=== handler_stream_arbiter ===
**src/rtl/handler_arb_pkg.sv**
```systemverilog
// Shared types and helpers for the handler stream arbiter and the handler wrapper.
// Holds the FSM state type, grant-width helper, round-robin search and AM header fields.
package handler_arb_pkg;

   typedef enum logic {
      ST_IDLE,
      ST_LOCKED
   } arb_state_t;

   localparam int unsigned DEFAULT_DATA_WIDTH = 64;

   // Active-message header fields, shared with the handler wrapper
   localparam int unsigned AM_DEST_LSB    = 24;
   localparam int unsigned AM_DEST_MSB    = 39;
   localparam int unsigned AM_HANDLER_LSB = 56;
   localparam int unsigned AM_HANDLER_MSB = 59;

   function automatic int unsigned src_w(input int unsigned n);
      return (n <= 1) ? 1 : $clog2(n);
   endfunction

   // First valid index after 'last', wrapping modulo n; the descending loop lets the
   // smallest offset win without an early exit.
   function automatic int unsigned rr_pick(input logic [15:0] valid,
                                           input int unsigned last,
                                           input int unsigned n);
      int unsigned idx;
      rr_pick = last;
      for (int unsigned i = n; i >= 1; i--) begin
         idx = (last + i) % n;
         if (valid[4'(idx)]) rr_pick = idx;
      end
   endfunction

endpackage

```
**src/rtl/axis_skid_buffer.sv**
```systemverilog
// Two-entry AXI-Stream skid buffer carrying tdata and tlast.
// Registered in_tready and out_tvalid; full throughput with one cycle of latency.
module axis_skid_buffer #(
   parameter int unsigned DATA_WIDTH = 64
) (
   input  logic                  clock,
   input  logic                  reset,
   input  logic [DATA_WIDTH-1:0] in_tdata,
   input  logic                  in_tlast,
   input  logic                  in_tvalid,
   output logic                  in_tready,
   output logic [DATA_WIDTH-1:0] out_tdata,
   output logic                  out_tlast,
   output logic                  out_tvalid,
   input  logic                  out_tready
);

   logic [DATA_WIDTH:0] mem_q [2];
   logic                rd_ptr_q;
   logic                wr_ptr_q;
   logic [1:0]          count_q;
   logic [1:0]          count_d;
   logic                push;
   logic                pop;

   assign push = in_tvalid & in_tready;
   assign pop  = out_tvalid & out_tready;

   always_comb begin
      count_d = count_q;
      if (push && !pop) count_d = count_q + 2'd1;
      else if (pop && !push) count_d = count_q - 2'd1;
   end

   always_ff @(posedge clock) begin
      if (reset) begin
         mem_q[0]   <= '0;
         mem_q[1]   <= '0;
         rd_ptr_q   <= 1'b0;
         wr_ptr_q   <= 1'b0;
         count_q    <= '0;
         in_tready  <= 1'b0;
         out_tvalid <= 1'b0;
      end else begin
         if (push) begin
            mem_q[wr_ptr_q] <= {in_tlast, in_tdata};
            wr_ptr_q        <= ~wr_ptr_q;
         end
         if (pop) rd_ptr_q <= ~rd_ptr_q;
         count_q    <= count_d;
         in_tready  <= (count_d < 2'd2);
         out_tvalid <= (count_d != 2'd0);
      end
   end

   assign {out_tlast, out_tdata} = mem_q[rd_ptr_q];

endmodule

```
**src/rtl/handler_stream_arbiter.sv**
```systemverilog
// Packet-granular round-robin arbiter feeding the handler bank through a skid buffer.
// Optional mid-packet stall timeout is enabled by defining HANDLER_ARB_TIMEOUT_EN.
module handler_stream_arbiter
   import handler_arb_pkg::*;
#(
   parameter int unsigned NUM_SOURCES    = 2,
   parameter int unsigned DATA_WIDTH     = DEFAULT_DATA_WIDTH,
   parameter int unsigned TIMEOUT_CYCLES = 1024
) (
   input  logic                              clock,
   input  logic                              reset,
   input  logic [NUM_SOURCES*DATA_WIDTH-1:0] s_axis_tdata,
   input  logic [NUM_SOURCES-1:0]            s_axis_tvalid,
   input  logic [NUM_SOURCES-1:0]            s_axis_tlast,
   output logic [NUM_SOURCES-1:0]            s_axis_tready,
   output logic [DATA_WIDTH-1:0]             m_axis_handler_tdata,
   output logic                              m_axis_handler_tvalid,
   output logic                              m_axis_handler_tlast,
   input  logic                              m_axis_handler_tready,
   output logic [src_w(NUM_SOURCES)-1:0]     grant_id,
   output logic                              busy
`ifdef HANDLER_ARB_TIMEOUT_EN
   ,
   output logic                              timeout_error
`endif
);

   localparam int unsigned SRC_W = src_w(NUM_SOURCES);

   if (NUM_SOURCES < 1 || NUM_SOURCES > 16 || TIMEOUT_CYCLES < 1 || TIMEOUT_CYCLES > 65535)
   begin : g_bad_params
      $error("handler_stream_arbiter: parameter out of range");
   end

   arb_state_t             state_q, state_d;
   logic [SRC_W-1:0]       grant_q, grant_d;
   logic [SRC_W-1:0]       last_q, last_d;
   logic                   skid_in_ready;
   logic                   skid_valid;
   logic [DATA_WIDTH-1:0]  skid_data;
   logic                   skid_last;
   logic                   flush;

`ifdef HANDLER_ARB_TIMEOUT_EN
   logic [15:0] stall_q;
   logic        accept;

   assign flush  = (state_q == ST_LOCKED) && (stall_q >= 16'(TIMEOUT_CYCLES));
   assign accept = |(s_axis_tvalid & s_axis_tready);

   // Counter freezes while the synthetic closing beat waits for buffer space
   always_ff @(posedge clock) begin
      if (reset) begin
         stall_q       <= '0;
         timeout_error <= 1'b0;
      end else begin
         if (state_q != ST_LOCKED || accept || (flush && skid_in_ready)) stall_q <= '0;
         else if (!flush && !s_axis_tvalid[grant_q]) stall_q <= stall_q + 16'd1;
         if (flush) timeout_error <= 1'b1;
      end
   end
`else
   assign flush = 1'b0;
`endif

   always_comb begin
      state_d       = state_q;
      grant_d       = grant_q;
      last_d        = last_q;
      s_axis_tready = '0;
      skid_valid    = 1'b0;
      skid_data     = s_axis_tdata[32'(grant_q)*DATA_WIDTH +: DATA_WIDTH];
      skid_last     = s_axis_tlast[grant_q];
      case (state_q)
         ST_IDLE: begin
            if (|s_axis_tvalid) begin
               grant_d = SRC_W'(rr_pick(16'(s_axis_tvalid), 32'(last_q), NUM_SOURCES));
               state_d = ST_LOCKED;
            end
         end
         ST_LOCKED: begin
            if (flush) begin
               skid_valid = 1'b1;
               skid_data  = '0;
               skid_last  = 1'b1;
               if (skid_in_ready) begin
                  last_d  = grant_q;
                  state_d = ST_IDLE;
               end
            end else begin
               s_axis_tready[grant_q] = skid_in_ready;
               skid_valid             = s_axis_tvalid[grant_q];
               if (s_axis_tvalid[grant_q] && skid_in_ready && s_axis_tlast[grant_q]) begin
                  last_d  = grant_q;
                  state_d = ST_IDLE;
               end
            end
         end
         default: state_d = ST_IDLE;
      endcase
   end

   always_ff @(posedge clock) begin
      if (reset) begin
         state_q <= ST_IDLE;
         grant_q <= '0;
         last_q  <= SRC_W'(NUM_SOURCES - 1);
      end else begin
         state_q <= state_d;
         grant_q <= grant_d;
         last_q  <= last_d;
      end
   end

   assign grant_id = grant_q;
   assign busy     = (state_q == ST_LOCKED);

   axis_skid_buffer #(
      .DATA_WIDTH(DATA_WIDTH)
   ) u_skid (
      .clock     (clock),
      .reset     (reset),
      .in_tdata  (skid_data),
      .in_tlast  (skid_last),
      .in_tvalid (skid_valid),
      .in_tready (skid_in_ready),
      .out_tdata (m_axis_handler_tdata),
      .out_tlast (m_axis_handler_tlast),
      .out_tvalid(m_axis_handler_tvalid),
      .out_tready(m_axis_handler_tready)
   );

endmodule

```
**config.mk**
```make
export PLATFORM = sky130hd
export DESIGN_NAME = handler_stream_arbiter
export DESIGN_NICKNAME = d
export VERILOG_FILES = /design/src/rtl/handler_arb_pkg.sv /design/src/rtl/axis_skid_buffer.sv /design/src/rtl/handler_stream_arbiter.sv
export SDC_FILE = /design/constraint.sdc
export NUM_CORES = 1
export LEC_CHECK = 0
export CORE_ASPECT_RATIO = 0.6
export CORE_MARGIN = 2
export CORE_UTILIZATION = 30
export DETAILED_ROUTE_END_ITERATION = 12
export PLACE_DENSITY = 0.65
export RECOVER_POWER = 100
export SYNTH_ARGS = -nofsm -noshare
export SYNTH_HDL_FRONTEND = slang
export SYNTH_SLANG_ARGS = --single-unit
```
**constraint.sdc**
```tcl
create_clock -name clock -period 4 [get_ports clock]
set_input_delay 1 -clock clock [delete_from_list [all_inputs] [get_ports clock]]
set_output_delay 1 -clock clock [all_outputs]
set_load 0.1 [all_outputs]
```
handler_stream_arbiter/pdn.png
The bar under the picture is 50 um long. Pins as bars on the die edge. Tap cells in grey.
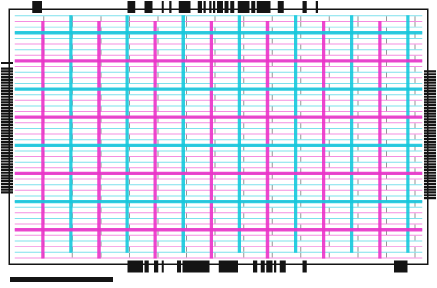
legend:
  VDD:
    colour: cyan
  VSS:
    colour: magenta
met1 rails: 44
met5 straps: 8
signal pins: 205
core footprint: 0.02303 sq mm
Die Y: 122.5 um
worst ir drop on vdd: 0.0002829 V
die width: 201.5 um

handler_stream_arbiter/cell_classes.png
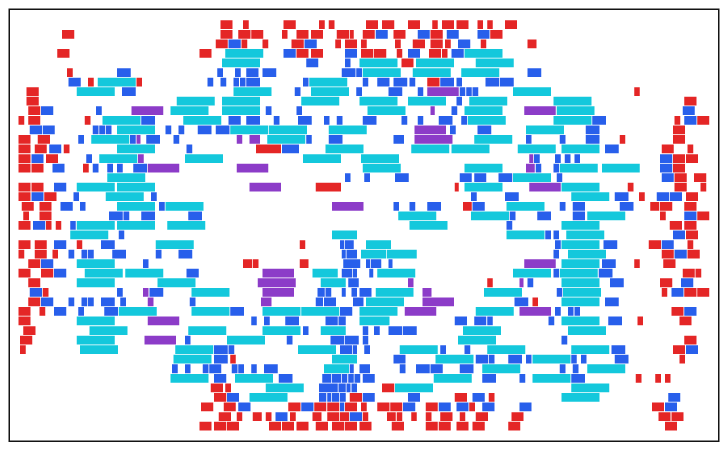
legend:
  flip-flops:
    colour: cyan
    cells: 140
    share_of_their_area: 46%
  all other logic:
    colour: blue
    cells: 304
    share_of_their_area: 27%
  other buffers and delay cells:
    colour: red
    cells: 213
    share_of_their_area: 20%
  clock drivers and dummy loads:
    colour: purple
    cells: 32
    share_of_their_area: 6.3%

handler_stream_arbiter/clock_map.png
The bar under the picture is 50 um long.
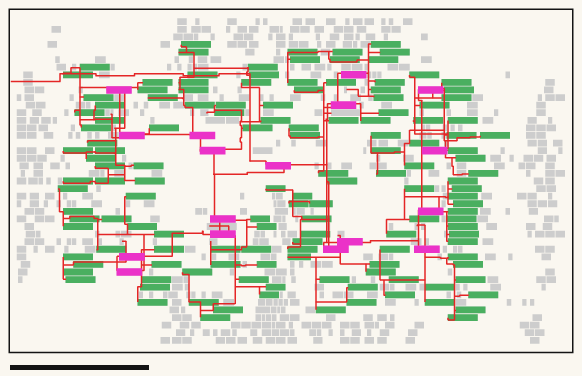
legend:
  clock wires:
    colour: red
    length: 1,870 um
  cells driving clock nets:
    colour: magenta
    count: 17
  flip-flops:
    colour: green
    count: 140
flops lie: spread over the die

==> Flow_metrics.wiki <==
=== Physical design figures ===
{| class="wikitable"
! Metric !! Value
|-
| Outcome || finished clean
|-
| Number of standard-cell rows in the floorplan || 43
|-
| Highest routed layer || met4
|-
| Synth Net Count || 624
|-
| Max Clk Rate || 295.7 MHz
|-
| Max reg flops || ~130
|-
| Final slew viol count || 0
|-
| Seq/Total Area, Yosys || 58.44%
|-
| Worst hold path cell count || 2
|-
| Met2 usage in global routing || 23.15%
|-
| Filler instances || 2,257
|-
| Largest stage delay, worst path || 0.79 ns
|-
| Number of iterations in the first detailed-routing pass || 5
|-
| Cell chain of the critical path || clkbuf_2 -> clkbuf_2
|-
| Area share, top type || about 56%
|-
| Met1 routing resource usage after global routing || a little under a fifth
|}
-- cells by family after synthesis --
family          share of synthesized area [%]
compound gates                         0.6235
xor+xnor                               0.4989
buf+inv                                 3.688
mux                                     20.33
flops                                   58.44
simple gates                            16.43
-- worst max-delay path: cells and delay by family, from the launching register on --
kind | cells | cell delay, ns
buf+inv | 2 | 1.38
flops | 1 | 0.57
-- where the power goes --
part	switching, mW	internal, mW	leakage, nW
combinational	0.888	0.302	1.56
clock	0.595	0.909	0.272
sequential	0.0739	1.69	1.43
total	1.56	2.90	3.27

=== elevator_ctrl_n_flat ===
==> src/rtl/elevator_pkg.sv <==
// Shared definitions for the elevator controller slice.
// Contents:
//   state_e   - controller FSM states (IDLE, MOVE_UP, MOVE_DOWN, DOOR_OPEN)
//   DIR_*     - encodings driven on the dir output
//   fw_of()   - floor index width for a given floor count (never below 1)
package elevator_pkg;

    typedef enum logic [1:0] {
        IDLE      = 2'b00,
        MOVE_UP   = 2'b01,
        MOVE_DOWN = 2'b10,
        DOOR_OPEN = 2'b11
    } state_e;

    localparam logic [1:0] DIR_IDLE = 2'b00;
    localparam logic [1:0] DIR_UP   = 2'b01;
    localparam logic [1:0] DIR_DOWN = 2'b10;

    // Width of a binary floor index; a two-floor car still needs one bit.
    function automatic int fw_of(input int n);
        return (n < 3) ? 1 : $clog2(n);
    endfunction

endpackage

==> src/rtl/elevator_ctrl_n_if.sv <==
// Request/status bundle between a car controller and its user.
// Signals:
//   req_valid, req_floor  - floor request (master -> controller)
//   door_hold             - keep the door open (master -> controller)
//   door, floor, dir      - car status (controller -> master)
//   pending               - outstanding request vector, bit i = floor i
// Modports: master (request side), slave (controller side).
interface elevator_ctrl_n_if
    import elevator_pkg::*;
#(
    parameter int NUM_FLOORS = 5
);
    localparam int FW = fw_of(NUM_FLOORS);

    logic                  req_valid;
    logic [FW-1:0]         req_floor;
    logic                  door_hold;
    logic                  door;
    logic [FW-1:0]         floor;
    logic [1:0]            dir;
    logic [NUM_FLOORS-1:0] pending;

    modport master (
        output req_valid, req_floor, door_hold,
        input  door, floor, dir, pending
    );

    modport slave (
        input  req_valid, req_floor, door_hold,
        output door, floor, dir, pending
    );

endinterface

==> src/rtl/elevator_timer.sv <==
// Loadable down-counter shared by the travel and door-dwell phases.
// Ports:
//   clk, rst_n   - clock, asynchronous active-low reset
//   load_i       - load load_val_i this edge (wins over counting)
//   load_val_i   - value to load
//   done_o       - count has reached zero
module elevator_timer #(
    parameter int  MAX_COUNT = 20,
    localparam int CW        = $clog2(MAX_COUNT + 1)
) (
    input  logic          clk,
    input  logic          rst_n,
    input  logic          load_i,
    input  logic [CW-1:0] load_val_i,
    output logic          done_o
);

    logic [CW-1:0] count_q;

    // Load on request, otherwise count down and park at zero.
    always_ff @(posedge clk or negedge rst_n) begin
        if (!rst_n) begin
            count_q <= CW'(0);
        end else if (load_i) begin
            count_q <= load_val_i;
        end else if (count_q != CW'(0)) begin
            count_q <= count_q - CW'(1);
        end else begin
            count_q <= count_q;
        end
    end

    assign done_o = (count_q == CW'(0));

endmodule

==> src/rtl/elevator_ctrl_n.sv <==
// Single-car SCAN elevator controller.
// Ports:
//   clk    - clock, all state on the rising edge
//   rst_n  - asynchronous active-low reset
//   bus    - elevator_ctrl_n_if.slave: requests/door_hold in,
//            registered door/floor/dir/pending out
// Travel takes TRAVEL_CYCLES per floor; the door dwells DOOR_CYCLES after
// the last of entry, a repeat request for this floor, or door_hold falling.
module elevator_ctrl_n
    import elevator_pkg::*;
#(
    parameter int NUM_FLOORS    = 5,
    parameter int TRAVEL_CYCLES = 10,
    parameter int DOOR_CYCLES   = 20
) (
    input  logic              clk,
    input  logic              rst_n,
    elevator_ctrl_n_if.slave  bus
);

    localparam int FW   = fw_of(NUM_FLOORS);
    localparam int NF   = NUM_FLOORS;
    localparam int MAXC = (TRAVEL_CYCLES > DOOR_CYCLES) ? TRAVEL_CYCLES : DOOR_CYCLES;
    localparam int CW   = $clog2(MAXC + 1);

    // A timer loaded with N expires N+1 edges later, hence the -1 loads.
    // While door_hold is high the full DOOR_CYCLES is loaded, so the dwell
    // is counted from the first edge that sees door_hold low.
    localparam logic [CW-1:0] TRAVEL_LOAD = CW'(TRAVEL_CYCLES - 1);
    localparam logic [CW-1:0] DOOR_LOAD   = CW'(DOOR_CYCLES - 1);
    localparam logic [CW-1:0] HOLD_LOAD   = CW'(DOOR_CYCLES);
    localparam logic [FW:0]   NF_L        = (FW + 1)'(NUM_FLOORS);

    state_e         state_q, state_d;
    logic [FW-1:0]  floor_q, floor_d;
    logic [1:0]     dir_q, dir_d;
    logic           door_q, door_d;
    logic [NF-1:0]  pend_q, pend_d;
    logic           last_up_q, last_up_d;

    logic           tmr_load_s;
    logic [CW-1:0]  tmr_val_s;
    logic           tmr_done_s;

    logic           req_ok_s, req_here_s;
    logic [NF-1:0]  req_bit_s, pend_req_s;
    logic [FW-1:0]  arr_floor_s;
    logic           idle_up_s, idle_dn_s, idle_go_up_s;
    logic           cur_up_s, cur_dn_s, exp_go_up_s;
    logic           arr_up_s, arr_dn_s, arr_hit_s;

    function automatic logic [NF-1:0] floor_bit(input logic [FW-1:0] f);
        return NF'(1) << f;
    endfunction

    // Bits strictly above f; shifting past the top wraps to an empty mask.
    function automatic logic [NF-1:0] above_mask(input logic [FW-1:0] f);
        return ~((NF'(2) << f) - NF'(1));
    endfunction

    function automatic logic [NF-1:0] below_mask(input logic [FW-1:0] f);
        return (NF'(1) << f) - NF'(1);
    endfunction

    elevator_timer #(.MAX_COUNT(MAXC)) u_timer (
        .clk        (clk),
        .rst_n      (rst_n),
        .load_i     (tmr_load_s),
        .load_val_i (tmr_val_s),
        .done_o     (tmr_done_s)
    );

    assign req_ok_s    = bus.req_valid && ({1'b0, bus.req_floor} < NF_L);
    assign req_bit_s   = req_ok_s ? floor_bit(bus.req_floor) : NF'(0);
    assign req_here_s  = req_ok_s && (bus.req_floor == floor_q);
    assign pend_req_s  = pend_q | req_bit_s;

    // Floor reached when the current travel leg completes.
    assign arr_floor_s = (state_q == MOVE_DOWN) ? (floor_q - FW'(1)) : (floor_q + FW'(1));

    // IDLE decides on the registered vector; a new request waits one edge.
    assign idle_up_s    = |(pend_q & above_mask(floor_q));
    assign idle_dn_s    = |(pend_q & below_mask(floor_q));
    assign idle_go_up_s = idle_up_s && (last_up_q || !idle_dn_s);

    // Dwell expiry and arrival also honour a request landing this cycle.
    assign cur_up_s     = |(pend_req_s & above_mask(floor_q));
    assign cur_dn_s     = |(pend_req_s & below_mask(floor_q));
    assign exp_go_up_s  = cur_up_s && (last_up_q || !cur_dn_s);
    assign arr_up_s     = |(pend_req_s & above_mask(arr_floor_s));
    assign arr_dn_s     = |(pend_req_s & below_mask(arr_floor_s));
    assign arr_hit_s    = |(pend_req_s & floor_bit(arr_floor_s));

    // Next-state, request bookkeeping and timer control.
    always_comb begin
        state_d    = state_q;
        floor_d    = floor_q;
        dir_d      = dir_q;
        door_d     = door_q;
        pend_d     = pend_req_s;
        last_up_d  = last_up_q;
        tmr_load_s = 1'b0;
        tmr_val_s  = TRAVEL_LOAD;
        case (state_q)
            IDLE: begin
                if (req_here_s || (|(pend_q & floor_bit(floor_q)))) begin
                    pend_d     = pend_req_s & ~floor_bit(floor_q);
                    state_d    = DOOR_OPEN;
                    door_d     = 1'b1;
                    tmr_load_s = 1'b1;
                    tmr_val_s  = DOOR_LOAD;
                end else if (idle_up_s || idle_dn_s) begin
                    state_d    = idle_go_up_s ? MOVE_UP : MOVE_DOWN;
                    dir_d      = idle_go_up_s ? DIR_UP : DIR_DOWN;
                    last_up_d  = idle_go_up_s;
                    tmr_load_s = 1'b1;
                    tmr_val_s  = TRAVEL_LOAD;
                end else begin
                    state_d = IDLE;
                end
            end
            MOVE_UP, MOVE_DOWN: begin
                if (tmr_done_s) begin
                    floor_d = arr_floor_s;
                    if (arr_hit_s) begin
                        pend_d     = pend_req_s & ~floor_bit(arr_floor_s);
                        state_d    = DOOR_OPEN;
                        dir_d      = DIR_IDLE;
                        door_d     = 1'b1;
                        tmr_load_s = 1'b1;
                        tmr_val_s  = DOOR_LOAD;
                    end else if ((state_q == MOVE_UP) ? arr_up_s : arr_dn_s) begin
                        tmr_load_s = 1'b1;
                        tmr_val_s  = TRAVEL_LOAD;
                    end else begin
                        // Reversal goes through IDLE so dir never flips in one step.
                        state_d = IDLE;
                        dir_d   = DIR_IDLE;
                    end
                end else begin
                    floor_d = floor_q;
                end
            end
            DOOR_OPEN: begin
                pend_d = req_here_s ? pend_q : pend_req_s;
                if (bus.door_hold) begin
                    tmr_load_s = 1'b1;
                    tmr_val_s  = HOLD_LOAD;
                end else if (req_here_s) begin
                    tmr_load_s = 1'b1;
                    tmr_val_s  = DOOR_LOAD;
                end else if (tmr_done_s) begin
                    door_d = 1'b0;
                    if (exp_go_up_s || cur_dn_s) begin
                        state_d    = exp_go_up_s ? MOVE_UP : MOVE_DOWN;
                        dir_d      = exp_go_up_s ? DIR_UP : DIR_DOWN;
                        last_up_d  = exp_go_up_s;
                        tmr_load_s = 1'b1;
                        tmr_val_s  = TRAVEL_LOAD;
                    end else begin
                        state_d = IDLE;
                        dir_d   = DIR_IDLE;
                    end
                end else begin
                    door_d = 1'b1;
                end
            end
            default: begin
                state_d = IDLE;
                dir_d   = DIR_IDLE;
                door_d  = 1'b0;
            end
        endcase
    end

    // Controller state and all registered outputs.
    always_ff @(posedge clk or negedge rst_n) begin
        if (!rst_n) begin
            state_q   <= IDLE;
            floor_q   <= FW'(0);
            dir_q     <= DIR_IDLE;
            door_q    <= 1'b0;
            pend_q    <= NF'(0);
            last_up_q <= 1'b1;
        end else begin
            state_q   <= state_d;
            floor_q   <= floor_d;
            dir_q     <= dir_d;
            door_q    <= door_d;
            pend_q    <= pend_d;
            last_up_q <= last_up_d;
        end
    end

    assign bus.door    = door_q;
    assign bus.floor   = floor_q;
    assign bus.dir     = dir_q;
    assign bus.pending = pend_q;

endmodule

==> src/flat_wrapper.sv <==
// flat-port wrapper written by rule: the top's interface ports become plain ports
module elevator_ctrl_n_flat import elevator_pkg::*;
#(
    parameter int NUM_FLOORS    = 5,
    parameter int TRAVEL_CYCLES = 10,
    parameter int DOOR_CYCLES   = 20
)
  (clk, rst_n, bus_req_valid, bus_req_floor, bus_door_hold, bus_door, bus_floor, bus_dir, bus_pending);
  elevator_ctrl_n_if #(.NUM_FLOORS(NUM_FLOORS)) bus_i ();
  input  logic clk;
  input  logic rst_n;
  input wire logic [$bits(bus_i.req_valid)-1:0] bus_req_valid;
  input wire logic [$bits(bus_i.req_floor)-1:0] bus_req_floor;
  input wire logic [$bits(bus_i.door_hold)-1:0] bus_door_hold;
  output wire logic [$bits(bus_i.door)-1:0] bus_door;
  output wire logic [$bits(bus_i.floor)-1:0] bus_floor;
  output wire logic [$bits(bus_i.dir)-1:0] bus_dir;
  output wire logic [$bits(bus_i.pending)-1:0] bus_pending;
  assign bus_i.req_valid = bus_req_valid;
  assign bus_i.req_floor = bus_req_floor;
  assign bus_i.door_hold = bus_door_hold;
  assign bus_door = bus_i.door;
  assign bus_floor = bus_i.floor;
  assign bus_dir = bus_i.dir;
  assign bus_pending = bus_i.pending;
  elevator_ctrl_n #(.NUM_FLOORS(NUM_FLOORS), .TRAVEL_CYCLES(TRAVEL_CYCLES), .DOOR_CYCLES(DOOR_CYCLES)) u_core (.clk(clk), .rst_n(rst_n), .bus(bus_i));
endmodule
==> config.mk <==
export PLATFORM = sky130hd
export DESIGN_NAME = elevator_ctrl_n_flat
export DESIGN_NICKNAME = d
export VERILOG_FILES = /design/src/rtl/elevator_pkg.sv /design/src/rtl/elevator_ctrl_n_if.sv /design/src/rtl/elevator_timer.sv /design/src/rtl/elevator_ctrl_n.sv /design/src/flat_wrapper.sv
export SDC_FILE = /design/constraint.sdc
export NUM_CORES = 1
export LEC_CHECK = 0
export CAP_MARGIN = 10
export CORE_MARGIN = 4
export CORE_UTILIZATION = 50
export DETAILED_ROUTE_END_ITERATION = 16
export PLACE_DENSITY = 0.79
export SLEW_MARGIN = 20
export SYNTH_ARGS = -nofsm -noshare
export SYNTH_HDL_FRONTEND = slang
export SYNTH_SLANG_ARGS = --single-unit
export TNS_END_PERCENT = 30
==> constraint.sdc <==
create_clock -name clk -period 4.5 [get_ports clk]
set_input_delay 0.9 -clock clk [delete_from_list [all_inputs] [get_ports clk]]
set_output_delay 0.9 -clock clk [all_outputs]
set_load 0.05 [all_outputs]
==> Flow_metrics.wiki <==
=== Physical design figures ===
{| class="wikitable"
! Metric !! Value
|-
| Outcome || finished clean
|-
| Final setup violation count || 0
|-
| Worst Path Buf+Inv || 2
|-
| Avg WL per Cell || 16.29 um
|-
| RSZ-0062 raised after global routing || false
|-
| Worst slew slack as a fraction of its limit || 44.48%
|-
| Multi-input gate area || about 0.0013 sq mm
|-
| Pin count of the biggest net entering global routing || 20
|-
| Endpoint arrival time on the critical path || between 3 and 4 ns
|-
| Worst setup startpoint || u_core.state_q[0]$_DFFE_PN0P_
|-
| Setup slack of the worst register-to-register path || roughly 0.74 ns
|-
| FF/Latch Area || roughly 480 sq um
|-
| Post-synthesis cell type with the largest combined area || sky130_fd_sc_hd__dfrtp_1
|-
| Average vias per placed instance || approximately 6.3
|-
| Number of max-cap violations || 0
|-
| Final std cell area, no fill || 0.002148 sq mm
|-
| Depth of the CTS H-tree || 1
|-
| Tap cells || 48
|-
| Flops after synth || 19
|}
==> layer usage <==
layer  track usage, %  up-vias  part of all wire (%)
li1                 -      897                     -
met1            28.34      871                    43
met2            32.73       97                    47
met3            2.754        9                   8.0
met4            7.447        0                   1.9
met5                0        -                     0
elevator_ctrl_n_flat/pdn.png
The bar under the picture is 20 um long. Pins as bars on the die edge. Tap cells in grey.
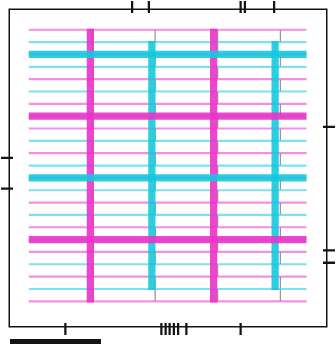
legend:
  VSS:
    colour: magenta
  VDD:
    colour: cyan
met5 straps: 4
tap cells: 48
rows: 22
core footprint: 0.003661 sq mm
Die Y: 69.64 um

elevator_ctrl_n_flat/cell_classes.png
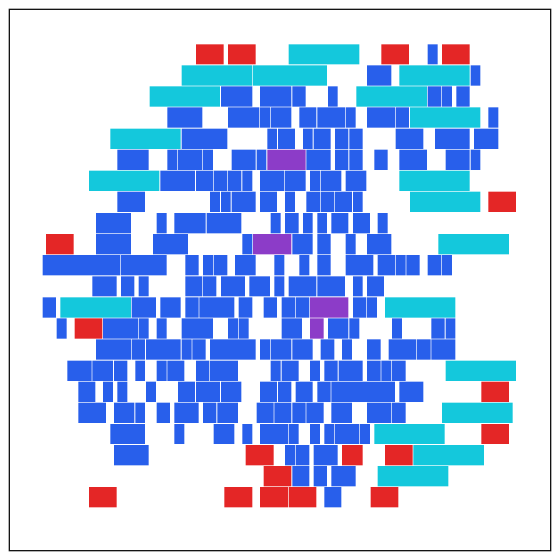
legend:
  clock drivers and dummy loads:
    colour: purple
    cells: 4
    share_of_their_area: 2.2%
  flip-flops:
    colour: cyan
    cells: 19
    share_of_their_area: 23%
  all other logic:
    colour: blue
    cells: 208
    share_of_their_area: 66%
  other buffers and delay cells:
    colour: red
    cells: 18
    share_of_their_area: 8.5%


=== adc_readout_flat ===
$ cat src/rtl/camera_pkg.sv
// rtl/camera_pkg.sv - shared widths, FSM states and readout word layout for adc_readout
package camera_pkg;

    localparam int DATA_W = 8;
    localparam int COLS   = 2;
    localparam int COL_W  = $clog2(COLS);

    localparam logic [DATA_W-1:0] MAX_CODE = {DATA_W{1'b1}};

    typedef enum logic [1:0] {
        IDLE    = 2'd0,
        CONVERT = 2'd1,
        STORE   = 2'd2
    } state_t;

    typedef struct packed {
        logic              row;
        logic [COL_W-1:0]  col;
        logic [DATA_W-1:0] value;
    } word_t;

endpackage

$ cat src/rtl/adc_readout_if.sv
// rtl/adc_readout_if.sv - readout word stream from adc_readout to the image sink
interface adc_readout_if #(
    parameter int WORD_W = camera_pkg::DATA_W + 1 + $clog2(camera_pkg::COLS)
);

    logic [WORD_W-1:0] Data_out;
    logic              Data_valid;
    logic              Data_ready;

    modport master (output Data_out, output Data_valid, input Data_ready);
    modport slave  (input Data_out, input Data_valid, output Data_ready);

endinterface

$ cat src/rtl/pixel_fifo.sv
// rtl/pixel_fifo.sv - synchronous FIFO buffering readout words ahead of the sink
module pixel_fifo #(
    parameter int WIDTH = 10,
    parameter int DEPTH = 4
) (
    input  logic             clk,
    input  logic             rst,
    input  logic             push,
    input  logic [WIDTH-1:0] push_data,
    input  logic             pop,
    output logic [WIDTH-1:0] pop_data,
    output logic             full,
    output logic             empty
);

    localparam int AW = $clog2(DEPTH);

    logic [WIDTH-1:0] mem [DEPTH];
    logic [AW:0]      wr_ptr;
    logic [AW:0]      rd_ptr;
    logic             do_push;
    logic             do_pop;

    // Extra pointer bit tells full from empty when the indices coincide.
    assign empty   = (wr_ptr == rd_ptr);
    assign full    = (wr_ptr[AW] != rd_ptr[AW]) && (wr_ptr[AW-1:0] == rd_ptr[AW-1:0]);
    assign do_pop  = pop && !empty;
    assign do_push = push && (!full || do_pop);

    assign pop_data = empty ? '0 : mem[rd_ptr[AW-1:0]];

    always_ff @(posedge clk or posedge rst) begin
        if (rst) begin
            wr_ptr <= '0;
            rd_ptr <= '0;
        end else begin
            if (do_push) wr_ptr <= wr_ptr + 1'b1;
            if (do_pop)  rd_ptr <= rd_ptr + 1'b1;
        end
    end

    always_ff @(posedge clk) begin
        if (do_push) mem[wr_ptr[AW-1:0]] <= push_data;
    end

endmodule

$ cat src/rtl/adc_readout.sv
// rtl/adc_readout.sv - single-slope column conversion driven by row strobes and the ADC window,
// with tagged per-column results streamed out through pixel_fifo
module adc_readout #(
    parameter int DATA_W     = camera_pkg::DATA_W,
    parameter int COLS       = camera_pkg::COLS,
    parameter int FIFO_DEPTH = 4
) (
    input  logic              Clk,
    input  logic              Reset,
    input  logic              NRE_1,
    input  logic              NRE_2,
    input  logic              ADC,
    input  logic              Expose,
    input  logic              Erase,
    input  logic [COLS-1:0]   Cmp,
    output logic [DATA_W-1:0] Ramp,
    output logic              Busy,
    output logic              Row_error,
    output logic              Overrun,
    adc_readout_if.master     stream
);

    import camera_pkg::*;

    localparam int COL_W  = $clog2(COLS);
    localparam int WORD_W = DATA_W + 1 + COL_W;
    localparam logic [DATA_W-1:0] RAMP_MAX = {DATA_W{1'b1}};

    state_t            state;
    state_t            state_nx;
    logic              adc_q;
    logic              adc_rise;
    logic              adc_fall;
    logic              adc_ok;
    logic              row_ok;
    logic              conv_done;
    logic              store_last;
    logic              start;
    logic              bad_row;
    logic              push;
    logic              pop;
    logic              fifo_full;
    logic              fifo_empty;
    logic              row_q;
    logic [COLS-1:0]   tripped;
    logic [DATA_W-1:0] col_val [COLS];
    logic [COL_W-1:0]  store_idx;
    logic [WORD_W-1:0] push_word;

    assign adc_rise   = ADC && !adc_q;
    assign adc_fall   = !ADC && adc_q;
    assign adc_ok     = adc_rise && !Expose;
    assign row_ok     = NRE_1 ^ NRE_2;
    assign conv_done  = adc_fall || (Ramp == RAMP_MAX);
    assign store_last = (store_idx == COL_W'(COLS - 1));

    always_ff @(posedge Clk or posedge Reset) begin
        if (Reset) state <= IDLE;
        else       state <= state_nx;
    end

    always_comb begin
        state_nx = state;
        case (state)
            IDLE:    if (adc_ok && row_ok) state_nx = CONVERT;
            CONVERT: if (conv_done)        state_nx = STORE;
            STORE:   if (store_last)       state_nx = IDLE;
            default:                       state_nx = IDLE;
        endcase
    end

    always_comb begin
        Busy    = 1'b0;
        start   = 1'b0;
        bad_row = 1'b0;
        push    = 1'b0;
        case (state)
            IDLE: begin
                start   = adc_ok && row_ok;
                bad_row = adc_ok && !row_ok;
            end
            CONVERT: Busy = 1'b1;
            STORE: begin
                Busy = 1'b1;
                push = 1'b1;
            end
            default: ;
        endcase
    end

    always_ff @(posedge Clk or posedge Reset) begin
        if (Reset) begin
            adc_q     <= 1'b0;
            Ramp      <= '0;
            row_q     <= 1'b0;
            tripped   <= '0;
            store_idx <= '0;
            Row_error <= 1'b0;
            Overrun   <= 1'b0;
            for (int c = 0; c < COLS; c++) col_val[c] <= '0;
        end else begin
            adc_q     <= ADC;
            Row_error <= bad_row;
            if (start) begin
                Ramp      <= '0;
                row_q     <= NRE_1;
                tripped   <= '0;
                store_idx <= '0;
            end else if (state == CONVERT) begin
                if (Ramp != RAMP_MAX) Ramp <= Ramp + 1'b1;
                // A trip in the exit cycle still wins over the saturated fill.
                for (int c = 0; c < COLS; c++) begin
                    if (Cmp[c] && !tripped[c]) begin
                        col_val[c] <= Ramp;
                        tripped[c] <= 1'b1;
                    end else if (conv_done && !tripped[c]) begin
                        col_val[c] <= RAMP_MAX;
                    end
                end
            end else if (state == STORE) begin
                store_idx <= store_idx + 1'b1;
            end
            if (Erase)
                Overrun <= 1'b0;
            else if ((adc_rise && Busy) || (push && fifo_full && !pop))
                Overrun <= 1'b1;
        end
    end

    assign push_word = {row_q, store_idx, col_val[store_idx]};
    assign pop       = stream.Data_valid && stream.Data_ready;

    assign stream.Data_valid = !fifo_empty;

    pixel_fifo #(
        .WIDTH (WORD_W),
        .DEPTH (FIFO_DEPTH)
    ) u_fifo (
        .clk       (Clk),
        .rst       (Reset),
        .push      (push),
        .push_data (push_word),
        .pop       (pop),
        .pop_data  (stream.Data_out),
        .full      (fifo_full),
        .empty     (fifo_empty)
    );

endmodule

$ cat src/flat_wrapper.sv
// flat-port wrapper written by rule: the top's interface ports become plain ports
module adc_readout_flat import camera_pkg::*;
#(
    parameter int DATA_W     = camera_pkg::DATA_W,
    parameter int COLS       = camera_pkg::COLS,
    parameter int FIFO_DEPTH = 4
)
  (Clk, Reset, NRE_1, NRE_2, ADC, Expose, Erase, Cmp, Ramp, Busy, Row_error, Overrun, stream_Data_out, stream_Data_valid, stream_Data_ready);
  adc_readout_if stream_i ();
  input  logic Clk;
  input  logic Reset;
  input  logic NRE_1;
  input  logic NRE_2;
  input  logic ADC;
  input  logic Expose;
  input  logic Erase;
  input  logic [COLS-1:0] Cmp;
  output logic [DATA_W-1:0] Ramp;
  output logic Busy;
  output logic Row_error;
  output logic Overrun;
  output wire logic [$bits(stream_i.Data_out)-1:0] stream_Data_out;
  output wire logic [$bits(stream_i.Data_valid)-1:0] stream_Data_valid;
  input wire logic [$bits(stream_i.Data_ready)-1:0] stream_Data_ready;
  assign stream_Data_out = stream_i.Data_out;
  assign stream_Data_valid = stream_i.Data_valid;
  assign stream_i.Data_ready = stream_Data_ready;
  adc_readout #(.DATA_W(DATA_W), .COLS(COLS), .FIFO_DEPTH(FIFO_DEPTH)) u_core (.Clk(Clk), .Reset(Reset), .NRE_1(NRE_1), .NRE_2(NRE_2), .ADC(ADC), .Expose(Expose), .Erase(Erase), .Cmp(Cmp), .Ramp(Ramp), .Busy(Busy), .Row_error(Row_error), .Overrun(Overrun), .stream(stream_i));
endmodule
$ cat config.mk
export PLATFORM = sky130hd
export DESIGN_NAME = adc_readout_flat
export DESIGN_NICKNAME = d
export VERILOG_FILES = /design/src/rtl/camera_pkg.sv /design/src/rtl/adc_readout_if.sv /design/src/rtl/pixel_fifo.sv /design/src/rtl/adc_readout.sv /design/src/flat_wrapper.sv
export SDC_FILE = /design/constraint.sdc
export NUM_CORES = 1
export LEC_CHECK = 0
export ABC_AREA = 1
export ABC_CLOCK_PERIOD_IN_PS = 2900
export CAP_MARGIN = 15
export CORE_UTILIZATION = 40
export CTS_CLUSTER_DIAMETER = 120
export DETAILED_ROUTE_END_ITERATION = 12
export PLACE_DENSITY = 0.58
export SLEW_MARGIN = 20
export SYNTH_ARGS = -nofsm -noshare
export SYNTH_HDL_FRONTEND = slang
export SYNTH_SLANG_ARGS = --single-unit
export TNS_END_PERCENT = 30
$ cat constraint.sdc
create_clock -name Clk -period 2.9 [get_ports Clk]
set_input_delay 0.87 -clock Clk [delete_from_list [all_inputs] [get_ports Clk]]
set_output_delay 0.87 -clock Clk [all_outputs]
set_load 0.05 [all_outputs]
adc_readout_flat/pdn.png
The bar under the picture is 20 um long. Pins as bars on the die edge. Tap cells in grey.
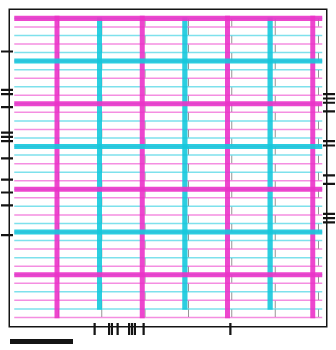
legend:
  VDD:
    colour: cyan
  VSS:
    colour: magenta
rows: 35
met4 straps: 7
signal pins: 32
tap cells: 129
Die Y: 100.6 um
core footprint: 0.009328 sq mm
worst ir drop on vdd: 0.0006322 V
die width: 100.6 um

==> Flow_metrics.wiki <==
=== Physical design figures ===
{| class="wikitable"
! Metric !! Value
|-
| Placed cell area || 0.004471 sq mm
|-
| Post-CTS sizing || 1
|-
| Outcome || finished clean
|-
| Crit path time final || 2.812 ns
|-
| Met1 layer wirelength in the final routing || 3710 um
|-
| Synthesized area per cell || 9.390 sq um
|-
| Number of synthesis warnings || 0
|-
| Pin count of the biggest net entering global routing || 40
|-
| Top flip-flop cell by instance count after synthesis || sky130_fd_sc_hd__edfxtp_1
|-
| Proportion of cell area occupied by multi-input gates || 30.03%
|-
| Endpoint kind of the worst setup timing path || output port
|-
| Detailed route wirelength on metal3 || 200 um
|-
| Worst slew slack as a fraction of its limit || 58.62%
|-
| Post CTS Setup Buffer Count || 0
|-
| Final slew viol count || 0
|}
-- report_power, final --
part / total [mW] / switching (mW) / internal [mW]
combinational: 2.98 / 1.83 / 1.15
clock: 0.777 / 0.449 / 0.327
sequential: 1.82 / 0.211 / 1.61
-- logic make-up after synthesis --
group,after synthesis,synth area share [%]
simple gates,171,19.63
buf+inv,79,8.079
flops,79,56.00
compound gates,61,9.592
mux,10,2.575
fa+ha+maj,10,3.219
xor+xnor,4,0.9014

=== sec_reg_bank_lock ===
<file path="config.mk">
export PLATFORM = sky130hd
export DESIGN_NAME = sec_reg_bank_lock
export DESIGN_NICKNAME = d
export VERILOG_FILES = /design/src/rtl/sec_reg_bank_lock.sv
export SDC_FILE = /design/constraint.sdc
export NUM_CORES = 1
export LEC_CHECK = 0
export CORE_MARGIN = 2
export CORE_UTILIZATION = 35
export CTS_CLUSTER_DIAMETER = 50
export DETAILED_ROUTE_END_ITERATION = 10
export GPL_TIMING_DRIVEN = 0
export PLACE_DENSITY = 0.77
export SETUP_SLACK_MARGIN = 0.3
export SLEW_MARGIN = 20
export SYNTH_ARGS = -nofsm -noshare
export SYNTH_HDL_FRONTEND = slang
export SYNTH_SLANG_ARGS = --single-unit
</file>
<file path="constraint.sdc">
create_clock -name clk -period 2.1 [get_ports clk]
set_input_delay 0.315 -clock clk [delete_from_list [all_inputs] [get_ports clk]]
set_output_delay 0.315 -clock clk [all_outputs]
set_load 0.005 [all_outputs]
</file>
<file path="src/rtl/sec_reg_bank_lock.sv">
// sec_reg_bank_lock
//   A bank of NUM_REGS protected registers that is guarded by a key-based
//   LOCKED / UNLOCKED state machine. Each register carries a 2-bit
//   protection level:
//     0 read-only, 1 writable while unlocked, 2 write-once while unlocked,
//     3 read-only.
//   Wrong keys are counted. Violations raise a one-cycle alert pulse and set
//   alert_sticky.
//
// Optional feature (macro SEC_REG_LOCKOUT_EN):
//   When the macro is defined, MAX_FAILS consecutive wrong keys put the bank
//   into LOCKOUT for exactly LOCKOUT_CYCLES cycles. When the macro is not
//   defined, fail_cnt saturates at MAX_FAILS and the bank stays in LOCKED.
//
// Ports:
//   clk, rst_n            clock, asynchronous active-low reset
//   key_in, key_valid     unlock key and its strobe
//   lock_req              relock strobe (wins over a same-cycle key)
//   lvl_wr_*              protection-level update
//   wr_valid / wr_ready   write request channel (wr_idx, wr_data)
//   resp_valid/resp_ready write response channel (resp_err)
//   regs_flat             register contents, reg i at [i*REG_WIDTH +: REG_WIDTH]
//   sec_state             00 LOCKED, 01 UNLOCKED, 10 LOCKOUT (debug view of the FSM)
//   fail_cnt              consecutive wrong keys
//   alert, alert_sticky   violation pulse and its latched copy
//
// Handshake: a beat transfers on a rising edge where valid && ready are both
// high. The sender holds valid and its payload stable until that edge. Only
// one write can be outstanding, so wr_ready is the inverse of resp_valid.
module sec_reg_bank_lock #(
    parameter int                    NUM_REGS       = 4,
    parameter int                    REG_WIDTH      = 32,
    parameter int                    KEY_WIDTH      = 32,
    parameter logic [KEY_WIDTH-1:0]  ADMIN_KEY      = 32'hDEADBEEF,
    parameter int                    MAX_FAILS      = 3,
    parameter int                    LOCKOUT_CYCLES = 256,
    parameter int                    IDX_W          = $clog2(NUM_REGS),
    parameter int                    FC_W           = $clog2(MAX_FAILS + 1)
) (
    input  logic                          clk,
    input  logic                          rst_n,
    input  logic [KEY_WIDTH-1:0]          key_in,
    input  logic                          key_valid,
    input  logic                          lock_req,
    input  logic                          lvl_wr_valid,
    input  logic [IDX_W-1:0]              lvl_wr_idx,
    input  logic [1:0]                    lvl_wr_data,
    input  logic                          wr_valid,
    output logic                          wr_ready,
    input  logic [IDX_W-1:0]              wr_idx,
    input  logic [REG_WIDTH-1:0]          wr_data,
    output logic                          resp_valid,
    input  logic                          resp_ready,
    output logic                          resp_err,
    output logic [NUM_REGS*REG_WIDTH-1:0] regs_flat,
    output logic [1:0]                    sec_state,
    output logic [FC_W-1:0]               fail_cnt,
    output logic                          alert,
    output logic                          alert_sticky
);

`ifdef SEC_REG_LOCKOUT_EN
    localparam bit LOCKOUT_EN = 1'b1;
`else
    localparam bit LOCKOUT_EN = 1'b0;
`endif

    localparam int              LC_W     = $clog2(LOCKOUT_CYCLES);
    localparam logic [FC_W-1:0] FAIL_MAX = FC_W'(MAX_FAILS);
    localparam logic [LC_W-1:0] LC_LAST  = LC_W'(LOCKOUT_CYCLES - 1);

    typedef enum logic [1:0] {
        ST_LOCKED   = 2'b00,
        ST_UNLOCKED = 2'b01,
        ST_LOCKOUT  = 2'b10
    } sec_state_e;

    sec_state_e           state;
    logic [LC_W-1:0]      lockout_cnt;
    logic [REG_WIDTH-1:0] regs    [NUM_REGS];
    logic [1:0]           level   [NUM_REGS];
    logic [NUM_REGS-1:0]  written;

    logic       key_ok, unlock_evt, key_fail_evt, lockout_key_evt;
    logic       wr_fire, wr_idx_ok, lvl_idx_ok, lvl_bad, wr_reject, alert_evt;
    logic [1:0] sel_level;
    logic       sel_written;

    assign key_ok          = (key_in == ADMIN_KEY);
    assign unlock_evt      = (state == ST_LOCKED) && key_valid && key_ok;
    assign key_fail_evt    = (state == ST_LOCKED) && key_valid && !key_ok;
    assign lockout_key_evt = (state == ST_LOCKOUT) && key_valid;

    assign wr_ready   = !resp_valid;
    assign wr_fire    = wr_valid && wr_ready;
    assign wr_idx_ok  = (32'(wr_idx) < NUM_REGS);
    assign lvl_idx_ok = (32'(lvl_wr_idx) < NUM_REGS);
    assign lvl_bad    = lvl_wr_valid && !((state == ST_UNLOCKED) && lvl_idx_ok);

    // Level and written flag of the addressed register. An out-of-range index
    // matches nothing and falls back to level 0, which is rejected anyway.
    always_comb begin
        sel_level   = 2'd0;
        sel_written = 1'b0;
        for (int i = 0; i < NUM_REGS; i++) begin
            if (wr_idx == IDX_W'(i)) begin
                sel_level   = level[i];
                sel_written = written[i];
            end
        end
    end

    assign wr_reject = (state != ST_UNLOCKED) || !wr_idx_ok ||
                       (sel_level == 2'd0) || (sel_level == 2'd3) ||
                       ((sel_level == 2'd2) && sel_written);

    assign alert_evt = key_fail_evt || lockout_key_evt || lvl_bad ||
                       (wr_fire && wr_reject);

    // Security state machine, wrong-key counter and lockout timer.
    always_ff @(posedge clk or negedge rst_n) begin
        if (!rst_n) begin
            state       <= ST_LOCKED;
            fail_cnt    <= '0;
            lockout_cnt <= '0;
        end else begin
            case (state)
                ST_LOCKED: begin
                    if (unlock_evt) begin
                        state    <= ST_UNLOCKED;
                        fail_cnt <= '0;
                    end else if (key_fail_evt) begin
                        if (fail_cnt != FAIL_MAX)
                            fail_cnt <= fail_cnt + FC_W'(1);
                        if (LOCKOUT_EN && (fail_cnt == FAIL_MAX - FC_W'(1))) begin
                            state       <= ST_LOCKOUT;
                            lockout_cnt <= '0;
                        end
                    end
                end
                ST_UNLOCKED: begin
                    // Keys are ignored here, so lock_req wins over a key in the same cycle.
                    if (lock_req)
                        state <= ST_LOCKED;
                end
                ST_LOCKOUT: begin
                    // LOCKOUT is held for cycles 0 .. LOCKOUT_CYCLES-1 of the timer.
                    if (lockout_cnt == LC_LAST) begin
                        state       <= ST_LOCKED;
                        fail_cnt    <= '0;
                        lockout_cnt <= '0;
                    end else begin
                        lockout_cnt <= lockout_cnt + LC_W'(1);
                    end
                end
                default: state <= ST_LOCKED;
            endcase
        end
    end

    // Write response channel and alert outputs.
    always_ff @(posedge clk or negedge rst_n) begin
        if (!rst_n) begin
            resp_valid   <= 1'b0;
            resp_err     <= 1'b0;
            alert        <= 1'b0;
            alert_sticky <= 1'b0;
        end else begin
            if (wr_fire) begin
                resp_valid <= 1'b1;
                resp_err   <= wr_reject;
            end else if (resp_valid && resp_ready) begin
                resp_valid <= 1'b0;
                resp_err   <= 1'b0;
            end
            alert        <= alert_evt;
            alert_sticky <= (alert_sticky && !unlock_evt) || alert_evt;
        end
    end

    // Register bank, protection levels and write-once flags. The register
    // commits in the transfer cycle, so a later relock cannot undo it.
    always_ff @(posedge clk or negedge rst_n) begin
        if (!rst_n) begin
            for (int i = 0; i < NUM_REGS; i++) begin
                regs[i]  <= '0;
                level[i] <= 2'd1;
            end
            written <= '0;
        end else begin
            for (int i = 0; i < NUM_REGS; i++) begin
                if (lvl_wr_valid && (state == ST_UNLOCKED) && (lvl_wr_idx == IDX_W'(i)))
                    level[i] <= lvl_wr_data;
                if (wr_fire && !wr_reject && (wr_idx == IDX_W'(i))) begin
                    regs[i] <= wr_data;
                    if (level[i] == 2'd2)
                        written[i] <= 1'b1;
                end
            end
        end
    end

    for (genvar g = 0; g < NUM_REGS; g++) begin : g_flat
        assign regs_flat[g*REG_WIDTH +: REG_WIDTH] = regs[g];
    end

    assign sec_state = state;

endmodule

</file>
sec_reg_bank_lock/clock_map.png
The bar under the picture is 50 um long.
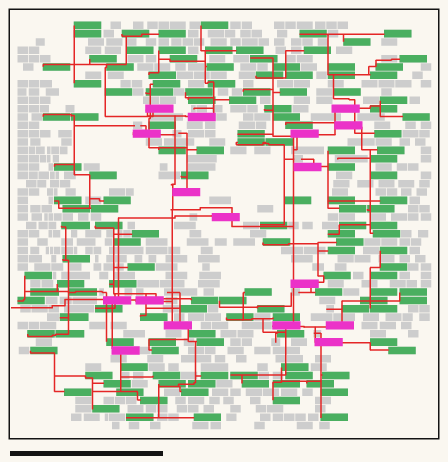
legend:
  clock wires:
    colour: red
    length: 1,900 um
  cells driving clock nets:
    colour: magenta
    count: 17
  flip-flops:
    colour: green
    count: 147
routed clock nets: 18

sec_reg_bank_lock/pdn.png
The bar under the picture is 50 um long. Pins as bars on the die edge. Tap cells in grey.
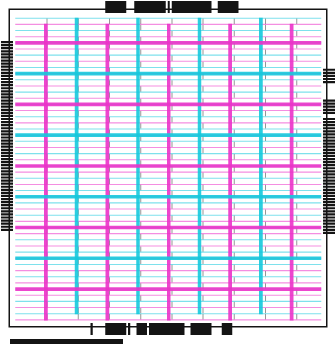
legend:
  VSS:
    colour: magenta
  VDD:
    colour: cyan
met1 rails: 50
tap cells: 229
rows: 49
met4 straps: 9

stage by stage:
| step | instance area (sq um) | instances |
|---|---|---|
| 6_report | 10110 | 866 |
| 5_1_grt | 10110 | 866 |
| 4_1_cts | 9928 | 858 |
| 3_5_place_dp | 8874 | 800 |
| 3_3_place_gp | 8841 | 799 |
| 2_1_floorplan | 6442 | 359 |
state kept, by name, summed over array words and instances, names as in the netlist:
| name | flops |
|---|---|
| level | 8 |
| resp_err | 1 |
| alert_sticky | 1 |
| sec_state | 1 |
| written | 4 |
| alert | 1 |
| regs_flat | 128 |
| fail_cnt | 2 |
| resp_valid | 1 |
==> Flow_metrics.wiki <==
=== Physical design figures ===
{| class="wikitable"
! Metric !! Value
|-
| Maximum number of buffers from clock root to sink || 2
|-
| Failing checks || setup timing
|-
| Cell count listed in synth_stat.txt || 359
|-
| Share of synthesized cell area in and-or and or-and compound cells || about 1.3%
|-
| Outcome || finished with violations
|-
| Mux frac, synth || between 30 and 40%
|-
| Synthesized area per cell || between 15 and 20 sq um
|-
| Power share of the sequential group || 43.9%
|-
| Total number of sequential cells || 147
|-
| Least setup slack across all paths after layout || -0.3424 ns
|-
| Final setup violation count || 128
|-
| Number of synthesis warnings || 0
|-
| Netlist area before placement || 0.006439 sq mm
|-
| Worst Path Buf+Inv || 3
|-
| Utilization after layout || 56.09%
|-
| Maximum fanout count along the critical path || 7
|-
| Final layout net count || 702
|-
| Top flip-flop cell by instance count after synthesis || sky130_fd_sc_hd__dfrtp_1
|}

=== lcd_nibble_transmitter ===
## src/rtl/lcd_nibble_transmitter.sv

```systemverilog
// HD44780 4-bit physical layer: power-on init sequence, then one {RS,RW,D} word
// per next_instruction pulse, sent as two E-strobed nibbles with execution wait.
module lcd_nibble_transmitter #(
  parameter int unsigned T_SETUP    = 2,
  parameter int unsigned T_E_HIGH   = 12,
  parameter int unsigned T_HOLD     = 1,
  parameter int unsigned T_NIB_GAP  = 50,
  parameter int unsigned T_CMD_WAIT = 2000,
  parameter int unsigned T_PWR      = 750000,
  parameter int unsigned T_INIT1    = 205000,
  parameter int unsigned T_INIT2    = 5000,
  parameter int unsigned CNT_W      = 20
) (
  input  logic       clk,
  input  logic       reset,
  input  logic       next_instruction,
  input  logic [9:0] db,
  output logic       done,
  output logic       init_done,
  output logic       busy,
  output logic       lcd_e,
  output logic       lcd_rs,
  output logic       lcd_rw,
  output logic [3:0] lcd_d
);

  typedef enum logic [3:0] {
    PWR_WAIT, INIT_SETUP, INIT_E, INIT_HOLD, INIT_WAIT,
    IDLE, LATCH, SETUP_H, E_H, HOLD_H, GAP, SETUP_L, E_L, HOLD_L, CMD_WAIT
  } state_t;

  state_t           state, state_next;
  logic [CNT_W-1:0] cnt, cnt_next, wait_lim;
  logic [1:0]       step, step_next;
  logic             rs_q, rs_next;
  logic [7:0]       data_q, data_next;
  logic             done_n, init_done_n, busy_n, lcd_e_n, lcd_rs_n, illegal;
  logic [3:0]       lcd_d_n;

  // RW bit of the word is meaningless here: the bus is write-only.
  logic db_rw_unused;
  assign db_rw_unused = db[8];
  assign lcd_rw = 1'b0;

  function automatic logic [CNT_W-1:0] lim(input int unsigned t);
    return CNT_W'(t - 1);
  endfunction

  always_comb begin
    state_next  = state;
    step_next   = step;
    rs_next     = rs_q;
    data_next   = data_q;
    done_n      = 1'b0;
    init_done_n = init_done;
    illegal     = 1'b0;
    case (step)
      2'd0:    wait_lim = lim(T_INIT1);
      2'd1:    wait_lim = lim(T_INIT2);
      default: wait_lim = lim(T_CMD_WAIT);
    endcase

    case (state)
      PWR_WAIT:   if (cnt == lim(T_PWR))    state_next = INIT_SETUP;
      INIT_SETUP: if (cnt == lim(T_SETUP))  state_next = INIT_E;
      INIT_E:     if (cnt == lim(T_E_HIGH)) state_next = INIT_HOLD;
      INIT_HOLD:  if (cnt == lim(T_HOLD))   state_next = INIT_WAIT;
      INIT_WAIT: begin
        if (cnt == wait_lim) begin
          if (step == 2'd3) begin
            state_next  = IDLE;
            init_done_n = 1'b1;
          end else begin
            step_next  = step + 2'd1;
            state_next = INIT_SETUP;
          end
        end
      end
      IDLE:       if (next_instruction) state_next = LATCH;
      LATCH: begin
        rs_next    = db[9];
        data_next  = db[7:0];
        state_next = SETUP_H;
      end
      SETUP_H:    if (cnt == lim(T_SETUP))   state_next = E_H;
      E_H:        if (cnt == lim(T_E_HIGH))  state_next = HOLD_H;
      HOLD_H:     if (cnt == lim(T_HOLD))    state_next = GAP;
      GAP:        if (cnt == lim(T_NIB_GAP)) state_next = SETUP_L;
      SETUP_L:    if (cnt == lim(T_SETUP))   state_next = E_L;
      E_L:        if (cnt == lim(T_E_HIGH))  state_next = HOLD_L;
      HOLD_L:     if (cnt == lim(T_HOLD))    state_next = CMD_WAIT;
      CMD_WAIT: begin
        if (cnt == lim(T_CMD_WAIT)) begin
          state_next = IDLE;
          done_n     = 1'b1;
        end
      end
      default: begin
        state_next = PWR_WAIT;
        step_next  = 2'd0;
        illegal    = 1'b1;
      end
    endcase

    // Outputs are registered from the upcoming state, so bus values only move
    // on entry to a SETUP state and E can never overlap a bus change.
    lcd_e_n  = (state_next == INIT_E) || (state_next == E_H) || (state_next == E_L);
    lcd_rs_n = lcd_rs;
    lcd_d_n  = lcd_d;
    busy_n   = (state_next != IDLE);
    if (state_next == INIT_SETUP && state != INIT_SETUP) begin
      lcd_rs_n = 1'b0;
      lcd_d_n  = (step_next == 2'd3) ? 4'h2 : 4'h3;
    end
    if (state_next == SETUP_H && state != SETUP_H) begin
      lcd_rs_n = rs_next;
      lcd_d_n  = data_next[7:4];
    end
    if (state_next == SETUP_L && state != SETUP_L) begin
      lcd_d_n = data_q[3:0];
    end
    if (illegal) begin
      lcd_e_n     = 1'b0;
      lcd_rs_n    = 1'b0;
      lcd_d_n     = '0;
      busy_n      = 1'b0;
      init_done_n = 1'b0;
      done_n      = 1'b0;
    end

    cnt_next = (state_next != state || state_next == IDLE) ? '0 : cnt + 1'b1;
  end

  always_ff @(posedge clk or posedge reset) begin
    if (reset) begin
      state     <= PWR_WAIT;
      cnt       <= '0;
      step      <= '0;
      rs_q      <= 1'b0;
      data_q    <= '0;
      done      <= 1'b0;
      init_done <= 1'b0;
      busy      <= 1'b0;
      lcd_e     <= 1'b0;
      lcd_rs    <= 1'b0;
      lcd_d     <= '0;
    end else begin
      state     <= state_next;
      cnt       <= cnt_next;
      step      <= step_next;
      rs_q      <= rs_next;
      data_q    <= data_next;
      done      <= done_n;
      init_done <= init_done_n;
      busy      <= busy_n;
      lcd_e     <= lcd_e_n;
      lcd_rs    <= lcd_rs_n;
      lcd_d     <= lcd_d_n;
    end
  end

endmodule
```

## config.mk

```make
export PLATFORM = sky130hd
export DESIGN_NAME = lcd_nibble_transmitter
export DESIGN_NICKNAME = d
export VERILOG_FILES = /design/src/rtl/lcd_nibble_transmitter.sv
export SDC_FILE = /design/constraint.sdc
export NUM_CORES = 1
export LEC_CHECK = 0
export CORE_ASPECT_RATIO = 0.9
export CORE_MARGIN = 8
export CORE_UTILIZATION = 55
export CTS_CLUSTER_SIZE = 10
export DETAILED_ROUTE_END_ITERATION = 10
export GPL_TIMING_DRIVEN = 0
export PLACE_DENSITY = 0.77
export SYNTH_ARGS = -nofsm -noshare
export SYNTH_HDL_FRONTEND = slang
export SYNTH_SLANG_ARGS = --single-unit
export TNS_END_PERCENT = 10
```

## constraint.sdc

```tcl
create_clock -name clk -period 5.34 [get_ports clk]
set_input_delay 0.534 -clock clk [delete_from_list [all_inputs] [get_ports clk]]
set_output_delay 0.534 -clock clk [all_outputs]
set_load 0.01 [all_outputs]
```

lcd_nibble_transmitter/pdn.png
The bar under the picture is 20 um long. Pins as bars on the die edge. Tap cells in grey.
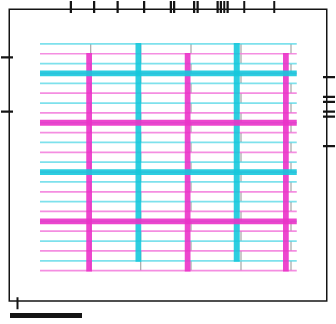
legend:
  VDD:
    colour: cyan
  VSS:
    colour: magenta
tap cells: 62
met1 rails: 24
Die Y: 80.07 um
die width: 87.19 um
worst ir drop on vdd: 0.0001468 V
core footprint: 0.004432 sq mm

==> Flow_metrics.wiki <==
=== Physical design figures ===
{| class="wikitable"
! Metric !! Value
|-
| Outcome || finished clean
|-
| Number of distinct library cells after synthesis || between 50 and 60
|-
| Post-synthesis cell type with the largest combined area || sky130_fd_sc_hd__dfrtp_1
|-
| Number of standard-cell rows in the floorplan || 23
|-
| Standard cell with the maximum stage delay on the critical path || sky130_fd_sc_hd__nor4_1
|-
| Clock net power || 216 uW
|-
| Clock group share of total power || around 41%
|-
| Layout buffering overhead excluding clock cells || 10.06%
|-
| Depth of the CTS H-tree || 2
|-
| Worst setup startpoint || cnt[0]$_DFF_PP0_
|-
| Power share of the sequential group || 56.2%
|-
| Endpoint arrival time on the critical path || 3.44 ns
|-
| Post-CTS sizing || 0
|-
| Worst slew slack as a fraction of its limit || 45.55%
|-
| Met2 usage in global routing || between 20% and 30%
|-
| Count of non-CTS inverters in the layout || 10
|-
| Internal power || 420.5 uW
|-
| Share of power burned in combinational logic || under 10%
|-
| Max reg flops || 20
|-
| Vias || 2,165
|-
| Net switching share of the total power || 19.98%
|-
| Clock input transition at the sequential cells of the worst setup and hold paths || approximately 0.070 ns
|}
lcd_nibble_transmitter/cell_classes.png
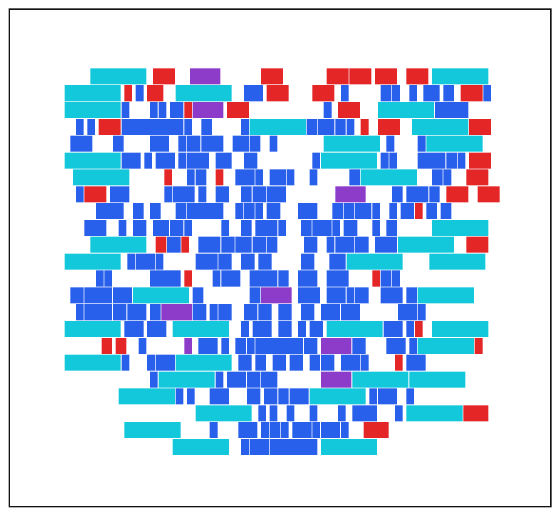
legend:
  all other logic:
    colour: blue
    cells: 228
    share_of_their_area: 51%
  flip-flops:
    colour: cyan
    cells: 39
    share_of_their_area: 35%
  clock drivers and dummy loads:
    colour: purple
    cells: 8
    share_of_their_area: 3.6%
  other buffers and delay cells:
    colour: red
    cells: 38
    share_of_their_area: 10%

-- cell families after synthesis --
logic type      synth area share (%)
flops                          38.90
xor+xnor                       6.633
buf+inv                        5.087
other cells                   0.1495
fa+ha+maj                      1.496
mux                            2.194
simple gates                   33.77
compound gates                 11.77
-- routing by layer --
| metal | up-vias | wire length, um | share of wire [%] |
|---|---|---|---|
| met3 | 10 | 355 | 6.0 |
| met2 | 48 | 2697 | 45 |
| met5 | - | 0 | 0 |
| met4 | 0 | 119 | 2.0 |
| li1 | 1060 | - | - |
| met1 | 1047 | 2759 | 47 |

=== inst_prefetch_buf ===
inst_prefetch_buf/pdn.png
The bar under the picture is 50 um long. Pins as bars on the die edge. Tap cells in grey.
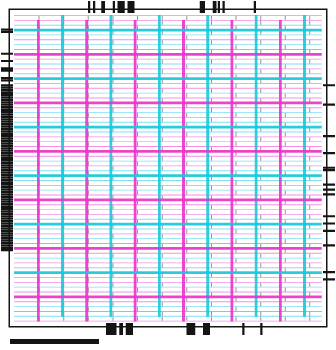
inst_prefetch_buf/cell_classes.png
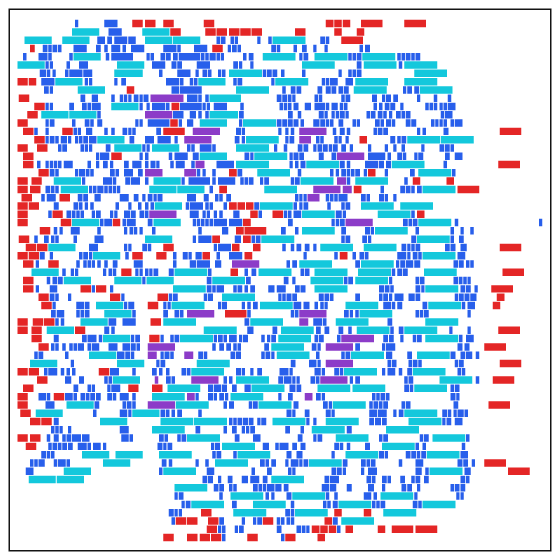
File: src/rtl/arm_fetch_pkg.sv
// Shared Thumb-2 fetch types: the halfword type, the 32-bit encoding prefixes
// and the instruction-length decode used by the prefetch buffer.
package arm_fetch_pkg;

    typedef logic [15:0] hw_t;

    localparam logic [4:0] T32_PFX_A = 5'b11101;
    localparam logic [4:0] T32_PFX_B = 5'b11110;
    localparam logic [4:0] T32_PFX_C = 5'b11111;

    function automatic logic is_thumb32(input hw_t hw);
        return (hw[15:11] == T32_PFX_A) || (hw[15:11] == T32_PFX_B) ||
               (hw[15:11] == T32_PFX_C);
    endfunction

endpackage

File: src/rtl/prefetch_hw_queue.sv
// Circular halfword FIFO: writes up to WR_MAX halfwords and reads up to two
// per cycle, exposing the head pair and the occupancy count.
module prefetch_hw_queue
    import arm_fetch_pkg::*;
#(
    parameter int DEPTH  = 8,
    parameter int WR_MAX = 2,
    localparam int PTR_W = $clog2(DEPTH),
    localparam int CNT_W = PTR_W + 1,
    localparam int WC_W  = $clog2(WR_MAX + 1)
) (
    input  logic                  clk,
    input  logic                  rst_n,
    input  logic                  clear,
    input  logic [16*WR_MAX-1:0]  wr_data,
    input  logic [WC_W-1:0]       wr_cnt,
    input  logic [1:0]            rd_cnt,
    output hw_t                   head0,
    output hw_t                   head1,
    output logic [CNT_W-1:0]      count
);

    hw_t              mem [DEPTH];
    logic [PTR_W-1:0] rd_ptr;
    logic [PTR_W-1:0] wr_ptr;

    // Lane i of wr_data lands at wr_ptr+i; storage needs no reset because
    // count gates every use of the head.
    always_ff @(posedge clk) begin
        for (int i = 0; i < WR_MAX; i++) begin
            if (!clear && (WC_W'(i) < wr_cnt))
                mem[wr_ptr + PTR_W'(i)] <= wr_data[16*i +: 16];
        end
    end

    always_ff @(posedge clk or negedge rst_n) begin
        if (!rst_n) begin
            rd_ptr <= '0;
            wr_ptr <= '0;
            count  <= '0;
        end else if (clear) begin
            rd_ptr <= '0;
            wr_ptr <= '0;
            count  <= '0;
        end else begin
            wr_ptr <= wr_ptr + PTR_W'(wr_cnt);
            rd_ptr <= rd_ptr + PTR_W'(rd_cnt);
            count  <= count + CNT_W'(wr_cnt) - CNT_W'(rd_cnt);
        end
    end

    assign head0 = mem[rd_ptr];
    assign head1 = mem[rd_ptr + PTR_W'(1)];

endmodule

File: src/rtl/inst_prefetch_buf.sv
// Instruction prefetch unit: multi-halfword fetch beats into a halfword queue,
// Thumb-2 16/32-bit assembly at the head, back-pressure and redirect.
module inst_prefetch_buf
    import arm_fetch_pkg::*;
#(
    parameter int                ADDR_W   = 21,
    parameter int                FETCH_HW = 2,
    parameter int                DEPTH    = 8,
    parameter int                MAX_OUT  = 2,
    parameter logic [ADDR_W-1:0] RESET_PC = '0
) (
    input  logic                   clk,
    input  logic                   rst_n,
    output logic                   mem_req,
    output logic [ADDR_W-1:0]      mem_addr,
    input  logic                   mem_gnt,
    input  logic                   mem_rvalid,
    input  logic [16*FETCH_HW-1:0] mem_rdata,
    input  logic                   flush,
    input  logic [ADDR_W-1:0]      flush_addr,
    output logic [31:0]            inst,
    output logic                   inst_is32,
    output logic [ADDR_W-1:0]      inst_pc,
    output logic                   inst_valid,
    input  logic                   inst_ready
);

    localparam int SKIP_W = (FETCH_HW > 1) ? $clog2(FETCH_HW) : 1;
    localparam int OUT_W  = $clog2(MAX_OUT + 1);
    localparam int WC_W   = $clog2(FETCH_HW + 1);
    localparam int CNT_W  = $clog2(DEPTH) + 1;
    localparam logic [ADDR_W-1:0] OFS_MASK   = ADDR_W'(FETCH_HW - 1);
    localparam logic [ADDR_W-1:0] RESET_FPC  = RESET_PC & ~OFS_MASK;
    localparam logic [SKIP_W-1:0] RESET_SKIP = SKIP_W'(RESET_PC & OFS_MASK);

    logic [ADDR_W-1:0] fpc;
    logic [SKIP_W-1:0] skip;
    logic [OUT_W-1:0]  drop;
    logic [OUT_W-1:0]  outstanding;
    logic [OUT_W-1:0]  out_next;
    logic [ADDR_W-1:0] pc_q;
    logic              run;

    hw_t               head0;
    hw_t               head1;
    logic [CNT_W-1:0]  q_count;
    logic              head_is32;
    logic              grant;
    logic              take;
    logic              pop;
    logic [WC_W-1:0]   wr_cnt;
    logic [1:0]        rd_cnt;
    logic [16*FETCH_HW-1:0] wr_data;

    // Handshakes: a memory request transfers when mem_req && mem_gnt, and an
    // instruction transfers when inst_valid && inst_ready; neither valid ever
    // depends combinationally on its ready or on mem_rvalid.
    assign mem_req  = run && (outstanding < OUT_W'(MAX_OUT)) &&
                      ((int'(q_count) + (int'(outstanding) + 1) * FETCH_HW) <= DEPTH);
    assign mem_addr = fpc;
    assign grant    = mem_req && mem_gnt;
    assign take     = mem_rvalid && (drop == '0) && !flush;
    assign out_next = outstanding + OUT_W'(grant) - OUT_W'(mem_rvalid);

    assign wr_data  = mem_rdata >> {skip, 4'b0000};
    assign wr_cnt   = take ? (WC_W'(FETCH_HW) - WC_W'(skip)) : '0;

    assign head_is32  = is_thumb32(head0);
    assign inst_valid = head_is32 ? (q_count >= CNT_W'(2)) : (q_count >= CNT_W'(1));
    assign inst_is32  = (q_count != '0) && head_is32;
    assign inst       = (q_count == '0) ? 32'h0 :
                        head_is32       ? {head0, head1} : {head0, 16'h0};
    assign inst_pc    = pc_q;

    assign pop    = inst_valid && inst_ready && !flush;
    assign rd_cnt = !pop ? 2'd0 : (head_is32 ? 2'd2 : 2'd1);

    prefetch_hw_queue #(
        .DEPTH  (DEPTH),
        .WR_MAX (FETCH_HW)
    ) u_queue (
        .clk     (clk),
        .rst_n   (rst_n),
        .clear   (flush),
        .wr_data (wr_data),
        .wr_cnt  (wr_cnt),
        .rd_cnt  (rd_cnt),
        .head0   (head0),
        .head1   (head1),
        .count   (q_count)
    );

    // A flush keeps counting outstanding beats; all of them, including one
    // granted in the flush cycle, are marked to be dropped on return.
    always_ff @(posedge clk or negedge rst_n) begin
        if (!rst_n) begin
            fpc         <= RESET_FPC;
            skip        <= RESET_SKIP;
            drop        <= '0;
            outstanding <= '0;
            pc_q        <= RESET_PC;
            run         <= 1'b0;
        end else begin
            run         <= 1'b1;
            outstanding <= out_next;
            if (flush) begin
                fpc  <= flush_addr & ~OFS_MASK;
                skip <= SKIP_W'(flush_addr & OFS_MASK);
                drop <= out_next;
                pc_q <= flush_addr;
            end else begin
                if (grant)
                    fpc <= fpc + ADDR_W'(FETCH_HW);
                if (mem_rvalid) begin
                    if (drop != '0)
                        drop <= drop - OUT_W'(1);
                    else
                        skip <= '0;
                end
                if (pop)
                    pc_q <= pc_q + (head_is32 ? ADDR_W'(2) : ADDR_W'(1));
            end
        end
    end

endmodule

File: config.mk
export PLATFORM = sky130hd
export DESIGN_NAME = inst_prefetch_buf
export DESIGN_NICKNAME = d
export VERILOG_FILES = /design/src/rtl/arm_fetch_pkg.sv /design/src/rtl/prefetch_hw_queue.sv /design/src/rtl/inst_prefetch_buf.sv
export SDC_FILE = /design/constraint.sdc
export NUM_CORES = 1
export LEC_CHECK = 0
export ABC_AREA = 1
export CAP_MARGIN = 15
export CORE_MARGIN = 2
export CORE_UTILIZATION = 39
export CTS_CLUSTER_DIAMETER = 200
export DETAILED_ROUTE_END_ITERATION = 10
export SYNTH_ARGS = -nofsm -noshare
export SYNTH_HDL_FRONTEND = slang
export SYNTH_SLANG_ARGS = --single-unit
File: constraint.sdc
create_clock -name clk -period 4.5 [get_ports clk]
set_clock_uncertainty 0.1 [all_clocks]
set_input_delay 0.675 -clock clk [delete_from_list [all_inputs] [get_ports clk]]
set_output_delay 0.675 -clock clk [all_outputs]
set_load 0.1 [all_outputs]
==> Flow_metrics.wiki <==
=== Physical design figures ===
{| class="wikitable"
! Metric !! Value
|-
| Proportion of cell area occupied by multi-input gates || 39.02%
|-
| Power density of the placed cells || 610.0 mW/mm^2
|-
| Largest register by flop count || u_queue.mem
|-
| Share of power burned in combinational logic || 54.3%
|-
| Worst setup path endpoint || inst[12]
|-
| Netlist area before placement || 0.01170 sq mm
|-
| Outcome || finished clean
|-
| Max Clk Rate || 243.4 MHz
|-
| Number of non-clock buffers in the layout || 163
|-
| Number of sinks on the clock net || approximately 190
|-
| Multi-input gate area || 0.005534 sq mm
|-
| Tightest Hold Check Type || in2async
|-
| Number of ports placed on the die boundary || 136
|-
| Yosys xor share || around 2.3%
|-
| Met1 routing resource usage after global routing || 31.30%
|-
| Quantity of I/O buffers inserted on ports || between 100 and 150
|-
| Maximum number of buffers from clock root to sink || 2
|-
| Total Routing Usage GR || 23.59%
|-
| Final Hold Vio Count || 0
|-
| Post-detail-place hpwl || 24,830 um
|-
| Tightest Pin Transition || about 1.0 ns
|-
| Power share of the sequential group || 27.5%
|-
| Number of cells produced by synthesis || 1,524
|-
| Num CTS Buffers || 17
|-
| Worst setup startpoint || u_queue.rd_ptr[0]$_DFF_PN0_
|-
| Via count of the first global-routing pass || 10,110
|-
| Latency at later pin || approximately 0.44 ns
|-
| Number of iterations in the first detailed-routing pass || 5
|-
| First DRT Iteration DRCs || 780
|-
| Largest stage delay, worst path || 0.75 ns
|-
| TritonCTS clock tree || done
|-
| Highest routed layer || met4
|}
About inst_prefetch_buf/pdn.png:
legend:
  VDD:
    colour: cyan
  VSS:
    colour: magenta
met5 straps: 12
met1 rails: 64
core footprint: 0.02956 sq mm
die width: 177.2 um

About inst_prefetch_buf/cell_classes.png:
legend:
  all other logic:
    colour: blue
    cells: 1,244
    share_of_their_area: 44%
  flip-flops:
    colour: cyan
    cells: 185
    share_of_their_area: 39%
  other buffers and delay cells:
    colour: red
    cells: 163
    share_of_their_area: 13%
  clock drivers and dummy loads:
    colour: purple
    cells: 32
    share_of_their_area: 4.4%
utilization after layout: 47.98%
final std cell area, no fill: 0.01418 sq mm
Seq/total area: 37.20%
number of standard-cell rows in the floorplan: 63

==> per-stage QoR <==
step / hold WS (ns) / utilization [%] / cell area [sq um] / setup slack [ns] / power, mW
5_1_grt: 0.2162 / 47.98 / 14180 / 0.1472 / 9.111
3_3_place_gp: 0.4284 / 45.93 / 13580 / 0.8242 / 7.059
2_1_floorplan: 0.2794 / - / 11700 / -0.6315 / 5.822
3_5_place_dp: 0.4264 / 45.93 / 13580 / 0.7215 / 7.090
6_report: 0.1699 / 47.98 / 14180 / 0.3915 / 8.651
4_1_cts: 0.1924 / 47.98 / 14180 / 0.3868 / 8.669

=== cb_wr_seq ===
**config.mk**
```make
export PLATFORM = sky130hd
export DESIGN_NAME = cb_wr_seq
export DESIGN_NICKNAME = d
export VERILOG_FILES = /design/src/rtl/cb_wr_seq_pkg.sv /design/src/rtl/cb_wr_align.sv /design/src/rtl/cb_wr_seq.sv
export SDC_FILE = /design/constraint.sdc
export NUM_CORES = 1
export LEC_CHECK = 0
export ABC_AREA = 0
export CORE_MARGIN = 8
export CORE_UTILIZATION = 45
export DETAILED_ROUTE_END_ITERATION = 8
export PLACE_DENSITY = 0.71
export SETUP_SLACK_MARGIN = 0.05
export SLEW_MARGIN = 20
export SYNTH_ARGS = -nofsm -noshare
export SYNTH_HDL_FRONTEND = slang
export SYNTH_SLANG_ARGS = --single-unit
```
**constraint.sdc**
```tcl
create_clock -name clk -period 5.05 [get_ports clk]
set_input_delay 0.7575 -clock clk [delete_from_list [all_inputs] [get_ports clk]]
set_output_delay 0.7575 -clock clk [all_outputs]
set_load 0.02 [all_outputs]
```
**src/rtl/cb_wr_seq_pkg.sv**
```systemverilog
// Shared definitions for the CB port-B write sequencer and the CB write-data mapper:
// direction codes, sequencer state encoding and a small command helper.
package cb_wr_seq_pkg;

  typedef enum logic [1:0] {
    DIR_IDLE = 2'b00,
    DIR_POS  = 2'b01,
    DIR_NEG  = 2'b10,
    DIR_NEW  = 2'b11
  } dir_e;

  typedef enum logic [1:0] {
    ST_IDLE  = 2'b00,
    ST_RUN   = 2'b01,
    ST_FLUSH = 2'b10,
    ST_DONE  = 2'b11
  } state_e;

  localparam logic [1:0] SEL_NONE = 2'b00;

  // A command with no rows or no direction completes without touching the CB.
  function automatic logic is_null_cmd(input logic [1:0] dir, input logic len_zero);
    return (dir == DIR_IDLE) || len_zero;
  endfunction

endpackage

```
**src/rtl/cb_wr_align.sv**
```systemverilog
// Write-alignment stage: delays the row-valid strobe by one cycle so CB_web lines up
// with the mapper's registered data, and forms the wrapped row address alongside it.
module cb_wr_align #(
  parameter int ADDR_W = 10,
  parameter int CNT_W  = 8
) (
  input  logic              clk,
  input  logic              rst_n,
  input  logic              i_wr_vld,
  input  logic [ADDR_W-1:0] i_base,
  input  logic [CNT_W-1:0]  i_row,
  output logic              o_web,
  output logic [ADDR_W-1:0] o_addrb
);

  logic [ADDR_W-1:0] w_row_ext;
  logic [ADDR_W-1:0] w_addr;
  logic              r_web;
  logic [ADDR_W-1:0] r_addr;

  generate
    if (CNT_W >= ADDR_W) begin : g_row_trunc
      assign w_row_ext = i_row[ADDR_W-1:0];
    end else begin : g_row_ext
      assign w_row_ext = {{(ADDR_W-CNT_W){1'b0}}, i_row};
    end
  endgenerate

  // Address arithmetic is ADDR_W wide so it wraps naturally past the top row.
  assign w_addr = i_base + w_row_ext;

  always_ff @(posedge clk or negedge rst_n) begin
    if (!rst_n) begin
      r_web  <= 1'b0;
      r_addr <= '0;
    end else begin
      r_web <= i_wr_vld;
      if (i_wr_vld) begin
        r_addr <= w_addr;
      end
    end
  end

  assign o_web   = r_web;
  assign o_addrb = r_addr;

endmodule

```
**src/rtl/cb_wr_seq.sv**
```systemverilog
// CB port-B write sequencer: accepts one command, steps one row per C_valid, drives the
// mapper select a cycle after each C_valid and the aligned write one cycle after that.
module cb_wr_seq
  import cb_wr_seq_pkg::*;
#(
  parameter int ADDR_W = 10,
  parameter int CNT_W  = 8
) (
  input  logic              clk,
  input  logic              sys_rst_n,
  input  logic              cmd_valid,
  output logic              cmd_ready,
  input  logic [1:0]        cmd_dir,
  input  logic [1:0]        cmd_lm_num,
  input  logic [ADDR_W-1:0] cmd_base_addr,
  input  logic [CNT_W-1:0]  cmd_len,
  input  logic              C_valid,
  output logic [1:0]        CB_dinb_sel,
  output logic [1:0]        landmark_num_10,
  output logic              CB_web,
  output logic [ADDR_W-1:0] CB_addrb,
  output logic              busy,
  output logic              done
);

  state_e            r_state;
  logic              r_ready;
  logic              r_busy;
  logic              r_done;
  logic [1:0]        r_dir;
  logic [1:0]        r_lm;
  logic [ADDR_W-1:0] r_base;
  logic [CNT_W-1:0]  r_len;
  logic [CNT_W-1:0]  r_cnt;
  logic [CNT_W-1:0]  r_row;
  logic [1:0]        r_sel;
  logic [1:0]        r_lm_out;
  logic              r_sel_vld;
  logic              r_sel_last;

  logic              w_accept;
  logic              w_take;

  assign w_accept = cmd_valid && r_ready;
  // Once every row has been counted, further C_valid pulses are ignored while the pipe drains.
  assign w_take   = (r_state == ST_RUN) && C_valid && (r_cnt != r_len);

  always_ff @(posedge clk or negedge sys_rst_n) begin
    if (!sys_rst_n) begin
      r_state    <= ST_IDLE;
      r_ready    <= 1'b0;
      r_busy     <= 1'b0;
      r_done     <= 1'b0;
      r_dir      <= DIR_IDLE;
      r_lm       <= '0;
      r_base     <= '0;
      r_len      <= '0;
      r_cnt      <= '0;
      r_row      <= '0;
      r_sel      <= SEL_NONE;
      r_lm_out   <= '0;
      r_sel_vld  <= 1'b0;
      r_sel_last <= 1'b0;
    end else begin
      r_sel      <= SEL_NONE;
      r_lm_out   <= '0;
      r_sel_vld  <= 1'b0;
      r_sel_last <= 1'b0;
      r_done     <= 1'b0;
      case (r_state)
        ST_IDLE: begin
          r_ready <= 1'b1;
          if (w_accept) begin
            r_dir   <= cmd_dir;
            r_lm    <= cmd_lm_num;
            r_base  <= cmd_base_addr;
            r_len   <= cmd_len;
            r_cnt   <= '0;
            r_ready <= 1'b0;
            r_busy  <= 1'b1;
            if (is_null_cmd(cmd_dir, cmd_len == '0)) begin
              r_state <= ST_DONE;
              r_done  <= 1'b1;
            end else begin
              r_state <= ST_RUN;
            end
          end
        end
        ST_RUN: begin
          if (w_take) begin
            r_sel      <= r_dir;
            r_lm_out   <= r_lm;
            r_sel_vld  <= 1'b1;
            r_row      <= r_cnt;
            r_sel_last <= (r_cnt == r_len - CNT_W'(1));
            r_cnt      <= r_cnt + CNT_W'(1);
          end
          // Leave RUN once the final select is on the mapper; its write lands in FLUSH.
          if (r_sel_last) begin
            r_state <= ST_FLUSH;
          end
        end
        ST_FLUSH: begin
          r_state <= ST_DONE;
          r_done  <= 1'b1;
        end
        ST_DONE: begin
          r_state <= ST_IDLE;
          r_ready <= 1'b1;
          r_busy  <= 1'b0;
        end
        default: begin
          r_state <= ST_IDLE;
          r_ready <= 1'b1;
          r_busy  <= 1'b0;
        end
      endcase
    end
  end

  cb_wr_align #(
    .ADDR_W (ADDR_W),
    .CNT_W  (CNT_W)
  ) u_align (
    .clk      (clk),
    .rst_n    (sys_rst_n),
    .i_wr_vld (r_sel_vld),
    .i_base   (r_base),
    .i_row    (r_row),
    .o_web    (CB_web),
    .o_addrb  (CB_addrb)
  );

  assign cmd_ready       = r_ready;
  assign busy            = r_busy;
  assign done            = r_done;
  assign CB_dinb_sel     = r_sel;
  assign landmark_num_10 = r_lm_out;

endmodule

```
==> Flow_metrics.wiki <==
=== Physical design figures ===
{| class="wikitable"
! Metric !! Value
|-
| Met3 Resource Use GR || 4.152%
|-
| Kind of cell with the highest combined delay on the critical path || AND-OR/OR-AND gates
|-
| Final slew viol count || 0
|-
| Maximum number of buffers from clock root to sink || 2
|-
| Multi-input gate area || ~0.0016 sq mm
|-
| Filler instances || about 630
|-
| ANT cells || 0
|-
| Proportion of cell area occupied by multi-input gates || 40.47%
|-
| Synth Area in Simple Gates || 12.03%
|-
| Final Routed Wirelength || 6280 um
|-
| Largest stage delay, worst path || between 0.4 and 0.5 ns
|-
| Number of cells produced by synthesis || 285
|-
| Final setup violation count || 0
|-
| Area share, top type || 47.34%
|-
| Outcome || finished clean
|-
| Number of non-clock buffers in the layout || roughly 45
|}
==> placed cells by master, fill, tap and decap left out, drive strengths merged, types with 3 or more instances in the layout <==
master / count
dfrtp: 60
clkdlybuf4s50: 42
mux2: 36
ha: 14
o21ai: 14
clkbuf: 14
nor2: 13
xnor2: 13
nand2: 13
a21oi: 11
nor3: 11
inv: 10
nor2b: 7
nor4: 6
nand3: 5
xor2: 5
a31oi: 5
and2: 4
mux2i: 4
a21o: 4
o21bai: 4
nand4: 3
or3: 3
a211oi: 3
or2: 3
buf: 3
cb_wr_seq/pdn.png
The bar under the picture is 20 um long. Pins as bars on the die edge. Tap cells in grey.
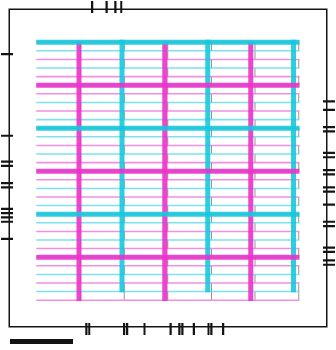
legend:
  VSS:
    colour: magenta
  VDD:
    colour: cyan
rows: 30
met1 rails: 31
tap cells: 96
signal pins: 44
met4 straps: 6
die width: 99.96 um
worst ir drop on vdd: 0.0002916 V
Die Y: 99.96 um
core footprint: 0.006794 sq mm

cb_wr_seq/cell_classes.png
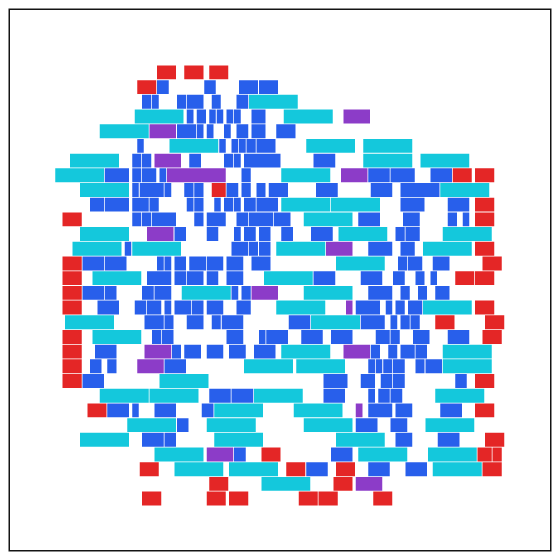
legend:
  other buffers and delay cells:
    colour: red
    cells: 45
    share_of_their_area: 12%
  all other logic:
    colour: blue
    cells: 212
    share_of_their_area: 43%
  clock drivers and dummy loads:
    colour: purple
    cells: 15
    share_of_their_area: 5.4%
  flip-flops:
    colour: cyan
    cells: 60
    share_of_their_area: 40%
utilization after layout: 56.92%
number of standard-cell rows in the floorplan: 30

cb_wr_seq/clock_map.png
The bar under the picture is 20 um long.
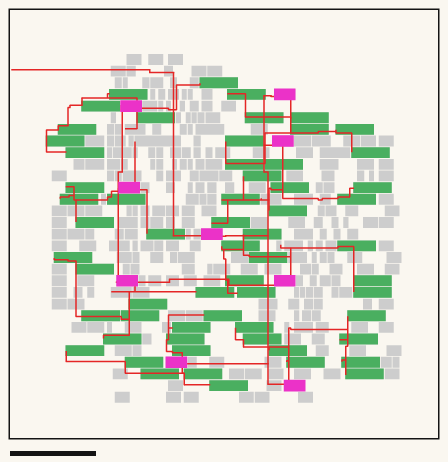
legend:
  flip-flops:
    colour: green
    count: 60
  cells driving clock nets:
    colour: magenta
    count: 9
  clock wires:
    colour: red
    length: 831 um
routed clock nets: 10
Clock net power: 443 uW
Latency at later pin: 0.34 ns
clock group share of total power: 18.7%
Worst Clk Skew: 0.005309 ns


=== mem_access_stage_flat ===
File: src/rtl/mem_access_stage_if.sv
// Data-memory request/acknowledge bus between the MEM stage (master) and data memory (slave).
interface mem_access_stage_if;
  logic        DMemReq;
  logic        DMemWe;
  logic [31:0] DMemAddr;
  logic [31:0] DMemWData;
  logic [3:0]  DMemBE;
  logic        DMemAck;
  logic [31:0] DMemRData;

  modport master (
    output DMemReq, DMemWe, DMemAddr, DMemWData, DMemBE,
    input  DMemAck, DMemRData
  );

  modport slave (
    input  DMemReq, DMemWe, DMemAddr, DMemWData, DMemBE,
    output DMemAck, DMemRData
  );
endinterface

File: src/rtl/mem_access_stage.sv
// Pipeline MEM stage with req/ack data-memory access, load formatting and the MEM/WB register.
// Optional macro MEM_ALIGN_CHECK_EN: reject misaligned half/word accesses without a bus request.
module mem_access_stage #(
  parameter int ACK_TIMEOUT = 15
) (
  input  logic               Clk,
  input  logic               Rst,
  input  logic               Valid_EXMEM_MEM,
  input  logic               MemRead_EXMEM_MEM,
  input  logic               MemWrite_EXMEM_MEM,
  input  logic [1:0]         MemSize_EXMEM_MEM,
  input  logic               LoadUnsigned_EXMEM_MEM,
  input  logic [31:0]        ALUResult_EXMEM_MEM,
  input  logic [31:0]        WriteData_EXMEM_MEM,
  input  logic [1:0]         MemReg_EXMEM_MEM,
  input  logic               RegWrite_EXMEM_MEM,
  input  logic [4:0]         WriteReg_EXMEM_MEM,
  input  logic [31:0]        PC2ndAdder_EXMEM_MEM,
  input  logic               Flush_MEM,
  mem_access_stage_if.master dmem,
  output logic               Stall_MEM,
  output logic               BusErr,
  output logic               MisalignErr_MEMWB,
  output logic [1:0]         MemReg_MEMWB_WRITE,
  output logic [31:0]        LoadData_MEMWB_WRITE,
  output logic [31:0]        ALUResult_MEMWB_WRITE,
  output logic [31:0]        PC2ndAdder_MEMWB_Write,
  output logic               RegWrite_MEMWB_WRITE,
  output logic [4:0]         WriteReg_MEMWB_WRITE
);

  localparam int CNT_W = $clog2(ACK_TIMEOUT + 1);

  typedef enum logic [1:0] {IDLE, ACCESS, DONE} state_t;

  state_t           state, state_nxt;
  logic [CNT_W-1:0] cnt;
  logic             flush_q, err_q, mis_q;
  logic [31:0]      load_q;

  logic        sz_byte, sz_half, is_load, is_mem, misalign;
  logic        timeout, wb_load, bubble, req;
  logic [7:0]  byte_sel;
  logic [15:0] half_sel;
  logic [31:0] load_fmt, wdata_rep;
  logic [3:0]  be_st;

  // NOTE: every always_comb output gets a default first so no path infers a latch.
  always_comb begin
    sz_byte  = (MemSize_EXMEM_MEM == 2'b10);
    sz_half  = (MemSize_EXMEM_MEM == 2'b01);
    is_load  = MemRead_EXMEM_MEM & ~MemWrite_EXMEM_MEM;
    is_mem   = Valid_EXMEM_MEM & (MemRead_EXMEM_MEM | MemWrite_EXMEM_MEM) & ~Flush_MEM;
`ifdef MEM_ALIGN_CHECK_EN
    misalign = (sz_half & ALUResult_EXMEM_MEM[0]) |
               (~sz_byte & ~sz_half & (ALUResult_EXMEM_MEM[1:0] != 2'b00));
`else
    misalign = 1'b0;
`endif

    be_st     = 4'b1111;
    wdata_rep = WriteData_EXMEM_MEM;
    if (sz_byte) begin
      be_st     = 4'b0001 << ALUResult_EXMEM_MEM[1:0];
      wdata_rep = {4{WriteData_EXMEM_MEM[7:0]}};
    end else if (sz_half) begin
      be_st     = ALUResult_EXMEM_MEM[1] ? 4'b1100 : 4'b0011;
      wdata_rep = {2{WriteData_EXMEM_MEM[15:0]}};
    end

    case (ALUResult_EXMEM_MEM[1:0])
      2'd0:    byte_sel = dmem.DMemRData[7:0];
      2'd1:    byte_sel = dmem.DMemRData[15:8];
      2'd2:    byte_sel = dmem.DMemRData[23:16];
      default: byte_sel = dmem.DMemRData[31:24];
    endcase
    half_sel = ALUResult_EXMEM_MEM[1] ? dmem.DMemRData[31:16] : dmem.DMemRData[15:0];

    if (sz_byte)
      load_fmt = LoadUnsigned_EXMEM_MEM ? {24'h0, byte_sel} : {{24{byte_sel[7]}}, byte_sel};
    else if (sz_half)
      load_fmt = LoadUnsigned_EXMEM_MEM ? {16'h0, half_sel} : {{16{half_sel[15]}}, half_sel};
    else
      load_fmt = dmem.DMemRData;
  end

  assign req            = (state == ACCESS);
  assign timeout        = req & ~dmem.DMemAck & (cnt == CNT_W'(ACK_TIMEOUT - 1));
  assign dmem.DMemReq   = req;
  assign dmem.DMemWe    = req & MemWrite_EXMEM_MEM;
  assign dmem.DMemBE    = req ? (MemWrite_EXMEM_MEM ? be_st : 4'b1111) : 4'b0000;
  assign dmem.DMemAddr  = {ALUResult_EXMEM_MEM[31:2], 2'b00};
  assign dmem.DMemWData = wdata_rep;

  always_comb begin
    state_nxt = state;
    Stall_MEM = 1'b0;
    wb_load   = 1'b0;
    case (state)
      IDLE: begin
        if (is_mem) begin
          Stall_MEM = 1'b1;
          state_nxt = misalign ? DONE : ACCESS;
        end else begin
          wb_load = 1'b1;
        end
      end
      ACCESS: begin
        Stall_MEM = 1'b1;
        if (dmem.DMemAck || timeout) state_nxt = DONE;
      end
      DONE: begin
        wb_load   = 1'b1;
        state_nxt = IDLE;
      end
      default: state_nxt = IDLE;
    endcase
    // A flush seen at any point of an access turns its DONE write-back into a bubble.
    bubble = (state == DONE) ? (flush_q | Flush_MEM) : (~Valid_EXMEM_MEM | Flush_MEM);
  end

  // NOTE: sequential state uses non-blocking assignments so every flop samples pre-edge values.
  always_ff @(posedge Clk or posedge Rst) begin
    if (Rst) begin
      state   <= IDLE;
      cnt     <= '0;
      flush_q <= 1'b0;
      err_q   <= 1'b0;
      mis_q   <= 1'b0;
      load_q  <= 32'h0;
      BusErr  <= 1'b0;
    end else begin
      state <= state_nxt;
      case (state)
        IDLE: begin
          cnt     <= '0;
          flush_q <= 1'b0;
          err_q   <= 1'b0;
          mis_q   <= is_mem & misalign;
          load_q  <= 32'h0;
        end
        ACCESS: begin
          flush_q <= flush_q | Flush_MEM;
          cnt     <= cnt + 1'b1;
          if (dmem.DMemAck) begin
            load_q <= is_load ? load_fmt : 32'h0;
          end else if (timeout) begin
            load_q <= 32'h0;
            err_q  <= 1'b1;
            BusErr <= 1'b1;
          end
        end
        default: ;
      endcase
    end
  end

  always_ff @(posedge Clk or posedge Rst) begin
    if (Rst) begin
      MemReg_MEMWB_WRITE     <= 2'b00;
      LoadData_MEMWB_WRITE   <= 32'h0;
      ALUResult_MEMWB_WRITE  <= 32'h0;
      PC2ndAdder_MEMWB_Write <= 32'h0;
      RegWrite_MEMWB_WRITE   <= 1'b0;
      WriteReg_MEMWB_WRITE   <= 5'd0;
      MisalignErr_MEMWB      <= 1'b0;
    end else if (wb_load) begin
      if (bubble) begin
        MemReg_MEMWB_WRITE     <= 2'b00;
        LoadData_MEMWB_WRITE   <= 32'h0;
        ALUResult_MEMWB_WRITE  <= 32'h0;
        PC2ndAdder_MEMWB_Write <= 32'h0;
        RegWrite_MEMWB_WRITE   <= 1'b0;
        WriteReg_MEMWB_WRITE   <= 5'd0;
        MisalignErr_MEMWB      <= 1'b0;
      end else begin
        MemReg_MEMWB_WRITE     <= MemReg_EXMEM_MEM;
        LoadData_MEMWB_WRITE   <= (state == DONE) ? load_q : 32'h0;
        ALUResult_MEMWB_WRITE  <= ALUResult_EXMEM_MEM;
        PC2ndAdder_MEMWB_Write <= PC2ndAdder_EXMEM_MEM;
        RegWrite_MEMWB_WRITE   <= RegWrite_EXMEM_MEM & ~((state == DONE) & (err_q | mis_q));
        WriteReg_MEMWB_WRITE   <= WriteReg_EXMEM_MEM;
        MisalignErr_MEMWB      <= (state == DONE) & mis_q;
      end
    end
  end

endmodule

File: src/flat_wrapper.sv
// flat-port wrapper written by rule: the top's interface ports become plain ports
module mem_access_stage_flat 
#(
  parameter int ACK_TIMEOUT = 15
)
  (Clk, Rst, Valid_EXMEM_MEM, MemRead_EXMEM_MEM, MemWrite_EXMEM_MEM, MemSize_EXMEM_MEM, LoadUnsigned_EXMEM_MEM, ALUResult_EXMEM_MEM, WriteData_EXMEM_MEM, MemReg_EXMEM_MEM, RegWrite_EXMEM_MEM, WriteReg_EXMEM_MEM, PC2ndAdder_EXMEM_MEM, Flush_MEM, Stall_MEM, BusErr, MisalignErr_MEMWB, MemReg_MEMWB_WRITE, LoadData_MEMWB_WRITE, ALUResult_MEMWB_WRITE, PC2ndAdder_MEMWB_Write, RegWrite_MEMWB_WRITE, WriteReg_MEMWB_WRITE, dmem_DMemReq, dmem_DMemWe, dmem_DMemAddr, dmem_DMemWData, dmem_DMemBE, dmem_DMemAck, dmem_DMemRData);
  mem_access_stage_if dmem_i ();
  input  logic Clk;
  input  logic Rst;
  input  logic Valid_EXMEM_MEM;
  input  logic MemRead_EXMEM_MEM;
  input  logic MemWrite_EXMEM_MEM;
  input  logic [1:0] MemSize_EXMEM_MEM;
  input  logic LoadUnsigned_EXMEM_MEM;
  input  logic [31:0] ALUResult_EXMEM_MEM;
  input  logic [31:0] WriteData_EXMEM_MEM;
  input  logic [1:0] MemReg_EXMEM_MEM;
  input  logic RegWrite_EXMEM_MEM;
  input  logic [4:0] WriteReg_EXMEM_MEM;
  input  logic [31:0] PC2ndAdder_EXMEM_MEM;
  input  logic Flush_MEM;
  output logic Stall_MEM;
  output logic BusErr;
  output logic MisalignErr_MEMWB;
  output logic [1:0] MemReg_MEMWB_WRITE;
  output logic [31:0] LoadData_MEMWB_WRITE;
  output logic [31:0] ALUResult_MEMWB_WRITE;
  output logic [31:0] PC2ndAdder_MEMWB_Write;
  output logic RegWrite_MEMWB_WRITE;
  output logic [4:0] WriteReg_MEMWB_WRITE;
  output wire logic [$bits(dmem_i.DMemReq)-1:0] dmem_DMemReq;
  output wire logic [$bits(dmem_i.DMemWe)-1:0] dmem_DMemWe;
  output wire logic [$bits(dmem_i.DMemAddr)-1:0] dmem_DMemAddr;
  output wire logic [$bits(dmem_i.DMemWData)-1:0] dmem_DMemWData;
  output wire logic [$bits(dmem_i.DMemBE)-1:0] dmem_DMemBE;
  input wire logic [$bits(dmem_i.DMemAck)-1:0] dmem_DMemAck;
  input wire logic [$bits(dmem_i.DMemRData)-1:0] dmem_DMemRData;
  assign dmem_DMemReq = dmem_i.DMemReq;
  assign dmem_DMemWe = dmem_i.DMemWe;
  assign dmem_DMemAddr = dmem_i.DMemAddr;
  assign dmem_DMemWData = dmem_i.DMemWData;
  assign dmem_DMemBE = dmem_i.DMemBE;
  assign dmem_i.DMemAck = dmem_DMemAck;
  assign dmem_i.DMemRData = dmem_DMemRData;
  mem_access_stage #(.ACK_TIMEOUT(ACK_TIMEOUT)) u_core (.Clk(Clk), .Rst(Rst), .Valid_EXMEM_MEM(Valid_EXMEM_MEM), .MemRead_EXMEM_MEM(MemRead_EXMEM_MEM), .MemWrite_EXMEM_MEM(MemWrite_EXMEM_MEM), .MemSize_EXMEM_MEM(MemSize_EXMEM_MEM), .LoadUnsigned_EXMEM_MEM(LoadUnsigned_EXMEM_MEM), .ALUResult_EXMEM_MEM(ALUResult_EXMEM_MEM), .WriteData_EXMEM_MEM(WriteData_EXMEM_MEM), .MemReg_EXMEM_MEM(MemReg_EXMEM_MEM), .RegWrite_EXMEM_MEM(RegWrite_EXMEM_MEM), .WriteReg_EXMEM_MEM(WriteReg_EXMEM_MEM), .PC2ndAdder_EXMEM_MEM(PC2ndAdder_EXMEM_MEM), .Flush_MEM(Flush_MEM), .dmem(dmem_i), .Stall_MEM(Stall_MEM), .BusErr(BusErr), .MisalignErr_MEMWB(MisalignErr_MEMWB), .MemReg_MEMWB_WRITE(MemReg_MEMWB_WRITE), .LoadData_MEMWB_WRITE(LoadData_MEMWB_WRITE), .ALUResult_MEMWB_WRITE(ALUResult_MEMWB_WRITE), .PC2ndAdder_MEMWB_Write(PC2ndAdder_MEMWB_Write), .RegWrite_MEMWB_WRITE(RegWrite_MEMWB_WRITE), .WriteReg_MEMWB_WRITE(WriteReg_MEMWB_WRITE));
endmodule
File: config.mk
export PLATFORM = sky130hd
export DESIGN_NAME = mem_access_stage_flat
export DESIGN_NICKNAME = d
export VERILOG_FILES = /design/src/rtl/mem_access_stage_if.sv /design/src/rtl/mem_access_stage.sv /design/src/flat_wrapper.sv
export SDC_FILE = /design/constraint.sdc
export NUM_CORES = 1
export LEC_CHECK = 0
export CORE_MARGIN = 4
export CORE_UTILIZATION = 40
export DETAILED_ROUTE_END_ITERATION = 7
export PLACE_DENSITY = 0.77
export SKIP_LAST_GASP = 1
export SYNTH_ARGS = -nofsm -noshare
export SYNTH_HDL_FRONTEND = slang
export SYNTH_SLANG_ARGS = --single-unit
File: constraint.sdc
create_clock -name Clk -period 5.1 [get_ports Clk]
set_clock_uncertainty 0.1 [all_clocks]
set_input_delay 0.51 -clock Clk [delete_from_list [all_inputs] [get_ports Clk]]
set_output_delay 0.51 -clock Clk [all_outputs]
set_load 0.03 [all_outputs]
mem_access_stage_flat/pdn.png
The bar under the picture is 50 um long. Pins as bars on the die edge. Tap cells in grey.
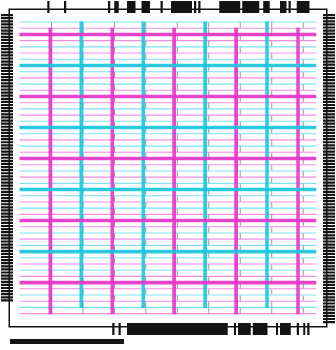
legend:
  VDD:
    colour: cyan
  VSS:
    colour: magenta
rows: 47
met5 straps: 9
met4 straps: 9
met1 rails: 48
core footprint: 0.01664 sq mm
die width: 138.6 um
worst ir drop on vdd: 0.0002438 V

mem_access_stage_flat/cell_classes.png
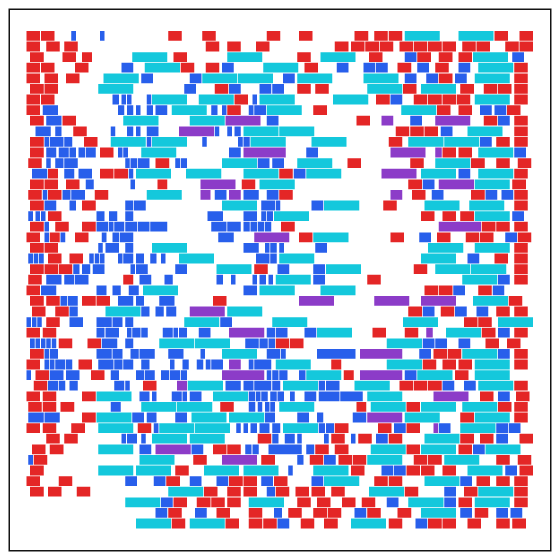
legend:
  flip-flops:
    colour: cyan
    cells: 145
    share_of_their_area: 36%
  other buffers and delay cells:
    colour: red
    cells: 327
    share_of_their_area: 32%
  clock drivers and dummy loads:
    colour: purple
    cells: 31
    share_of_their_area: 6.3%
  all other logic:
    colour: blue
    cells: 374
    share_of_their_area: 26%
final std cell area, no fill: 0.01045 sq mm
number of standard-cell rows in the floorplan: 47
Seq/total area: 34.71%
utilization after layout: 62.81%

mem_access_stage_flat/clock_map.png
The bar under the picture is 50 um long.
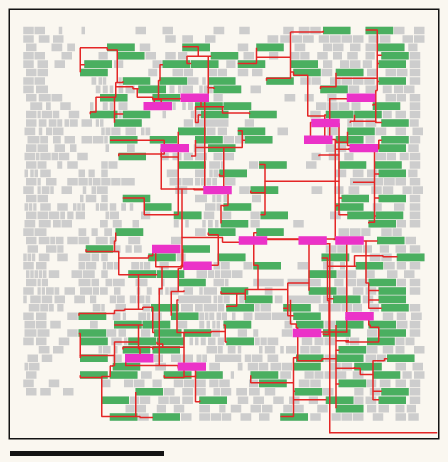
legend:
  cells driving clock nets:
    colour: magenta
    count: 17
  clock wires:
    colour: red
    length: 1,850 um
  flip-flops:
    colour: green
    count: 145
routed clock nets: 18
flops lie: spread over the die

## power breakdown
part	internal [mW]	switching, mW	leakage, nW
Clock	0.867	0.487	0.306
Combinational	0.353	0.462	2.37
Sequential	1.22	0.0405	1.98
Total	2.44	0.989	4.66
## metal layers
layer / vias to the layer above / share of wire, %
li1: 2700 / -
met1: 2899 / 39
met2: 282 / 50
met3: 30 / 8.4
met4: 0 / 2.1
met5: - / 0
==> Flow_metrics.wiki <==
=== Physical design figures ===
{| class="wikitable"
! Metric !! Value
|-
| Outcome || finished clean
|-
| Period utilisation layout || 72.62%
|-
| Area growth from synthesis to layout || 53.28%
|-
| FFs w/ async S/R, synth || 100.0%
|-
| Chip area || ~0.019 sq mm
|-
| Number of sinks on the clock net || 145
|-
| Synth logic family || AND-OR/OR-AND gates
|-
| Synthesized area per cell || 11.33 sq um
|-
| Length in cells of the worst reg-to-reg path || 3
|-
| Post-synthesis cell type with the largest combined area || sky130_fd_sc_hd__dfrtp_1
|-
| Total number of sequential cells || 145
|-
| Start point of the worst hold path || u_core.BusErr$_DFFE_PP0P_
|-
| Number of synthesis warnings || 0
|-
| Number of max-cap violations || 0
|-
| Standard cell with the maximum stage delay on the critical path || sky130_fd_sc_hd__clkdlybuf4s50_1
|-
| TritonCTS clock tree || done
|-
| Worst EP required || 4.49 ns
|-
| Area share, top type || 53.21%
|-
| Chip area estimate from yosys synthesis || just under 0.007 sq mm
|-
| Clock input transition at the sequential cells of the worst setup and hold paths || 0.06 ns
|-
| Average vias per placed instance || 5.388
|-
| Final layout net count || 1,013
|-
| Depth of the CTS H-tree || 4
|-
| Num CTS Buffers || 17
|-
| FF/Latch Area || 0.003628 sq mm
|-
| Cell chain of the critical path || clkdlybuf4s50_1 -> buf_4 -> nand3b_1 -> nand2b_1 -> a31oi_1 -> clkdlybuf4s50_1
|-
| Netlist area before placement || 0.006819 sq mm
|-
| Leading cell category by total area || sequential cells
|-
| Crit path time final || 3.704 ns
|-
| Mux frac, synth || around 6.5%
|-
| Max Clk Rate || 270.0 MHz
|-
| Tightest Hold Check Type || reg2reg
|-
| Final non-filler cell total || 1,097
|-
| Synth Area in Simple Gates || 9.248%
|-
| Clock buffer and inverter area fraction after layout || 6.117%
|-
| Latency at later pin || ~0.42 ns
|-
| Power density of the placed cells || 327.6 mW/mm^2
|-
| Post-CTS sizing || 0
|-
| Reg2reg start || u_core.state[1]$_DFFE_PP0P_
|-
| Number of non-clock buffers in the layout || 327
|}

=== controlador_quadro ===
<file path="config.mk">
export PLATFORM = sky130hd
export DESIGN_NAME = controlador_quadro
export DESIGN_NICKNAME = d
export VERILOG_FILES = /design/src/rtl/controlador_quadro.sv
export SDC_FILE = /design/constraint.sdc
export NUM_CORES = 1
export LEC_CHECK = 0
export CAP_MARGIN = 20
export CELL_PAD_IN_SITES_DETAIL_PLACEMENT = 1
export CELL_PAD_IN_SITES_GLOBAL_PLACEMENT = 1
export CORE_ASPECT_RATIO = 0.8
export CORE_MARGIN = 2
export CORE_UTILIZATION = 32
export CTS_BUF_LIST = sky130_fd_sc_hd__clkbuf_16
export CTS_CLUSTER_DIAMETER = 60
export CTS_CLUSTER_SIZE = 16
export DETAILED_ROUTE_END_ITERATION = 6
export PLACE_DENSITY = 0.91
export REMOVE_ABC_BUFFERS = 1
export SLEW_MARGIN = 0
export SYNTH_ARGS = -nofsm -noshare
export SYNTH_HDL_FRONTEND = slang
export SYNTH_SLANG_ARGS = --single-unit
</file>
<file path="constraint.sdc">
create_clock -name clock_50MHz -period 3 [get_ports clock_50MHz]
set_clock_uncertainty 0.15 [all_clocks]
set_input_delay 0.3 -clock clock_50MHz [delete_from_list [all_inputs] [get_ports clock_50MHz]]
set_output_delay 0.3 -clock clock_50MHz [all_outputs]
set_load 0.05 [all_outputs]
</file>
<file path="src/rtl/controlador_quadro.sv">
// controlador_quadro
// Frame controller for the edge-detection coprocessor. A rising edge on
// start launches one frame: the coprocessor is enabled, it reads the source
// RAM and writes the result RAM through this block, and the frame ends when
// it raises cop_acabou. A watchdog aborts a frame that runs too long. A done
// flag that is already high at launch also aborts the frame.
//
// Handshake: there is no valid/ready pair on this block. A request is a
// rising edge of start, and only IDLE or PRONTO accept it. cop_acabou is a
// level that the first PROCESSA cycle which sees it high consumes. The
// result-RAM write port (res_wren/res_wraddress/res_data) is a one-cycle-
// delayed copy of the coprocessor write strobe. It is gated by the frame
// being active.
//
// Ports
//   clock_50MHz      system clock, rising edge
//   reset_n          asynchronous active-low reset
//   start            frame request (level, rising edge used)
//   clear_err        leaves ERRO when high
//   cop_rdaddress    coprocessor source read address
//   cop_wraddress    coprocessor result write address
//   cop_pixel        coprocessor result pixel
//   cop_enable       coprocessor write strobe
//   cop_acabou       coprocessor frame-done level
//   vga_rdaddress    scan-out read address
//   cop_enable_start run enable to the coprocessor (PROCESSA only)
//   src_rdaddress    source RAM read address (muxed)
//   res_wraddress    result RAM write address (registered)
//   res_data         result RAM write data (registered)
//   res_wren         result RAM write enable (registered)
//   vga_sel          1 when scan-out owns the source RAM address
//   ocupado          frame in progress
//   pronto           one-cycle frame-complete pulse
//   erro             in ERRO state
//   err_code         01 = done already high at start, 10 = watchdog timeout
//   frame_count      completed frames, modulo 256
//   estado           current FSM state (IDLE=0 PROCESSA=1 PRONTO=2 ERRO=4)
module controlador_quadro #(
  parameter logic [19:0] TIMEOUT = 20'd200000
) (
  input  logic        clock_50MHz,
  input  logic        reset_n,
  input  logic        start,
  input  logic        clear_err,
  input  logic [11:0] cop_rdaddress,
  input  logic [11:0] cop_wraddress,
  input  logic        cop_pixel,
  input  logic        cop_enable,
  input  logic        cop_acabou,
  input  logic [11:0] vga_rdaddress,
  output logic        cop_enable_start,
  output logic [11:0] src_rdaddress,
  output logic [11:0] res_wraddress,
  output logic        res_data,
  output logic        res_wren,
  output logic        vga_sel,
  output logic        ocupado,
  output logic        pronto,
  output logic        erro,
  output logic [1:0]  err_code,
  output logic [7:0]  frame_count,
  output logic [2:0]  estado
);

  typedef enum logic [2:0] {
    ST_IDLE     = 3'd0,
    ST_PROCESSA = 3'd1,
    ST_PRONTO   = 3'd2,
    ST_ERRO     = 3'd4
  } state_t;

  localparam logic [19:0] WD_LIMIT = TIMEOUT - 20'd1;

  state_t      state;
  state_t      state_next;
  logic        start_q;
  logic        start_edge;
  logic [19:0] watchdog;
  logic        done;
  logic        err_set;
  logic [1:0]  err_val;

  // The edge is used combinationally so it is acted on in the cycle it is seen.
  assign start_edge = start & ~start_q;

  always_comb begin
    state_next = state;
    done       = 1'b0;
    err_set    = 1'b0;
    err_val    = 2'b00;
    case (state)
      ST_IDLE, ST_PRONTO: begin
        if (start_edge) begin
          if (cop_acabou) begin
            // Done still high from the last frame: the coprocessor was not re-armed.
            state_next = ST_ERRO;
            err_set    = 1'b1;
            err_val    = 2'b01;
          end else begin
            state_next = ST_PROCESSA;
          end
        end
      end
      ST_PROCESSA: begin
        // Completion is checked first so that it wins over a same-cycle timeout.
        if (cop_acabou) begin
          state_next = ST_PRONTO;
          done       = 1'b1;
        end else if (watchdog == WD_LIMIT) begin
          state_next = ST_ERRO;
          err_set    = 1'b1;
          err_val    = 2'b10;
        end
      end
      ST_ERRO: begin
        if (clear_err) state_next = ST_IDLE;
      end
      default: state_next = ST_IDLE;
    endcase
  end

  always_ff @(posedge clock_50MHz or negedge reset_n) begin
    if (!reset_n) begin
      state       <= ST_IDLE;
      start_q     <= 1'b0;
      watchdog    <= 20'd0;
      pronto      <= 1'b0;
      frame_count <= 8'd0;
      err_code    <= 2'b00;
    end else begin
      state       <= state_next;
      start_q     <= start;
      // The watchdog is zero outside PROCESSA, so every accepted frame starts from 0.
      watchdog    <= (state == ST_PROCESSA) ? watchdog + 20'd1 : 20'd0;
      pronto      <= done;
      frame_count <= frame_count + {7'd0, done};
      if (err_set) begin
        err_code <= err_val;
      end else if (state == ST_ERRO && clear_err) begin
        err_code <= 2'b00;
      end
    end
  end

  // Result RAM write port: one cycle behind the coprocessor. The write from
  // the last PROCESSA cycle is dropped when that cycle exits to ERRO.
  always_ff @(posedge clock_50MHz or negedge reset_n) begin
    if (!reset_n) begin
      res_wren      <= 1'b0;
      res_wraddress <= 12'd0;
      res_data      <= 1'b0;
    end else begin
      res_wren      <= (state == ST_PROCESSA) && cop_enable && (state_next != ST_ERRO);
      res_wraddress <= cop_wraddress;
      res_data      <= cop_pixel;
    end
  end

  assign estado           = state;
  assign cop_enable_start = (state == ST_PROCESSA);
  assign ocupado          = (state == ST_PROCESSA);
  assign erro             = (state == ST_ERRO);
  assign vga_sel          = (state != ST_PROCESSA);
  assign src_rdaddress    = (state == ST_PROCESSA) ? cop_rdaddress : vga_rdaddress;

endmodule

</file>
controlador_quadro/pdn.png
The bar under the picture is 20 um long. Pins as bars on the die edge. Tap cells in grey.
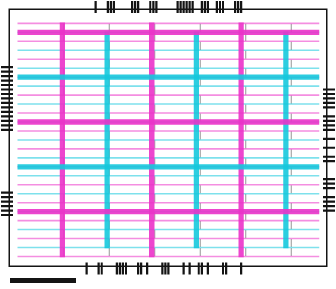
legend:
  VDD:
    colour: cyan
  VSS:
    colour: magenta
met5 straps: 5
signal pins: 87
tap cells: 84
die width: 95.88 um
worst ir drop on vdd: 0.0002414 V
core footprint: 0.006474 sq mm

controlador_quadro/cell_classes.png
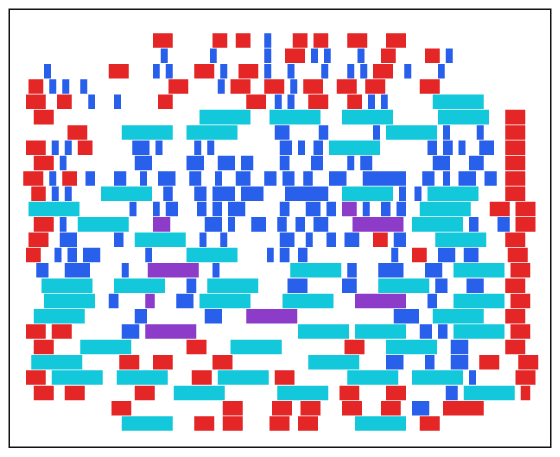
legend:
  other buffers and delay cells:
    colour: red
    cells: 90
    share_of_their_area: 28%
  flip-flops:
    colour: cyan
    cells: 49
    share_of_their_area: 39%
  clock drivers and dummy loads:
    colour: purple
    cells: 8
    share_of_their_area: 4.7%
  all other logic:
    colour: blue
    cells: 153
    share_of_their_area: 28%
utilization after layout: 49.96%
Seq/total area: 37.91%

## Yosys cell counts (all sizes together) (3+ instances only)
cell / instances / area, sq um
xor2: 9 / 78.83
nand3: 12 / 60.06
a21oi: 7 / 35.03
nor4: 4 / 40.04
ha: 3 / 37.54
nand2: 50 / 187.7
nand4: 4 / 40.04
and2: 3 / 18.77
o21ai: 5 / 25.02
or3: 3 / 20.02
nor3: 4 / 20.02
and3: 6 / 43.79
xnor2: 8 / 70.07
nor2: 14 / 52.55
buf: 7 / 40.04
dfrtp: 49 / 1226
or4: 3 / 22.52
==> Flow_metrics.wiki <==
=== Physical design figures ===
{| class="wikitable"
! Metric !! Value
|-
| Met1 routing resource usage after global routing || 19.23%
|-
| Multi-input gate area || 887.1 sq um
|-
| Tightest Pin Transition || 0.6180 ns
|-
| Endpoint kind of the worst setup timing path || output port
|-
| Power in combinational cells || 495 uW
|-
| Start point of the worst hold path || cop_wraddress[6]
|-
| Kind of cell with the highest combined delay on the critical path || buffers and inverters
|-
| Layout buffering overhead excluding clock cells || between 20% and 30%
|-
| Cell count listed in synth_stat.txt || approximately 210
|-
| Power density of the placed cells || 549.1 mW/mm^2
|-
| Clock buffer instance count of the final layout || 5
|-
| Final non-filler cell total || 384
|-
| Netlist area before placement || 0.002161 sq mm
|-
| Met3 Resource Use GR || 3.301%
|-
| Largest stage delay, worst path || 0.75 ns
|-
| Count of flip-flops with a built-in enable after synthesis || 0
|-
| Largest register by flop count || watchdog
|-
| Length in cells of the worst reg-to-reg path || 8
|-
| Maximum fanout count along the critical path || 33
|-
| Placed cell area || between 0.003 and 0.004 sq mm
|-
| Number of standard-cell rows in the floorplan || 26
|-
| Met2 usage in global routing || 25.17%
|-
| Gr busiest metal || met2
|-
| Synthesized area per cell || 10.29 sq um
|-
| Outcome || finished clean
|-
| Most frequent standard cell in the layout excluding fill and tap cells || sky130_fd_sc_hd__clkdlybuf4s50_1
|-
| Met1 layer wirelength in the final routing || 2343 um
|-
| Final layout net count || between 300 and 400
|-
| Worst slew slack as a fraction of its limit || 58.22%
|-
| Final Hold Vio Count || 0
|-
| Number of cells in the design after placement || 374
|-
| Clock Tree Root || sky130_fd_sc_hd__clkbuf_16
|-
| Count of nets left with antenna violations after detail routing || 0
|-
| WL met2 || 2609 um
|-
| Largest regs || watchdog: 20 flops, res_wraddress: 12 flops, frame_count: 8 flops
|-
| Warning total across the stage logs || 25
|-
| TritonCTS clock tree || done
|-
| Average vias per placed instance || 4.854
|-
| Standard cell with the maximum stage delay on the critical path || sky130_fd_sc_hd__clkdlybuf4s50_1
|-
| End of the worst register-to-register path || frame_count[7]$_DFF_PN0_
|-
| Via count of the first global-routing pass || 1,944
|}

=== cheri_rvfi_dii_injector ===
cheri_rvfi_dii_injector/pdn.png
The bar under the picture is 50 um long. Pins as bars on the die edge. Tap cells in grey.
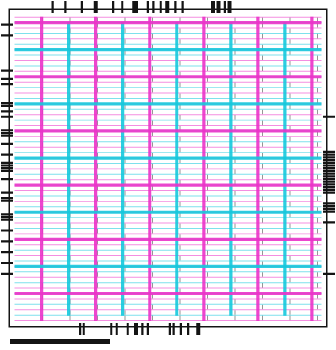
cheri_rvfi_dii_injector/cell_classes.png
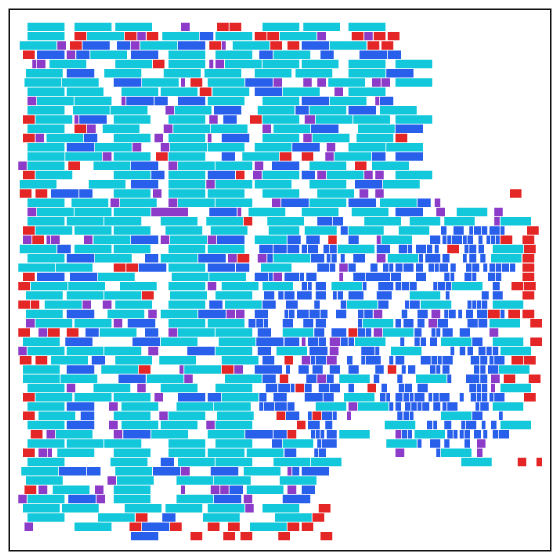
### config.mk
export PLATFORM = sky130hd
export DESIGN_NAME = cheri_rvfi_dii_injector
export DESIGN_NICKNAME = d
export VERILOG_FILES = /design/src/rtl/cheri_rvfi_dii_injector.sv
export SDC_FILE = /design/constraint.sdc
export NUM_CORES = 1
export LEC_CHECK = 0
export ABC_CLOCK_PERIOD_IN_PS = 7050
export CORE_MARGIN = 2
export CORE_UTILIZATION = 55
export CTS_BUF_LIST = sky130_fd_sc_hd__clkbuf_4
export DETAILED_ROUTE_END_ITERATION = 6
export PLACE_DENSITY = 0.79
export SLEW_MARGIN = 0
export SYNTH_ARGS = -nofsm -noshare
export SYNTH_HDL_FRONTEND = slang
export SYNTH_SLANG_ARGS = --single-unit
export TNS_END_PERCENT = 5
### constraint.sdc
create_clock -name clk_i -period 7.05 [get_ports clk_i]
set_input_delay 1.0575 -clock clk_i [delete_from_list [all_inputs] [get_ports clk_i]]
set_output_delay 1.0575 -clock clk_i [all_outputs]
set_load 0.05 [all_outputs]
### src/rtl/cheri_rvfi_dii_injector.sv
// Replays the RVFI-DII instruction stream into the core frontend, keeping every
// injected instruction until it commits so a flush can re-fetch it, and holds
// the core in reset between traces when an end-of-trace command reaches the head.
module cheri_rvfi_dii_injector #(
   parameter int unsigned DepthLog2   = 3,
   parameter int unsigned ResetCycles = 4,
   parameter int unsigned SeqWidth    = 16
) (
   input  logic                clk_i,
   input  logic                rst_ni,
   input  logic                dii_valid_i,
   output logic                dii_ready_o,
   input  logic                dii_cmd_i,
   input  logic [31:0]         dii_insn_i,
   output logic                fetch_valid_o,
   input  logic                fetch_ready_i,
   output logic [31:0]         fetch_insn_o,
   output logic [SeqWidth-1:0] fetch_seq_o,
   input  logic                commit_i,
   input  logic                flush_i,
   output logic                trace_done_o,
   output logic                core_rst_req_o,
   output logic                err_o
);

   localparam int unsigned Depth = 1 << DepthLog2;
   localparam int unsigned PtrW  = DepthLog2 + 1;
   localparam int unsigned CntW  = (ResetCycles > 1) ? $clog2(ResetCycles) : 1;
   localparam logic [CntW-1:0] CntLoad = CntW'(ResetCycles - 1);

   localparam logic [0:0] StRun = 1'b0;
   localparam logic [0:0] StRst = 1'b1;

   // Handshakes (host and fetch side): a transfer happens in exactly the cycle
   // where valid and ready are both high; valid never depends on ready.
   logic [PtrW-1:0]     wr_q, wr_d, fe_q, fe_d, cm_q, cm_d;
   logic [SeqWidth-1:0] fseq_q, fseq_d, cseq_q, cseq_d;
   logic [0:0]          state_q, state_d;
   logic [CntW-1:0]     cnt_q, cnt_d;
   logic                eot_pend_q, eot_pend_d;
   logic                err_q, err_d;

   logic                buf_cmd_q  [Depth];
   logic [31:0]         buf_insn_q [Depth];

   logic [DepthLog2-1:0] wr_idx, fe_idx, cm_idx;
   logic                 run, full, wr_en, fetch_hs, eot_head, commit_ok;
   logic [PtrW-1:0]      cm_next;
   logic [SeqWidth-1:0]  cseq_next;

   assign wr_idx = wr_q[DepthLog2-1:0];
   assign fe_idx = fe_q[DepthLog2-1:0];
   assign cm_idx = cm_q[DepthLog2-1:0];

   always_comb begin
      run  = (state_q == StRun);
      full = (wr_q[DepthLog2] != cm_q[DepthLog2]) && (wr_idx == cm_idx);

      dii_ready_o    = !full && run && !eot_pend_q;
      wr_en          = dii_valid_i && dii_ready_o;
      // An EOT entry is never offered, so fetch stalls on it until it commits out.
      fetch_valid_o  = run && (fe_q != wr_q) && buf_cmd_q[fe_idx] && !flush_i;
      fetch_insn_o   = buf_insn_q[fe_idx];
      fetch_seq_o    = fseq_q;
      fetch_hs       = fetch_valid_o && fetch_ready_i;
      eot_head       = run && (cm_q != wr_q) && !buf_cmd_q[cm_idx];
      trace_done_o   = eot_head;
      core_rst_req_o = !run;
      err_o          = err_q;

      commit_ok = run && !eot_head && commit_i && (cm_q != fe_q);
      cm_next   = cm_q + PtrW'(commit_ok);
      cseq_next = cseq_q + SeqWidth'(commit_ok);
   end

   always_comb begin
      wr_d       = wr_q;
      fe_d       = fe_q;
      cm_d       = cm_q;
      fseq_d     = fseq_q;
      cseq_d     = cseq_q;
      state_d    = state_q;
      cnt_d      = cnt_q;
      eot_pend_d = eot_pend_q;
      err_d      = err_q | (commit_i && !commit_ok);

      if (wr_en) begin
         wr_d = wr_q + PtrW'(1);
         if (!dii_cmd_i) begin
            eot_pend_d = 1'b1;
         end
      end

      if (state_q == StRun) begin
         if (eot_head) begin
            cm_d    = cm_q + PtrW'(1);
            fe_d    = cm_q + PtrW'(1);
            state_d = StRst;
            cnt_d   = CntLoad;
         end else begin
            cm_d   = cm_next;
            cseq_d = cseq_next;
            if (flush_i) begin
               fe_d   = cm_next;
               fseq_d = cseq_next;
            end else if (fetch_hs) begin
               fe_d   = fe_q + PtrW'(1);
               fseq_d = fseq_q + SeqWidth'(1);
            end
         end
      end else begin
         if (cnt_q == '0) begin
            state_d    = StRun;
            fseq_d     = '0;
            cseq_d     = '0;
            eot_pend_d = 1'b0;
         end else begin
            cnt_d = cnt_q - CntW'(1);
         end
      end
   end

   always_ff @(posedge clk_i or negedge rst_ni) begin
      if (!rst_ni) begin
         wr_q       <= '0;
         fe_q       <= '0;
         cm_q       <= '0;
         fseq_q     <= '0;
         cseq_q     <= '0;
         state_q    <= StRun;
         cnt_q      <= '0;
         eot_pend_q <= 1'b0;
         err_q      <= 1'b0;
      end else begin
         wr_q       <= wr_d;
         fe_q       <= fe_d;
         cm_q       <= cm_d;
         fseq_q     <= fseq_d;
         cseq_q     <= cseq_d;
         state_q    <= state_d;
         cnt_q      <= cnt_d;
         eot_pend_q <= eot_pend_d;
         err_q      <= err_d;
      end
   end

   // Storage needs no reset: only slots between cm and wr are ever read.
   always_ff @(posedge clk_i) begin
      if (wr_en) begin
         buf_cmd_q[wr_idx]  <= dii_cmd_i;
         buf_insn_q[wr_idx] <= dii_insn_i;
      end
   end

endmodule

==> Flow_metrics.wiki <==
=== Physical design figures ===
{| class="wikitable"
! Metric !! Value
|-
| Outcome || finished clean
|-
| Final slew viol count || 0
|-
| Maximum fanout count along the critical path || between 50 and 60
|-
| Final non-filler cell total || 1,278
|-
| Final std cell area, no fill || 0.01537 sq mm
|-
| Period utilisation layout || between 60% and 70%
|-
| Crit path time final || 4.926 ns
|-
| Clock buffer and inverter area fraction after layout || 6.048%
|-
| Clock input transition at the sequential cells of the worst setup and hold paths || ~0.060 ns
|-
| Initial standard-cell utilization of the core || ~56%
|-
| Share of synthesized cell area in and-or and or-and compound cells || 4.300%
|-
| Netlist area before placement || 0.01315 sq mm
|-
| Number of cells on the critical path || 4
|-
| Least setup slack across all paths after layout || approximately 2.1 ns
|-
| Internal power || 3.951 mW
|-
| Seq/total area || 59.59%
|-
| Net switching share of the total power || 37.81%
|-
| Tap cells || 319
|-
| Standard cell with the maximum stage delay on the critical path || sky130_fd_sc_hd__buf_4
|-
| Net switching power || 2.402 mW
|-
| Pin count of the biggest net entering global routing || 53
|-
| Final Hold Vio Count || 0
|-
| Clock buffer instance count of the final layout || around 100
|-
| Startpoint types || register
|-
| Sequential power || 2.41 mW
|-
| Power in combinational cells || approximately 2.5 mW
|-
| Worst Clk Skew || 0.06647 ns
|-
| Share of power burned in combinational logic || 40.0%
|-
| Number of iterations in the first detailed-routing pass || 6
|-
| Tightest Hold Check Type || in2async
|-
| Number of cells produced by synthesis || 760
|-
| TritonCTS clock tree || done
|-
| Largest stage delay, worst path || 0.87 ns
|}
Notes on cheri_rvfi_dii_injector/pdn.png above:
legend:
  VDD:
    colour: cyan
  VSS:
    colour: magenta
signal pins: 92
met1 rails: 57
core footprint: 0.02347 sq mm
worst ir drop on vdd: 0.0003639 V
Die Y: 158.6 um
die width: 158.6 um

Notes on cheri_rvfi_dii_injector/cell_classes.png above:
legend:
  all other logic:
    colour: blue
    cells: 408
    share_of_their_area: 26%
  flip-flops:
    colour: cyan
    cells: 313
    share_of_their_area: 61%
  clock drivers and dummy loads:
    colour: purple
    cells: 131
    share_of_their_area: 6.2%
  other buffers and delay cells:
    colour: red
    cells: 106
    share_of_their_area: 6.8%

-- per-layer routing --
metal	routed length, um	track usage, %	part of all wire (%)	vias to the layer above
met5	0	0	0	-
met4	556	8.666	2.1	0
met3	1786	5.335	6.9	49
met2	12850	35.11	50	256
met1	10720	28.32	41	3750
li1	-	-	-	3360
-- state kept, by name, indices dropped and copies added, names as in the netlist --
register and flops:
buf_cmd_q 8, buf_insn_q 256, cm_q 4, cnt_q 2, core_rst_req_o 1, cseq_q 16, eot_pend_q 1, err_o 1
fe_q 4, fetch_seq_o 16, wr_q 4

=== branch_predictor ===
### config.mk
export PLATFORM = sky130hd
export DESIGN_NAME = branch_predictor
export DESIGN_NICKNAME = d
export VERILOG_FILES = /design/src/rtl/branch_predictor.sv
export SDC_FILE = /design/constraint.sdc
export NUM_CORES = 1
export LEC_CHECK = 0
export CAP_MARGIN = 20
export CORE_MARGIN = 3
export CORE_UTILIZATION = 30
export DETAILED_ROUTE_END_ITERATION = 8
export PLACE_DENSITY = 0.44
export SYNTH_ARGS = -nofsm -noshare
export SYNTH_HDL_FRONTEND = slang
export SYNTH_SLANG_ARGS = --single-unit
### constraint.sdc
create_clock -name clk_i -period 11.8 [get_ports clk_i]
set_input_delay 2.36 -clock clk_i [delete_from_list [all_inputs] [get_ports clk_i]]
set_output_delay 2.36 -clock clk_i [all_outputs]
set_load 0.02 [all_outputs]
### src/rtl/branch_predictor.sv
// Fetch-stage BTB + bimodal BHT predictor, trained from execute resolutions.
// Define BP_RAS_EN to add a circular return-address stack for RET entries.
module branch_predictor #(
    parameter int XLEN        = 32,
    parameter int BTB_ENTRIES = 16,
    parameter int BHT_ENTRIES = 64,
    parameter int RAS_DEPTH   = 4
) (
    input  logic            clk_i,
    input  logic            rst_ni,
    input  logic            fetch_valid_i,
    input  logic [XLEN-1:0] fetch_pc_i,
    output logic            pred_taken_o,
    output logic [XLEN-1:0] pred_target_o,
    input  logic            resolve_valid_i,
    input  logic [XLEN-1:0] resolve_pc_i,
    input  logic            resolve_is_cond_i,
    input  logic            resolve_taken_i,
    input  logic [XLEN-1:0] resolve_target_i,
    input  logic            resolve_pred_taken_i,
    input  logic [XLEN-1:0] resolve_pred_target_i,
`ifdef BP_RAS_EN
    input  logic            resolve_is_call_i,
    input  logic            resolve_is_ret_i,
`endif
    output logic            mispredict_o,
    output logic [XLEN-1:0] redirect_pc_o
);

    localparam int BTB_IW = $clog2(BTB_ENTRIES);
    localparam int BHT_IW = $clog2(BHT_ENTRIES);
    localparam int TAG_W  = XLEN - BTB_IW - 2;

    typedef enum logic [1:0] {
        T_COND = 2'd0,
        T_JUMP = 2'd1,
        T_RET  = 2'd2
    } btb_type_e;

    logic              r_btb_v    [BTB_ENTRIES];
    logic [TAG_W-1:0]  r_btb_tag  [BTB_ENTRIES];
    logic [XLEN-1:0]   r_btb_tgt  [BTB_ENTRIES];
    btb_type_e         r_btb_type [BTB_ENTRIES];
    logic [1:0]        r_bht      [BHT_ENTRIES];

    logic [BTB_IW-1:0] w_f_bidx;
    logic [TAG_W-1:0]  w_f_tag;
    logic [BHT_IW-1:0] w_f_hidx;
    logic              w_hit;
    logic [BTB_IW-1:0] w_r_bidx;
    logic [TAG_W-1:0]  w_r_tag;
    logic [BHT_IW-1:0] w_r_hidx;
    btb_type_e         w_r_type;
    logic [XLEN-1:0]   w_ras_top;

    assign w_f_bidx = fetch_pc_i[BTB_IW+1:2];
    assign w_f_tag  = fetch_pc_i[XLEN-1:BTB_IW+2];
    assign w_f_hidx = fetch_pc_i[BHT_IW+1:2];
    assign w_r_bidx = resolve_pc_i[BTB_IW+1:2];
    assign w_r_tag  = resolve_pc_i[XLEN-1:BTB_IW+2];
    assign w_r_hidx = resolve_pc_i[BHT_IW+1:2];

    assign w_hit = fetch_valid_i & r_btb_v[w_f_bidx]
                 & (r_btb_tag[w_f_bidx] == w_f_tag);

    always_comb begin
        pred_taken_o  = 1'b0;
        pred_target_o = '0;
        if (w_hit) begin
            case (r_btb_type[w_f_bidx])
                T_COND: begin
                    if (r_bht[w_f_hidx][1]) begin
                        pred_taken_o  = 1'b1;
                        pred_target_o = r_btb_tgt[w_f_bidx];
                    end
                end
                T_RET: begin
                    pred_taken_o  = 1'b1;
                    pred_target_o = w_ras_top;
                end
                default: begin
                    pred_taken_o  = 1'b1;
                    pred_target_o = r_btb_tgt[w_f_bidx];
                end
            endcase
        end
    end

    always_comb begin
        mispredict_o  = 1'b0;
        redirect_pc_o = '0;
        if (resolve_valid_i) begin
            mispredict_o = (resolve_taken_i != resolve_pred_taken_i)
                         | (resolve_taken_i
                            & (resolve_target_i != resolve_pred_target_i));
            redirect_pc_o = resolve_taken_i ? resolve_target_i
                                            : resolve_pc_i + XLEN'(4);
        end
    end

    always_comb begin
        w_r_type = resolve_is_cond_i ? T_COND : T_JUMP;
`ifdef BP_RAS_EN
        if (resolve_is_ret_i)
            w_r_type = T_RET;
`endif
    end

    // Valid bits and counters need a reset; tag/target/type are qualified by valid.
    always_ff @(posedge clk_i or negedge rst_ni) begin
        if (!rst_ni) begin
            for (int i = 0; i < BTB_ENTRIES; i++)
                r_btb_v[i] <= 1'b0;
            for (int i = 0; i < BHT_ENTRIES; i++)
                r_bht[i] <= 2'b01;
        end else if (resolve_valid_i) begin
            if (resolve_taken_i)
                r_btb_v[w_r_bidx] <= 1'b1;
            if (resolve_is_cond_i) begin
                if (resolve_taken_i && r_bht[w_r_hidx] != 2'b11)
                    r_bht[w_r_hidx] <= r_bht[w_r_hidx] + 2'b01;
                else if (!resolve_taken_i && r_bht[w_r_hidx] != 2'b00)
                    r_bht[w_r_hidx] <= r_bht[w_r_hidx] - 2'b01;
            end
        end
    end

    always_ff @(posedge clk_i) begin
        if (resolve_valid_i && resolve_taken_i) begin
            r_btb_tag[w_r_bidx]  <= w_r_tag;
            r_btb_tgt[w_r_bidx]  <= resolve_target_i;
            r_btb_type[w_r_bidx] <= w_r_type;
        end
    end

`ifdef BP_RAS_EN
    localparam int RAS_IW = $clog2(RAS_DEPTH);
    localparam int CNT_W  = RAS_IW + 1;

    logic [XLEN-1:0]   r_ras [RAS_DEPTH];
    logic [RAS_IW-1:0] r_ras_ptr;
    logic [CNT_W-1:0]  r_ras_cnt;
    logic              w_push;
    logic              w_pop;
    logic [RAS_IW-1:0] w_ptr_inc;
    logic [RAS_IW-1:0] w_ptr_dec;
    logic [XLEN-1:0]   w_ret_addr;

    assign w_push     = resolve_valid_i & resolve_is_call_i;
    assign w_pop      = resolve_valid_i & resolve_is_ret_i;
    assign w_ptr_inc  = r_ras_ptr + 1'b1;
    assign w_ptr_dec  = r_ras_ptr - 1'b1;
    assign w_ret_addr = resolve_pc_i + XLEN'(4);
    assign w_ras_top  = r_ras[r_ras_ptr];

    always_ff @(posedge clk_i) begin
        if (w_push && w_pop)
            r_ras[r_ras_ptr] <= w_ret_addr;
        else if (w_push)
            r_ras[w_ptr_inc] <= w_ret_addr;
    end

    // The last pop leaves the pointer on the drained entry, so it stays the stale top.
    always_ff @(posedge clk_i or negedge rst_ni) begin
        if (!rst_ni) begin
            r_ras_ptr <= '0;
            r_ras_cnt <= '0;
        end else if (w_push && !w_pop) begin
            r_ras_ptr <= w_ptr_inc;
            if (r_ras_cnt != CNT_W'(RAS_DEPTH))
                r_ras_cnt <= r_ras_cnt + 1'b1;
        end else if (w_pop && !w_push) begin
            if (r_ras_cnt != '0) begin
                r_ras_cnt <= r_ras_cnt - 1'b1;
                if (r_ras_cnt > CNT_W'(1))
                    r_ras_ptr <= w_ptr_dec;
            end
        end
    end
`else
    assign w_ras_top = '0;
`endif

endmodule

branch_predictor/pdn.png
The bar under the picture is 100 um long. Pins as bars on the die edge. Tap cells in grey.
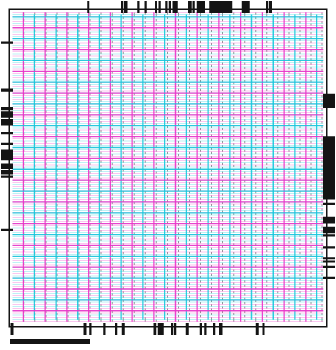
legend:
  VDD:
    colour: cyan
  VSS:
    colour: magenta
met5 straps: 28
met4 straps: 28
die width: 394.8 um
Die Y: 394.8 um

==> Flow_metrics.wiki <==
=== Physical design figures ===
{| class="wikitable"
! Metric !! Value
|-
| Number of logic gates || 1,097
|-
| Largest register by flop count || r_btb_tgt
|-
| Utilization after layout || 35.95%
|-
| Number of synthesis warnings || 0
|-
| Net switching share of the total power || 22.93%
|-
| Via count of the first global-routing pass || 25,710
|-
| List of most frequent post-synthesis cells || sky130_fd_sc_hd__edfxtp_1, sky130_fd_sc_hd__mux4_2, sky130_fd_sc_hd__mux2_2
|-
| Least setup slack across all paths after layout || 2.057 ns
|-
| Cell count listed in synth_stat.txt || 2,344
|-
| Average vias per placed instance || 5.073
|-
| Number of buffers inserted for hold repair after clock tree synthesis || 0
|-
| Number of standard-cell rows in the floorplan || roughly 140
|-
| Power share of the sequential group || 49.9%
|-
| Pin count of the biggest net entering global routing || 80
|-
| Chip area || 0.1559 sq mm
|-
| Gr busiest metal || met2
|-
| Number of distinct library cells after synthesis || 65
|-
| Routability Congestion || 0.7789
|-
| Seq/total area || 59.42%
|-
| Netlist area before placement || 0.04536 sq mm
|-
| Filler instances || 13,990
|-
| Share of synthesized cell area in and-or and or-and compound cells || approximately 2.6%
|-
| Num CTS Buffers || 121
|-
| Yosys xor share || 1.603%
|-
| TritonCTS clock tree || done
|-
| Power density of the placed cells || 161.1 mW/mm^2
|-
| Quantity of I/O buffers inserted on ports || 198
|-
| Depth of the CTS H-tree || 3
|-
| Share of layout cells above drive strength 1 || 30.01%
|-
| Outcome || finished clean
|-
| Post-detail-place hpwl || 81,460 um
|-
| WL met2 || 67,020 um
|-
| Avg WL per Cell || approximately 29 um
|-
| Worst slew slack as a fraction of its limit || 26.05%
|-
| Met1 routing resource usage after global routing || about a quarter
|}
branch_predictor/cell_classes.png
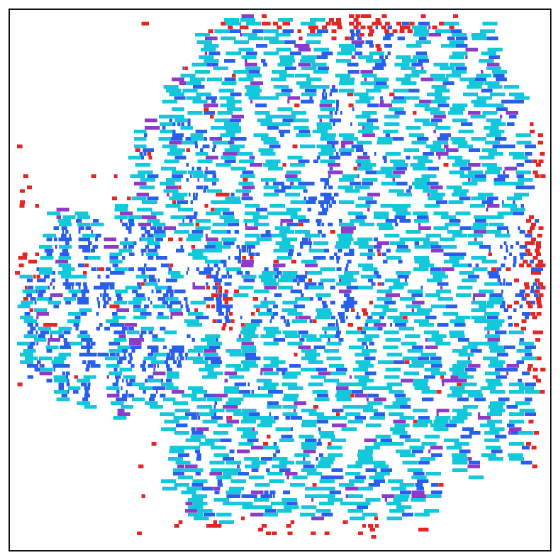
legend:
  flip-flops:
    colour: cyan
    cells: 1,088
    share_of_their_area: 62%
  all other logic:
    colour: blue
    cells: 1,118
    share_of_their_area: 25%
  other buffers and delay cells:
    colour: red
    cells: 284
    share_of_their_area: 5.2%
  clock drivers and dummy loads:
    colour: purple
    cells: 226
    share_of_their_area: 7.6%

## final timing paths
check	startpoint	to	slack [ns]	cells past startpoint
setup / recovery	fetch_pc_i[5]	pred_target_o[1]	2.06	11
max in group asynchronous	rst_ni	async pin	9.05	3
hold reg to reg	r_btb_v[3]$_DFFE_PN0P_	r_btb_v[3]$_DFFE_PN0P_	0.46	1
min in group asynchronous	rst_ni	r_btb_v[15]$_DFFE_PN0P_	1.64	1
setup reg to reg	register	r_bht[81]$_DFFE_PN0P_	7.40	11
hold / removal	r_btb_v[3]$_DFFE_PN0P_	r_btb_v[3]$_DFFE_PN0P_	0.46	1

=== pwm_speed_ctrl_flat ===
pwm_speed_ctrl_flat/pdn.png
The bar under the picture is 20 um long. Pins as bars on the die edge. Tap cells in grey.
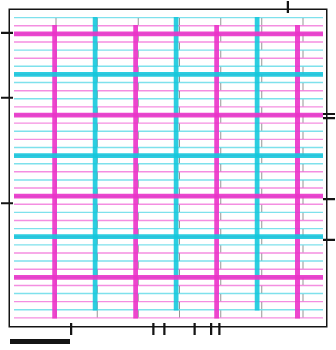
## config.mk

```make
export PLATFORM = sky130hd
export DESIGN_NAME = pwm_speed_ctrl_flat
export DESIGN_NICKNAME = d
export VERILOG_FILES = /design/src/rtl/pwm_ctrl_pkg.sv /design/src/rtl/pwm_speed_ctrl_if.sv /design/src/rtl/btn_debounce.sv /design/src/rtl/pwm_speed_ctrl.sv /design/src/flat_wrapper.sv
export SDC_FILE = /design/constraint.sdc
export NUM_CORES = 1
export LEC_CHECK = 0
export ABC_CLOCK_PERIOD_IN_PS = 2400
export CAP_MARGIN = 30
export CELL_PAD_IN_SITES_DETAIL_PLACEMENT = 1
export CELL_PAD_IN_SITES_GLOBAL_PLACEMENT = 1
export CORE_UTILIZATION = 35
export CTS_CLUSTER_DIAMETER = 80
export DETAILED_ROUTE_END_ITERATION = 7
export PLACE_DENSITY = 0.62
export SLEW_MARGIN = 20
export SYNTH_ARGS = -nofsm -noshare
export SYNTH_HDL_FRONTEND = slang
export SYNTH_SLANG_ARGS = --single-unit
```

## constraint.sdc

```tcl
create_clock -name clk -period 2.4 [get_ports clk]
set_input_delay 0.6 -clock clk [delete_from_list [all_inputs] [get_ports clk]]
set_output_delay 0.6 -clock clk [all_outputs]
set_load 0.02 [all_outputs]
```

## src/rtl/pwm_ctrl_pkg.sv

```systemverilog
// Shared types and constants for the PWM speed control front end.
// Speed is a 3-bit value; the FSM ramps it one step per prescaler tick.
package pwm_ctrl_pkg;

  localparam int SPEED_W = 3;
  localparam logic [SPEED_W-1:0] SPEED_MAX = 3'd7;

  typedef enum logic [1:0] {
    OFF     = 2'd0,
    RAMP_UP = 2'd1,
    RUN     = 2'd2,
    RAMP_DN = 2'd3
  } state_e;

  // One step from cur toward tgt; returns cur unchanged when already equal.
  function automatic logic [SPEED_W-1:0] step_toward(input logic [SPEED_W-1:0] cur,
                                                     input logic [SPEED_W-1:0] tgt);
    if (cur < tgt) begin
      return cur + 3'd1;
    end else if (cur > tgt) begin
      return cur - 3'd1;
    end
    return cur;
  endfunction

endpackage

```

## src/rtl/pwm_speed_ctrl_if.sv

```systemverilog
// Button inputs and PWM-generator-facing outputs of the speed controller.
// The controller takes the slave side; whoever drives the buttons takes master.
interface pwm_speed_ctrl_if;

  logic                               btn_up;
  logic                               btn_dn;
  logic                               btn_run;
  logic [pwm_ctrl_pkg::SPEED_W-1:0]   speed;
  logic                               enable;
  logic [pwm_ctrl_pkg::SPEED_W-1:0]   target;
  logic                               busy;

  modport master (
    output btn_up, btn_dn, btn_run,
    input  speed, enable, target, busy
  );

  modport slave (
    input  btn_up, btn_dn, btn_run,
    output speed, enable, target, busy
  );

endinterface

```

## src/rtl/btn_debounce.sv

```systemverilog
// Two-flop synchronizer, counting debouncer and rising-edge pulse for one raw button.
// A clean input edge yields a registered 1-cycle pulse DEB_CYCLES+2 cycles later.
module btn_debounce #(
  parameter int DEB_CYCLES = 16
) (
  input  logic clk,
  input  logic rst_n,
  input  logic ena_i,
  input  logic btn_i,
  output logic pulse_o
);

  localparam logic [7:0] CNT_LAST = 8'(DEB_CYCLES - 1);

  logic       sync1_q;
  logic       sync2_q;
  logic       level_q;
  logic       level_d;
  logic       pulse_q;
  logic       pulse_d;
  logic [7:0] cnt_q;
  logic [7:0] cnt_d;

  always_comb begin
    level_d = level_q;
    cnt_d   = cnt_q;
    pulse_d = 1'b0;
    if (ena_i) begin
      if (sync2_q == level_q) begin
        cnt_d = '0;
      end else if (cnt_q == CNT_LAST) begin
        level_d = sync2_q;
        cnt_d   = '0;
        pulse_d = sync2_q;
      end else begin
        cnt_d = cnt_q + 8'd1;
      end
    end
  end

  // Synchronizer keeps sampling even while the rest of the block is frozen.
  always_ff @(posedge clk or negedge rst_n) begin
    if (!rst_n) begin
      sync1_q <= 1'b0;
      sync2_q <= 1'b0;
      level_q <= 1'b0;
      cnt_q   <= '0;
      pulse_q <= 1'b0;
    end else begin
      sync1_q <= btn_i;
      sync2_q <= sync1_q;
      level_q <= level_d;
      cnt_q   <= cnt_d;
      pulse_q <= pulse_d;
    end
  end

  assign pulse_o = pulse_q;

endmodule

```

## src/rtl/pwm_speed_ctrl.sv

```systemverilog
// Button-driven target speed with soft start/stop ramp feeding the PWM generator.
// Outputs are registered; speed moves one step every RAMP_DIV cycles toward its goal.
module pwm_speed_ctrl
  import pwm_ctrl_pkg::*;
#(
  parameter int DEB_CYCLES = 16,
  parameter int RAMP_DIV   = 256,
  parameter int TARGET_RST = 4
) (
  input  logic                 clk,
  input  logic                 rst_n,
  input  logic                 ena,
  pwm_speed_ctrl_if.slave      bus
);

  localparam logic [15:0] PRESC_LAST = 16'(RAMP_DIV - 1);

  logic               up_pls;
  logic               dn_pls;
  logic               run_pls;
  logic               tick;
  state_e             state_q, state_d;
  logic [SPEED_W-1:0] speed_q, speed_d;
  logic [SPEED_W-1:0] target_q, target_d;
  logic [15:0]        presc_q, presc_d;
  logic               enable_q, enable_d;
  logic               busy_q, busy_d;

  btn_debounce #(.DEB_CYCLES(DEB_CYCLES)) u_deb_up (
    .clk(clk), .rst_n(rst_n), .ena_i(ena), .btn_i(bus.btn_up), .pulse_o(up_pls)
  );
  btn_debounce #(.DEB_CYCLES(DEB_CYCLES)) u_deb_dn (
    .clk(clk), .rst_n(rst_n), .ena_i(ena), .btn_i(bus.btn_dn), .pulse_o(dn_pls)
  );
  btn_debounce #(.DEB_CYCLES(DEB_CYCLES)) u_deb_run (
    .clk(clk), .rst_n(rst_n), .ena_i(ena), .btn_i(bus.btn_run), .pulse_o(run_pls)
  );

  assign tick = (presc_q == PRESC_LAST);

  always_comb begin
    target_d = target_q;
    state_d  = state_q;
    speed_d  = speed_q;
    presc_d  = presc_q;
    if (ena) begin
      if (up_pls && !dn_pls && target_q != SPEED_MAX) begin
        target_d = target_q + 3'd1;
      end else if (dn_pls && !up_pls && target_q != '0) begin
        target_d = target_q - 3'd1;
      end

      // A run pulse always wins over a same-cycle tick: the step is dropped.
      unique case (state_q)
        OFF: begin
          speed_d = '0;
          if (run_pls) state_d = (target_q == '0) ? RUN : RAMP_UP;
        end
        RAMP_UP: begin
          if (run_pls) begin
            state_d = RAMP_DN;
          end else if (tick) begin
            speed_d = step_toward(speed_q, target_q);
            if (step_toward(speed_q, target_q) == target_q) state_d = RUN;
          end
        end
        RUN: begin
          if (run_pls) begin
            state_d = RAMP_DN;
          end else if (tick) begin
            speed_d = step_toward(speed_q, target_q);
          end
        end
        RAMP_DN: begin
          if (run_pls) begin
            state_d = RAMP_UP;
          end else if (speed_q == '0) begin
            state_d = OFF;
          end else if (tick) begin
            speed_d = speed_q - 3'd1;
            if (speed_q == 3'd1) state_d = OFF;
          end
        end
        default: state_d = OFF;
      endcase

      if (state_d != state_q || (state_q == RUN && speed_q == target_q) || tick) begin
        presc_d = '0;
      end else begin
        presc_d = presc_q + 16'd1;
      end
    end
    enable_d = (state_d != OFF);
    busy_d   = (state_d == RAMP_DN) || (state_d != OFF && speed_d != target_d);
  end

  always_ff @(posedge clk or negedge rst_n) begin
    if (!rst_n) begin
      state_q  <= OFF;
      speed_q  <= '0;
      target_q <= SPEED_W'(TARGET_RST);
      presc_q  <= '0;
      enable_q <= 1'b0;
      busy_q   <= 1'b0;
    end else begin
      state_q  <= state_d;
      speed_q  <= speed_d;
      target_q <= target_d;
      presc_q  <= presc_d;
      enable_q <= enable_d;
      busy_q   <= busy_d;
    end
  end

  assign bus.speed  = speed_q;
  assign bus.enable = enable_q;
  assign bus.target = target_q;
  assign bus.busy   = busy_q;

endmodule

```

## src/flat_wrapper.sv

```systemverilog
// flat-port wrapper written by rule: the top's interface ports become plain ports
module pwm_speed_ctrl_flat import pwm_ctrl_pkg::*;
#(
  parameter int DEB_CYCLES = 16,
  parameter int RAMP_DIV   = 256,
  parameter int TARGET_RST = 4
)
  (clk, rst_n, ena, bus_btn_up, bus_btn_dn, bus_btn_run, bus_speed, bus_enable, bus_target, bus_busy);
  pwm_speed_ctrl_if bus_i ();
  input  logic clk;
  input  logic rst_n;
  input  logic ena;
  input wire logic [$bits(bus_i.btn_up)-1:0] bus_btn_up;
  input wire logic [$bits(bus_i.btn_dn)-1:0] bus_btn_dn;
  input wire logic [$bits(bus_i.btn_run)-1:0] bus_btn_run;
  output wire logic [$bits(bus_i.speed)-1:0] bus_speed;
  output wire logic [$bits(bus_i.enable)-1:0] bus_enable;
  output wire logic [$bits(bus_i.target)-1:0] bus_target;
  output wire logic [$bits(bus_i.busy)-1:0] bus_busy;
  assign bus_i.btn_up = bus_btn_up;
  assign bus_i.btn_dn = bus_btn_dn;
  assign bus_i.btn_run = bus_btn_run;
  assign bus_speed = bus_i.speed;
  assign bus_enable = bus_i.enable;
  assign bus_target = bus_i.target;
  assign bus_busy = bus_i.busy;
  pwm_speed_ctrl #(.DEB_CYCLES(DEB_CYCLES), .RAMP_DIV(RAMP_DIV), .TARGET_RST(TARGET_RST)) u_core (.clk(clk), .rst_n(rst_n), .ena(ena), .bus(bus_i));
endmodule
```

==> Flow_metrics.wiki <==
=== Physical design figures ===
{| class="wikitable"
! Metric !! Value
|-
| Failing checks || setup timing
|-
| Kind of cell with the highest combined delay on the critical path || simple AND/OR/NAND/NOR gates
|-
| Cell chain of the critical path || inv_2 -> ha_4 -> nand3b_1 -> a211oi_2 -> a211oi_2 -> xnor2_2 -> nor4_4 -> nand2b_4 -> a31oi_4 -> maj3_2
|-
| Count of nets left with antenna violations after detail routing || 0
|-
| P_leak || about 2.4 nW
|-
| Worst hold margin || 0.2444 ns
|-
| Maximum number of buffers from clock root to sink || 2
|-
| Clock group share of total power || 26.4%
|-
| Standard cell with the maximum stage delay on the critical path || sky130_fd_sc_hd__dfstp_2
|-
| Power density of the placed cells || 683.2 mW/mm^2
|-
| Worst Path Buf+Inv || 1
|-
| Total number of sequential cells || 62
|-
| Worst setup startpoint || u_core.bus.target[2]$_DFF_PN1_
|-
| Latency at later pin || 0.35 ns
|-
| Crit path time final || 2.629 ns
|-
| Initial antenna violation count || 0
|-
| Least setup slack across all paths after layout || -0.2294 ns
|-
| Clock input transition at the sequential cells of the worst setup and hold paths || 0.08 ns
|-
| Chip area || 0.01122 sq mm
|-
| Num CTS Buffers || 9
|-
| Count of non-CTS inverters in the layout || 14
|-
| Share of layout cells above drive strength 1 || 32.18%
|-
| Depth of the CTS H-tree || 3
|-
| Seq/Total Area, Yosys || around two fifths
|-
| Clock net power || approximately 950 uW
|-
| Via count of the first global-routing pass || 3,619
|-
| Global route total overflow || 0
|-
| Number of ports placed on the die boundary || 14
|-
| Number of logic gates || between 300 and 400
|-
| Outcome || finished with violations
|-
| Top cells by area || sky130_fd_sc_hd__dfrtp_1, sky130_fd_sc_hd__ha_1, sky130_fd_sc_hd__o21ai_0
|-
| Final setup violation count || 2
|-
| First-pass GRT wire length || 17,820 um
|}
## Picture notes: pwm_speed_ctrl_flat/pdn.png
legend:
  VSS:
    colour: magenta
  VDD:
    colour: cyan
rows: 37
tap cells: 136
met5 straps: 7
Die Y: 105.9 um
die width: 105.9 um
worst ir drop on vdd: 0.0003561 V
core footprint: 0.01042 sq mm

## kinds of logic after synthesis
| kind of cell | count (synthesis) | share of synthesized area [%] |
|---|---|---|
| flip-flops | 62 | 41.08 |
| AND/OR/NAND/NOR | 160 | 23.11 |
| buffers and inverters | 28 | 3.145 |
| AND-OR/OR-AND | 102 | 18.34 |
| adder cells (fa/ha/maj) | 20 | 6.587 |
| multiplexers | 5 | 1.357 |
| XOR/XNOR | 26 | 6.389 |
## routing by layer
metal  up-vias  share of wire, %  track usage, %
met3         7               2.9           3.985
met4         0               1.1           5.655
met2        46                49           32.96
met1      1785                47           27.38
li1       1693                 -               -
met5         -                 0               0

=== frame_req_gen ===
frame_req_gen/pdn.png
The bar under the picture is 20 um long. Pins as bars on the die edge. Tap cells in grey.
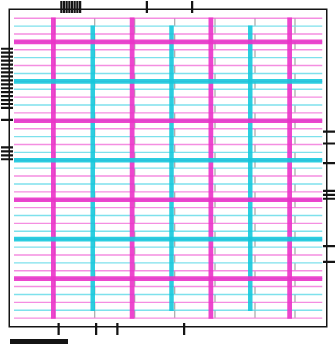
frame_req_gen/cell_classes.png
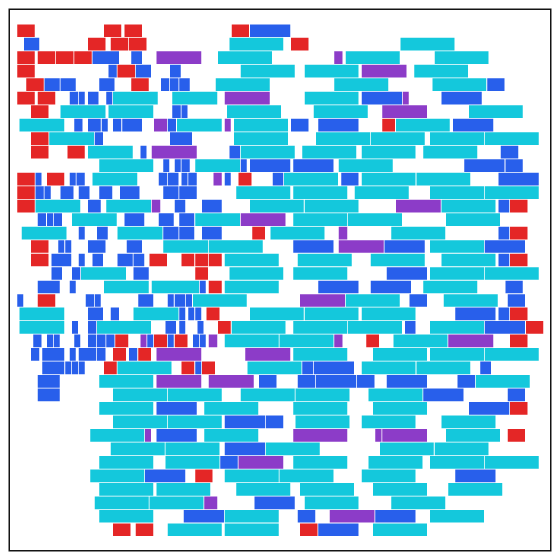
frame_req_gen/clock_map.png
The bar under the picture is 20 um long.
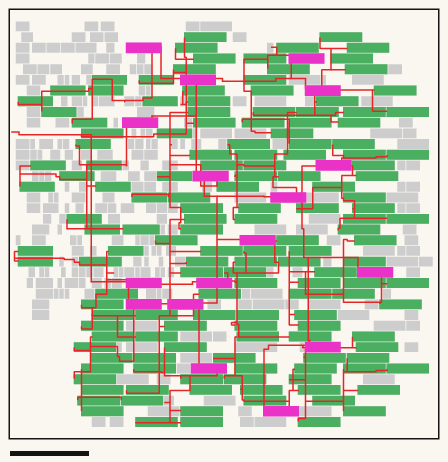
<file path="src/rtl/frame_req_gen.sv">
`default_nettype none
// ============================================================================
//  Module      : frame_req_gen
//  Description : Per-input-port frame front end. Parses a one-byte header,
//                buffers up to 16 payload bytes, requests the destination
//                output arbiter, and streams the payload once granted.
//  Revision    : 1.0  initial release
// ============================================================================
module frame_req_gen #(
  parameter int         PORT_ID    = 0,
  parameter logic [3:0] GRANT_BASE = 4'b0100,
  parameter logic [3:0] NON_GRANT  = 4'b0000
) (
  input  logic       glb_clk,
  input  logic       glb_areset_n,
  input  logic [7:0] in_data,
  input  logic       in_valid,
  output logic       in_ready,
  input  logic [3:0] grant_code_0,
  input  logic [3:0] grant_code_1,
  input  logic [3:0] grant_code_2,
  input  logic [3:0] grant_code_3,
  output logic [3:0] fifo_sel_bits,
  output logic [7:0] out_data,
  output logic       out_valid,
  output logic       out_last,
  output logic       busy
);

  localparam logic [2:0] c_ST_IDLE = 3'd0;
  localparam logic [2:0] c_ST_LOAD = 3'd1;
  localparam logic [2:0] c_ST_REQ  = 3'd2;
  localparam logic [2:0] c_ST_SEND = 3'd3;
  localparam logic [2:0] c_ST_GAP  = 3'd4;

  localparam logic [3:0] c_MY_GRANT = GRANT_BASE + 4'(PORT_ID);

  logic [2:0] r_state;
  logic [2:0] w_next;
  logic [1:0] r_dest;
  logic [3:0] r_lenm1;
  logic [3:0] r_wptr;
  logic [3:0] r_rptr;
  logic       r_gap_cnt;
  logic       r_run;       // holds in_ready low until the first edge after reset
  logic [3:0] r_fifo_sel;
  logic [7:0] r_buf [16];

  logic       w_xfer;
  logic [3:0] w_grant_sel;
  logic       w_match;
  logic       w_last_load;
  logic       w_last_send;

  assign w_xfer      = in_valid & in_ready;
  assign w_last_load = (r_wptr == r_lenm1);
  assign w_last_send = (r_rptr == r_lenm1);

  // Only the arbiter of the latched destination can grant this frame
  always_comb begin
    w_grant_sel = grant_code_0;
    case (r_dest)
      2'd0:    w_grant_sel = grant_code_0;
      2'd1:    w_grant_sel = grant_code_1;
      2'd2:    w_grant_sel = grant_code_2;
      default: w_grant_sel = grant_code_3;
    endcase
  end

  assign w_match = (w_grant_sel == c_MY_GRANT) && (w_grant_sel != NON_GRANT);

  // State register
  always_ff @(posedge glb_clk or negedge glb_areset_n) begin
    if (!glb_areset_n) begin
      r_state <= c_ST_IDLE;
    end else begin
      r_state <= w_next;
    end
  end

  // Next-state decode
  always_comb begin
    w_next = r_state;
    case (r_state)
      c_ST_IDLE: if (w_xfer)                w_next = c_ST_LOAD;
      c_ST_LOAD: if (w_xfer && w_last_load) w_next = c_ST_REQ;
      c_ST_REQ:  if (w_match)               w_next = c_ST_SEND;
      c_ST_SEND: if (w_last_send)           w_next = c_ST_GAP;
      c_ST_GAP:  if (r_gap_cnt)             w_next = c_ST_IDLE;
      default:                              w_next = c_ST_IDLE;
    endcase
  end

  // Header fields, pointers, gap counter and the registered request
  always_ff @(posedge glb_clk or negedge glb_areset_n) begin
    if (!glb_areset_n) begin
      r_run      <= 1'b0;
      r_dest     <= 2'd0;
      r_lenm1    <= 4'd0;
      r_wptr     <= 4'd0;
      r_rptr     <= 4'd0;
      r_gap_cnt  <= 1'b0;
      r_fifo_sel <= 4'd0;
    end else begin
      r_run <= 1'b1;
      case (r_state)
        c_ST_IDLE: begin
          if (w_xfer) begin
            r_dest  <= in_data[1:0];
            r_lenm1 <= in_data[5:2];
            r_wptr  <= 4'd0;
          end
        end
        c_ST_LOAD: if (w_xfer) r_wptr <= r_wptr + 4'd1;
        c_ST_REQ:  if (w_match) r_rptr <= 4'd0;
        c_ST_SEND: if (!w_last_send) r_rptr <= r_rptr + 4'd1;
        // Enters at 0, so toggling gives exactly two GAP cycles
        c_ST_GAP:  r_gap_cnt <= ~r_gap_cnt;
        default:   r_gap_cnt <= 1'b0;
      endcase
      // Request is held from REQ through the last SEND byte
      if ((w_next == c_ST_REQ) || (w_next == c_ST_SEND)) begin
        r_fifo_sel <= 4'b0001 << r_dest;
      end else begin
        r_fifo_sel <= 4'd0;
      end
    end
  end

  // Payload store; contents are meaningless outside a frame, so no reset
  always_ff @(posedge glb_clk) begin
    if ((r_state == c_ST_LOAD) && w_xfer) begin
      r_buf[r_wptr] <= in_data;
    end
  end

  // Output decode
  always_comb begin
    in_ready      = r_run && ((r_state == c_ST_IDLE) || (r_state == c_ST_LOAD));
    out_valid     = (r_state == c_ST_SEND);
    out_data      = out_valid ? r_buf[r_rptr] : 8'd0;
    out_last      = out_valid && w_last_send;
    busy          = (r_state != c_ST_IDLE);
    fifo_sel_bits = r_fifo_sel;
  end

endmodule
`default_nettype wire

</file>
<file path="config.mk">
export PLATFORM = sky130hd
export DESIGN_NAME = frame_req_gen
export DESIGN_NICKNAME = d
export VERILOG_FILES = /design/src/rtl/frame_req_gen.sv
export SDC_FILE = /design/constraint.sdc
export NUM_CORES = 1
export LEC_CHECK = 0
export ABC_CLOCK_PERIOD_IN_PS = 4200
export CELL_PAD_IN_SITES_DETAIL_PLACEMENT = 0
export CELL_PAD_IN_SITES_GLOBAL_PLACEMENT = 1
export CORE_UTILIZATION = 54
export DETAILED_ROUTE_END_ITERATION = 10
export PLACE_DENSITY = 0.85
export SYNTH_ARGS = -nofsm -noshare
export SYNTH_HDL_FRONTEND = slang
export SYNTH_SLANG_ARGS = --single-unit
</file>
<file path="constraint.sdc">
create_clock -name glb_clk -period 4.2 [get_ports glb_clk]
set_clock_uncertainty 0.1 [all_clocks]
set_input_delay 0.84 -clock glb_clk [delete_from_list [all_inputs] [get_ports glb_clk]]
set_output_delay 0.84 -clock glb_clk [all_outputs]
set_load 0.05 [all_outputs]
</file>
==> Flow_metrics.wiki <==
=== Physical design figures ===
{| class="wikitable"
! Metric !! Value
|-
| Outcome || finished clean
|-
| Leading cell category by total area || sequential cells
|-
| Post CTS Setup Buffer Count || 0
|-
| Tightest Pin Transition || 1.054 ns
|-
| Area share, top type || between 60% and 70%
|-
| Startpoint types || register
|-
| Clock buffer and inverter area fraction after layout || under 10%
|-
| Final Routed Wirelength || 12,700 um
|-
| Layout buffering overhead excluding clock cells || 7.673%
|-
| Final std cell area, no fill || 0.007338 sq mm
|-
| Worst hold path cell count || 1
|-
| Global route total overflow || 0
|-
| Internal power || 3.093 mW
|-
| Number of max-cap violations || 0
|-
| Total number of sequential cells || roughly 150
|-
| Number of logic gates || 167
|-
| FF/Latch Area || 0.004420 sq mm
|-
| Tap cells || ~140
|-
| Number of cells on the critical path || 6
|-
| Top flip-flop cell by instance count after synthesis || sky130_fd_sc_hd__edfxtp_1
|-
| Net switching power || approximately 1.3 mW
|-
| Top-count cell post-synth || sky130_fd_sc_hd__edfxtp_1
|-
| Met2 usage in global routing || 39.62%
|-
| Utilization after layout || 66.81%
|-
| Total Routing Usage GR || 24.04%
|-
| Quantity of I/O buffers inserted on ports || about 42
|-
| Number of cells produced by synthesis || between 300 and 400
|-
| Total power after layout || 4.409 mW
|-
| Length in cells of the worst reg-to-reg path || 4
|-
| Worst setup path endpoint || out_data[0]
|-
| Worst ir drop on vdd || 0.0003603 V
|-
| Reg2reg start || r_state[2]$_DFF_PN0_
|-
| Chip area || 0.01186 sq mm
|-
| Initial antenna violation count || 0
|-
| Power group with the highest consumption || sequential cells
|}
About frame_req_gen/pdn.png:
legend:
  VSS:
    colour: magenta
  VDD:
    colour: cyan
met1 rails: 39
signal pins: 43
rows: 38
tap cells: 140
met5 straps: 7

About frame_req_gen/cell_classes.png:
legend:
  clock drivers and dummy loads:
    colour: purple
    cells: 31
    share_of_their_area: 7.2%
  other buffers and delay cells:
    colour: red
    cells: 61
    share_of_their_area: 7.9%
  all other logic:
    colour: blue
    cells: 174
    share_of_their_area: 23%
  flip-flops:
    colour: cyan
    cells: 151
    share_of_their_area: 62%

About frame_req_gen/clock_map.png:
legend:
  cells driving clock nets:
    colour: magenta
    count: 17
  flip-flops:
    colour: green
    count: 151
  clock wires:
    colour: red
    length: 1,650 um
flops lie: spread over the die

cell families after synthesis:
| family | Yosys count |
|---|---|
| and+or+nand+nor | 65 |
| AOI/OAI and AO/OA | 33 |
| DFF | 151 |
| xor gates and xnor gates | 8 |
| muxes | 55 |
| buffers and inverters | 23 |
| adders and majority gates | 5 |
| other | 1 |
state kept, by name, indices dropped and copies added (netlist names):
signal and flops:
r_buf 128, fifo_sel_bits 4, r_lenm1 4, r_rptr 4, r_wptr 4, r_state 3, r_dest 2, r_gap_cnt 1
r_run 1

=== csp_mux_n ===
[config.mk]
export PLATFORM = sky130hd
export DESIGN_NAME = csp_mux_n
export DESIGN_NICKNAME = d
export VERILOG_FILES = /design/src/rtl/csp_mux_n.sv
export SDC_FILE = /design/constraint.sdc
export NUM_CORES = 1
export LEC_CHECK = 0
export CORE_MARGIN = 3
export CORE_UTILIZATION = 45
export DETAILED_ROUTE_END_ITERATION = 16
export PLACE_DENSITY = 0.74
export SLEW_MARGIN = 20
export SYNTH_ARGS = -nofsm -noshare
export SYNTH_HDL_FRONTEND = slang
export SYNTH_SLANG_ARGS = --single-unit
[constraint.sdc]
create_clock -name clk -period 2.5 [get_ports clk]
set_input_delay 0.25 -clock clk [delete_from_list [all_inputs] [get_ports clk]]
set_output_delay 0.25 -clock clk [all_outputs]
set_load 0.005 [all_outputs]
[src/rtl/csp_mux_n.sv]
// csp_mux_n: N-way valid/ready channel mux, select-steered or round-robin,
// decoupled from the output port by a small FIFO that tags each token's source.
module csp_mux_n #(
    parameter int WIDTH  = 11,
    parameter int NUM_IN = 2,
    parameter int SEL_W  = 1,
    parameter int DEPTH  = 2,
    parameter int MODE   = 0
) (
    input  logic                      clk,
    input  logic                      reset,
    input  logic [NUM_IN*WIDTH-1:0]   in_data,
    input  logic [NUM_IN-1:0]         in_valid,
    output logic [NUM_IN-1:0]         in_ready,
    input  logic [SEL_W-1:0]          sel_data,
    input  logic                      sel_valid,
    output logic                      sel_ready,
    output logic [WIDTH-1:0]          out_data,
    output logic [SEL_W-1:0]          out_src,
    output logic                      out_valid,
    input  logic                      out_ready,
    output logic                      sel_err,
    output logic [$clog2(DEPTH):0]    count
);

    localparam int AW = $clog2(DEPTH);
    localparam int CW = AW + 1;

    logic [WIDTH-1:0] mem_d [DEPTH];
    logic [SEL_W-1:0] mem_s [DEPTH];
    logic [AW-1:0]    rd_ptr;
    logic [AW-1:0]    wr_ptr;
    logic [AW-1:0]    rd_nx;
    logic [CW-1:0]    cnt_left;
    logic [SEL_W-1:0] rr_ptr;
    logic [SEL_W-1:0] gidx;
    logic [WIDTH-1:0] wtok;
    logic             full;
    logic             grant;
    logic             pop;
    logic             sel_hit;
    logic             sel_bad;
    logic             found;

    assign full = (count == CW'(DEPTH));
    assign pop  = out_valid && out_ready;

    always_comb begin
        sel_hit = 1'b0;
        sel_bad = 1'b1;
        for (int i = 0; i < NUM_IN; i++) begin
            if (sel_data == SEL_W'(i)) begin
                sel_bad = 1'b0;
                sel_hit = in_valid[i];
            end
        end
    end

    // Round-robin search starts at rr_ptr and wraps; first valid wins.
    always_comb begin
        found = 1'b0;
        gidx  = '0;
        grant = 1'b0;
        if (MODE == 0) begin
            gidx  = sel_data;
            grant = reset && sel_valid && sel_hit && !full;
        end else begin
            for (int k = 0; k < NUM_IN; k++) begin
                for (int j = 0; j < NUM_IN; j++) begin
                    if (!found && in_valid[j] &&
                        j == (int'(rr_ptr) + k) % NUM_IN) begin
                        found = 1'b1;
                        gidx  = SEL_W'(j);
                    end
                end
            end
            grant = reset && found && !full;
        end
    end

    always_comb begin
        wtok     = '0;
        in_ready = '0;
        for (int i = 0; i < NUM_IN; i++) begin
            if (gidx == SEL_W'(i)) begin
                wtok        = in_data[i*WIDTH +: WIDTH];
                in_ready[i] = grant;
            end
        end
    end

    // Out-of-range selects are dropped without waiting on FIFO space.
    assign sel_ready = (MODE == 0) && reset && sel_valid &&
                       (sel_bad || (sel_hit && !full));

    assign rd_nx    = rd_ptr + AW'(pop);
    assign cnt_left = count - CW'(pop);

    always_ff @(posedge clk) begin
        if (grant) begin
            mem_d[wr_ptr] <= wtok;
            mem_s[wr_ptr] <= gidx;
        end
    end

    always_ff @(posedge clk or negedge reset) begin
        if (!reset) begin
            rd_ptr    <= '0;
            wr_ptr    <= '0;
            count     <= '0;
            out_valid <= 1'b0;
            out_data  <= '0;
            out_src   <= '0;
            sel_err   <= 1'b0;
            rr_ptr    <= '0;
        end else begin
            rd_ptr    <= rd_nx;
            wr_ptr    <= wr_ptr + AW'(grant);
            count     <= count + CW'(grant) - CW'(pop);
            out_valid <= (cnt_left != '0) || grant;
            sel_err   <= (MODE == 0) && sel_valid && sel_bad;
            // Head register: bypass the new token when it lands in an empty slot.
            if (grant && cnt_left == '0) begin
                out_data <= wtok;
                out_src  <= gidx;
            end else if (cnt_left != '0) begin
                out_data <= mem_d[rd_nx];
                out_src  <= mem_s[rd_nx];
            end
            if (MODE != 0 && grant) begin
                rr_ptr <= SEL_W'((int'(gidx) + 1) % NUM_IN);
            end
        end
    end

endmodule

csp_mux_n/cell_classes.png
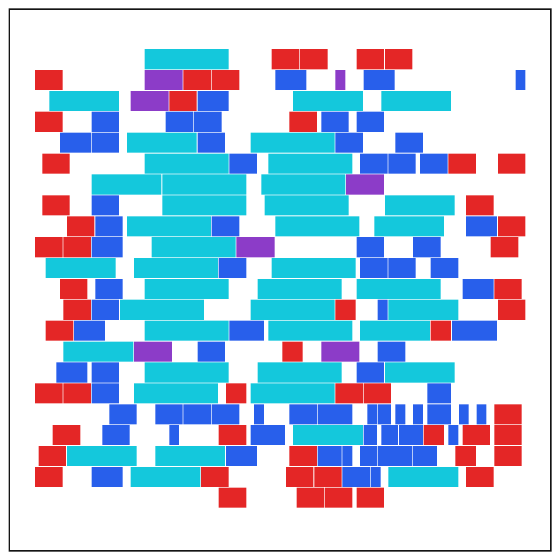
legend:
  other buffers and delay cells:
    colour: red
    cells: 52
    share_of_their_area: 21%
  clock drivers and dummy loads:
    colour: purple
    cells: 7
    share_of_their_area: 3.6%
  flip-flops:
    colour: cyan
    cells: 41
    share_of_their_area: 48%
  all other logic:
    colour: blue
    cells: 73
    share_of_their_area: 28%

csp_mux_n/final_clocks.png
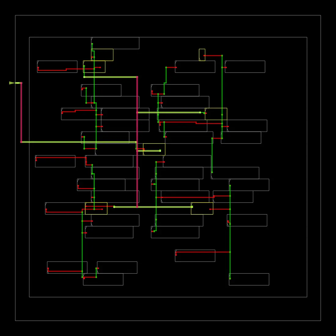
Clock net power: 422 uW
Worst Clk Skew: 0.003527 ns
Num CTS Buffers: 5

==> Flow_metrics.wiki <==
=== Physical design figures ===
{| class="wikitable"
! Metric !! Value
|-
| ANT cells || 0
|-
| Leading cell category by total area || sequential cells
|-
| First-pass GRT wire length || 5927 um
|-
| Largest regs || mem_d: 22 flops, out_data: 11 flops
|-
| Cell chain of the critical path || nor2b_1 -> or3_1 -> inv_1 -> clkdlybuf4s50_1
|-
| Startpoint types || register
|-
| Warning total across the stage logs || 27
|-
| Final std cell area, no fill || between 0.002 and 0.0025 sq mm
|-
| Chip area || ~0.0049 sq mm
|-
| Endpoint arrival time on the critical path || 1.93 ns
|-
| Top-count cell post-synth || sky130_fd_sc_hd__mux2i_1
|-
| Count of flip-flops with a built-in enable after synthesis || 24
|-
| Synth logic family || multiplexers
|-
| Worst setup path category || reg2out
|-
| Initial antenna violation count || 0
|-
| Worst hold margin || 0.3342 ns
|-
| Synth Net Count || 154
|-
| Top cells by area || sky130_fd_sc_hd__edfxtp_1, sky130_fd_sc_hd__dfrtp_1, sky130_fd_sc_hd__mux2i_1
|-
| Largest register by flop count || mem_d
|-
| Largest stage delay, worst path || 0.49 ns
|-
| Synth Area in Simple Gates || around 2.4%
|-
| Area share, top type || between 30% and 40%
|-
| Endpoint kind of the worst setup timing path || output port
|-
| Outcome || finished clean
|-
| Number of buffers inserted for hold repair after clock tree synthesis || 0
|-
| Max Clk Rate || between 400 and 500 MHz
|}
metal layers:
layer | GRT usage, % | vias up
li1 | - | 534
met1 | 19.15 | 533
met2 | 25.99 | 44
met3 | 5.468 | 8
met4 | 5.532 | 0
met5 | 0 | -
power groups by stage:
stage | Clock (mW) | Sequential (mW) | Combinational (mW)
floorplan | 0 | 1.00 | 0.537
global placement | 0 | 1.00 | 0.953
detailed placement | 0 | 1.01 | 0.974
CTS | 0.431 | 0.998 | 0.981
global route | 0.455 | 1.02 | 1.05
finish | 0.422 | 0.995 | 0.965

=== pc_sequencer ===
pc_sequencer/pdn.png
The bar under the picture is 20 um long. Pins as bars on the die edge. Tap cells in grey.
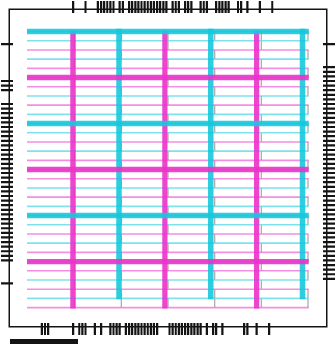
pc_sequencer/cell_classes.png
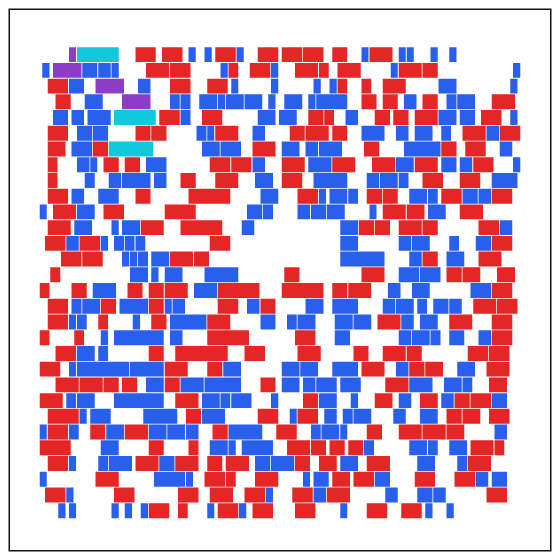
[src/rtl/pc_seq_pkg.sv]
// Shared types and defaults for the fetch-stage next-PC sequencer.
// Holds the debug FSM state encoding, the alignment mask and the reset/step defaults.
package pc_seq_pkg;

  typedef enum logic [1:0] {
    BOOT = 2'd0,
    RUN  = 2'd1,
    HALT = 2'd2,
    STEP = 2'd3
  } seq_state_e;

  localparam logic [1:0]  PC_ALIGN_MASK        = 2'b11;
  localparam logic [31:0] DEFAULT_RESET_VECTOR = 32'h0000_0000;
  localparam int          DEFAULT_PC_STEP      = 4;

endpackage

[src/rtl/pc_sequencer_next_pc_mux.sv]
// Combinational next-PC priority select: jump > branch > hazard stall > sequential.
// Redirect targets are word-aligned; misalign_o flags dropped low bits, redirect still proceeds.
module next_pc_mux
  import pc_seq_pkg::*;
#(
  parameter int PC_WIDTH = 32,
  parameter int PC_STEP  = DEFAULT_PC_STEP
) (
  input  logic [PC_WIDTH-1:0] pc_current_i,
  input  logic                hazard_stall_i,
  input  logic                branch_taken_i,
  input  logic [PC_WIDTH-1:0] branch_target_i,
  input  logic                jump_i,
  input  logic [PC_WIDTH-1:0] jump_target_i,
  output logic [PC_WIDTH-1:0] pc_next_o,
  output logic                pc_write_en_o,
  output logic                flush_o,
  output logic                misalign_o,
  output logic                redirect_o
);

  logic [PC_WIDTH-1:0] sel_target;

  always_comb begin
    redirect_o    = jump_i | branch_taken_i;
    sel_target    = jump_i ? jump_target_i : branch_target_i;
    pc_next_o     = pc_current_i;
    pc_write_en_o = 1'b1;
    flush_o       = 1'b0;
    misalign_o    = 1'b0;
    if (redirect_o) begin
      // Redirects beat a hazard stall: the stalled instruction is on the wrong path anyway.
      pc_next_o  = sel_target & ~PC_WIDTH'(PC_ALIGN_MASK);
      flush_o    = 1'b1;
      misalign_o = |(sel_target[1:0] & PC_ALIGN_MASK);
    end else if (hazard_stall_i) begin
      pc_write_en_o = 1'b0;
    end else begin
      pc_next_o = pc_current_i + PC_WIDTH'(PC_STEP);
    end
  end

endmodule

[src/rtl/pc_sequencer.sv]
// Fetch-stage next-PC controller with BOOT/RUN/HALT/STEP debug FSM; outputs are combinational from state.
// Optional FETCH_COUNTER_EN adds a 32-bit count of cycles that actually advance fetch.
module pc_sequencer
  import pc_seq_pkg::*;
#(
  parameter int                  PC_WIDTH     = 32,
  parameter logic [PC_WIDTH-1:0] RESET_VECTOR = PC_WIDTH'(DEFAULT_RESET_VECTOR),
  parameter int                  PC_STEP      = DEFAULT_PC_STEP
) (
  input  logic                clk,
  input  logic                rst_n,
  input  logic [PC_WIDTH-1:0] pc_current_i,
  input  logic                hazard_stall_i,
  input  logic                branch_taken_i,
  input  logic [PC_WIDTH-1:0] branch_target_i,
  input  logic                jump_i,
  input  logic [PC_WIDTH-1:0] jump_target_i,
  input  logic                halt_req_i,
  input  logic                resume_req_i,
  input  logic                step_req_i,
  output logic [PC_WIDTH-1:0] pc_next_o,
  output logic                pc_write_en_o,
  output logic                global_stall_o,
  output logic                flush_o,
  output logic                halted_o,
  output logic                misalign_o,
  output logic [31:0]         fetch_count_o
);

  seq_state_e          state_q;
  logic                halt_pending_q;

  logic [PC_WIDTH-1:0] mux_pc_next;
  logic                mux_write_en;
  logic                mux_flush;
  logic                mux_misalign;
  logic                mux_redirect;

  next_pc_mux #(
    .PC_WIDTH (PC_WIDTH),
    .PC_STEP  (PC_STEP)
  ) u_next_pc_mux (
    .pc_current_i    (pc_current_i),
    .hazard_stall_i  (hazard_stall_i),
    .branch_taken_i  (branch_taken_i),
    .branch_target_i (branch_target_i),
    .jump_i          (jump_i),
    .jump_target_i   (jump_target_i),
    .pc_next_o       (mux_pc_next),
    .pc_write_en_o   (mux_write_en),
    .flush_o         (mux_flush),
    .misalign_o      (mux_misalign),
    .redirect_o      (mux_redirect)
  );

  always_ff @(posedge clk) begin
    if (!rst_n) begin
      state_q        <= BOOT;
      halt_pending_q <= 1'b0;
    end else begin
      case (state_q)
        BOOT: state_q <= RUN;
        RUN: begin
          // A redirect in flight finishes first; the halt lands on the next quiet cycle.
          if ((halt_pending_q || halt_req_i) && !mux_redirect) begin
            state_q        <= HALT;
            halt_pending_q <= 1'b0;
          end else if (halt_req_i) begin
            halt_pending_q <= 1'b1;
          end
        end
        HALT: begin
          if (resume_req_i)    state_q <= RUN;
          else if (step_req_i) state_q <= STEP;
        end
        STEP:    state_q <= HALT;
        default: state_q <= BOOT;
      endcase
    end
  end

  always_comb begin
    pc_next_o      = RESET_VECTOR;
    pc_write_en_o  = 1'b0;
    global_stall_o = 1'b1;
    flush_o        = 1'b0;
    halted_o       = 1'b0;
    misalign_o     = 1'b0;
    if (rst_n) begin
      case (state_q)
        BOOT: begin
          pc_write_en_o  = 1'b1;
          flush_o        = 1'b1;
          global_stall_o = 1'b0;
        end
        RUN, STEP: begin
          pc_next_o      = mux_pc_next;
          pc_write_en_o  = mux_write_en;
          flush_o        = mux_flush;
          misalign_o     = mux_misalign;
          global_stall_o = 1'b0;
        end
        HALT: begin
          pc_next_o = pc_current_i;
          halted_o  = 1'b1;
        end
        default: ;
      endcase
    end
  end

`ifdef FETCH_COUNTER_EN
  logic [31:0] fetch_count_q;
  logic [31:0] fetch_count_d;

  assign fetch_count_d = fetch_count_q + 32'd1;

  always_ff @(posedge clk) begin
    if (!rst_n) begin
      fetch_count_q <= 32'd0;
    end else if (pc_write_en_o && !global_stall_o) begin
      fetch_count_q <= fetch_count_d;
    end
  end

  assign fetch_count_o = fetch_count_q;
`else
  assign fetch_count_o = 32'd0;
`endif

endmodule
[config.mk]
export PLATFORM = sky130hd
export DESIGN_NAME = pc_sequencer
export DESIGN_NICKNAME = d
export VERILOG_FILES = /design/src/rtl/pc_seq_pkg.sv /design/src/rtl/pc_sequencer_next_pc_mux.sv /design/src/rtl/pc_sequencer.sv
export SDC_FILE = /design/constraint.sdc
export NUM_CORES = 1
export LEC_CHECK = 0
export CAP_MARGIN = 20
export CORE_MARGIN = 5
export CORE_UTILIZATION = 30
export CTS_CLUSTER_DIAMETER = 60
export DETAILED_ROUTE_END_ITERATION = 8
export PLACE_DENSITY_LB_ADDON = 0.08
export SYNTH_ARGS = -nofsm -noshare
export SYNTH_HDL_FRONTEND = slang
export SYNTH_HIERARCHICAL = 1
export SYNTH_SLANG_ARGS = --single-unit
[constraint.sdc]
create_clock -name clk -period 1.6 [get_ports clk]
set_input_delay 0.24 -clock clk [delete_from_list [all_inputs] [get_ports clk]]
set_output_delay 0.24 -clock clk [all_outputs]
set_load 0.02 [all_outputs]
==> Flow_metrics.wiki <==
=== Physical design figures ===
{| class="wikitable"
! Metric !! Value
|-
| FFs w/ async S/R, synth || 0%
|-
| Outcome || finished with violations
|-
| Power group with the highest consumption || combinational cells
|-
| Met1 layer wirelength in the final routing || 3385 um
|-
| Worst EP required || 1.36 ns
|-
| Clock input transition at the sequential cells of the worst setup and hold paths || 0.03 ns
|-
| Failing checks || setup timing
|-
| Least setup slack across all paths after layout || -0.3575 ns
|-
| Final Hold Vio Count || 0
|-
| Period utilisation layout || 122.3%
|-
| Count of flip-flops with a built-in enable after synthesis || 0
|-
| TNS Setup || -7.205 ns
|-
| Pin count of the biggest net entering global routing || 35
|-
| Worst hold margin || 0.4671 ns
|-
| Most prevalent standard cell on the critical path || sky130_fd_sc_hd__buf_6
|-
| Highest routed layer || met4
|-
| Initial standard-cell utilization of the core || slightly above 30%
|-
| Clock buffer and inverter area fraction after layout || between 1 and 1.5%
|-
| Quantity of I/O buffers inserted on ports || 140
|-
| Area share, top type || 13.43%
|-
| Clock Tree Root || sky130_fd_sc_hd__clkbuf_8
|-
| Clock group share of total power || 15.1%
|-
| Worst Path Buf+Inv || 4
|-
| Top-count cell post-synth || sky130_fd_sc_hd__buf_4
|-
| Final setup violation count || 27
|-
| Worst setup path category || in2out
|-
| Worst setup path endpoint || pc_next_o[15]
|}
About pc_sequencer/pdn.png:
legend:
  VDD:
    colour: cyan
  VSS:
    colour: magenta
rows: 30
met5 straps: 6
signal pins: 173
met1 rails: 31
die width: 93.41 um
Die Y: 93.41 um
core footprint: 0.006794 sq mm
worst ir drop on vdd: 0.0004684 V

About pc_sequencer/cell_classes.png:
legend:
  clock drivers and dummy loads:
    colour: purple
    cells: 4
    share_of_their_area: 1.1%
  all other logic:
    colour: blue
    cells: 266
    share_of_their_area: 47%
  flip-flops:
    colour: cyan
    cells: 3
    share_of_their_area: 1.5%
  other buffers and delay cells:
    colour: red
    cells: 223
    share_of_their_area: 51%
final std cell area, no fill: 0.004329 sq mm
number of standard-cell rows in the floorplan: 30
Seq/total area: 1.416%

[cells by family (layout without fill, tap and decap cells)]
| group | after synthesis | in the layout | share of synthesized area, % |
|---|---|---|---|
| other | 1 | 32 | 0.1797 |
| AOI/OAI and AO/OA | 90 | 90 | 31.47 |
| buffers and inverters | 58 | 232 | 19.48 |
| muxes | 6 | 6 | 2.998 |
| and+or+nand+nor | 105 | 105 | 31.06 |
| xor gates and xnor gates | 27 | 27 | 11.33 |
| adders and majority gates | 1 | 1 | 0.5994 |
| DFF | 3 | 3 | 2.878 |
[sequential cells by signal (all words and copies together) (netlist names)]
register and count:
halt_pending_q 1, state_q 2

=== uart_tx_serializer ===
uart_tx_serializer/pdn.png
The bar under the picture is 20 um long. Pins as bars on the die edge. Tap cells in grey.
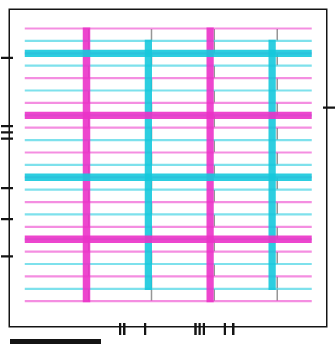
uart_tx_serializer/cell_classes.png
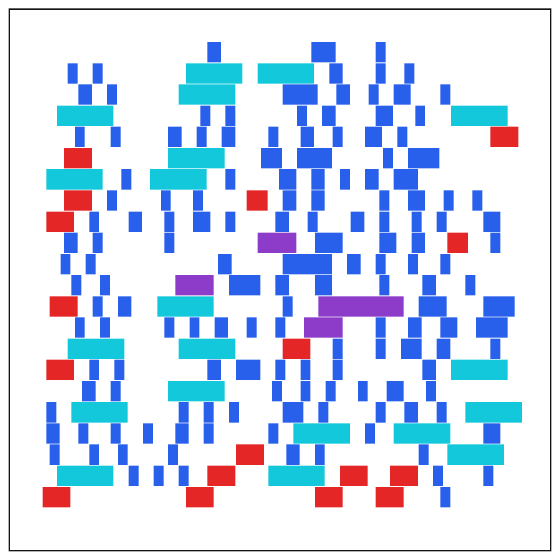
<file path="src/rtl/uart_pkg.sv">
// rtl/uart_pkg.sv - shared UART state encoding, parity modes and frame-length helper
package uart_pkg;

    typedef enum logic [2:0] {
        IDLE   = 3'd0,
        START  = 3'd1,
        DATA   = 3'd2,
        PARITY = 3'd3,
        STOP   = 3'd4
    } uart_state_t;

    localparam int PAR_NONE = 0;
    localparam int PAR_ODD  = 1;
    localparam int PAR_EVEN = 2;

    // Bit periods from the first tick of a frame to its done tick
    function automatic int frame_bits(input int data_bits, input int parity, input int stop_bits);
        return 1 + data_bits + ((parity != PAR_NONE) ? 1 : 0) + stop_bits;
    endfunction

endpackage

</file>
<file path="src/rtl/uart_tick_detect.sv">
// rtl/uart_tick_detect.sv - one-clock tick on each rising edge of the synchronous baud clock
module uart_tick_detect (
    input  logic clock,
    input  logic reset,
    input  logic u_clk,
    output logic tick
);

    logic u_clk_prev;

    // Reset to 1 so a baud clock that is already high after reset is not seen as an edge
    always_ff @(posedge clock) begin
        if (reset) begin
            u_clk_prev <= 1'b1;
        end else begin
            u_clk_prev <= u_clk;
        end
    end

    assign tick = u_clk & ~u_clk_prev;

endmodule

</file>
<file path="src/rtl/uart_tx_serializer.sv">
// rtl/uart_tx_serializer.sv - UART transmit serializer driven by baud-clock ticks
module uart_tx_serializer
    import uart_pkg::*;
#(
    parameter int P_DATA_BITS = 8,
    parameter int P_PARITY    = 0,
    parameter int P_STOP_BITS = 1
) (
    input  logic                   clock,
    input  logic                   reset,
    input  logic                   i_u_clk,
    input  logic [P_DATA_BITS-1:0] i_tx_data,
    input  logic                   i_tx_valid,
    output logic                   o_tx_ready,
    output logic                   o_uart_tx,
    output logic                   o_tx_busy,
    output logic                   o_tx_done
);

    localparam int             CW         = $clog2(P_DATA_BITS + 1);
    localparam bit             HAS_PARITY = (P_PARITY == PAR_ODD) || (P_PARITY == PAR_EVEN);
    localparam logic [CW-1:0]  DATA_LAST  = CW'(P_DATA_BITS - 1);
    localparam logic [CW-1:0]  STOP_LAST  = CW'(P_STOP_BITS - 1);

    uart_state_t            state, state_next;
    logic [P_DATA_BITS-1:0] shift, shift_next;
    logic [CW-1:0]          cnt, cnt_next;
    logic                   par, par_next;
    logic                   line_next, ready_next, busy_next, done_next;
    logic                   tick;

    uart_tick_detect u_tick_detect (
        .clock (clock),
        .reset (reset),
        .u_clk (i_u_clk),
        .tick  (tick)
    );

    always_comb begin
        state_next = state;
        shift_next = shift;
        cnt_next   = cnt;
        par_next   = par;
        line_next  = o_uart_tx;
        ready_next = o_tx_ready;
        busy_next  = o_tx_busy;
        done_next  = 1'b0;
        case (state)
            IDLE: begin
                if (i_tx_valid && o_tx_ready) begin
                    shift_next = i_tx_data;
                    par_next   = (^i_tx_data) ^ (P_PARITY == PAR_ODD);
                    cnt_next   = '0;
                    state_next = START;
                    ready_next = 1'b0;
                    busy_next  = 1'b1;
                end
            end
            START: begin
                // Line still high means the start bit has not begun yet
                if (tick) begin
                    if (o_uart_tx) begin
                        line_next = 1'b0;
                    end else begin
                        line_next  = shift[0];
                        shift_next = shift >> 1;
                        cnt_next   = '0;
                        state_next = DATA;
                    end
                end
            end
            DATA: begin
                if (tick) begin
                    if (cnt == DATA_LAST) begin
                        cnt_next = '0;
                        if (HAS_PARITY) begin
                            line_next  = par;
                            state_next = PARITY;
                        end else begin
                            line_next  = 1'b1;
                            state_next = STOP;
                        end
                    end else begin
                        line_next  = shift[0];
                        shift_next = shift >> 1;
                        cnt_next   = cnt + 1'b1;
                    end
                end
            end
            PARITY: begin
                if (tick) begin
                    line_next  = 1'b1;
                    cnt_next   = '0;
                    state_next = STOP;
                end
            end
            STOP: begin
                if (tick) begin
                    if (cnt == STOP_LAST) begin
                        state_next = IDLE;
                        done_next  = 1'b1;
                        busy_next  = 1'b0;
                        ready_next = 1'b1;
                        line_next  = 1'b1;
                    end else begin
                        cnt_next = cnt + 1'b1;
                    end
                end
            end
            default: begin
                state_next = IDLE;
                line_next  = 1'b1;
                ready_next = 1'b1;
                busy_next  = 1'b0;
            end
        endcase
    end

    always_ff @(posedge clock) begin
        if (reset) begin
            state      <= IDLE;
            shift      <= '0;
            cnt        <= '0;
            par        <= 1'b0;
            o_uart_tx  <= 1'b1;
            o_tx_ready <= 1'b1;
            o_tx_busy  <= 1'b0;
            o_tx_done  <= 1'b0;
        end else begin
            state      <= state_next;
            shift      <= shift_next;
            cnt        <= cnt_next;
            par        <= par_next;
            o_uart_tx  <= line_next;
            o_tx_ready <= ready_next;
            o_tx_busy  <= busy_next;
            o_tx_done  <= done_next;
        end
    end

endmodule

</file>
<file path="config.mk">
export PLATFORM = sky130hd
export DESIGN_NAME = uart_tx_serializer
export DESIGN_NICKNAME = d
export VERILOG_FILES = /design/src/rtl/uart_pkg.sv /design/src/rtl/uart_tick_detect.sv /design/src/rtl/uart_tx_serializer.sv
export SDC_FILE = /design/constraint.sdc
export NUM_CORES = 1
export LEC_CHECK = 0
export ABC_AREA = 1
export CELL_PAD_IN_SITES_DETAIL_PLACEMENT = 2
export CELL_PAD_IN_SITES_GLOBAL_PLACEMENT = 2
export CORE_MARGIN = 3
export CORE_UTILIZATION = 29
export DETAILED_ROUTE_END_ITERATION = 8
export HOLD_SLACK_MARGIN = 0.05
export PLACE_DENSITY = 0.74
export RECOVER_POWER = 25
export SYNTH_ARGS = -nofsm -noshare
export SYNTH_HDL_FRONTEND = slang
export SYNTH_HIERARCHICAL = 1
export SYNTH_SLANG_ARGS = --single-unit
</file>
<file path="constraint.sdc">
create_clock -name clock -period 1.9 [get_ports clock]
set_input_delay 0.285 -clock clock [delete_from_list [all_inputs] [get_ports clock]]
set_output_delay 0.285 -clock clock [all_outputs]
set_load 0.005 [all_outputs]
</file>
==> Flow_metrics.wiki <==
=== Physical design figures ===
{| class="wikitable"
! Metric !! Value
|-
| Outcome || finished clean
|-
| Final layout net count || 210
|-
| DRC errors left || 0
|-
| Seq/total area || 27.71%
|-
| Post-synthesis cell type with the largest combined area || sky130_fd_sc_hd__dfxtp_1
|-
| Chip area estimate from yosys synthesis || 0.001164 sq mm
|-
| Number of iterations in the first detailed-routing pass || 4
|-
| Area share, top type || 34.41%
|-
| Area growth from synthesis to layout || 24.19%
|-
| Final non-filler cell total || around 240
|-
| Synthesized area per cell || 6.611 sq um
|-
| Worst Path Buf+Inv || 3
|-
| Setup slack of the worst register-to-register path || 0.28 ns
|-
| Final setup violation count || 0
|-
| Post-CTS sizing || 0
|-
| Largest register by flop count || shift
|-
| Post-detail-place hpwl || 2842 um
|-
| Layout buffering overhead excluding clock cells || 11.43%
|-
| Proportion of cell area occupied by multi-input gates || 47.19%
|-
| Number of logic gates || 137
|-
| Chip area || 0.004809 sq mm
|-
| Top flip-flop cell by instance count after synthesis || sky130_fd_sc_hd__dfxtp_1
|-
| Detailed route wirelength on metal3 || between 70 and 80 um
|-
| Met3 Resource Use GR || about 2.8%
|-
| Number of sinks on the clock net || 20
|-
| WL met2 || ~1900 um
|-
| Clock group share of total power || a little under a fifth
|-
| Global route total overflow || 0
|-
| List of most frequent post-synthesis cells || sky130_fd_sc_hd__nand2_1, sky130_fd_sc_hd__dfxtp_1, sky130_fd_sc_hd__nor2_1
|-
| Hold Path End || o_tx_busy$_SDFFE_PP0P_
|-
| Worst EP required || between 2 and 2.5 ns
|}
Notes on uart_tx_serializer/pdn.png above:
legend:
  VSS:
    colour: magenta
  VDD:
    colour: cyan
tap cells: 48
met5 straps: 4
rows: 22

Notes on uart_tx_serializer/cell_classes.png above:
legend:
  flip-flops:
    colour: cyan
    cells: 20
    share_of_their_area: 29%
  other buffers and delay cells:
    colour: red
    cells: 17
    share_of_their_area: 12%
  clock drivers and dummy loads:
    colour: purple
    cells: 4
    share_of_their_area: 5.1%
  all other logic:
    colour: blue
    cells: 154
    share_of_their_area: 54%

## cells by family (layout without fill, tap and decap cells)
| group | Yosys count | count (layout) | share of synthesized area [%] |
|---|---|---|---|
| AND/OR/NAND/NOR | 110 | 110 | 43.76 |
| AND-OR/OR-AND | 24 | 24 | 11.94 |
| flip-flops | 20 | 20 | 34.41 |
| buffers and inverters | 19 | 38 | 6.989 |
| adder cells (fa/ha/maj) | 2 | 2 | 2.150 |
| XOR/XNOR | 1 | 1 | 0.7528 |
## worst min-delay path: cells and delay by family (launching register included)
kind | cells | cell delay [ns]
compound gates | 1 | 0.05
flops | 1 | 0.32
simple gates | 1 | 0.06

=== otter_mem_arbiter ===
otter_mem_arbiter/pdn.png
The bar under the picture is 50 um long. Pins as bars on the die edge. Tap cells in grey.
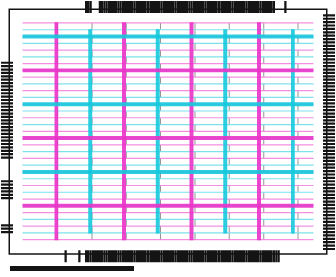
otter_mem_arbiter/cell_classes.png
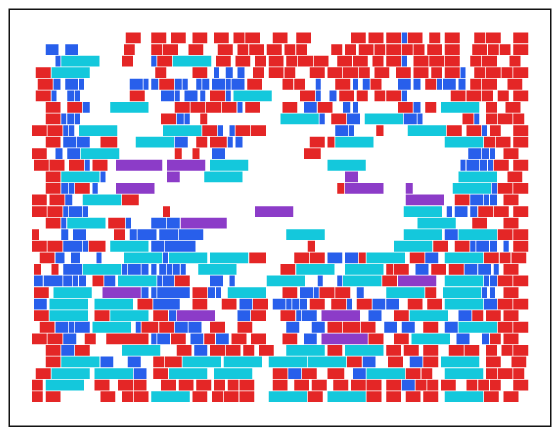
--- config.mk ---
export PLATFORM = sky130hd
export DESIGN_NAME = otter_mem_arbiter
export DESIGN_NICKNAME = d
export VERILOG_FILES = /design/src/rtl/otter_mem_pkg.sv /design/src/rtl/otter_arb_starve_cnt.sv /design/src/rtl/otter_mem_arbiter.sv
export SDC_FILE = /design/constraint.sdc
export NUM_CORES = 1
export LEC_CHECK = 0
export CORE_ASPECT_RATIO = 0.75
export CORE_MARGIN = 5
export CORE_UTILIZATION = 38
export CTS_CLUSTER_SIZE = 8
export DETAILED_ROUTE_END_ITERATION = 6
export GPL_TIMING_DRIVEN = 0
export MAX_ROUTING_LAYER = met4
export PLACE_DENSITY = 0.94
export SYNTH_ARGS = -nofsm -noshare
export SYNTH_HDL_FRONTEND = slang
export SYNTH_SLANG_ARGS = --single-unit
--- constraint.sdc ---
create_clock -name CLK -period 2.3 [get_ports CLK]
set_input_delay 0.69 -clock CLK [delete_from_list [all_inputs] [get_ports CLK]]
set_output_delay 0.69 -clock CLK [all_outputs]
set_load 0.02 [all_outputs]
--- src/rtl/otter_mem_pkg.sv ---
// Shared types for the OTTER memory-port arbiter.
// Holds the FSM encoding, mux-select codes and the latched request bundle.
package otter_mem_pkg;

    // Widest address/data the latched request bundle can hold
    localparam int MEM_ADDR_W = 32;
    localparam int MEM_DATA_W = 32;
    localparam int MEM_BE_W   = MEM_DATA_W / 8;

    // Shared address/data mux select codes
    localparam logic SEL_I = 1'b0;
    localparam logic SEL_D = 1'b1;

    typedef enum logic [1:0] {
        ARB_IDLE,
        ARB_BUSY_I,
        ARB_BUSY_D
    } arb_state_t;

    // Request fields frozen for the duration of one memory transaction
    typedef struct packed {
        logic [MEM_ADDR_W-1:0] addr;
        logic                  we;
        logic [MEM_DATA_W-1:0] wdata;
        logic [MEM_BE_W-1:0]   be;
    } mem_req_t;

endpackage

--- src/rtl/otter_arb_starve_cnt.sv ---
// Saturating wait counter for the instruction port of the memory arbiter.
// sat flags that port I has waited LIMIT cycles and must win the next arbitration.
module otter_arb_starve_cnt #(
    parameter int LIMIT = 8
) (
    input  logic CLK,
    input  logic RST_N,
    input  logic inc,
    input  logic clr,
    output logic sat
);

    localparam int             CW    = $clog2(LIMIT + 1);
    localparam logic [CW-1:0]  LIM_C = CW'(LIMIT);
    localparam logic [CW-1:0]  ONE_C = CW'(1);

    logic [CW-1:0] cnt_q;
    logic [CW-1:0] cnt_d;

    // Clear wins over increment; increment stops at the limit
    always_comb begin
        cnt_d = cnt_q;
        if (clr) begin
            cnt_d = '0;
        end else if (inc && (cnt_q != LIM_C)) begin
            cnt_d = cnt_q + ONE_C;
        end
    end

    // Counter register
    always_ff @(posedge CLK or negedge RST_N) begin
        if (!RST_N) begin
            cnt_q <= '0;
        end else begin
            cnt_q <= cnt_d;
        end
    end

    assign sat = (cnt_q == LIM_C);

endmodule

--- src/rtl/otter_mem_arbiter.sv ---
// Two-port (fetch / data) arbiter for the single OTTER memory port, one transaction in flight.
// Optional macro OTTER_MEM_ARB_ROUND_ROBIN_EN: alternate grants on contention instead of fixed D priority.
module otter_mem_arbiter
    import otter_mem_pkg::*;
#(
    parameter int ADDR_W       = 32,
    parameter int DATA_W       = 32,
    parameter int STARVE_LIMIT = 8
) (
    input  logic                CLK,
    input  logic                RST_N,
    input  logic                i_req,
    input  logic [ADDR_W-1:0]   i_addr,
    output logic                i_ack,
    output logic [DATA_W-1:0]   i_rdata,
    input  logic                d_req,
    input  logic                d_we,
    input  logic [ADDR_W-1:0]   d_addr,
    input  logic [DATA_W-1:0]   d_wdata,
    input  logic [DATA_W/8-1:0] d_be,
    output logic                d_ack,
    output logic [DATA_W-1:0]   d_rdata,
    output logic                mem_req,
    output logic                mem_we,
    output logic [ADDR_W-1:0]   mem_addr,
    output logic [DATA_W-1:0]   mem_wdata,
    output logic [DATA_W/8-1:0] mem_be,
    input  logic                mem_ack,
    input  logic [DATA_W-1:0]   mem_rdata,
    output logic                mem_sel,
    output logic                busy
);

    localparam int BE_W = DATA_W / 8;

    arb_state_t state_q;
    arb_state_t state_d;
    mem_req_t   req_q;
    mem_req_t   req_d;
    logic       sel_q;
    logic       sel_d;

    logic       grant_i;
    logic       grant_d;
    logic       pick_i;
    logic       starve_sat;
    logic       starve_inc;
    logic       starve_clr;

`ifdef OTTER_MEM_ARB_ROUND_ROBIN_EN
    logic       last_q;
    logic       last_d;

    // On contention the port not served last wins; starvation still forces I
    always_comb begin
        pick_i = starve_sat | (last_q == SEL_D);
    end
`else
    // On contention D wins unless I has been starved
    always_comb begin
        pick_i = starve_sat;
    end
`endif

    // Grant decision, only taken while no transaction is in flight
    always_comb begin
        grant_i = 1'b0;
        grant_d = 1'b0;
        if (state_q == ARB_IDLE) begin
            if (i_req && d_req) begin
                grant_i = pick_i;
                grant_d = ~pick_i;
            end else begin
                grant_i = i_req;
                grant_d = d_req;
            end
        end
    end

    // Next state and latched request fields
    always_comb begin
        state_d = state_q;
        req_d   = req_q;
        sel_d   = sel_q;
        unique case (state_q)
            ARB_IDLE: begin
                if (grant_i) begin
                    state_d     = ARB_BUSY_I;
                    sel_d       = SEL_I;
                    req_d.addr  = MEM_ADDR_W'(i_addr);
                    req_d.we    = 1'b0;
                    req_d.wdata = '0;
                    req_d.be    = '1;
                end else if (grant_d) begin
                    state_d     = ARB_BUSY_D;
                    sel_d       = SEL_D;
                    req_d.addr  = MEM_ADDR_W'(d_addr);
                    req_d.we    = d_we;
                    req_d.wdata = MEM_DATA_W'(d_wdata);
                    req_d.be    = d_we ? MEM_BE_W'(d_be) : '1;
                end
            end
            ARB_BUSY_I,
            ARB_BUSY_D: begin
                if (mem_ack) begin
                    state_d = ARB_IDLE;
                end
            end
            default: begin
                state_d = ARB_IDLE;
            end
        endcase
    end

    // State and latched-request registers
    always_ff @(posedge CLK or negedge RST_N) begin
        if (!RST_N) begin
            state_q <= ARB_IDLE;
            req_q   <= '0;
            sel_q   <= SEL_I;
        end else begin
            state_q <= state_d;
            req_q   <= req_d;
            sel_q   <= sel_d;
        end
    end

`ifdef OTTER_MEM_ARB_ROUND_ROBIN_EN
    // Remember which port was granted most recently
    always_comb begin
        last_d = last_q;
        if (grant_i) begin
            last_d = SEL_I;
        end else if (grant_d) begin
            last_d = SEL_D;
        end
    end

    // Last-grant register, resets to I so D wins the first contention
    always_ff @(posedge CLK or negedge RST_N) begin
        if (!RST_N) begin
            last_q <= SEL_I;
        end else begin
            last_q <= last_d;
        end
    end
`endif

    // I waits in any cycle it requests without being granted
    always_comb begin
        starve_inc = i_req & ~grant_i;
        starve_clr = ~i_req | grant_i;
    end

    otter_arb_starve_cnt #(
        .LIMIT (STARVE_LIMIT)
    ) u_starve (
        .CLK   (CLK),
        .RST_N (RST_N),
        .inc   (starve_inc),
        .clr   (starve_clr),
        .sat   (starve_sat)
    );

    // Memory-side outputs come straight from registers; acks qualify shared rdata
    always_comb begin
        busy      = (state_q != ARB_IDLE);
        mem_req   = busy;
        mem_sel   = sel_q;
        mem_we    = req_q.we;
        mem_addr  = ADDR_W'(req_q.addr);
        mem_wdata = DATA_W'(req_q.wdata);
        mem_be    = BE_W'(req_q.be);
        i_ack     = (state_q == ARB_BUSY_I) & mem_ack;
        d_ack     = (state_q == ARB_BUSY_D) & mem_ack;
        i_rdata   = mem_rdata;
        d_rdata   = mem_rdata;
    end

endmodule

==> Flow_metrics.wiki <==
=== Physical design figures ===
{| class="wikitable"
! Metric !! Value
|-
| Routability Congestion || 0.7878
|-
| Top flip-flop cell by instance count after synthesis || sky130_fd_sc_hd__dfrtp_1
|-
| Most frequent standard cell in the layout excluding fill and tap cells || sky130_fd_sc_hd__clkdlybuf4s50_1
|-
| Vias || 3,870
|-
| Area share, top type || 48.81%
|-
| Max Clk Rate || 442.5 MHz
|-
| Number of max-cap violations || 0
|-
| ANT cells || 0
|-
| Setup slack of the worst register-to-register path || 0.48 ns
|-
| DRC errors left || 0
|-
| Endpoint kind of the worst setup timing path || output port
|-
| Die width || 126.9 um
|-
| Outcome || finished clean
|-
| Top cells by area || sky130_fd_sc_hd__dfrtp_1, sky130_fd_sc_hd__buf_4, sky130_fd_sc_hd__a32oi_1
|-
| Gr busiest metal || met2
|-
| Worst ir drop on vdd || 0.0008947 V
|-
| End of the worst register-to-register path || state_q[0]$_DFFE_PN0P_
|-
| Seq/Total Area, Yosys || 48.81%
|-
| Power share of the sequential group || roughly 28%
|-
| Top-count cell post-synth || sky130_fd_sc_hd__dfrtp_1
|-
| Power in combinational cells || 4.58 mW
|-
| Tap cells || between 100 and 150
|-
| Layout buffering overhead excluding clock cells || 45.67%
|-
| Warning total across the stage logs || 29
|-
| Crit path time final || around 2.3 ns
|-
| Flops after synth || 76
|-
| Number of synthesis warnings || 0
|-
| WL met2 || 7498 um
|-
| Final Routed Wirelength || 14,260 um
|-
| Clock group share of total power || 18.9%
|-
| Internal power || 5.212 mW
|-
| First DRT Iteration DRCs || 230
|-
| Met2 usage in global routing || 40.57%
|-
| Core footprint || 0.01017 sq mm
|}
## Picture notes: otter_mem_arbiter/pdn.png
legend:
  VSS:
    colour: magenta
  VDD:
    colour: cyan
rows: 32
met1 rails: 33
met5 straps: 6
signal pins: 276
met4 straps: 8

## Picture notes: otter_mem_arbiter/cell_classes.png
legend:
  clock drivers and dummy loads:
    colour: purple
    cells: 15
    share_of_their_area: 5.1%
  flip-flops:
    colour: cyan
    cells: 76
    share_of_their_area: 28%
  all other logic:
    colour: blue
    cells: 205
    share_of_their_area: 20%
  other buffers and delay cells:
    colour: red
    cells: 334
    share_of_their_area: 47%

timing repair:
item                                    4_1_cts  5_1_grt
hold buffers                                  0        0
buffers inserted                              0        1
resized                                      13        2
pin swaps                                     0        0
endpoints found under the setup margin        4        4
logic make-up (layout without fill, tap and decap cells):
kind of cell | after synthesis | in the layout | synth area share, %
AND/OR/NAND/NOR | 80 | 80 | 8.478
XOR/XNOR | 3 | 3 | 0.6745
buffers and inverters | 96 | 355 | 18.02
AND-OR/OR-AND | 109 | 109 | 21.90
flip-flops | 76 | 76 | 48.81
adder cells (fa/ha/maj) | 5 | 5 | 1.606
multiplexers | 2 | 2 | 0.5138

=== factorial_dispatch ===
$ cat config.mk
export PLATFORM = sky130hd
export DESIGN_NAME = factorial_dispatch
export DESIGN_NICKNAME = d
export VERILOG_FILES = /design/src/rtl/factorial_dispatch.sv
export SDC_FILE = /design/constraint.sdc
export NUM_CORES = 1
export LEC_CHECK = 0
export ABC_AREA = 1
export CAP_MARGIN = 15
export CORE_MARGIN = 2
export CORE_UTILIZATION = 53
export CTS_CLUSTER_DIAMETER = 80
export DETAILED_ROUTE_END_ITERATION = 7
export GPL_TIMING_DRIVEN = 0
export PLACE_DENSITY = 0.78
export SYNTH_ARGS = -nofsm -noshare
export SYNTH_HDL_FRONTEND = slang
export SYNTH_SLANG_ARGS = --single-unit
$ cat constraint.sdc
create_clock -name clk -period 2 [get_ports clk]
set_input_delay 0.4 -clock clk [delete_from_list [all_inputs] [get_ports clk]]
set_output_delay 0.4 -clock clk [all_outputs]
set_load 0.02 [all_outputs]
$ cat src/rtl/factorial_dispatch.sv
// Request feeder for the factorial engine: a small FIFO in front of a
// one-outstanding issue FSM that pulses operands into the engine.
module factorial_dispatch #(
    parameter int IN_DATA_WD = 4,
    parameter int DEPTH      = 4,
    localparam int CNT_WD    = $clog2(DEPTH) + 1
) (
    input  logic                  clk,
    input  logic                  resetn,
    // Host side: a request transfers on any rising edge where s_valid && s_ready;
    // the host holds s_valid/s_data stable until then, and s_ready never
    // depends on s_valid.
    input  logic [IN_DATA_WD-1:0] s_data,
    input  logic                  s_valid,
    output logic                  s_ready,
    // Engine side
    output logic [IN_DATA_WD-1:0] f_in_data,
    output logic                  f_in_valid,
    input  logic                  f_out_valid,
    input  logic                  f_out_busy,
    // Status
    output logic [CNT_WD-1:0]     count,
    output logic                  pending,
    output logic                  err_spurious,
    output logic [1:0]            dbg_state
);

    localparam int PTR_WD = $clog2(DEPTH);

    typedef enum logic [1:0] {
        IDLE  = 2'd0,
        ISSUE = 2'd1,
        WAIT  = 2'd2
    } state_t;

    state_t                state;
    logic [IN_DATA_WD-1:0] mem [DEPTH];
    logic [PTR_WD-1:0]     wr_ptr;
    logic [PTR_WD-1:0]     rd_ptr;
    logic                  push;
    logic                  pop;
    logic                  fifo_empty;

    // Readiness comes from the registered count only, so a same-cycle pop
    // never opens a slot for the host until the following cycle.
    assign s_ready    = (count != CNT_WD'(DEPTH));
    assign fifo_empty = (count == '0);
    assign push       = s_valid && s_ready;
    assign pop        = (state == IDLE) && !fifo_empty && !f_out_busy;
    assign dbg_state  = state;

    always_ff @(posedge clk) begin
        if (push) begin
            mem[wr_ptr] <= s_data;
        end
    end

    // Pointers wrap naturally because DEPTH is a power of two.
    always_ff @(posedge clk or negedge resetn) begin
        if (!resetn) begin
            wr_ptr <= '0;
            rd_ptr <= '0;
            count  <= '0;
        end else begin
            if (push) begin
                wr_ptr <= wr_ptr + PTR_WD'(1);
            end
            if (pop) begin
                rd_ptr <= rd_ptr + PTR_WD'(1);
            end
            if (push && !pop) begin
                count <= count + CNT_WD'(1);
            end else if (pop && !push) begin
                count <= count - CNT_WD'(1);
            end
        end
    end

    always_ff @(posedge clk or negedge resetn) begin
        if (!resetn) begin
            state        <= IDLE;
            f_in_data    <= '0;
            f_in_valid   <= 1'b0;
            pending      <= 1'b0;
            err_spurious <= 1'b0;
        end else begin
            // A result outside WAIT has no request to belong to.
            if (f_out_valid && (state != WAIT)) begin
                err_spurious <= 1'b1;
            end
            case (state)
                IDLE: begin
                    if (pop) begin
                        f_in_data  <= mem[rd_ptr];
                        f_in_valid <= 1'b1;
                        state      <= ISSUE;
                    end
                end
                ISSUE: begin
                    f_in_valid <= 1'b0;
                    pending    <= 1'b1;
                    state      <= WAIT;
                end
                WAIT: begin
                    if (f_out_valid) begin
                        pending <= 1'b0;
                        state   <= IDLE;
                    end
                end
                default: begin
                    f_in_valid <= 1'b0;
                    pending    <= 1'b0;
                    state      <= IDLE;
                end
            endcase
        end
    end

endmodule

factorial_dispatch/metal_stack.png
The bar under the picture is 20 um long. Only two layers are drawn.
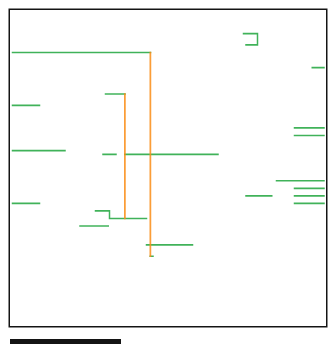
legend:
  met3:
    colour: green
    wire_length: 139 um
  met4:
    colour: orange
    wire_length: 59.2 um
Avg WL per Cell: 11.91 um
vias: 1,005
Total Routing Usage GR: 16.76%
Final Routed Wirelength: 2502 um

==> Flow_metrics.wiki <==
=== Physical design figures ===
{| class="wikitable"
! Metric !! Value
|-
| Clock buffer instance count of the final layout || 6
|-
| Top flip-flop cell by instance count after synthesis || sky130_fd_sc_hd__edfxtp_1
|-
| First DRT Iteration DRCs || 25
|-
| FF/Latch Area || 882.1 sq um
|-
| Number of standard-cell rows in the floorplan || 19
|-
| Outcome || finished clean
|-
| Final Hold Vio Count || 0
|-
| Netlist area before placement || about 0.0015 sq mm
|-
| Tap cells || 31
|-
| Crit path time final || a little under 2 ns
|-
| Quantity of I/O buffers inserted on ports || 21
|-
| Yosys xor share || 2.862%
|-
| Mux frac, synth || less than 1%
|-
| Worst Path Buf+Inv || 1
|-
| Post-synthesis cell type with the largest combined area || sky130_fd_sc_hd__edfxtp_1
|-
| Period utilisation layout || a little over nine tenths
|-
| Placed cell area || 0.001737 sq mm
|-
| Core footprint || 0.002710 sq mm
|-
| Synth logic family || simple AND/OR/NAND/NOR gates
|}
-- flip-flops by register name (all words and copies together) (netlist names) --
signal        count
f_in_data         4
mem              16
f_in_valid        1
pending           1
count             3
err_spurious      1
rd_ptr            2
wr_ptr            2
dbg_state         2
-- layer usage --
layer	up-vias	share of wire (%)	GRT usage, %	wire (um)
li1	508	-	-	-
met1	467	41	19.08	1038
met2	25	51	27.26	1266
met3	5	5.5	6.576	138
met4	0	2.4	8.970	59
met5	-	0	0	0

=== fifo_wr_arbiter ===
fifo_wr_arbiter/pdn.png
The bar under the picture is 20 um long. Pins as bars on the die edge. Tap cells in grey.
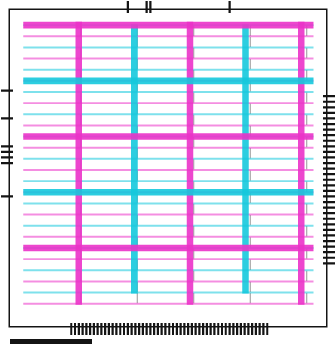
fifo_wr_arbiter/cell_classes.png
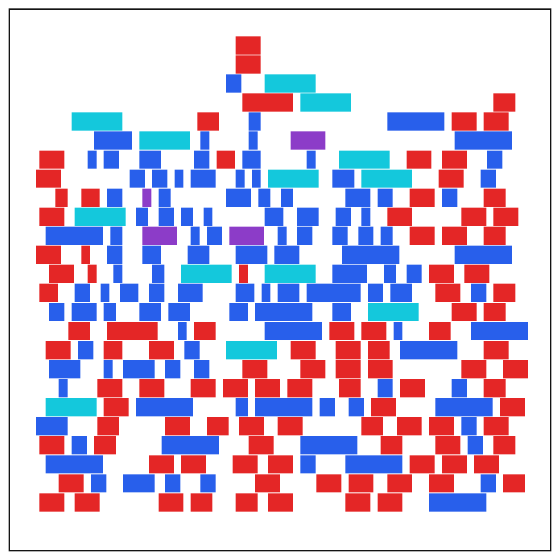
fifo_wr_arbiter/clock_map.png
The bar under the picture is 20 um long.
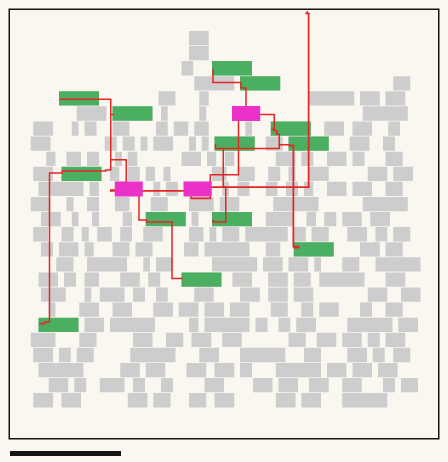
--- config.mk ---
export PLATFORM = sky130hd
export DESIGN_NAME = fifo_wr_arbiter
export DESIGN_NICKNAME = d
export VERILOG_FILES = /design/src/rtl/fifo_wr_arbiter.sv
export SDC_FILE = /design/constraint.sdc
export NUM_CORES = 1
export LEC_CHECK = 0
export CELL_PAD_IN_SITES_DETAIL_PLACEMENT = 1
export CELL_PAD_IN_SITES_GLOBAL_PLACEMENT = 1
export CORE_MARGIN = 3
export CORE_UTILIZATION = 27
export DETAILED_ROUTE_END_ITERATION = 7
export PLACE_DENSITY = 0.95
export RECOVER_POWER = 50
export REMOVE_ABC_BUFFERS = 1
export SETUP_SLACK_MARGIN = 0.05
export SYNTH_ARGS = -nofsm -noshare
export SYNTH_HDL_FRONTEND = slang
export SYNTH_SLANG_ARGS = --single-unit
--- constraint.sdc ---
create_clock -name clk -period 4.3 [get_ports clk]
set_input_delay 1.29 -clock clk [delete_from_list [all_inputs] [get_ports clk]]
set_output_delay 1.29 -clock clk [all_outputs]
set_load 0.01 [all_outputs]
--- src/rtl/fifo_wr_arbiter.sv ---
// Round-robin arbiter sharing the FIFO write port among NUM_REQ producers, with bursts of up to MAX_BURST words.
// Optional ARB_LOCK_EN adds a per-requester lock input that lifts the burst limit for a locked owner.
module fifo_wr_arbiter #(
  parameter int unsigned NUM_REQ    = 4,
  parameter int unsigned DATA_WIDTH = 16,
  parameter int unsigned MAX_BURST  = 4,
  parameter int unsigned ID_WIDTH   = $clog2(NUM_REQ)
) (
  input  logic                          clk,
  input  logic                          rst,
  input  logic [NUM_REQ-1:0]            req,
  input  logic [NUM_REQ*DATA_WIDTH-1:0] req_data,
`ifdef ARB_LOCK_EN
  input  logic [NUM_REQ-1:0]            lock,
`endif
  output logic [NUM_REQ-1:0]            gnt,
  output logic                          fifo_wr,
  output logic [DATA_WIDTH-1:0]         fifo_wr_data,
  input  logic                          fifo_full,
  output logic                          busy,
  output logic [ID_WIDTH-1:0]           owner
);

  localparam int unsigned CNT_W = 8;

  typedef enum logic {IDLE = 1'b0, GRANT = 1'b1} state_t;

  state_t              state, state_nxt;
  logic [ID_WIDTH-1:0] owner_nxt, rr_ptr, rr_ptr_nxt, winner, owner_inc, idx;
  logic [CNT_W-1:0]    burst_cnt, burst_cnt_nxt;
  logic                found, owner_req, accept, last_word, locked;

  // First requester at or above rr_ptr, wrapping at NUM_REQ
  always_comb begin
    winner = rr_ptr;
    found  = 1'b0;
    idx    = '0;
    for (int unsigned i = 0; i < NUM_REQ; i++) begin
      idx = ID_WIDTH'((32'(rr_ptr) + i) % NUM_REQ);
      if (!found && req[idx]) begin
        winner = idx;
        found  = 1'b1;
      end
    end
  end

`ifdef ARB_LOCK_EN
  assign locked = lock[owner];
`else
  assign locked = 1'b0;
`endif

  assign owner_inc = ID_WIDTH'((32'(owner) + 1) % NUM_REQ);
  assign owner_req = req[owner];
  assign last_word = (burst_cnt == CNT_W'(MAX_BURST - 1));
  assign accept    = (state == GRANT) && owner_req && !fifo_full;
  assign busy      = (state == GRANT);

  // Write port is a direct mux of the owner's slice, qualified by the strobe
  assign fifo_wr      = accept;
  assign gnt          = accept ? (NUM_REQ'(1) << owner) : '0;
  assign fifo_wr_data = accept ? req_data[32'(owner)*DATA_WIDTH +: DATA_WIDTH] : '0;

  always_ff @(posedge clk) begin
    if (rst) begin
      state     <= IDLE;
      owner     <= '0;
      rr_ptr    <= '0;
      burst_cnt <= '0;
    end else begin
      state     <= state_nxt;
      owner     <= owner_nxt;
      rr_ptr    <= rr_ptr_nxt;
      burst_cnt <= burst_cnt_nxt;
    end
  end

  always_comb begin
    state_nxt     = state;
    owner_nxt     = owner;
    rr_ptr_nxt    = rr_ptr;
    burst_cnt_nxt = burst_cnt;
    case (state)
      IDLE: begin
        if (found) begin
          owner_nxt     = winner;
          burst_cnt_nxt = '0;
          state_nxt     = GRANT;
        end
      end
      GRANT: begin
        if (!owner_req) begin
          state_nxt  = IDLE;
          rr_ptr_nxt = owner_inc;
        end else if (accept) begin
          // A locked owner saturates the count and keeps the grant
          if (last_word && !locked) begin
            state_nxt  = IDLE;
            rr_ptr_nxt = owner_inc;
          end else if (!last_word) begin
            burst_cnt_nxt = burst_cnt + CNT_W'(1);
          end
        end
      end
      default: state_nxt = IDLE;
    endcase
  end

endmodule
==> Flow_metrics.wiki <==
=== Physical design figures ===
{| class="wikitable"
! Metric !! Value
|-
| Share of power burned in combinational logic || 46.9%
|-
| Number of sinks on the clock net || 13
|-
| Worst Clk Skew || just under 0.004 ns
|-
| Number of buffers inserted for hold repair after clock tree synthesis || 0
|-
| Clock group share of total power || approximately a quarter
|-
| Vias || about 1,600
|-
| Tightest Hold Check Type || reg2reg
|-
| Number of synthesis warnings || 0
|-
| Worst setup path category || in2out
|-
| Total power after layout || 467.0 uW
|-
| Clock input transition at the sequential cells of the worst setup and hold paths || 0.06 ns
|-
| Largest regs || burst_cnt: 8 flops, owner: 2 flops, rr_ptr: 2 flops
|-
| Final layout net count || roughly 310
|-
| Synthesized area per cell || approximately 9.8 sq um
|-
| Average vias per placed instance || approximately 5.1
|-
| Internal power || between 300 and 400 uW
|-
| Chip area estimate from yosys synthesis || 0.001366 sq mm
|-
| Cell count listed in synth_stat.txt || 139
|-
| Outcome || finished clean
|-
| Maximum fanout count along the critical path || 19
|-
| Number of cells on the critical path || 5
|-
| TNS Setup || 0 ns
|-
| First DRT Iteration DRCs || between 40 and 50
|-
| Largest register by flop count || burst_cnt
|-
| Number of iterations in the first detailed-routing pass || 4
|-
| Worst setup path endpoint || fifo_wr_data[0]
|-
| Worst hold path cell count || 2
|-
| Final slew viol count || 0
|-
| Net switching power || about 140 uW
|-
| Area share, top type || 28.02%
|-
| Dominant logic cell types in the final layout || sky130_fd_sc_hd__clkdlybuf4s50_1, sky130_fd_sc_hd__dlygate4sd2_1, sky130_fd_sc_hd__and3_1
|-
| Length in cells of the worst reg-to-reg path || 7
|-
| Final non-filler cell total || 303
|-
| Die width || 77.14 um
|-
| Final Routed Wirelength || approximately 5500 um
|}
About fifo_wr_arbiter/pdn.png:
legend:
  VDD:
    colour: cyan
  VSS:
    colour: magenta
met1 rails: 26
rows: 25
signal pins: 95

About fifo_wr_arbiter/cell_classes.png:
legend:
  other buffers and delay cells:
    colour: red
    cells: 104
    share_of_their_area: 42%
  clock drivers and dummy loads:
    colour: purple
    cells: 4
    share_of_their_area: 1.9%
  flip-flops:
    colour: cyan
    cells: 13
    share_of_their_area: 11%
  all other logic:
    colour: blue
    cells: 115
    share_of_their_area: 45%
Seq/total area: 10.67%
final std cell area, no fill: 0.002440 sq mm
core footprint: 0.004817 sq mm
utilization after layout: 50.65%

About fifo_wr_arbiter/clock_map.png:
legend:
  clock wires:
    colour: red
    length: 273 um
  cells driving clock nets:
    colour: magenta
    count: 3
  flip-flops:
    colour: green
    count: 13
routed clock nets: 4

final cells by class:
cell class	instances	area [sq um]	area share (%)
clock buffers	4	45.04	1.846
inverters	5	18.77	0.7692
multi-input cells	110	1031	42.26
flip-flops and latches	13	260.3	10.67
well taps	67	83.83	3.436
repair buffers	104	1001	41.03
layer usage:
layer | up-vias | global-route usage, % | wire length, um
li1 | 730 | - | -
met1 | 767 | 19.18 | 1964
met2 | 52 | 38.69 | 3178
met3 | 10 | 3.521 | 210
met4 | 0 | 7.473 | 129
met5 | - | 0 | 0

=== keypad_code_sender ===
File: src/rtl/keypad_code_sender.sv
// Replays a 32-bit binary code as keypad digit presses, most-significant decimal digit first.
// Binary is converted to BCD by double-dabble, validated (digits 1..6 only), then strobed out.
module keypad_code_sender #(
   parameter int PRESS_CYCLES = 4,
   parameter int GAP_CYCLES   = 4
) (
   input  logic        hwclk,
   input  logic        reset,
   input  logic        start,
   input  logic [31:0] value,
   output logic [7:0]  key,
   output logic        button_pressed,
   output logic        busy,
   output logic        done,
   output logic        error
);

   localparam int MAX_CYC = (PRESS_CYCLES > GAP_CYCLES) ? PRESS_CYCLES : GAP_CYCLES;
   localparam int CW      = $clog2(MAX_CYC + 1);
   localparam logic [CW-1:0] PRESS_LAST = CW'(PRESS_CYCLES - 1);
   localparam logic [CW-1:0] GAP_LAST   = CW'(GAP_CYCLES - 1);

   typedef enum logic [2:0] {
      S_IDLE    = 3'd0,
      S_CONVERT = 3'd1,
      S_SCAN    = 3'd2,
      S_PRESS   = 3'd3,
      S_GAP     = 3'd4,
      S_DONE    = 3'd5
   } state_t;

   function automatic logic [39:0] dabble_adjust(input logic [39:0] b);
      logic [39:0] r;
      r = b;
      for (int i = 0; i < 10; i++) begin
         if (b[i*4 +: 4] >= 4'd5) r[i*4 +: 4] = b[i*4 +: 4] + 4'd3;
         else                     r[i*4 +: 4] = b[i*4 +: 4];
      end
      return r;
   endfunction

   function automatic logic [3:0] digit_count(input logic [39:0] b);
      logic [3:0] n;
      n = 4'd0;
      for (int i = 0; i < 10; i++) begin
         if (b[i*4 +: 4] != 4'd0) n = 4'(i + 1);
         else                     n = n;
      end
      return n;
   endfunction

   // Any digit at or below the most-significant nonzero one must be 1..6.
   function automatic logic digits_illegal(input logic [39:0] b, input logic [3:0] n);
      logic bad;
      bad = 1'b0;
      for (int i = 0; i < 10; i++) begin
         if ((4'(i) < n) && ((b[i*4 +: 4] == 4'd0) || (b[i*4 +: 4] > 4'd6))) bad = 1'b1;
         else                                                                 bad = bad;
      end
      return bad;
   endfunction

   state_t         state_q, state_d;
   logic [31:0]    bin_q, bin_d;
   logic [39:0]    bcd_q, bcd_d;
   logic [4:0]     iter_q, iter_d;
   logic [CW-1:0]  cnt_q, cnt_d;
   logic [3:0]     idx_q, idx_d;
   logic [7:0]     key_q, key_d;
   logic           bp_q, bp_d, busy_q, busy_d, done_q, done_d, err_q, err_d;
   logic [3:0]     scan_n_s;
   logic           scan_bad_s;

   assign scan_n_s   = digit_count(bcd_q);
   assign scan_bad_s = digits_illegal(bcd_q, scan_n_s);

   // State and datapath registers.
   always_ff @(posedge hwclk or posedge reset) begin
      if (reset) begin
         state_q <= S_IDLE;
         bin_q   <= 32'd0;
         bcd_q   <= 40'd0;
         iter_q  <= 5'd0;
         cnt_q   <= '0;
         idx_q   <= 4'd0;
      end else begin
         state_q <= state_d;
         bin_q   <= bin_d;
         bcd_q   <= bcd_d;
         iter_q  <= iter_d;
         cnt_q   <= cnt_d;
         idx_q   <= idx_d;
      end
   end

   // Next-state and datapath update.
   always_comb begin
      state_d = state_q;
      bin_d   = bin_q;
      bcd_d   = bcd_q;
      iter_d  = iter_q;
      cnt_d   = cnt_q;
      idx_d   = idx_q;
      case (state_q)
         S_IDLE: begin
            if (start) begin
               bin_d   = value;
               bcd_d   = 40'd0;
               iter_d  = 5'd0;
               state_d = S_CONVERT;
            end else begin
               state_d = S_IDLE;
            end
         end
         S_CONVERT: begin
            bcd_d  = {dabble_adjust(bcd_q)[38:0], bin_q[31]};
            bin_d  = {bin_q[30:0], 1'b0};
            iter_d = iter_q + 5'd1;
            if (iter_q == 5'd31) state_d = S_SCAN;
            else                 state_d = S_CONVERT;
         end
         S_SCAN: begin
            cnt_d = '0;
            if (scan_bad_s || (scan_n_s == 4'd0)) begin
               state_d = S_DONE;
            end else begin
               idx_d   = scan_n_s - 4'd1;
               state_d = S_PRESS;
            end
         end
         S_PRESS: begin
            if (cnt_q == PRESS_LAST) begin
               cnt_d   = '0;
               state_d = S_GAP;
            end else begin
               cnt_d   = cnt_q + 1'b1;
            end
         end
         S_GAP: begin
            if (cnt_q != GAP_LAST) begin
               cnt_d = cnt_q + 1'b1;
            end else if (idx_q == 4'd0) begin
               cnt_d   = '0;
               state_d = S_DONE;
            end else begin
               cnt_d   = '0;
               idx_d   = idx_q - 4'd1;
               state_d = S_PRESS;
            end
         end
         S_DONE:  state_d = S_IDLE;
         default: state_d = S_IDLE;
      endcase
   end

   // Outputs are derived from the next state so they change on the same edge as the state.
   always_comb begin
      key_d  = 8'd0;
      bp_d   = 1'b0;
      busy_d = 1'b0;
      done_d = 1'b0;
      err_d  = err_q;
      case (state_d)
         S_CONVERT, S_SCAN, S_GAP: busy_d = 1'b1;
         S_PRESS: begin
            busy_d = 1'b1;
            bp_d   = 1'b1;
            key_d  = {4'd0, bcd_q[{idx_d, 2'b00} +: 4]};
         end
         S_DONE:  done_d = 1'b1;
         default: busy_d = 1'b0;
      endcase
      if ((state_q == S_IDLE) && start)        err_d = 1'b0;
      else if ((state_q == S_SCAN) && scan_bad_s) err_d = 1'b1;
      else                                     err_d = err_q;
   end

   // Registered outputs.
   always_ff @(posedge hwclk or posedge reset) begin
      if (reset) begin
         key_q  <= 8'd0;
         bp_q   <= 1'b0;
         busy_q <= 1'b0;
         done_q <= 1'b0;
         err_q  <= 1'b0;
      end else begin
         key_q  <= key_d;
         bp_q   <= bp_d;
         busy_q <= busy_d;
         done_q <= done_d;
         err_q  <= err_d;
      end
   end

   assign key            = key_q;
   assign button_pressed = bp_q;
   assign busy           = busy_q;
   assign done           = done_q;
   assign error          = err_q;

endmodule

File: config.mk
export PLATFORM = sky130hd
export DESIGN_NAME = keypad_code_sender
export DESIGN_NICKNAME = d
export VERILOG_FILES = /design/src/rtl/keypad_code_sender.sv
export SDC_FILE = /design/constraint.sdc
export NUM_CORES = 1
export LEC_CHECK = 0
export ABC_CLOCK_PERIOD_IN_PS = 8100
export CAP_MARGIN = 10
export CORE_MARGIN = 5
export CORE_UTILIZATION = 47
export CTS_CLUSTER_SIZE = 8
export DETAILED_ROUTE_END_ITERATION = 16
export GPL_TIMING_DRIVEN = 0
export PLACE_DENSITY_LB_ADDON = 0.15
export SYNTH_ARGS = -nofsm -noshare
export SYNTH_HDL_FRONTEND = slang
export SYNTH_SLANG_ARGS = --single-unit
File: constraint.sdc
create_clock -name hwclk -period 8.1 [get_ports hwclk]
set_clock_uncertainty 0.05 [all_clocks]
set_input_delay 2.43 -clock hwclk [delete_from_list [all_inputs] [get_ports hwclk]]
set_output_delay 2.43 -clock hwclk [all_outputs]
set_load 0.02 [all_outputs]
keypad_code_sender/pdn.png
The bar under the picture is 20 um long. Pins as bars on the die edge. Tap cells in grey.
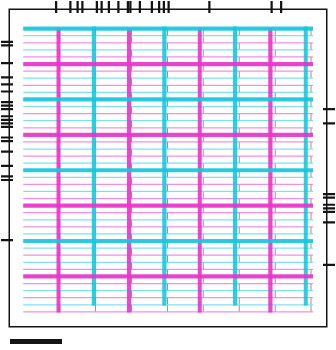
legend:
  VSS:
    colour: magenta
  VDD:
    colour: cyan
met1 rails: 41
rows: 40

==> Flow_metrics.wiki <==
=== Physical design figures ===
{| class="wikitable"
! Metric !! Value
|-
| Outcome || finished clean
|-
| Vias || 4,892
|-
| Multi-input gate area || 0.003129 sq mm
|-
| Number of standard-cell rows in the floorplan || 40
|-
| Depth of the CTS H-tree || 3
|-
| Maximum fanout count along the critical path || 8
|-
| Global route total overflow || 0
|-
| Least setup slack across all paths after layout || approximately 3.0 ns
|-
| Clock input transition at the sequential cells of the worst setup and hold paths || around 0.07 ns
|-
| Tightest Hold Check Type || reg2reg
|-
| Worst ir drop on vdd || 0.0001407 V
|-
| Final slew viol count || 0
|-
| RSZ-0062 raised after global routing || false
|-
| Die width || 121.4 um
|-
| Share of synthesized cell area in and-or and or-and compound cells || 21.79%
|-
| TritonCTS clock tree || done
|-
| Top-count cell post-synth || sky130_fd_sc_hd__dfrtp_1
|-
| Final non-filler cell total || 862
|-
| Dominant logic cell types in the final layout || sky130_fd_sc_hd__dfrtp_1, sky130_fd_sc_hd__nor2_1, sky130_fd_sc_hd__o22ai_1
|-
| TNS Setup || 0 ns
|-
| WL met2 || approximately 6900 um
|-
| Warning total across the stage logs || 50
|-
| Net switching power || 1.129 mW
|-
| Count of non-CTS inverters in the layout || 43
|-
| Top cells by area || sky130_fd_sc_hd__dfrtp_1, sky130_fd_sc_hd__ha_1, sky130_fd_sc_hd__nor2_1
|-
| Worst hold path cell count || 2
|-
| FF/Latch Area || 0.002377 sq mm
|-
| Seq/Total Area, Yosys || 40.76%
|}
## critical path, delay by kind of cell (launching register included)
kind / cells / cell delay (ns)
compound gates: 6 / 1.59
simple gates: 5 / 1.49
mux: 1 / 0.66
fa+ha+maj: 2 / 0.51
flops: 1 / 0.40
buf+inv: 2 / 0.26
## state kept, by name (all words and copies together), names as in the netlist
signal          count
busy                1
done                1
cnt_q               3
key                 4
iter_q              5
error               1
state_q             3
idx_q               4
button_pressed      1
bin_q              32
bcd_q              40

=== regfile_wb_arb ===
File: src/rtl/regfile_pkg.sv
// Shared register-file types and constants for the write-back path.
package regfile_pkg;

    localparam int REG_ADDR_WIDTH = 5;
    localparam int REG_DATA_WIDTH = 32;

    typedef logic [REG_ADDR_WIDTH-1:0] reg_addr_t;
    typedef logic [REG_DATA_WIDTH-1:0] reg_data_t;

    typedef enum logic {
        WB_SRC_ALU = 1'b0,
        WB_SRC_MEM = 1'b1
    } wb_src_e;

    localparam reg_addr_t REG_ZERO = 5'd0;

endpackage

File: src/rtl/regfile_wb_arb_scoreboard.sv
// Pending-write busy vector; issue sets, register-file write clears.
module wb_scoreboard
    import regfile_pkg::*;
#(
    parameter int ADDR_WIDTH = REG_ADDR_WIDTH
) (
    input  logic                  clk,
    input  logic                  rst,
    input  logic                  iss_valid,
    input  logic [ADDR_WIDTH-1:0] iss_rd,
    input  logic                  clr_en,
    input  logic [ADDR_WIDTH-1:0] clr_addr,
    input  logic [ADDR_WIDTH-1:0] rs1,
    input  logic [ADDR_WIDTH-1:0] rs2,
    output logic                  hazard_rs1,
    output logic                  hazard_rs2
);

    localparam int NREG = 1 << ADDR_WIDTH;

    logic [NREG-1:0] busy;
    logic [NREG-1:0] set_vec;
    logic [NREG-1:0] clr_vec;

    always_comb begin
        set_vec = '0;
        clr_vec = '0;
        if (iss_valid) set_vec[iss_rd] = 1'b1;
        if (clr_en) clr_vec[clr_addr] = 1'b1;
        set_vec[0] = 1'b0;
    end

    // Applying the set after the clear lets a same-cycle re-issue win.
    always_ff @(posedge clk) begin
        if (rst) busy <= '0;
        else busy <= (busy & ~clr_vec) | set_vec;
    end

    assign hazard_rs1 = busy[rs1];
    assign hazard_rs2 = busy[rs2];

endmodule

File: src/rtl/regfile_wb_arb.sv
// Round-robin write-back arbiter for the register file write port.
// REGFILE_WB_SCOREBOARD_EN adds the pending-write hazard scoreboard.
module regfile_wb_arb
    import regfile_pkg::*;
#(
    parameter int ADDR_WIDTH = REG_ADDR_WIDTH,
    parameter int DATA_WIDTH = REG_DATA_WIDTH
) (
    input  logic                  clk,
    input  logic                  rst,
    input  logic                  alu_valid,
    input  logic [ADDR_WIDTH-1:0] alu_rd,
    input  logic [DATA_WIDTH-1:0] alu_data,
    output logic                  alu_ready,
    input  logic                  mem_valid,
    input  logic [ADDR_WIDTH-1:0] mem_rd,
    input  logic [DATA_WIDTH-1:0] mem_data,
    output logic                  mem_ready,
    output logic                  wr_en,
    output logic [ADDR_WIDTH-1:0] wr_addr,
    output logic [DATA_WIDTH-1:0] wr_data,
    input  logic                  iss_valid,
    input  logic [ADDR_WIDTH-1:0] iss_rd,
    input  logic [ADDR_WIDTH-1:0] rs1,
    input  logic [ADDR_WIDTH-1:0] rs2,
    output logic                  hazard_rs1,
    output logic                  hazard_rs2
);

    wb_src_e               prio;
    logic                  conflict;
    logic                  xfer;
    logic [ADDR_WIDTH-1:0] sel_rd;
    logic [DATA_WIDTH-1:0] sel_data;

    always_comb begin
        conflict  = alu_valid && mem_valid;
        alu_ready = alu_valid && (!mem_valid || prio == WB_SRC_ALU);
        mem_ready = mem_valid && (!alu_valid || prio == WB_SRC_MEM);
        xfer      = alu_ready || mem_ready;
        sel_rd    = alu_ready ? alu_rd : mem_rd;
        sel_data  = alu_ready ? alu_data : mem_data;
    end

    // Priority moves to the loser of a conflict so it wins the retry.
    always_ff @(posedge clk) begin
        if (rst) begin
            prio    <= WB_SRC_ALU;
            wr_en   <= 1'b0;
            wr_addr <= '0;
            wr_data <= '0;
        end else begin
            if (conflict)
                prio <= alu_ready ? WB_SRC_MEM : WB_SRC_ALU;
            if (xfer) begin
                wr_en   <= |sel_rd;
                wr_addr <= sel_rd;
                wr_data <= sel_data;
            end else begin
                wr_en <= 1'b0;
            end
        end
    end

`ifdef REGFILE_WB_SCOREBOARD_EN
    wb_scoreboard #(
        .ADDR_WIDTH(ADDR_WIDTH)
    ) u_sb (
        .clk       (clk),
        .rst       (rst),
        .iss_valid (iss_valid),
        .iss_rd    (iss_rd),
        .clr_en    (wr_en),
        .clr_addr  (wr_addr),
        .rs1       (rs1),
        .rs2       (rs2),
        .hazard_rs1(hazard_rs1),
        .hazard_rs2(hazard_rs2)
    );
`else
    logic unused_iss;
    assign unused_iss = ^{iss_valid, iss_rd, rs1, rs2};
    assign hazard_rs1 = 1'b0;
    assign hazard_rs2 = 1'b0;
`endif

endmodule

File: config.mk
export PLATFORM = sky130hd
export DESIGN_NAME = regfile_wb_arb
export DESIGN_NICKNAME = d
export VERILOG_FILES = /design/src/rtl/regfile_pkg.sv /design/src/rtl/regfile_wb_arb_scoreboard.sv /design/src/rtl/regfile_wb_arb.sv
export SDC_FILE = /design/constraint.sdc
export NUM_CORES = 1
export LEC_CHECK = 0
export CORE_ASPECT_RATIO = 1.2
export CORE_UTILIZATION = 29
export CTS_CLUSTER_DIAMETER = 100
export DETAILED_ROUTE_END_ITERATION = 6
export HOLD_SLACK_MARGIN = 0.05
export PLACE_DENSITY_LB_ADDON = 0.25
export SLEW_MARGIN = 30
export SYNTH_ARGS = -nofsm -noshare
export SYNTH_HDL_FRONTEND = slang
export SYNTH_SLANG_ARGS = --single-unit
File: constraint.sdc
create_clock -name clk -period 1.7 [get_ports clk]
set_input_delay 0.51 -clock clk [delete_from_list [all_inputs] [get_ports clk]]
set_output_delay 0.51 -clock clk [all_outputs]
set_load 0.005 [all_outputs]
regfile_wb_arb/pdn.png
The bar under the picture is 20 um long. Pins as bars on the die edge. Tap cells in grey.
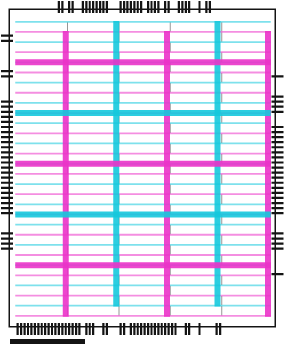
legend:
  VSS:
    colour: magenta
  VDD:
    colour: cyan
signal pins: 136
met1 rails: 30
core footprint: 0.005406 sq mm
die width: 70.97 um
worst ir drop on vdd: 0.0003996 V
Die Y: 84.76 um

==> state kept, by name, summed over array words and instances (netlist names) <==
signal	cells
wr_data	32
wr_addr	5
prio	1
wr_en	1
==> per-stage QoR <==
step / std cells / util (%)
after floorplan: 177 / -
after global placement: 354 / 54.48
after detailed placement: 354 / 54.48
after CTS: 361 / 56.05
after global routing: 361 / 56.17
final: 361 / 56.17
==> cell families after synthesis <==
kind of cell	synth area share, %
XOR/XNOR	0.5292
AND-OR/OR-AND	13.45
flip-flops	47.17
other	0.2265
multiplexers	22.45
AND/OR/NAND/NOR	11.11
buffers and inverters	5.064
==> Flow_metrics.wiki <==
=== Physical design figures ===
{| class="wikitable"
! Metric !! Value
|-
| Global route total overflow || 0
|-
| Number of non-clock buffers in the layout || 129
|-
| DRC errors left || 8
|-
| Most frequent standard cell in the layout excluding fill and tap cells || sky130_fd_sc_hd__clkdlybuf4s50_1
|-
| Maximum fanout count along the critical path || 3
|-
| Number of buffers inserted for hold repair after clock tree synthesis || 0
|-
| Seq/Total Area, Yosys || 47.17%
|-
| Worst EP required || 1.19 ns
|-
| Length in cells of the worst reg-to-reg path || 6
|-
| FF/Latch Area || 784.5 sq um
|-
| Area share, top type || a little under half
|-
| Power share of the sequential group || 47.9%
|-
| Average vias per placed instance || 4.568
|-
| Top-count cell post-synth || sky130_fd_sc_hd__dfxtp_1
|-
| ANT cells || 0
|-
| Number of logic gates || 125
|-
| Period utilisation layout || 97.11%
|-
| Met3 Resource Use GR || 5.402%
|-
| Number of sinks on the clock net || 39
|-
| Seq/total area || 25.83%
|-
| Netlist area before placement || 0.001655 sq mm
|-
| Worst Path Buf+Inv || 2
|-
| Number of max-cap violations || 0
|-
| Synthesized area per cell || 9.405 sq um
|-
| Quantity of I/O buffers inserted on ports || 117
|-
| WL met2 || 2447 um
|-
| Reg2reg start || prio$_SDFFE_PP0P_
|-
| Clock Tree Root || sky130_fd_sc_hd__clkbuf_8
|-
| Failing checks || DRC
|-
| Proportion of cell area occupied by multi-input gates || 26.86%
|-
| Crit path time final || between 1.5 and 2 ns
|-
| TNS Setup || 0 ns
|-
| Multi-input gate area || approximately 800 sq um
|-
| Outcome || finished with violations
|-
| Post-detail-place hpwl || 3497 um
|-
| Count of nets left with antenna violations after detail routing || 0
|-
| Vias || around 1,600
|-
| Max Clk Rate || 605.8 MHz
|-
| Flops after synth || 39
|-
| Sequential power || around 1.0 mW
|}

=== lfsr_seq_ctrl ===
lfsr_seq_ctrl/pdn.png
The bar under the picture is 20 um long. Pins as bars on the die edge. Tap cells in grey.
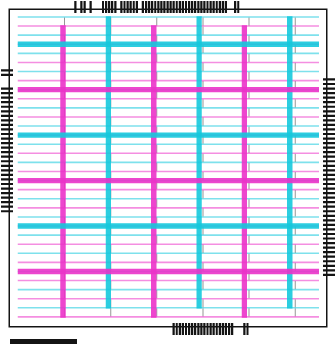
lfsr_seq_ctrl/cell_classes.png
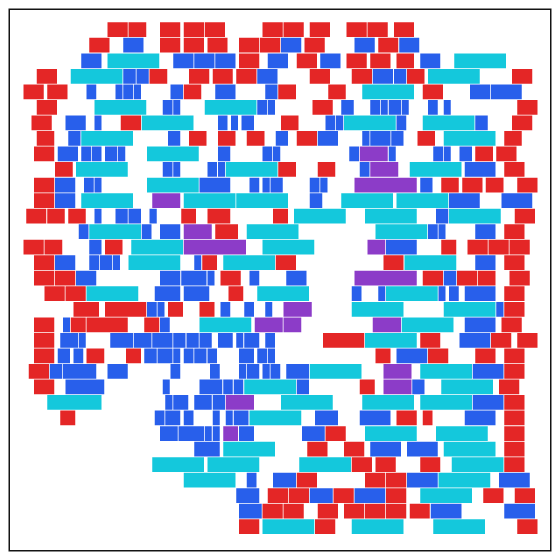
lfsr_seq_ctrl/clock_map.png
The bar under the picture is 20 um long.
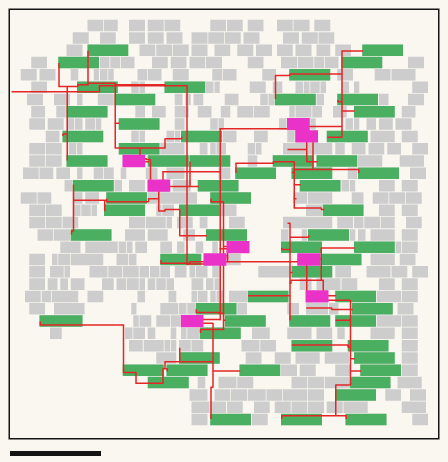
`src/rtl/lfsr_seq_ctrl.sv`:
```
// lfsr_seq_ctrl
// Sequencing and arbitration controller for a shared 26-bit LFSR.
// Two requesters are round-robin arbitrated. The winner optionally reseeds
// the LFSR, the LFSR free-runs STEPS steps, and the sampled word is returned
// on a valid/ready channel tagged with the requester ID.
//
// Ports:
//   clk, rst           clock, asynchronous active-high reset
//   req[1:0]           per-requester request, held until its handshake
//   reseed[1:0]        per-requester reseed flag, sampled at grant
//   seed0, seed1       per-requester seed (LFSR din bit order)
//   lfsr_load/din      drive the LFSR load/din pins (active only in LOAD)
//   lfsr_q             LFSR state
//   rsp_valid/ready    response handshake
//   rsp_data, rsp_id   captured LFSR word and served requester
//   busy               high whenever the controller is not IDLE
//
// Configuration macro: LFSR_SEED_GUARD_EN
//   defined   -> a registered all-zero seed is replaced by SEED_DFLT in LOAD
//   undefined -> the seed is passed through unmodified

module lfsr_seq_ctrl #(
  parameter int unsigned STEPS     = 8,
  parameter logic [0:25] SEED_DFLT = 26'h2AA5C81
) (
  input  logic        clk,
  input  logic        rst,
  input  logic [1:0]  req,
  input  logic [1:0]  reseed,
  input  logic [0:25] seed0,
  input  logic [0:25] seed1,
  output logic        lfsr_load,
  output logic [0:25] lfsr_din,
  input  logic [0:25] lfsr_q,
  output logic        rsp_valid,
  input  logic        rsp_ready,
  output logic [0:25] rsp_data,
  output logic        rsp_id,
  output logic        busy
);

  localparam logic [7:0] STEPS_W = 8'(STEPS);

  typedef enum logic [1:0] {IDLE, LOAD, RUN, RESP} state_t;

  state_t      state_q, state_d;
  logic        last_q, last_d;
  logic        id_q, id_d;
  logic [0:25] seed_q, seed_d;
  logic [0:25] data_q, data_d;
  logic [7:0]  cnt_q, cnt_d;
  logic        gnt;
  logic [0:25] seed_eff;

  // Seed presented on lfsr_din during LOAD; an all-zero seed would lock
  // an XOR LFSR, so the guard build substitutes the default seed.
  always_comb begin
`ifdef LFSR_SEED_GUARD_EN
    seed_eff = (seed_q == '0) ? SEED_DFLT : seed_q;
`else
    seed_eff = seed_q;
`endif
  end

  // Round-robin pick: on contention the requester that did not win last
  // time gets the grant; otherwise the lone requester wins.
  always_comb begin
    gnt = (req == 2'b11) ? ~last_q : req[1];
  end

  // Next-state logic. RUN counts cnt down from STEPS to 0 inclusive, so it
  // lasts STEPS+1 cycles; the LFSR word is captured on the way to RESP.
  always_comb begin
    state_d = state_q;
    last_d  = last_q;
    id_d    = id_q;
    seed_d  = seed_q;
    data_d  = data_q;
    cnt_d   = cnt_q;
    unique case (state_q)
      IDLE: begin
        if (req != 2'b00) begin
          last_d = gnt;
          id_d   = gnt;
          seed_d = gnt ? seed1 : seed0;
          if (reseed[gnt]) begin
            state_d = LOAD;
          end else begin
            state_d = RUN;
            cnt_d   = STEPS_W;
          end
        end
      end
      LOAD: begin
        state_d = RUN;
        cnt_d   = STEPS_W;
      end
      RUN: begin
        if (cnt_q == 8'd0) begin
          state_d = RESP;
          data_d  = lfsr_q;
        end else begin
          cnt_d = cnt_q - 8'd1;
        end
      end
      RESP: begin
        if (rsp_ready) begin
          state_d = IDLE;
        end
      end
      default: state_d = IDLE;
    endcase
  end

  // Outputs are decoded from the state register so that an asynchronous
  // reset clears them immediately.
  always_comb begin
    lfsr_load = 1'b0;
    lfsr_din  = '0;
    rsp_valid = 1'b0;
    busy      = (state_q != IDLE);
    rsp_data  = data_q;
    rsp_id    = id_q;
    if (state_q == LOAD) begin
      lfsr_load = 1'b1;
      lfsr_din  = seed_eff;
    end
    if (state_q == RESP) begin
      rsp_valid = 1'b1;
    end
  end

  // State registers. last resets to 1 so requester 0 wins the first
  // contention after reset.
  always_ff @(posedge clk or posedge rst) begin
    if (rst) begin
      state_q <= IDLE;
      last_q  <= 1'b1;
      id_q    <= 1'b0;
      seed_q  <= '0;
      data_q  <= '0;
      cnt_q   <= 8'd0;
    end else begin
      state_q <= state_d;
      last_q  <= last_d;
      id_q    <= id_d;
      seed_q  <= seed_d;
      data_q  <= data_d;
      cnt_q   <= cnt_d;
    end
  end

endmodule

```
`config.mk`:
```
export PLATFORM = sky130hd
export DESIGN_NAME = lfsr_seq_ctrl
export DESIGN_NICKNAME = d
export VERILOG_FILES = /design/src/rtl/lfsr_seq_ctrl.sv
export SDC_FILE = /design/constraint.sdc
export NUM_CORES = 1
export LEC_CHECK = 0
export CAP_MARGIN = 15
export CORE_MARGIN = 2
export CORE_UTILIZATION = 39
export CTS_BUF_LIST = sky130_fd_sc_hd__clkbuf_4 sky130_fd_sc_hd__clkbuf_8
export DETAILED_ROUTE_END_ITERATION = 12
export GPL_TIMING_DRIVEN = 1
export PLACE_DENSITY = 0.78
export SYNTH_ARGS = -nofsm -noshare
export SYNTH_HDL_FRONTEND = slang
export SYNTH_SLANG_ARGS = --single-unit
```
`constraint.sdc`:
```
create_clock -name clk -period 2.5 [get_ports clk]
set_clock_uncertainty 0.05 [all_clocks]
set_input_delay 0.75 -clock clk [delete_from_list [all_inputs] [get_ports clk]]
set_output_delay 0.75 -clock clk [all_outputs]
set_load 0.01 [all_outputs]
```
==> Flow_metrics.wiki <==
=== Physical design figures ===
{| class="wikitable"
! Metric !! Value
|-
| Most frequent standard cell in the layout excluding fill and tap cells || sky130_fd_sc_hd__clkdlybuf4s50_1
|-
| Post-detail-place hpwl || between 6000 and 7000 um
|-
| Worst EP required || 1.70 ns
|-
| Post CTS Setup Buffer Count || 2
|-
| Final std cell area, no fill || 0.005054 sq mm
|-
| Global route total overflow || 0
|-
| Number of non-clock buffers in the layout || 158
|-
| Highest routed layer || met4
|-
| P_leak || 2.373 nW
|-
| Cell count listed in synth_stat.txt || 282
|-
| TritonCTS clock tree || done
|-
| Outcome || finished clean
|-
| Vias || 2,647
|-
| Number of ports placed on the die boundary || 141
|-
| Multi-input gate area || about 0.0015 sq mm
|-
| Final slew viol count || 0
|-
| Pin count of the biggest net entering global routing || 54
|-
| Tightest Hold Check Type || reg2reg
|-
| Number of cells in the design after placement || 527
|-
| Filler instances || 665
|-
| Final non-filler cell total || 546
|-
| Chip area estimate from yosys synthesis || 0.003199 sq mm
|-
| WL met2 || 3985 um
|-
| Max Clk Rate || 417.2 MHz
|-
| Number of standard-cell rows in the floorplan || 33
|-
| Internal power || 3.677 mW
|-
| Area share, top type || approximately half
|-
| Final Routed Wirelength || 8142 um
|-
| Tap cells || 105
|-
| End of the worst register-to-register path || rsp_data[20]$_DFFE_PP0P_
|-
| Standard cell with the maximum stage delay on the critical path || sky130_fd_sc_hd__clkdlybuf4s50_1
|-
| Clock buffer and inverter area fraction after layout || about 5.0%
|}
About lfsr_seq_ctrl/pdn.png:
legend:
  VDD:
    colour: cyan
  VSS:
    colour: magenta
signal pins: 141
met5 straps: 6
tap cells: 105
rows: 33
Die Y: 94.57 um
core footprint: 0.008093 sq mm
die width: 94.57 um
worst ir drop on vdd: 0.0007113 V

About lfsr_seq_ctrl/cell_classes.png:
legend:
  other buffers and delay cells:
    colour: red
    cells: 158
    share_of_their_area: 31%
  clock drivers and dummy loads:
    colour: purple
    cells: 16
    share_of_their_area: 5.1%
  flip-flops:
    colour: cyan
    cells: 64
    share_of_their_area: 33%
  all other logic:
    colour: blue
    cells: 203
    share_of_their_area: 31%

About lfsr_seq_ctrl/clock_map.png:
legend:
  clock wires:
    colour: red
    length: 822 um
  cells driving clock nets:
    colour: magenta
    count: 9
  flip-flops:
    colour: green
    count: 64
flops lie: spread over the die

## cell families (layout without fill, tap and decap cells)
| logic type | after synthesis | in the layout | synth area share [%] |
|---|---|---|---|
| AND-OR/OR-AND | 55 | 55 | 9.855 |
| adder cells (fa/ha/maj) | 6 | 6 | 2.346 |
| buffers and inverters | 22 | 181 | 3.989 |
| flip-flops | 64 | 64 | 50.10 |
| multiplexers | 56 | 56 | 20.92 |
| AND/OR/NAND/NOR | 79 | 79 | 12.79 |
## state kept, by name, summed over array words and instances, names as in the netlist
name and flops:
cnt_q 8, last_q 1, rsp_data 26, rsp_id 1
seed_eff 26, state_q 2

=== turbo_out_buf_sched ===
--- src/rtl/turbo_out_pkg.sv ---
// Shared constants and grant encoding for the turbo encoder output bit buffer scheduler.
package turbo_out_pkg;

   localparam int unsigned DEPTH_DFLT = 16;
   localparam int unsigned AW_DFLT    = 4;
   localparam int unsigned SYM_W_DFLT = 4;

   // Bit positions inside an encoder symbol.
   localparam int unsigned X  = 0;
   localparam int unsigned Z  = 1;
   localparam int unsigned ZP = 2;
   localparam int unsigned XP = 3;

   typedef enum logic [1:0] {
      G_IDLE,
      G_WR,
      G_RD
   } gnt_e;

endpackage

--- src/rtl/turbo_sym_stager.sv ---
// Holds one accepted encoder symbol and presents its bits one at a time, x first.
module turbo_sym_stager
   import turbo_out_pkg::*;
#(
   parameter int unsigned SYM_W = SYM_W_DFLT
) (
   input  logic             clk_i,
   input  logic             rst_i,
   input  logic             flush_i,
   input  logic             load_i,
   input  logic [SYM_W-1:0] sym_i,
   input  logic             mode_i,
   input  logic             adv_i,
   output logic             busy_o,
   output logic             next_bit_o
);

   logic [SYM_W-1:0] sym_q, sym_d;
   logic             mode_q, mode_d;
   logic [1:0]       cnt_q, cnt_d;
   logic             busy_q, busy_d;
   logic [1:0]       last_idx;

   always_comb begin
      sym_d    = sym_q;
      mode_d   = mode_q;
      cnt_d    = cnt_q;
      busy_d   = busy_q;
      last_idx = mode_q ? 2'(XP) : 2'(ZP);
      if (flush_i) begin
         sym_d  = '0;
         mode_d = 1'b0;
         cnt_d  = '0;
         busy_d = 1'b0;
      end else if (load_i) begin
         sym_d  = sym_i;
         mode_d = mode_i;
         cnt_d  = '0;
         busy_d = 1'b1;
      end else if (adv_i && busy_q) begin
         if (cnt_q == last_idx) begin
            cnt_d  = '0;
            busy_d = 1'b0;
         end else begin
            cnt_d = cnt_q + 2'd1;
         end
      end
   end

   always_ff @(posedge clk_i or posedge rst_i) begin
      if (rst_i) begin
         sym_q  <= '0;
         mode_q <= 1'b0;
         cnt_q  <= '0;
         busy_q <= 1'b0;
      end else begin
         sym_q  <= sym_d;
         mode_q <= mode_d;
         cnt_q  <= cnt_d;
         busy_q <= busy_d;
      end
   end

   assign busy_o     = busy_q;
   assign next_bit_o = sym_q[cnt_q];

endmodule

--- src/rtl/turbo_out_buf_sched.sv ---
// Circular-FIFO access scheduler for the 16-bit output SRAM: single-bit writes from the
// symbol stager, two-bit reads for the serializer, one SRAM operation per cycle.
module turbo_out_buf_sched
   import turbo_out_pkg::*;
#(
   parameter int unsigned DEPTH = DEPTH_DFLT,
   parameter int unsigned AW    = AW_DFLT,
   parameter int unsigned SYM_W = SYM_W_DFLT
) (
   input  logic             clk,
   input  logic             reset,
   input  logic             flush,
   input  logic             mode,
   input  logic [SYM_W-1:0] sym_in,
   input  logic             sym_valid,
   output logic             sym_ready,
   input  logic             rd_req,
   output logic             out0,
   output logic             out1,
   output logic             validOut,
   output logic [AW:0]      level,
   output logic [AW-1:0]    addr1,
   output logic [AW-1:0]    addr2,
   output logic             WriteLine,
   output logic             RdWr,
   output logic             DevEn,
   input  logic             readLine1,
   input  logic             readLine2
);

   localparam logic [AW:0]   LvlOne    = (AW+1)'(1);
   localparam logic [AW:0]   LvlTwo    = (AW+1)'(2);
   localparam logic [AW:0]   LvlAccMax = (AW+1)'(DEPTH - 4);
   localparam logic [AW-1:0] PtrOne    = AW'(1);
   localparam logic [AW-1:0] PtrTwo    = AW'(2);

   logic [AW-1:0] wr_ptr_q, wr_ptr_d;
   logic [AW-1:0] rd_ptr_q, rd_ptr_d;
   logic [AW:0]   level_q, level_d;
   logic          rd_pend_q, rd_pend_d;
   logic          out0_q, out0_d, out1_q, out1_d;
   logic          valid_q, valid_d;
   gnt_e          last_gnt_q, gnt;

   logic          busy, next_bit, accept, rd_elig;

   // Room for a worst-case termination symbol is required before accepting.
   assign sym_ready = !reset && !flush && !busy && (level_q <= LvlAccMax);
   assign accept    = sym_valid && sym_ready;
   assign rd_elig   = rd_pend_q && (level_q >= LvlTwo);

   turbo_sym_stager #(
      .SYM_W (SYM_W)
   ) u_stager (
      .clk_i      (clk),
      .rst_i      (reset),
      .flush_i    (flush),
      .load_i     (accept),
      .sym_i      (sym_in),
      .mode_i     (mode),
      .adv_i      (gnt == G_WR),
      .busy_o     (busy),
      .next_bit_o (next_bit)
   );

   // Read wins unless it won last cycle while a write is waiting.
   always_comb begin
      gnt = G_IDLE;
      if (!flush) begin
         if (rd_elig && (!busy || last_gnt_q != G_RD)) begin
            gnt = G_RD;
         end else if (busy) begin
            gnt = G_WR;
         end
      end
   end

   always_ff @(posedge clk or posedge reset) begin
      if (reset) begin
         last_gnt_q <= G_IDLE;
      end else begin
         last_gnt_q <= gnt;
      end
   end

   always_comb begin
      wr_ptr_d  = wr_ptr_q;
      rd_ptr_d  = rd_ptr_q;
      level_d   = level_q;
      rd_pend_d = rd_pend_q;
      out0_d    = out0_q;
      out1_d    = out1_q;
      valid_d   = 1'b0;
      if (flush) begin
         wr_ptr_d  = '0;
         rd_ptr_d  = '0;
         level_d   = '0;
         rd_pend_d = 1'b0;
      end else begin
         if (rd_req && !rd_pend_q) begin
            rd_pend_d = 1'b1;
         end
         case (gnt)
            G_WR: begin
               wr_ptr_d = wr_ptr_q + PtrOne;
               level_d  = level_q + LvlOne;
            end
            G_RD: begin
               rd_ptr_d  = rd_ptr_q + PtrTwo;
               level_d   = level_q - LvlTwo;
               rd_pend_d = 1'b0;
               out0_d    = readLine1;
               out1_d    = readLine2;
               valid_d   = 1'b1;
            end
            default: ;
         endcase
      end
   end

   always_ff @(posedge clk or posedge reset) begin
      if (reset) begin
         wr_ptr_q  <= '0;
         rd_ptr_q  <= '0;
         level_q   <= '0;
         rd_pend_q <= 1'b0;
         out0_q    <= 1'b0;
         out1_q    <= 1'b0;
         valid_q   <= 1'b0;
      end else begin
         wr_ptr_q  <= wr_ptr_d;
         rd_ptr_q  <= rd_ptr_d;
         level_q   <= level_d;
         rd_pend_q <= rd_pend_d;
         out0_q    <= out0_d;
         out1_q    <= out1_d;
         valid_q   <= valid_d;
      end
   end

   // SRAM samples on the falling edge, so these are driven for the whole granted cycle.
   always_comb begin
      addr1     = '0;
      addr2     = '0;
      WriteLine = 1'b0;
      RdWr      = 1'b0;
      DevEn     = 1'b1;
      case (gnt)
         G_WR: begin
            addr1     = wr_ptr_q;
            WriteLine = next_bit;
            RdWr      = 1'b1;
            DevEn     = 1'b0;
         end
         G_RD: begin
            addr1 = rd_ptr_q;
            addr2 = rd_ptr_q + PtrOne;
            DevEn = 1'b0;
         end
         default: ;
      endcase
   end

   assign out0     = out0_q;
   assign out1     = out1_q;
   assign validOut = valid_q;
   assign level    = level_q;

endmodule

--- config.mk ---
export PLATFORM = sky130hd
export DESIGN_NAME = turbo_out_buf_sched
export DESIGN_NICKNAME = d
export VERILOG_FILES = /design/src/rtl/turbo_out_pkg.sv /design/src/rtl/turbo_sym_stager.sv /design/src/rtl/turbo_out_buf_sched.sv
export SDC_FILE = /design/constraint.sdc
export NUM_CORES = 1
export LEC_CHECK = 0
export CORE_MARGIN = 5
export CORE_UTILIZATION = 45
export DETAILED_ROUTE_END_ITERATION = 10
export MAX_ROUTING_LAYER = met4
export PLACE_DENSITY = 0.87
export SLEW_MARGIN = 15
export SYNTH_ARGS = -nofsm -noshare
export SYNTH_HDL_FRONTEND = slang
export SYNTH_SLANG_ARGS = --single-unit
--- constraint.sdc ---
create_clock -name clk -period 2.9 [get_ports clk]
set_input_delay 0.87 -clock clk [delete_from_list [all_inputs] [get_ports clk]]
set_output_delay 0.87 -clock clk [all_outputs]
set_load 0.02 [all_outputs]
turbo_out_buf_sched/final_clocks.png
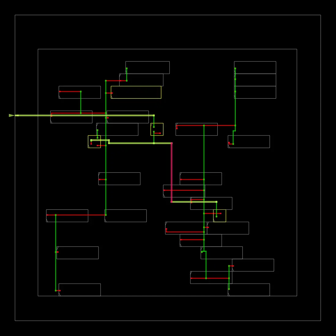
Clock net power: 253 uW
Worst Clk Skew: 0.01142 ns

==> Flow_metrics.wiki <==
=== Physical design figures ===
{| class="wikitable"
! Metric !! Value
|-
| Number of ports placed on the die boundary || 32
|-
| Area share, top type || 43.96%
|-
| Startpoint types || register
|-
| Failing checks || setup timing
|-
| WL met2 || 2184 um
|-
| TNS Setup || -1.751 ns
|-
| Average vias per placed instance || roughly 5.3
|-
| P_leak || 1.057 nW
|-
| Proportion of cell area occupied by multi-input gates || 40.83%
|-
| Net switching share of the total power || 26.64%
|-
| Max reg flops || 5
|-
| Least setup slack across all paths after layout || -0.2420 ns
|-
| DRC errors left || 0
|-
| Detailed route wirelength on metal3 || 166 um
|-
| Worst setup path endpoint || addr1[0]
|-
| Number of synthesis warnings || 0
|-
| FF/Latch Area || 653.1 sq um
|-
| First-pass GRT wire length || 6644 um
|-
| Period utilisation layout || 108.3%
|-
| Max Clk Rate || between 300 and 400 MHz
|-
| Final setup violation count || 11
|-
| Seq/total area || 28.42%
|-
| Number of sinks on the clock net || 26
|-
| Tightest Hold Check Type || reg2reg
|-
| Worst setup startpoint || level[1]$_DFFE_PP0P_
|-
| End of the worst register-to-register path || level[4]$_DFFE_PP0P_
|-
| Filler instances || 233
|-
| Layout buffering overhead excluding clock cells || 24.99%
|-
| Final Routed Wirelength || 3989 um
|-
| Num CTS Buffers || 3
|-
| Outcome || finished with violations
|-
| Total number of sequential cells || 26
|-
| Power density of the placed cells || 381.1 mW/mm^2
|-
| Routability Congestion || 0.7910
|-
| ANT cells || 0
|-
| Top-count cell post-synth || sky130_fd_sc_hd__dfrtp_1
|-
| Sequential power || roughly 400 uW
|-
| Internal power || 642.5 uW
|-
| Multi-input gate area || 938.4 sq um
|}
turbo_out_buf_sched/metal_stack.png
The bar under the picture is 20 um long. Only two layers are drawn.
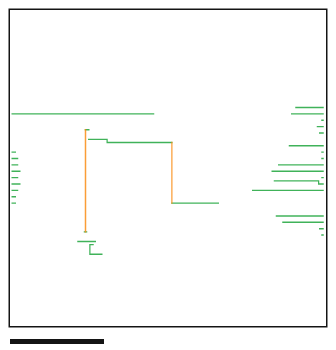
legend:
  met4:
    colour: orange
    wire_length: 34.7 um
  met3:
    colour: green
    wire_length: 166 um

cell families after synthesis:
| kind of cell | Yosys count | synth area share, % |
|---|---|---|
| buffers and inverters | 11 | 3.043 |
| DFF | 26 | 43.96 |
| and+or+nand+nor | 51 | 19.53 |
| adders and majority gates | 9 | 7.608 |
| muxes | 11 | 10.23 |
| xor gates and xnor gates | 7 | 4.142 |
| AOI/OAI and AO/OA | 22 | 11.50 |
timing repair:
item	CTS	global route
hold endpoints to repair	0	0
setup buffers	5	5
pin swaps	10	5
gates cloned	0	0
setup endpoints to repair	12	12
hold buffers	0	0
gates resized	84	6


==> layout pictures side by side <==
Metal layers overlaid.
picture 1
The bar under the picture is 20 um long. Only two layers are drawn.
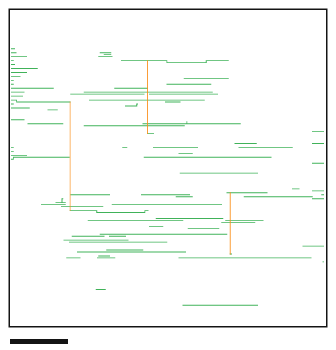
picture 2
The bar under the picture is 20 um long. Only two layers are drawn.
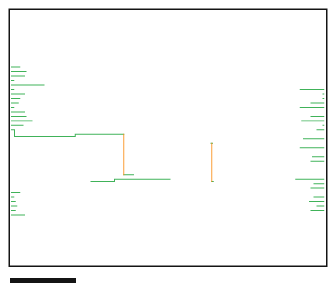
picture 3
The bar under the picture is 20 um long. Only two layers are drawn.
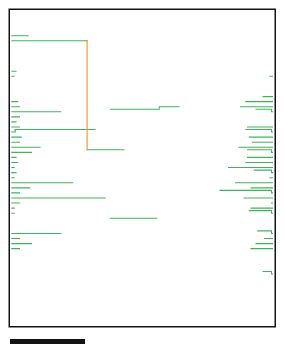
picture 4
The bar under the picture is 20 um long. Only two layers are drawn.
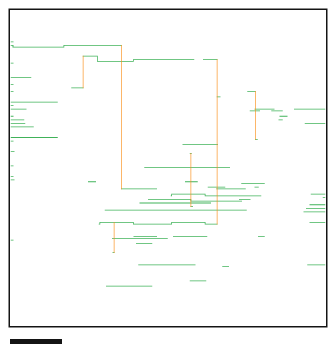
picture 5
The bar under the picture is 100 um long. Only two layers are drawn.
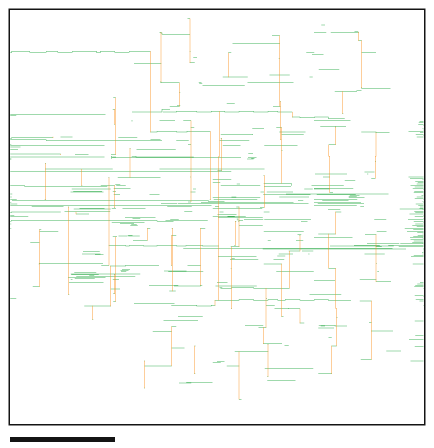
picture 6
The bar under the picture is 50 um long. Only two layers are drawn.
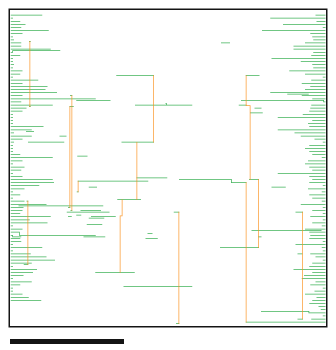
Of these, largest die: picture 5
Of these, most wire: picture 5
| from | picture |
|---|---|
| mem_access_stage_flat | picture 6 |
| regfile_wb_arb | picture 3 |
| frame_req_gen | picture 1 |
| keypad_code_sender | picture 4 |
| controlador_quadro | picture 2 |
| branch_predictor | picture 5 |

Key to picture 1:
legend:
  met3:
    colour: green
    wire_length: 1,090 um
  met4:
    colour: orange
    wire_length: 83.6 um


## Gallery

Clock wiring as the flow saved it.
(a)
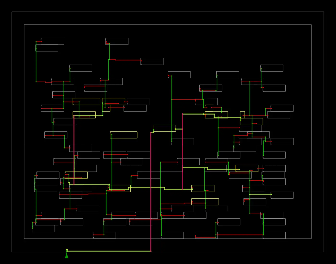
(b)
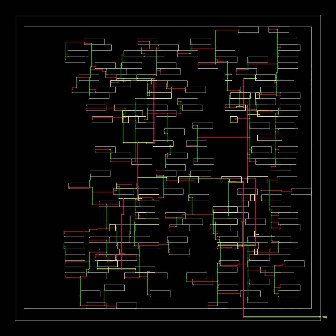
(c)
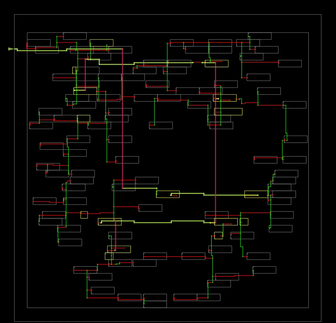
(d)
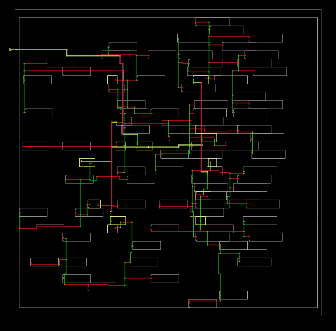
(e)
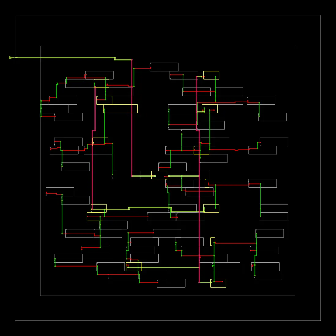
(f)
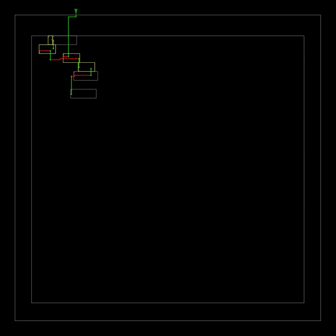
otter_mem_arbiter -> (a)
pc_sequencer -> (f)
keypad_code_sender -> (c)
cb_wr_seq -> (e)
adc_readout_flat -> (d)
mem_access_stage_flat -> (b)
Of these, fewest sequential cells: (f)
Of these, fewest clock buffers: (f)

Power and IR drop assume default switching activity.
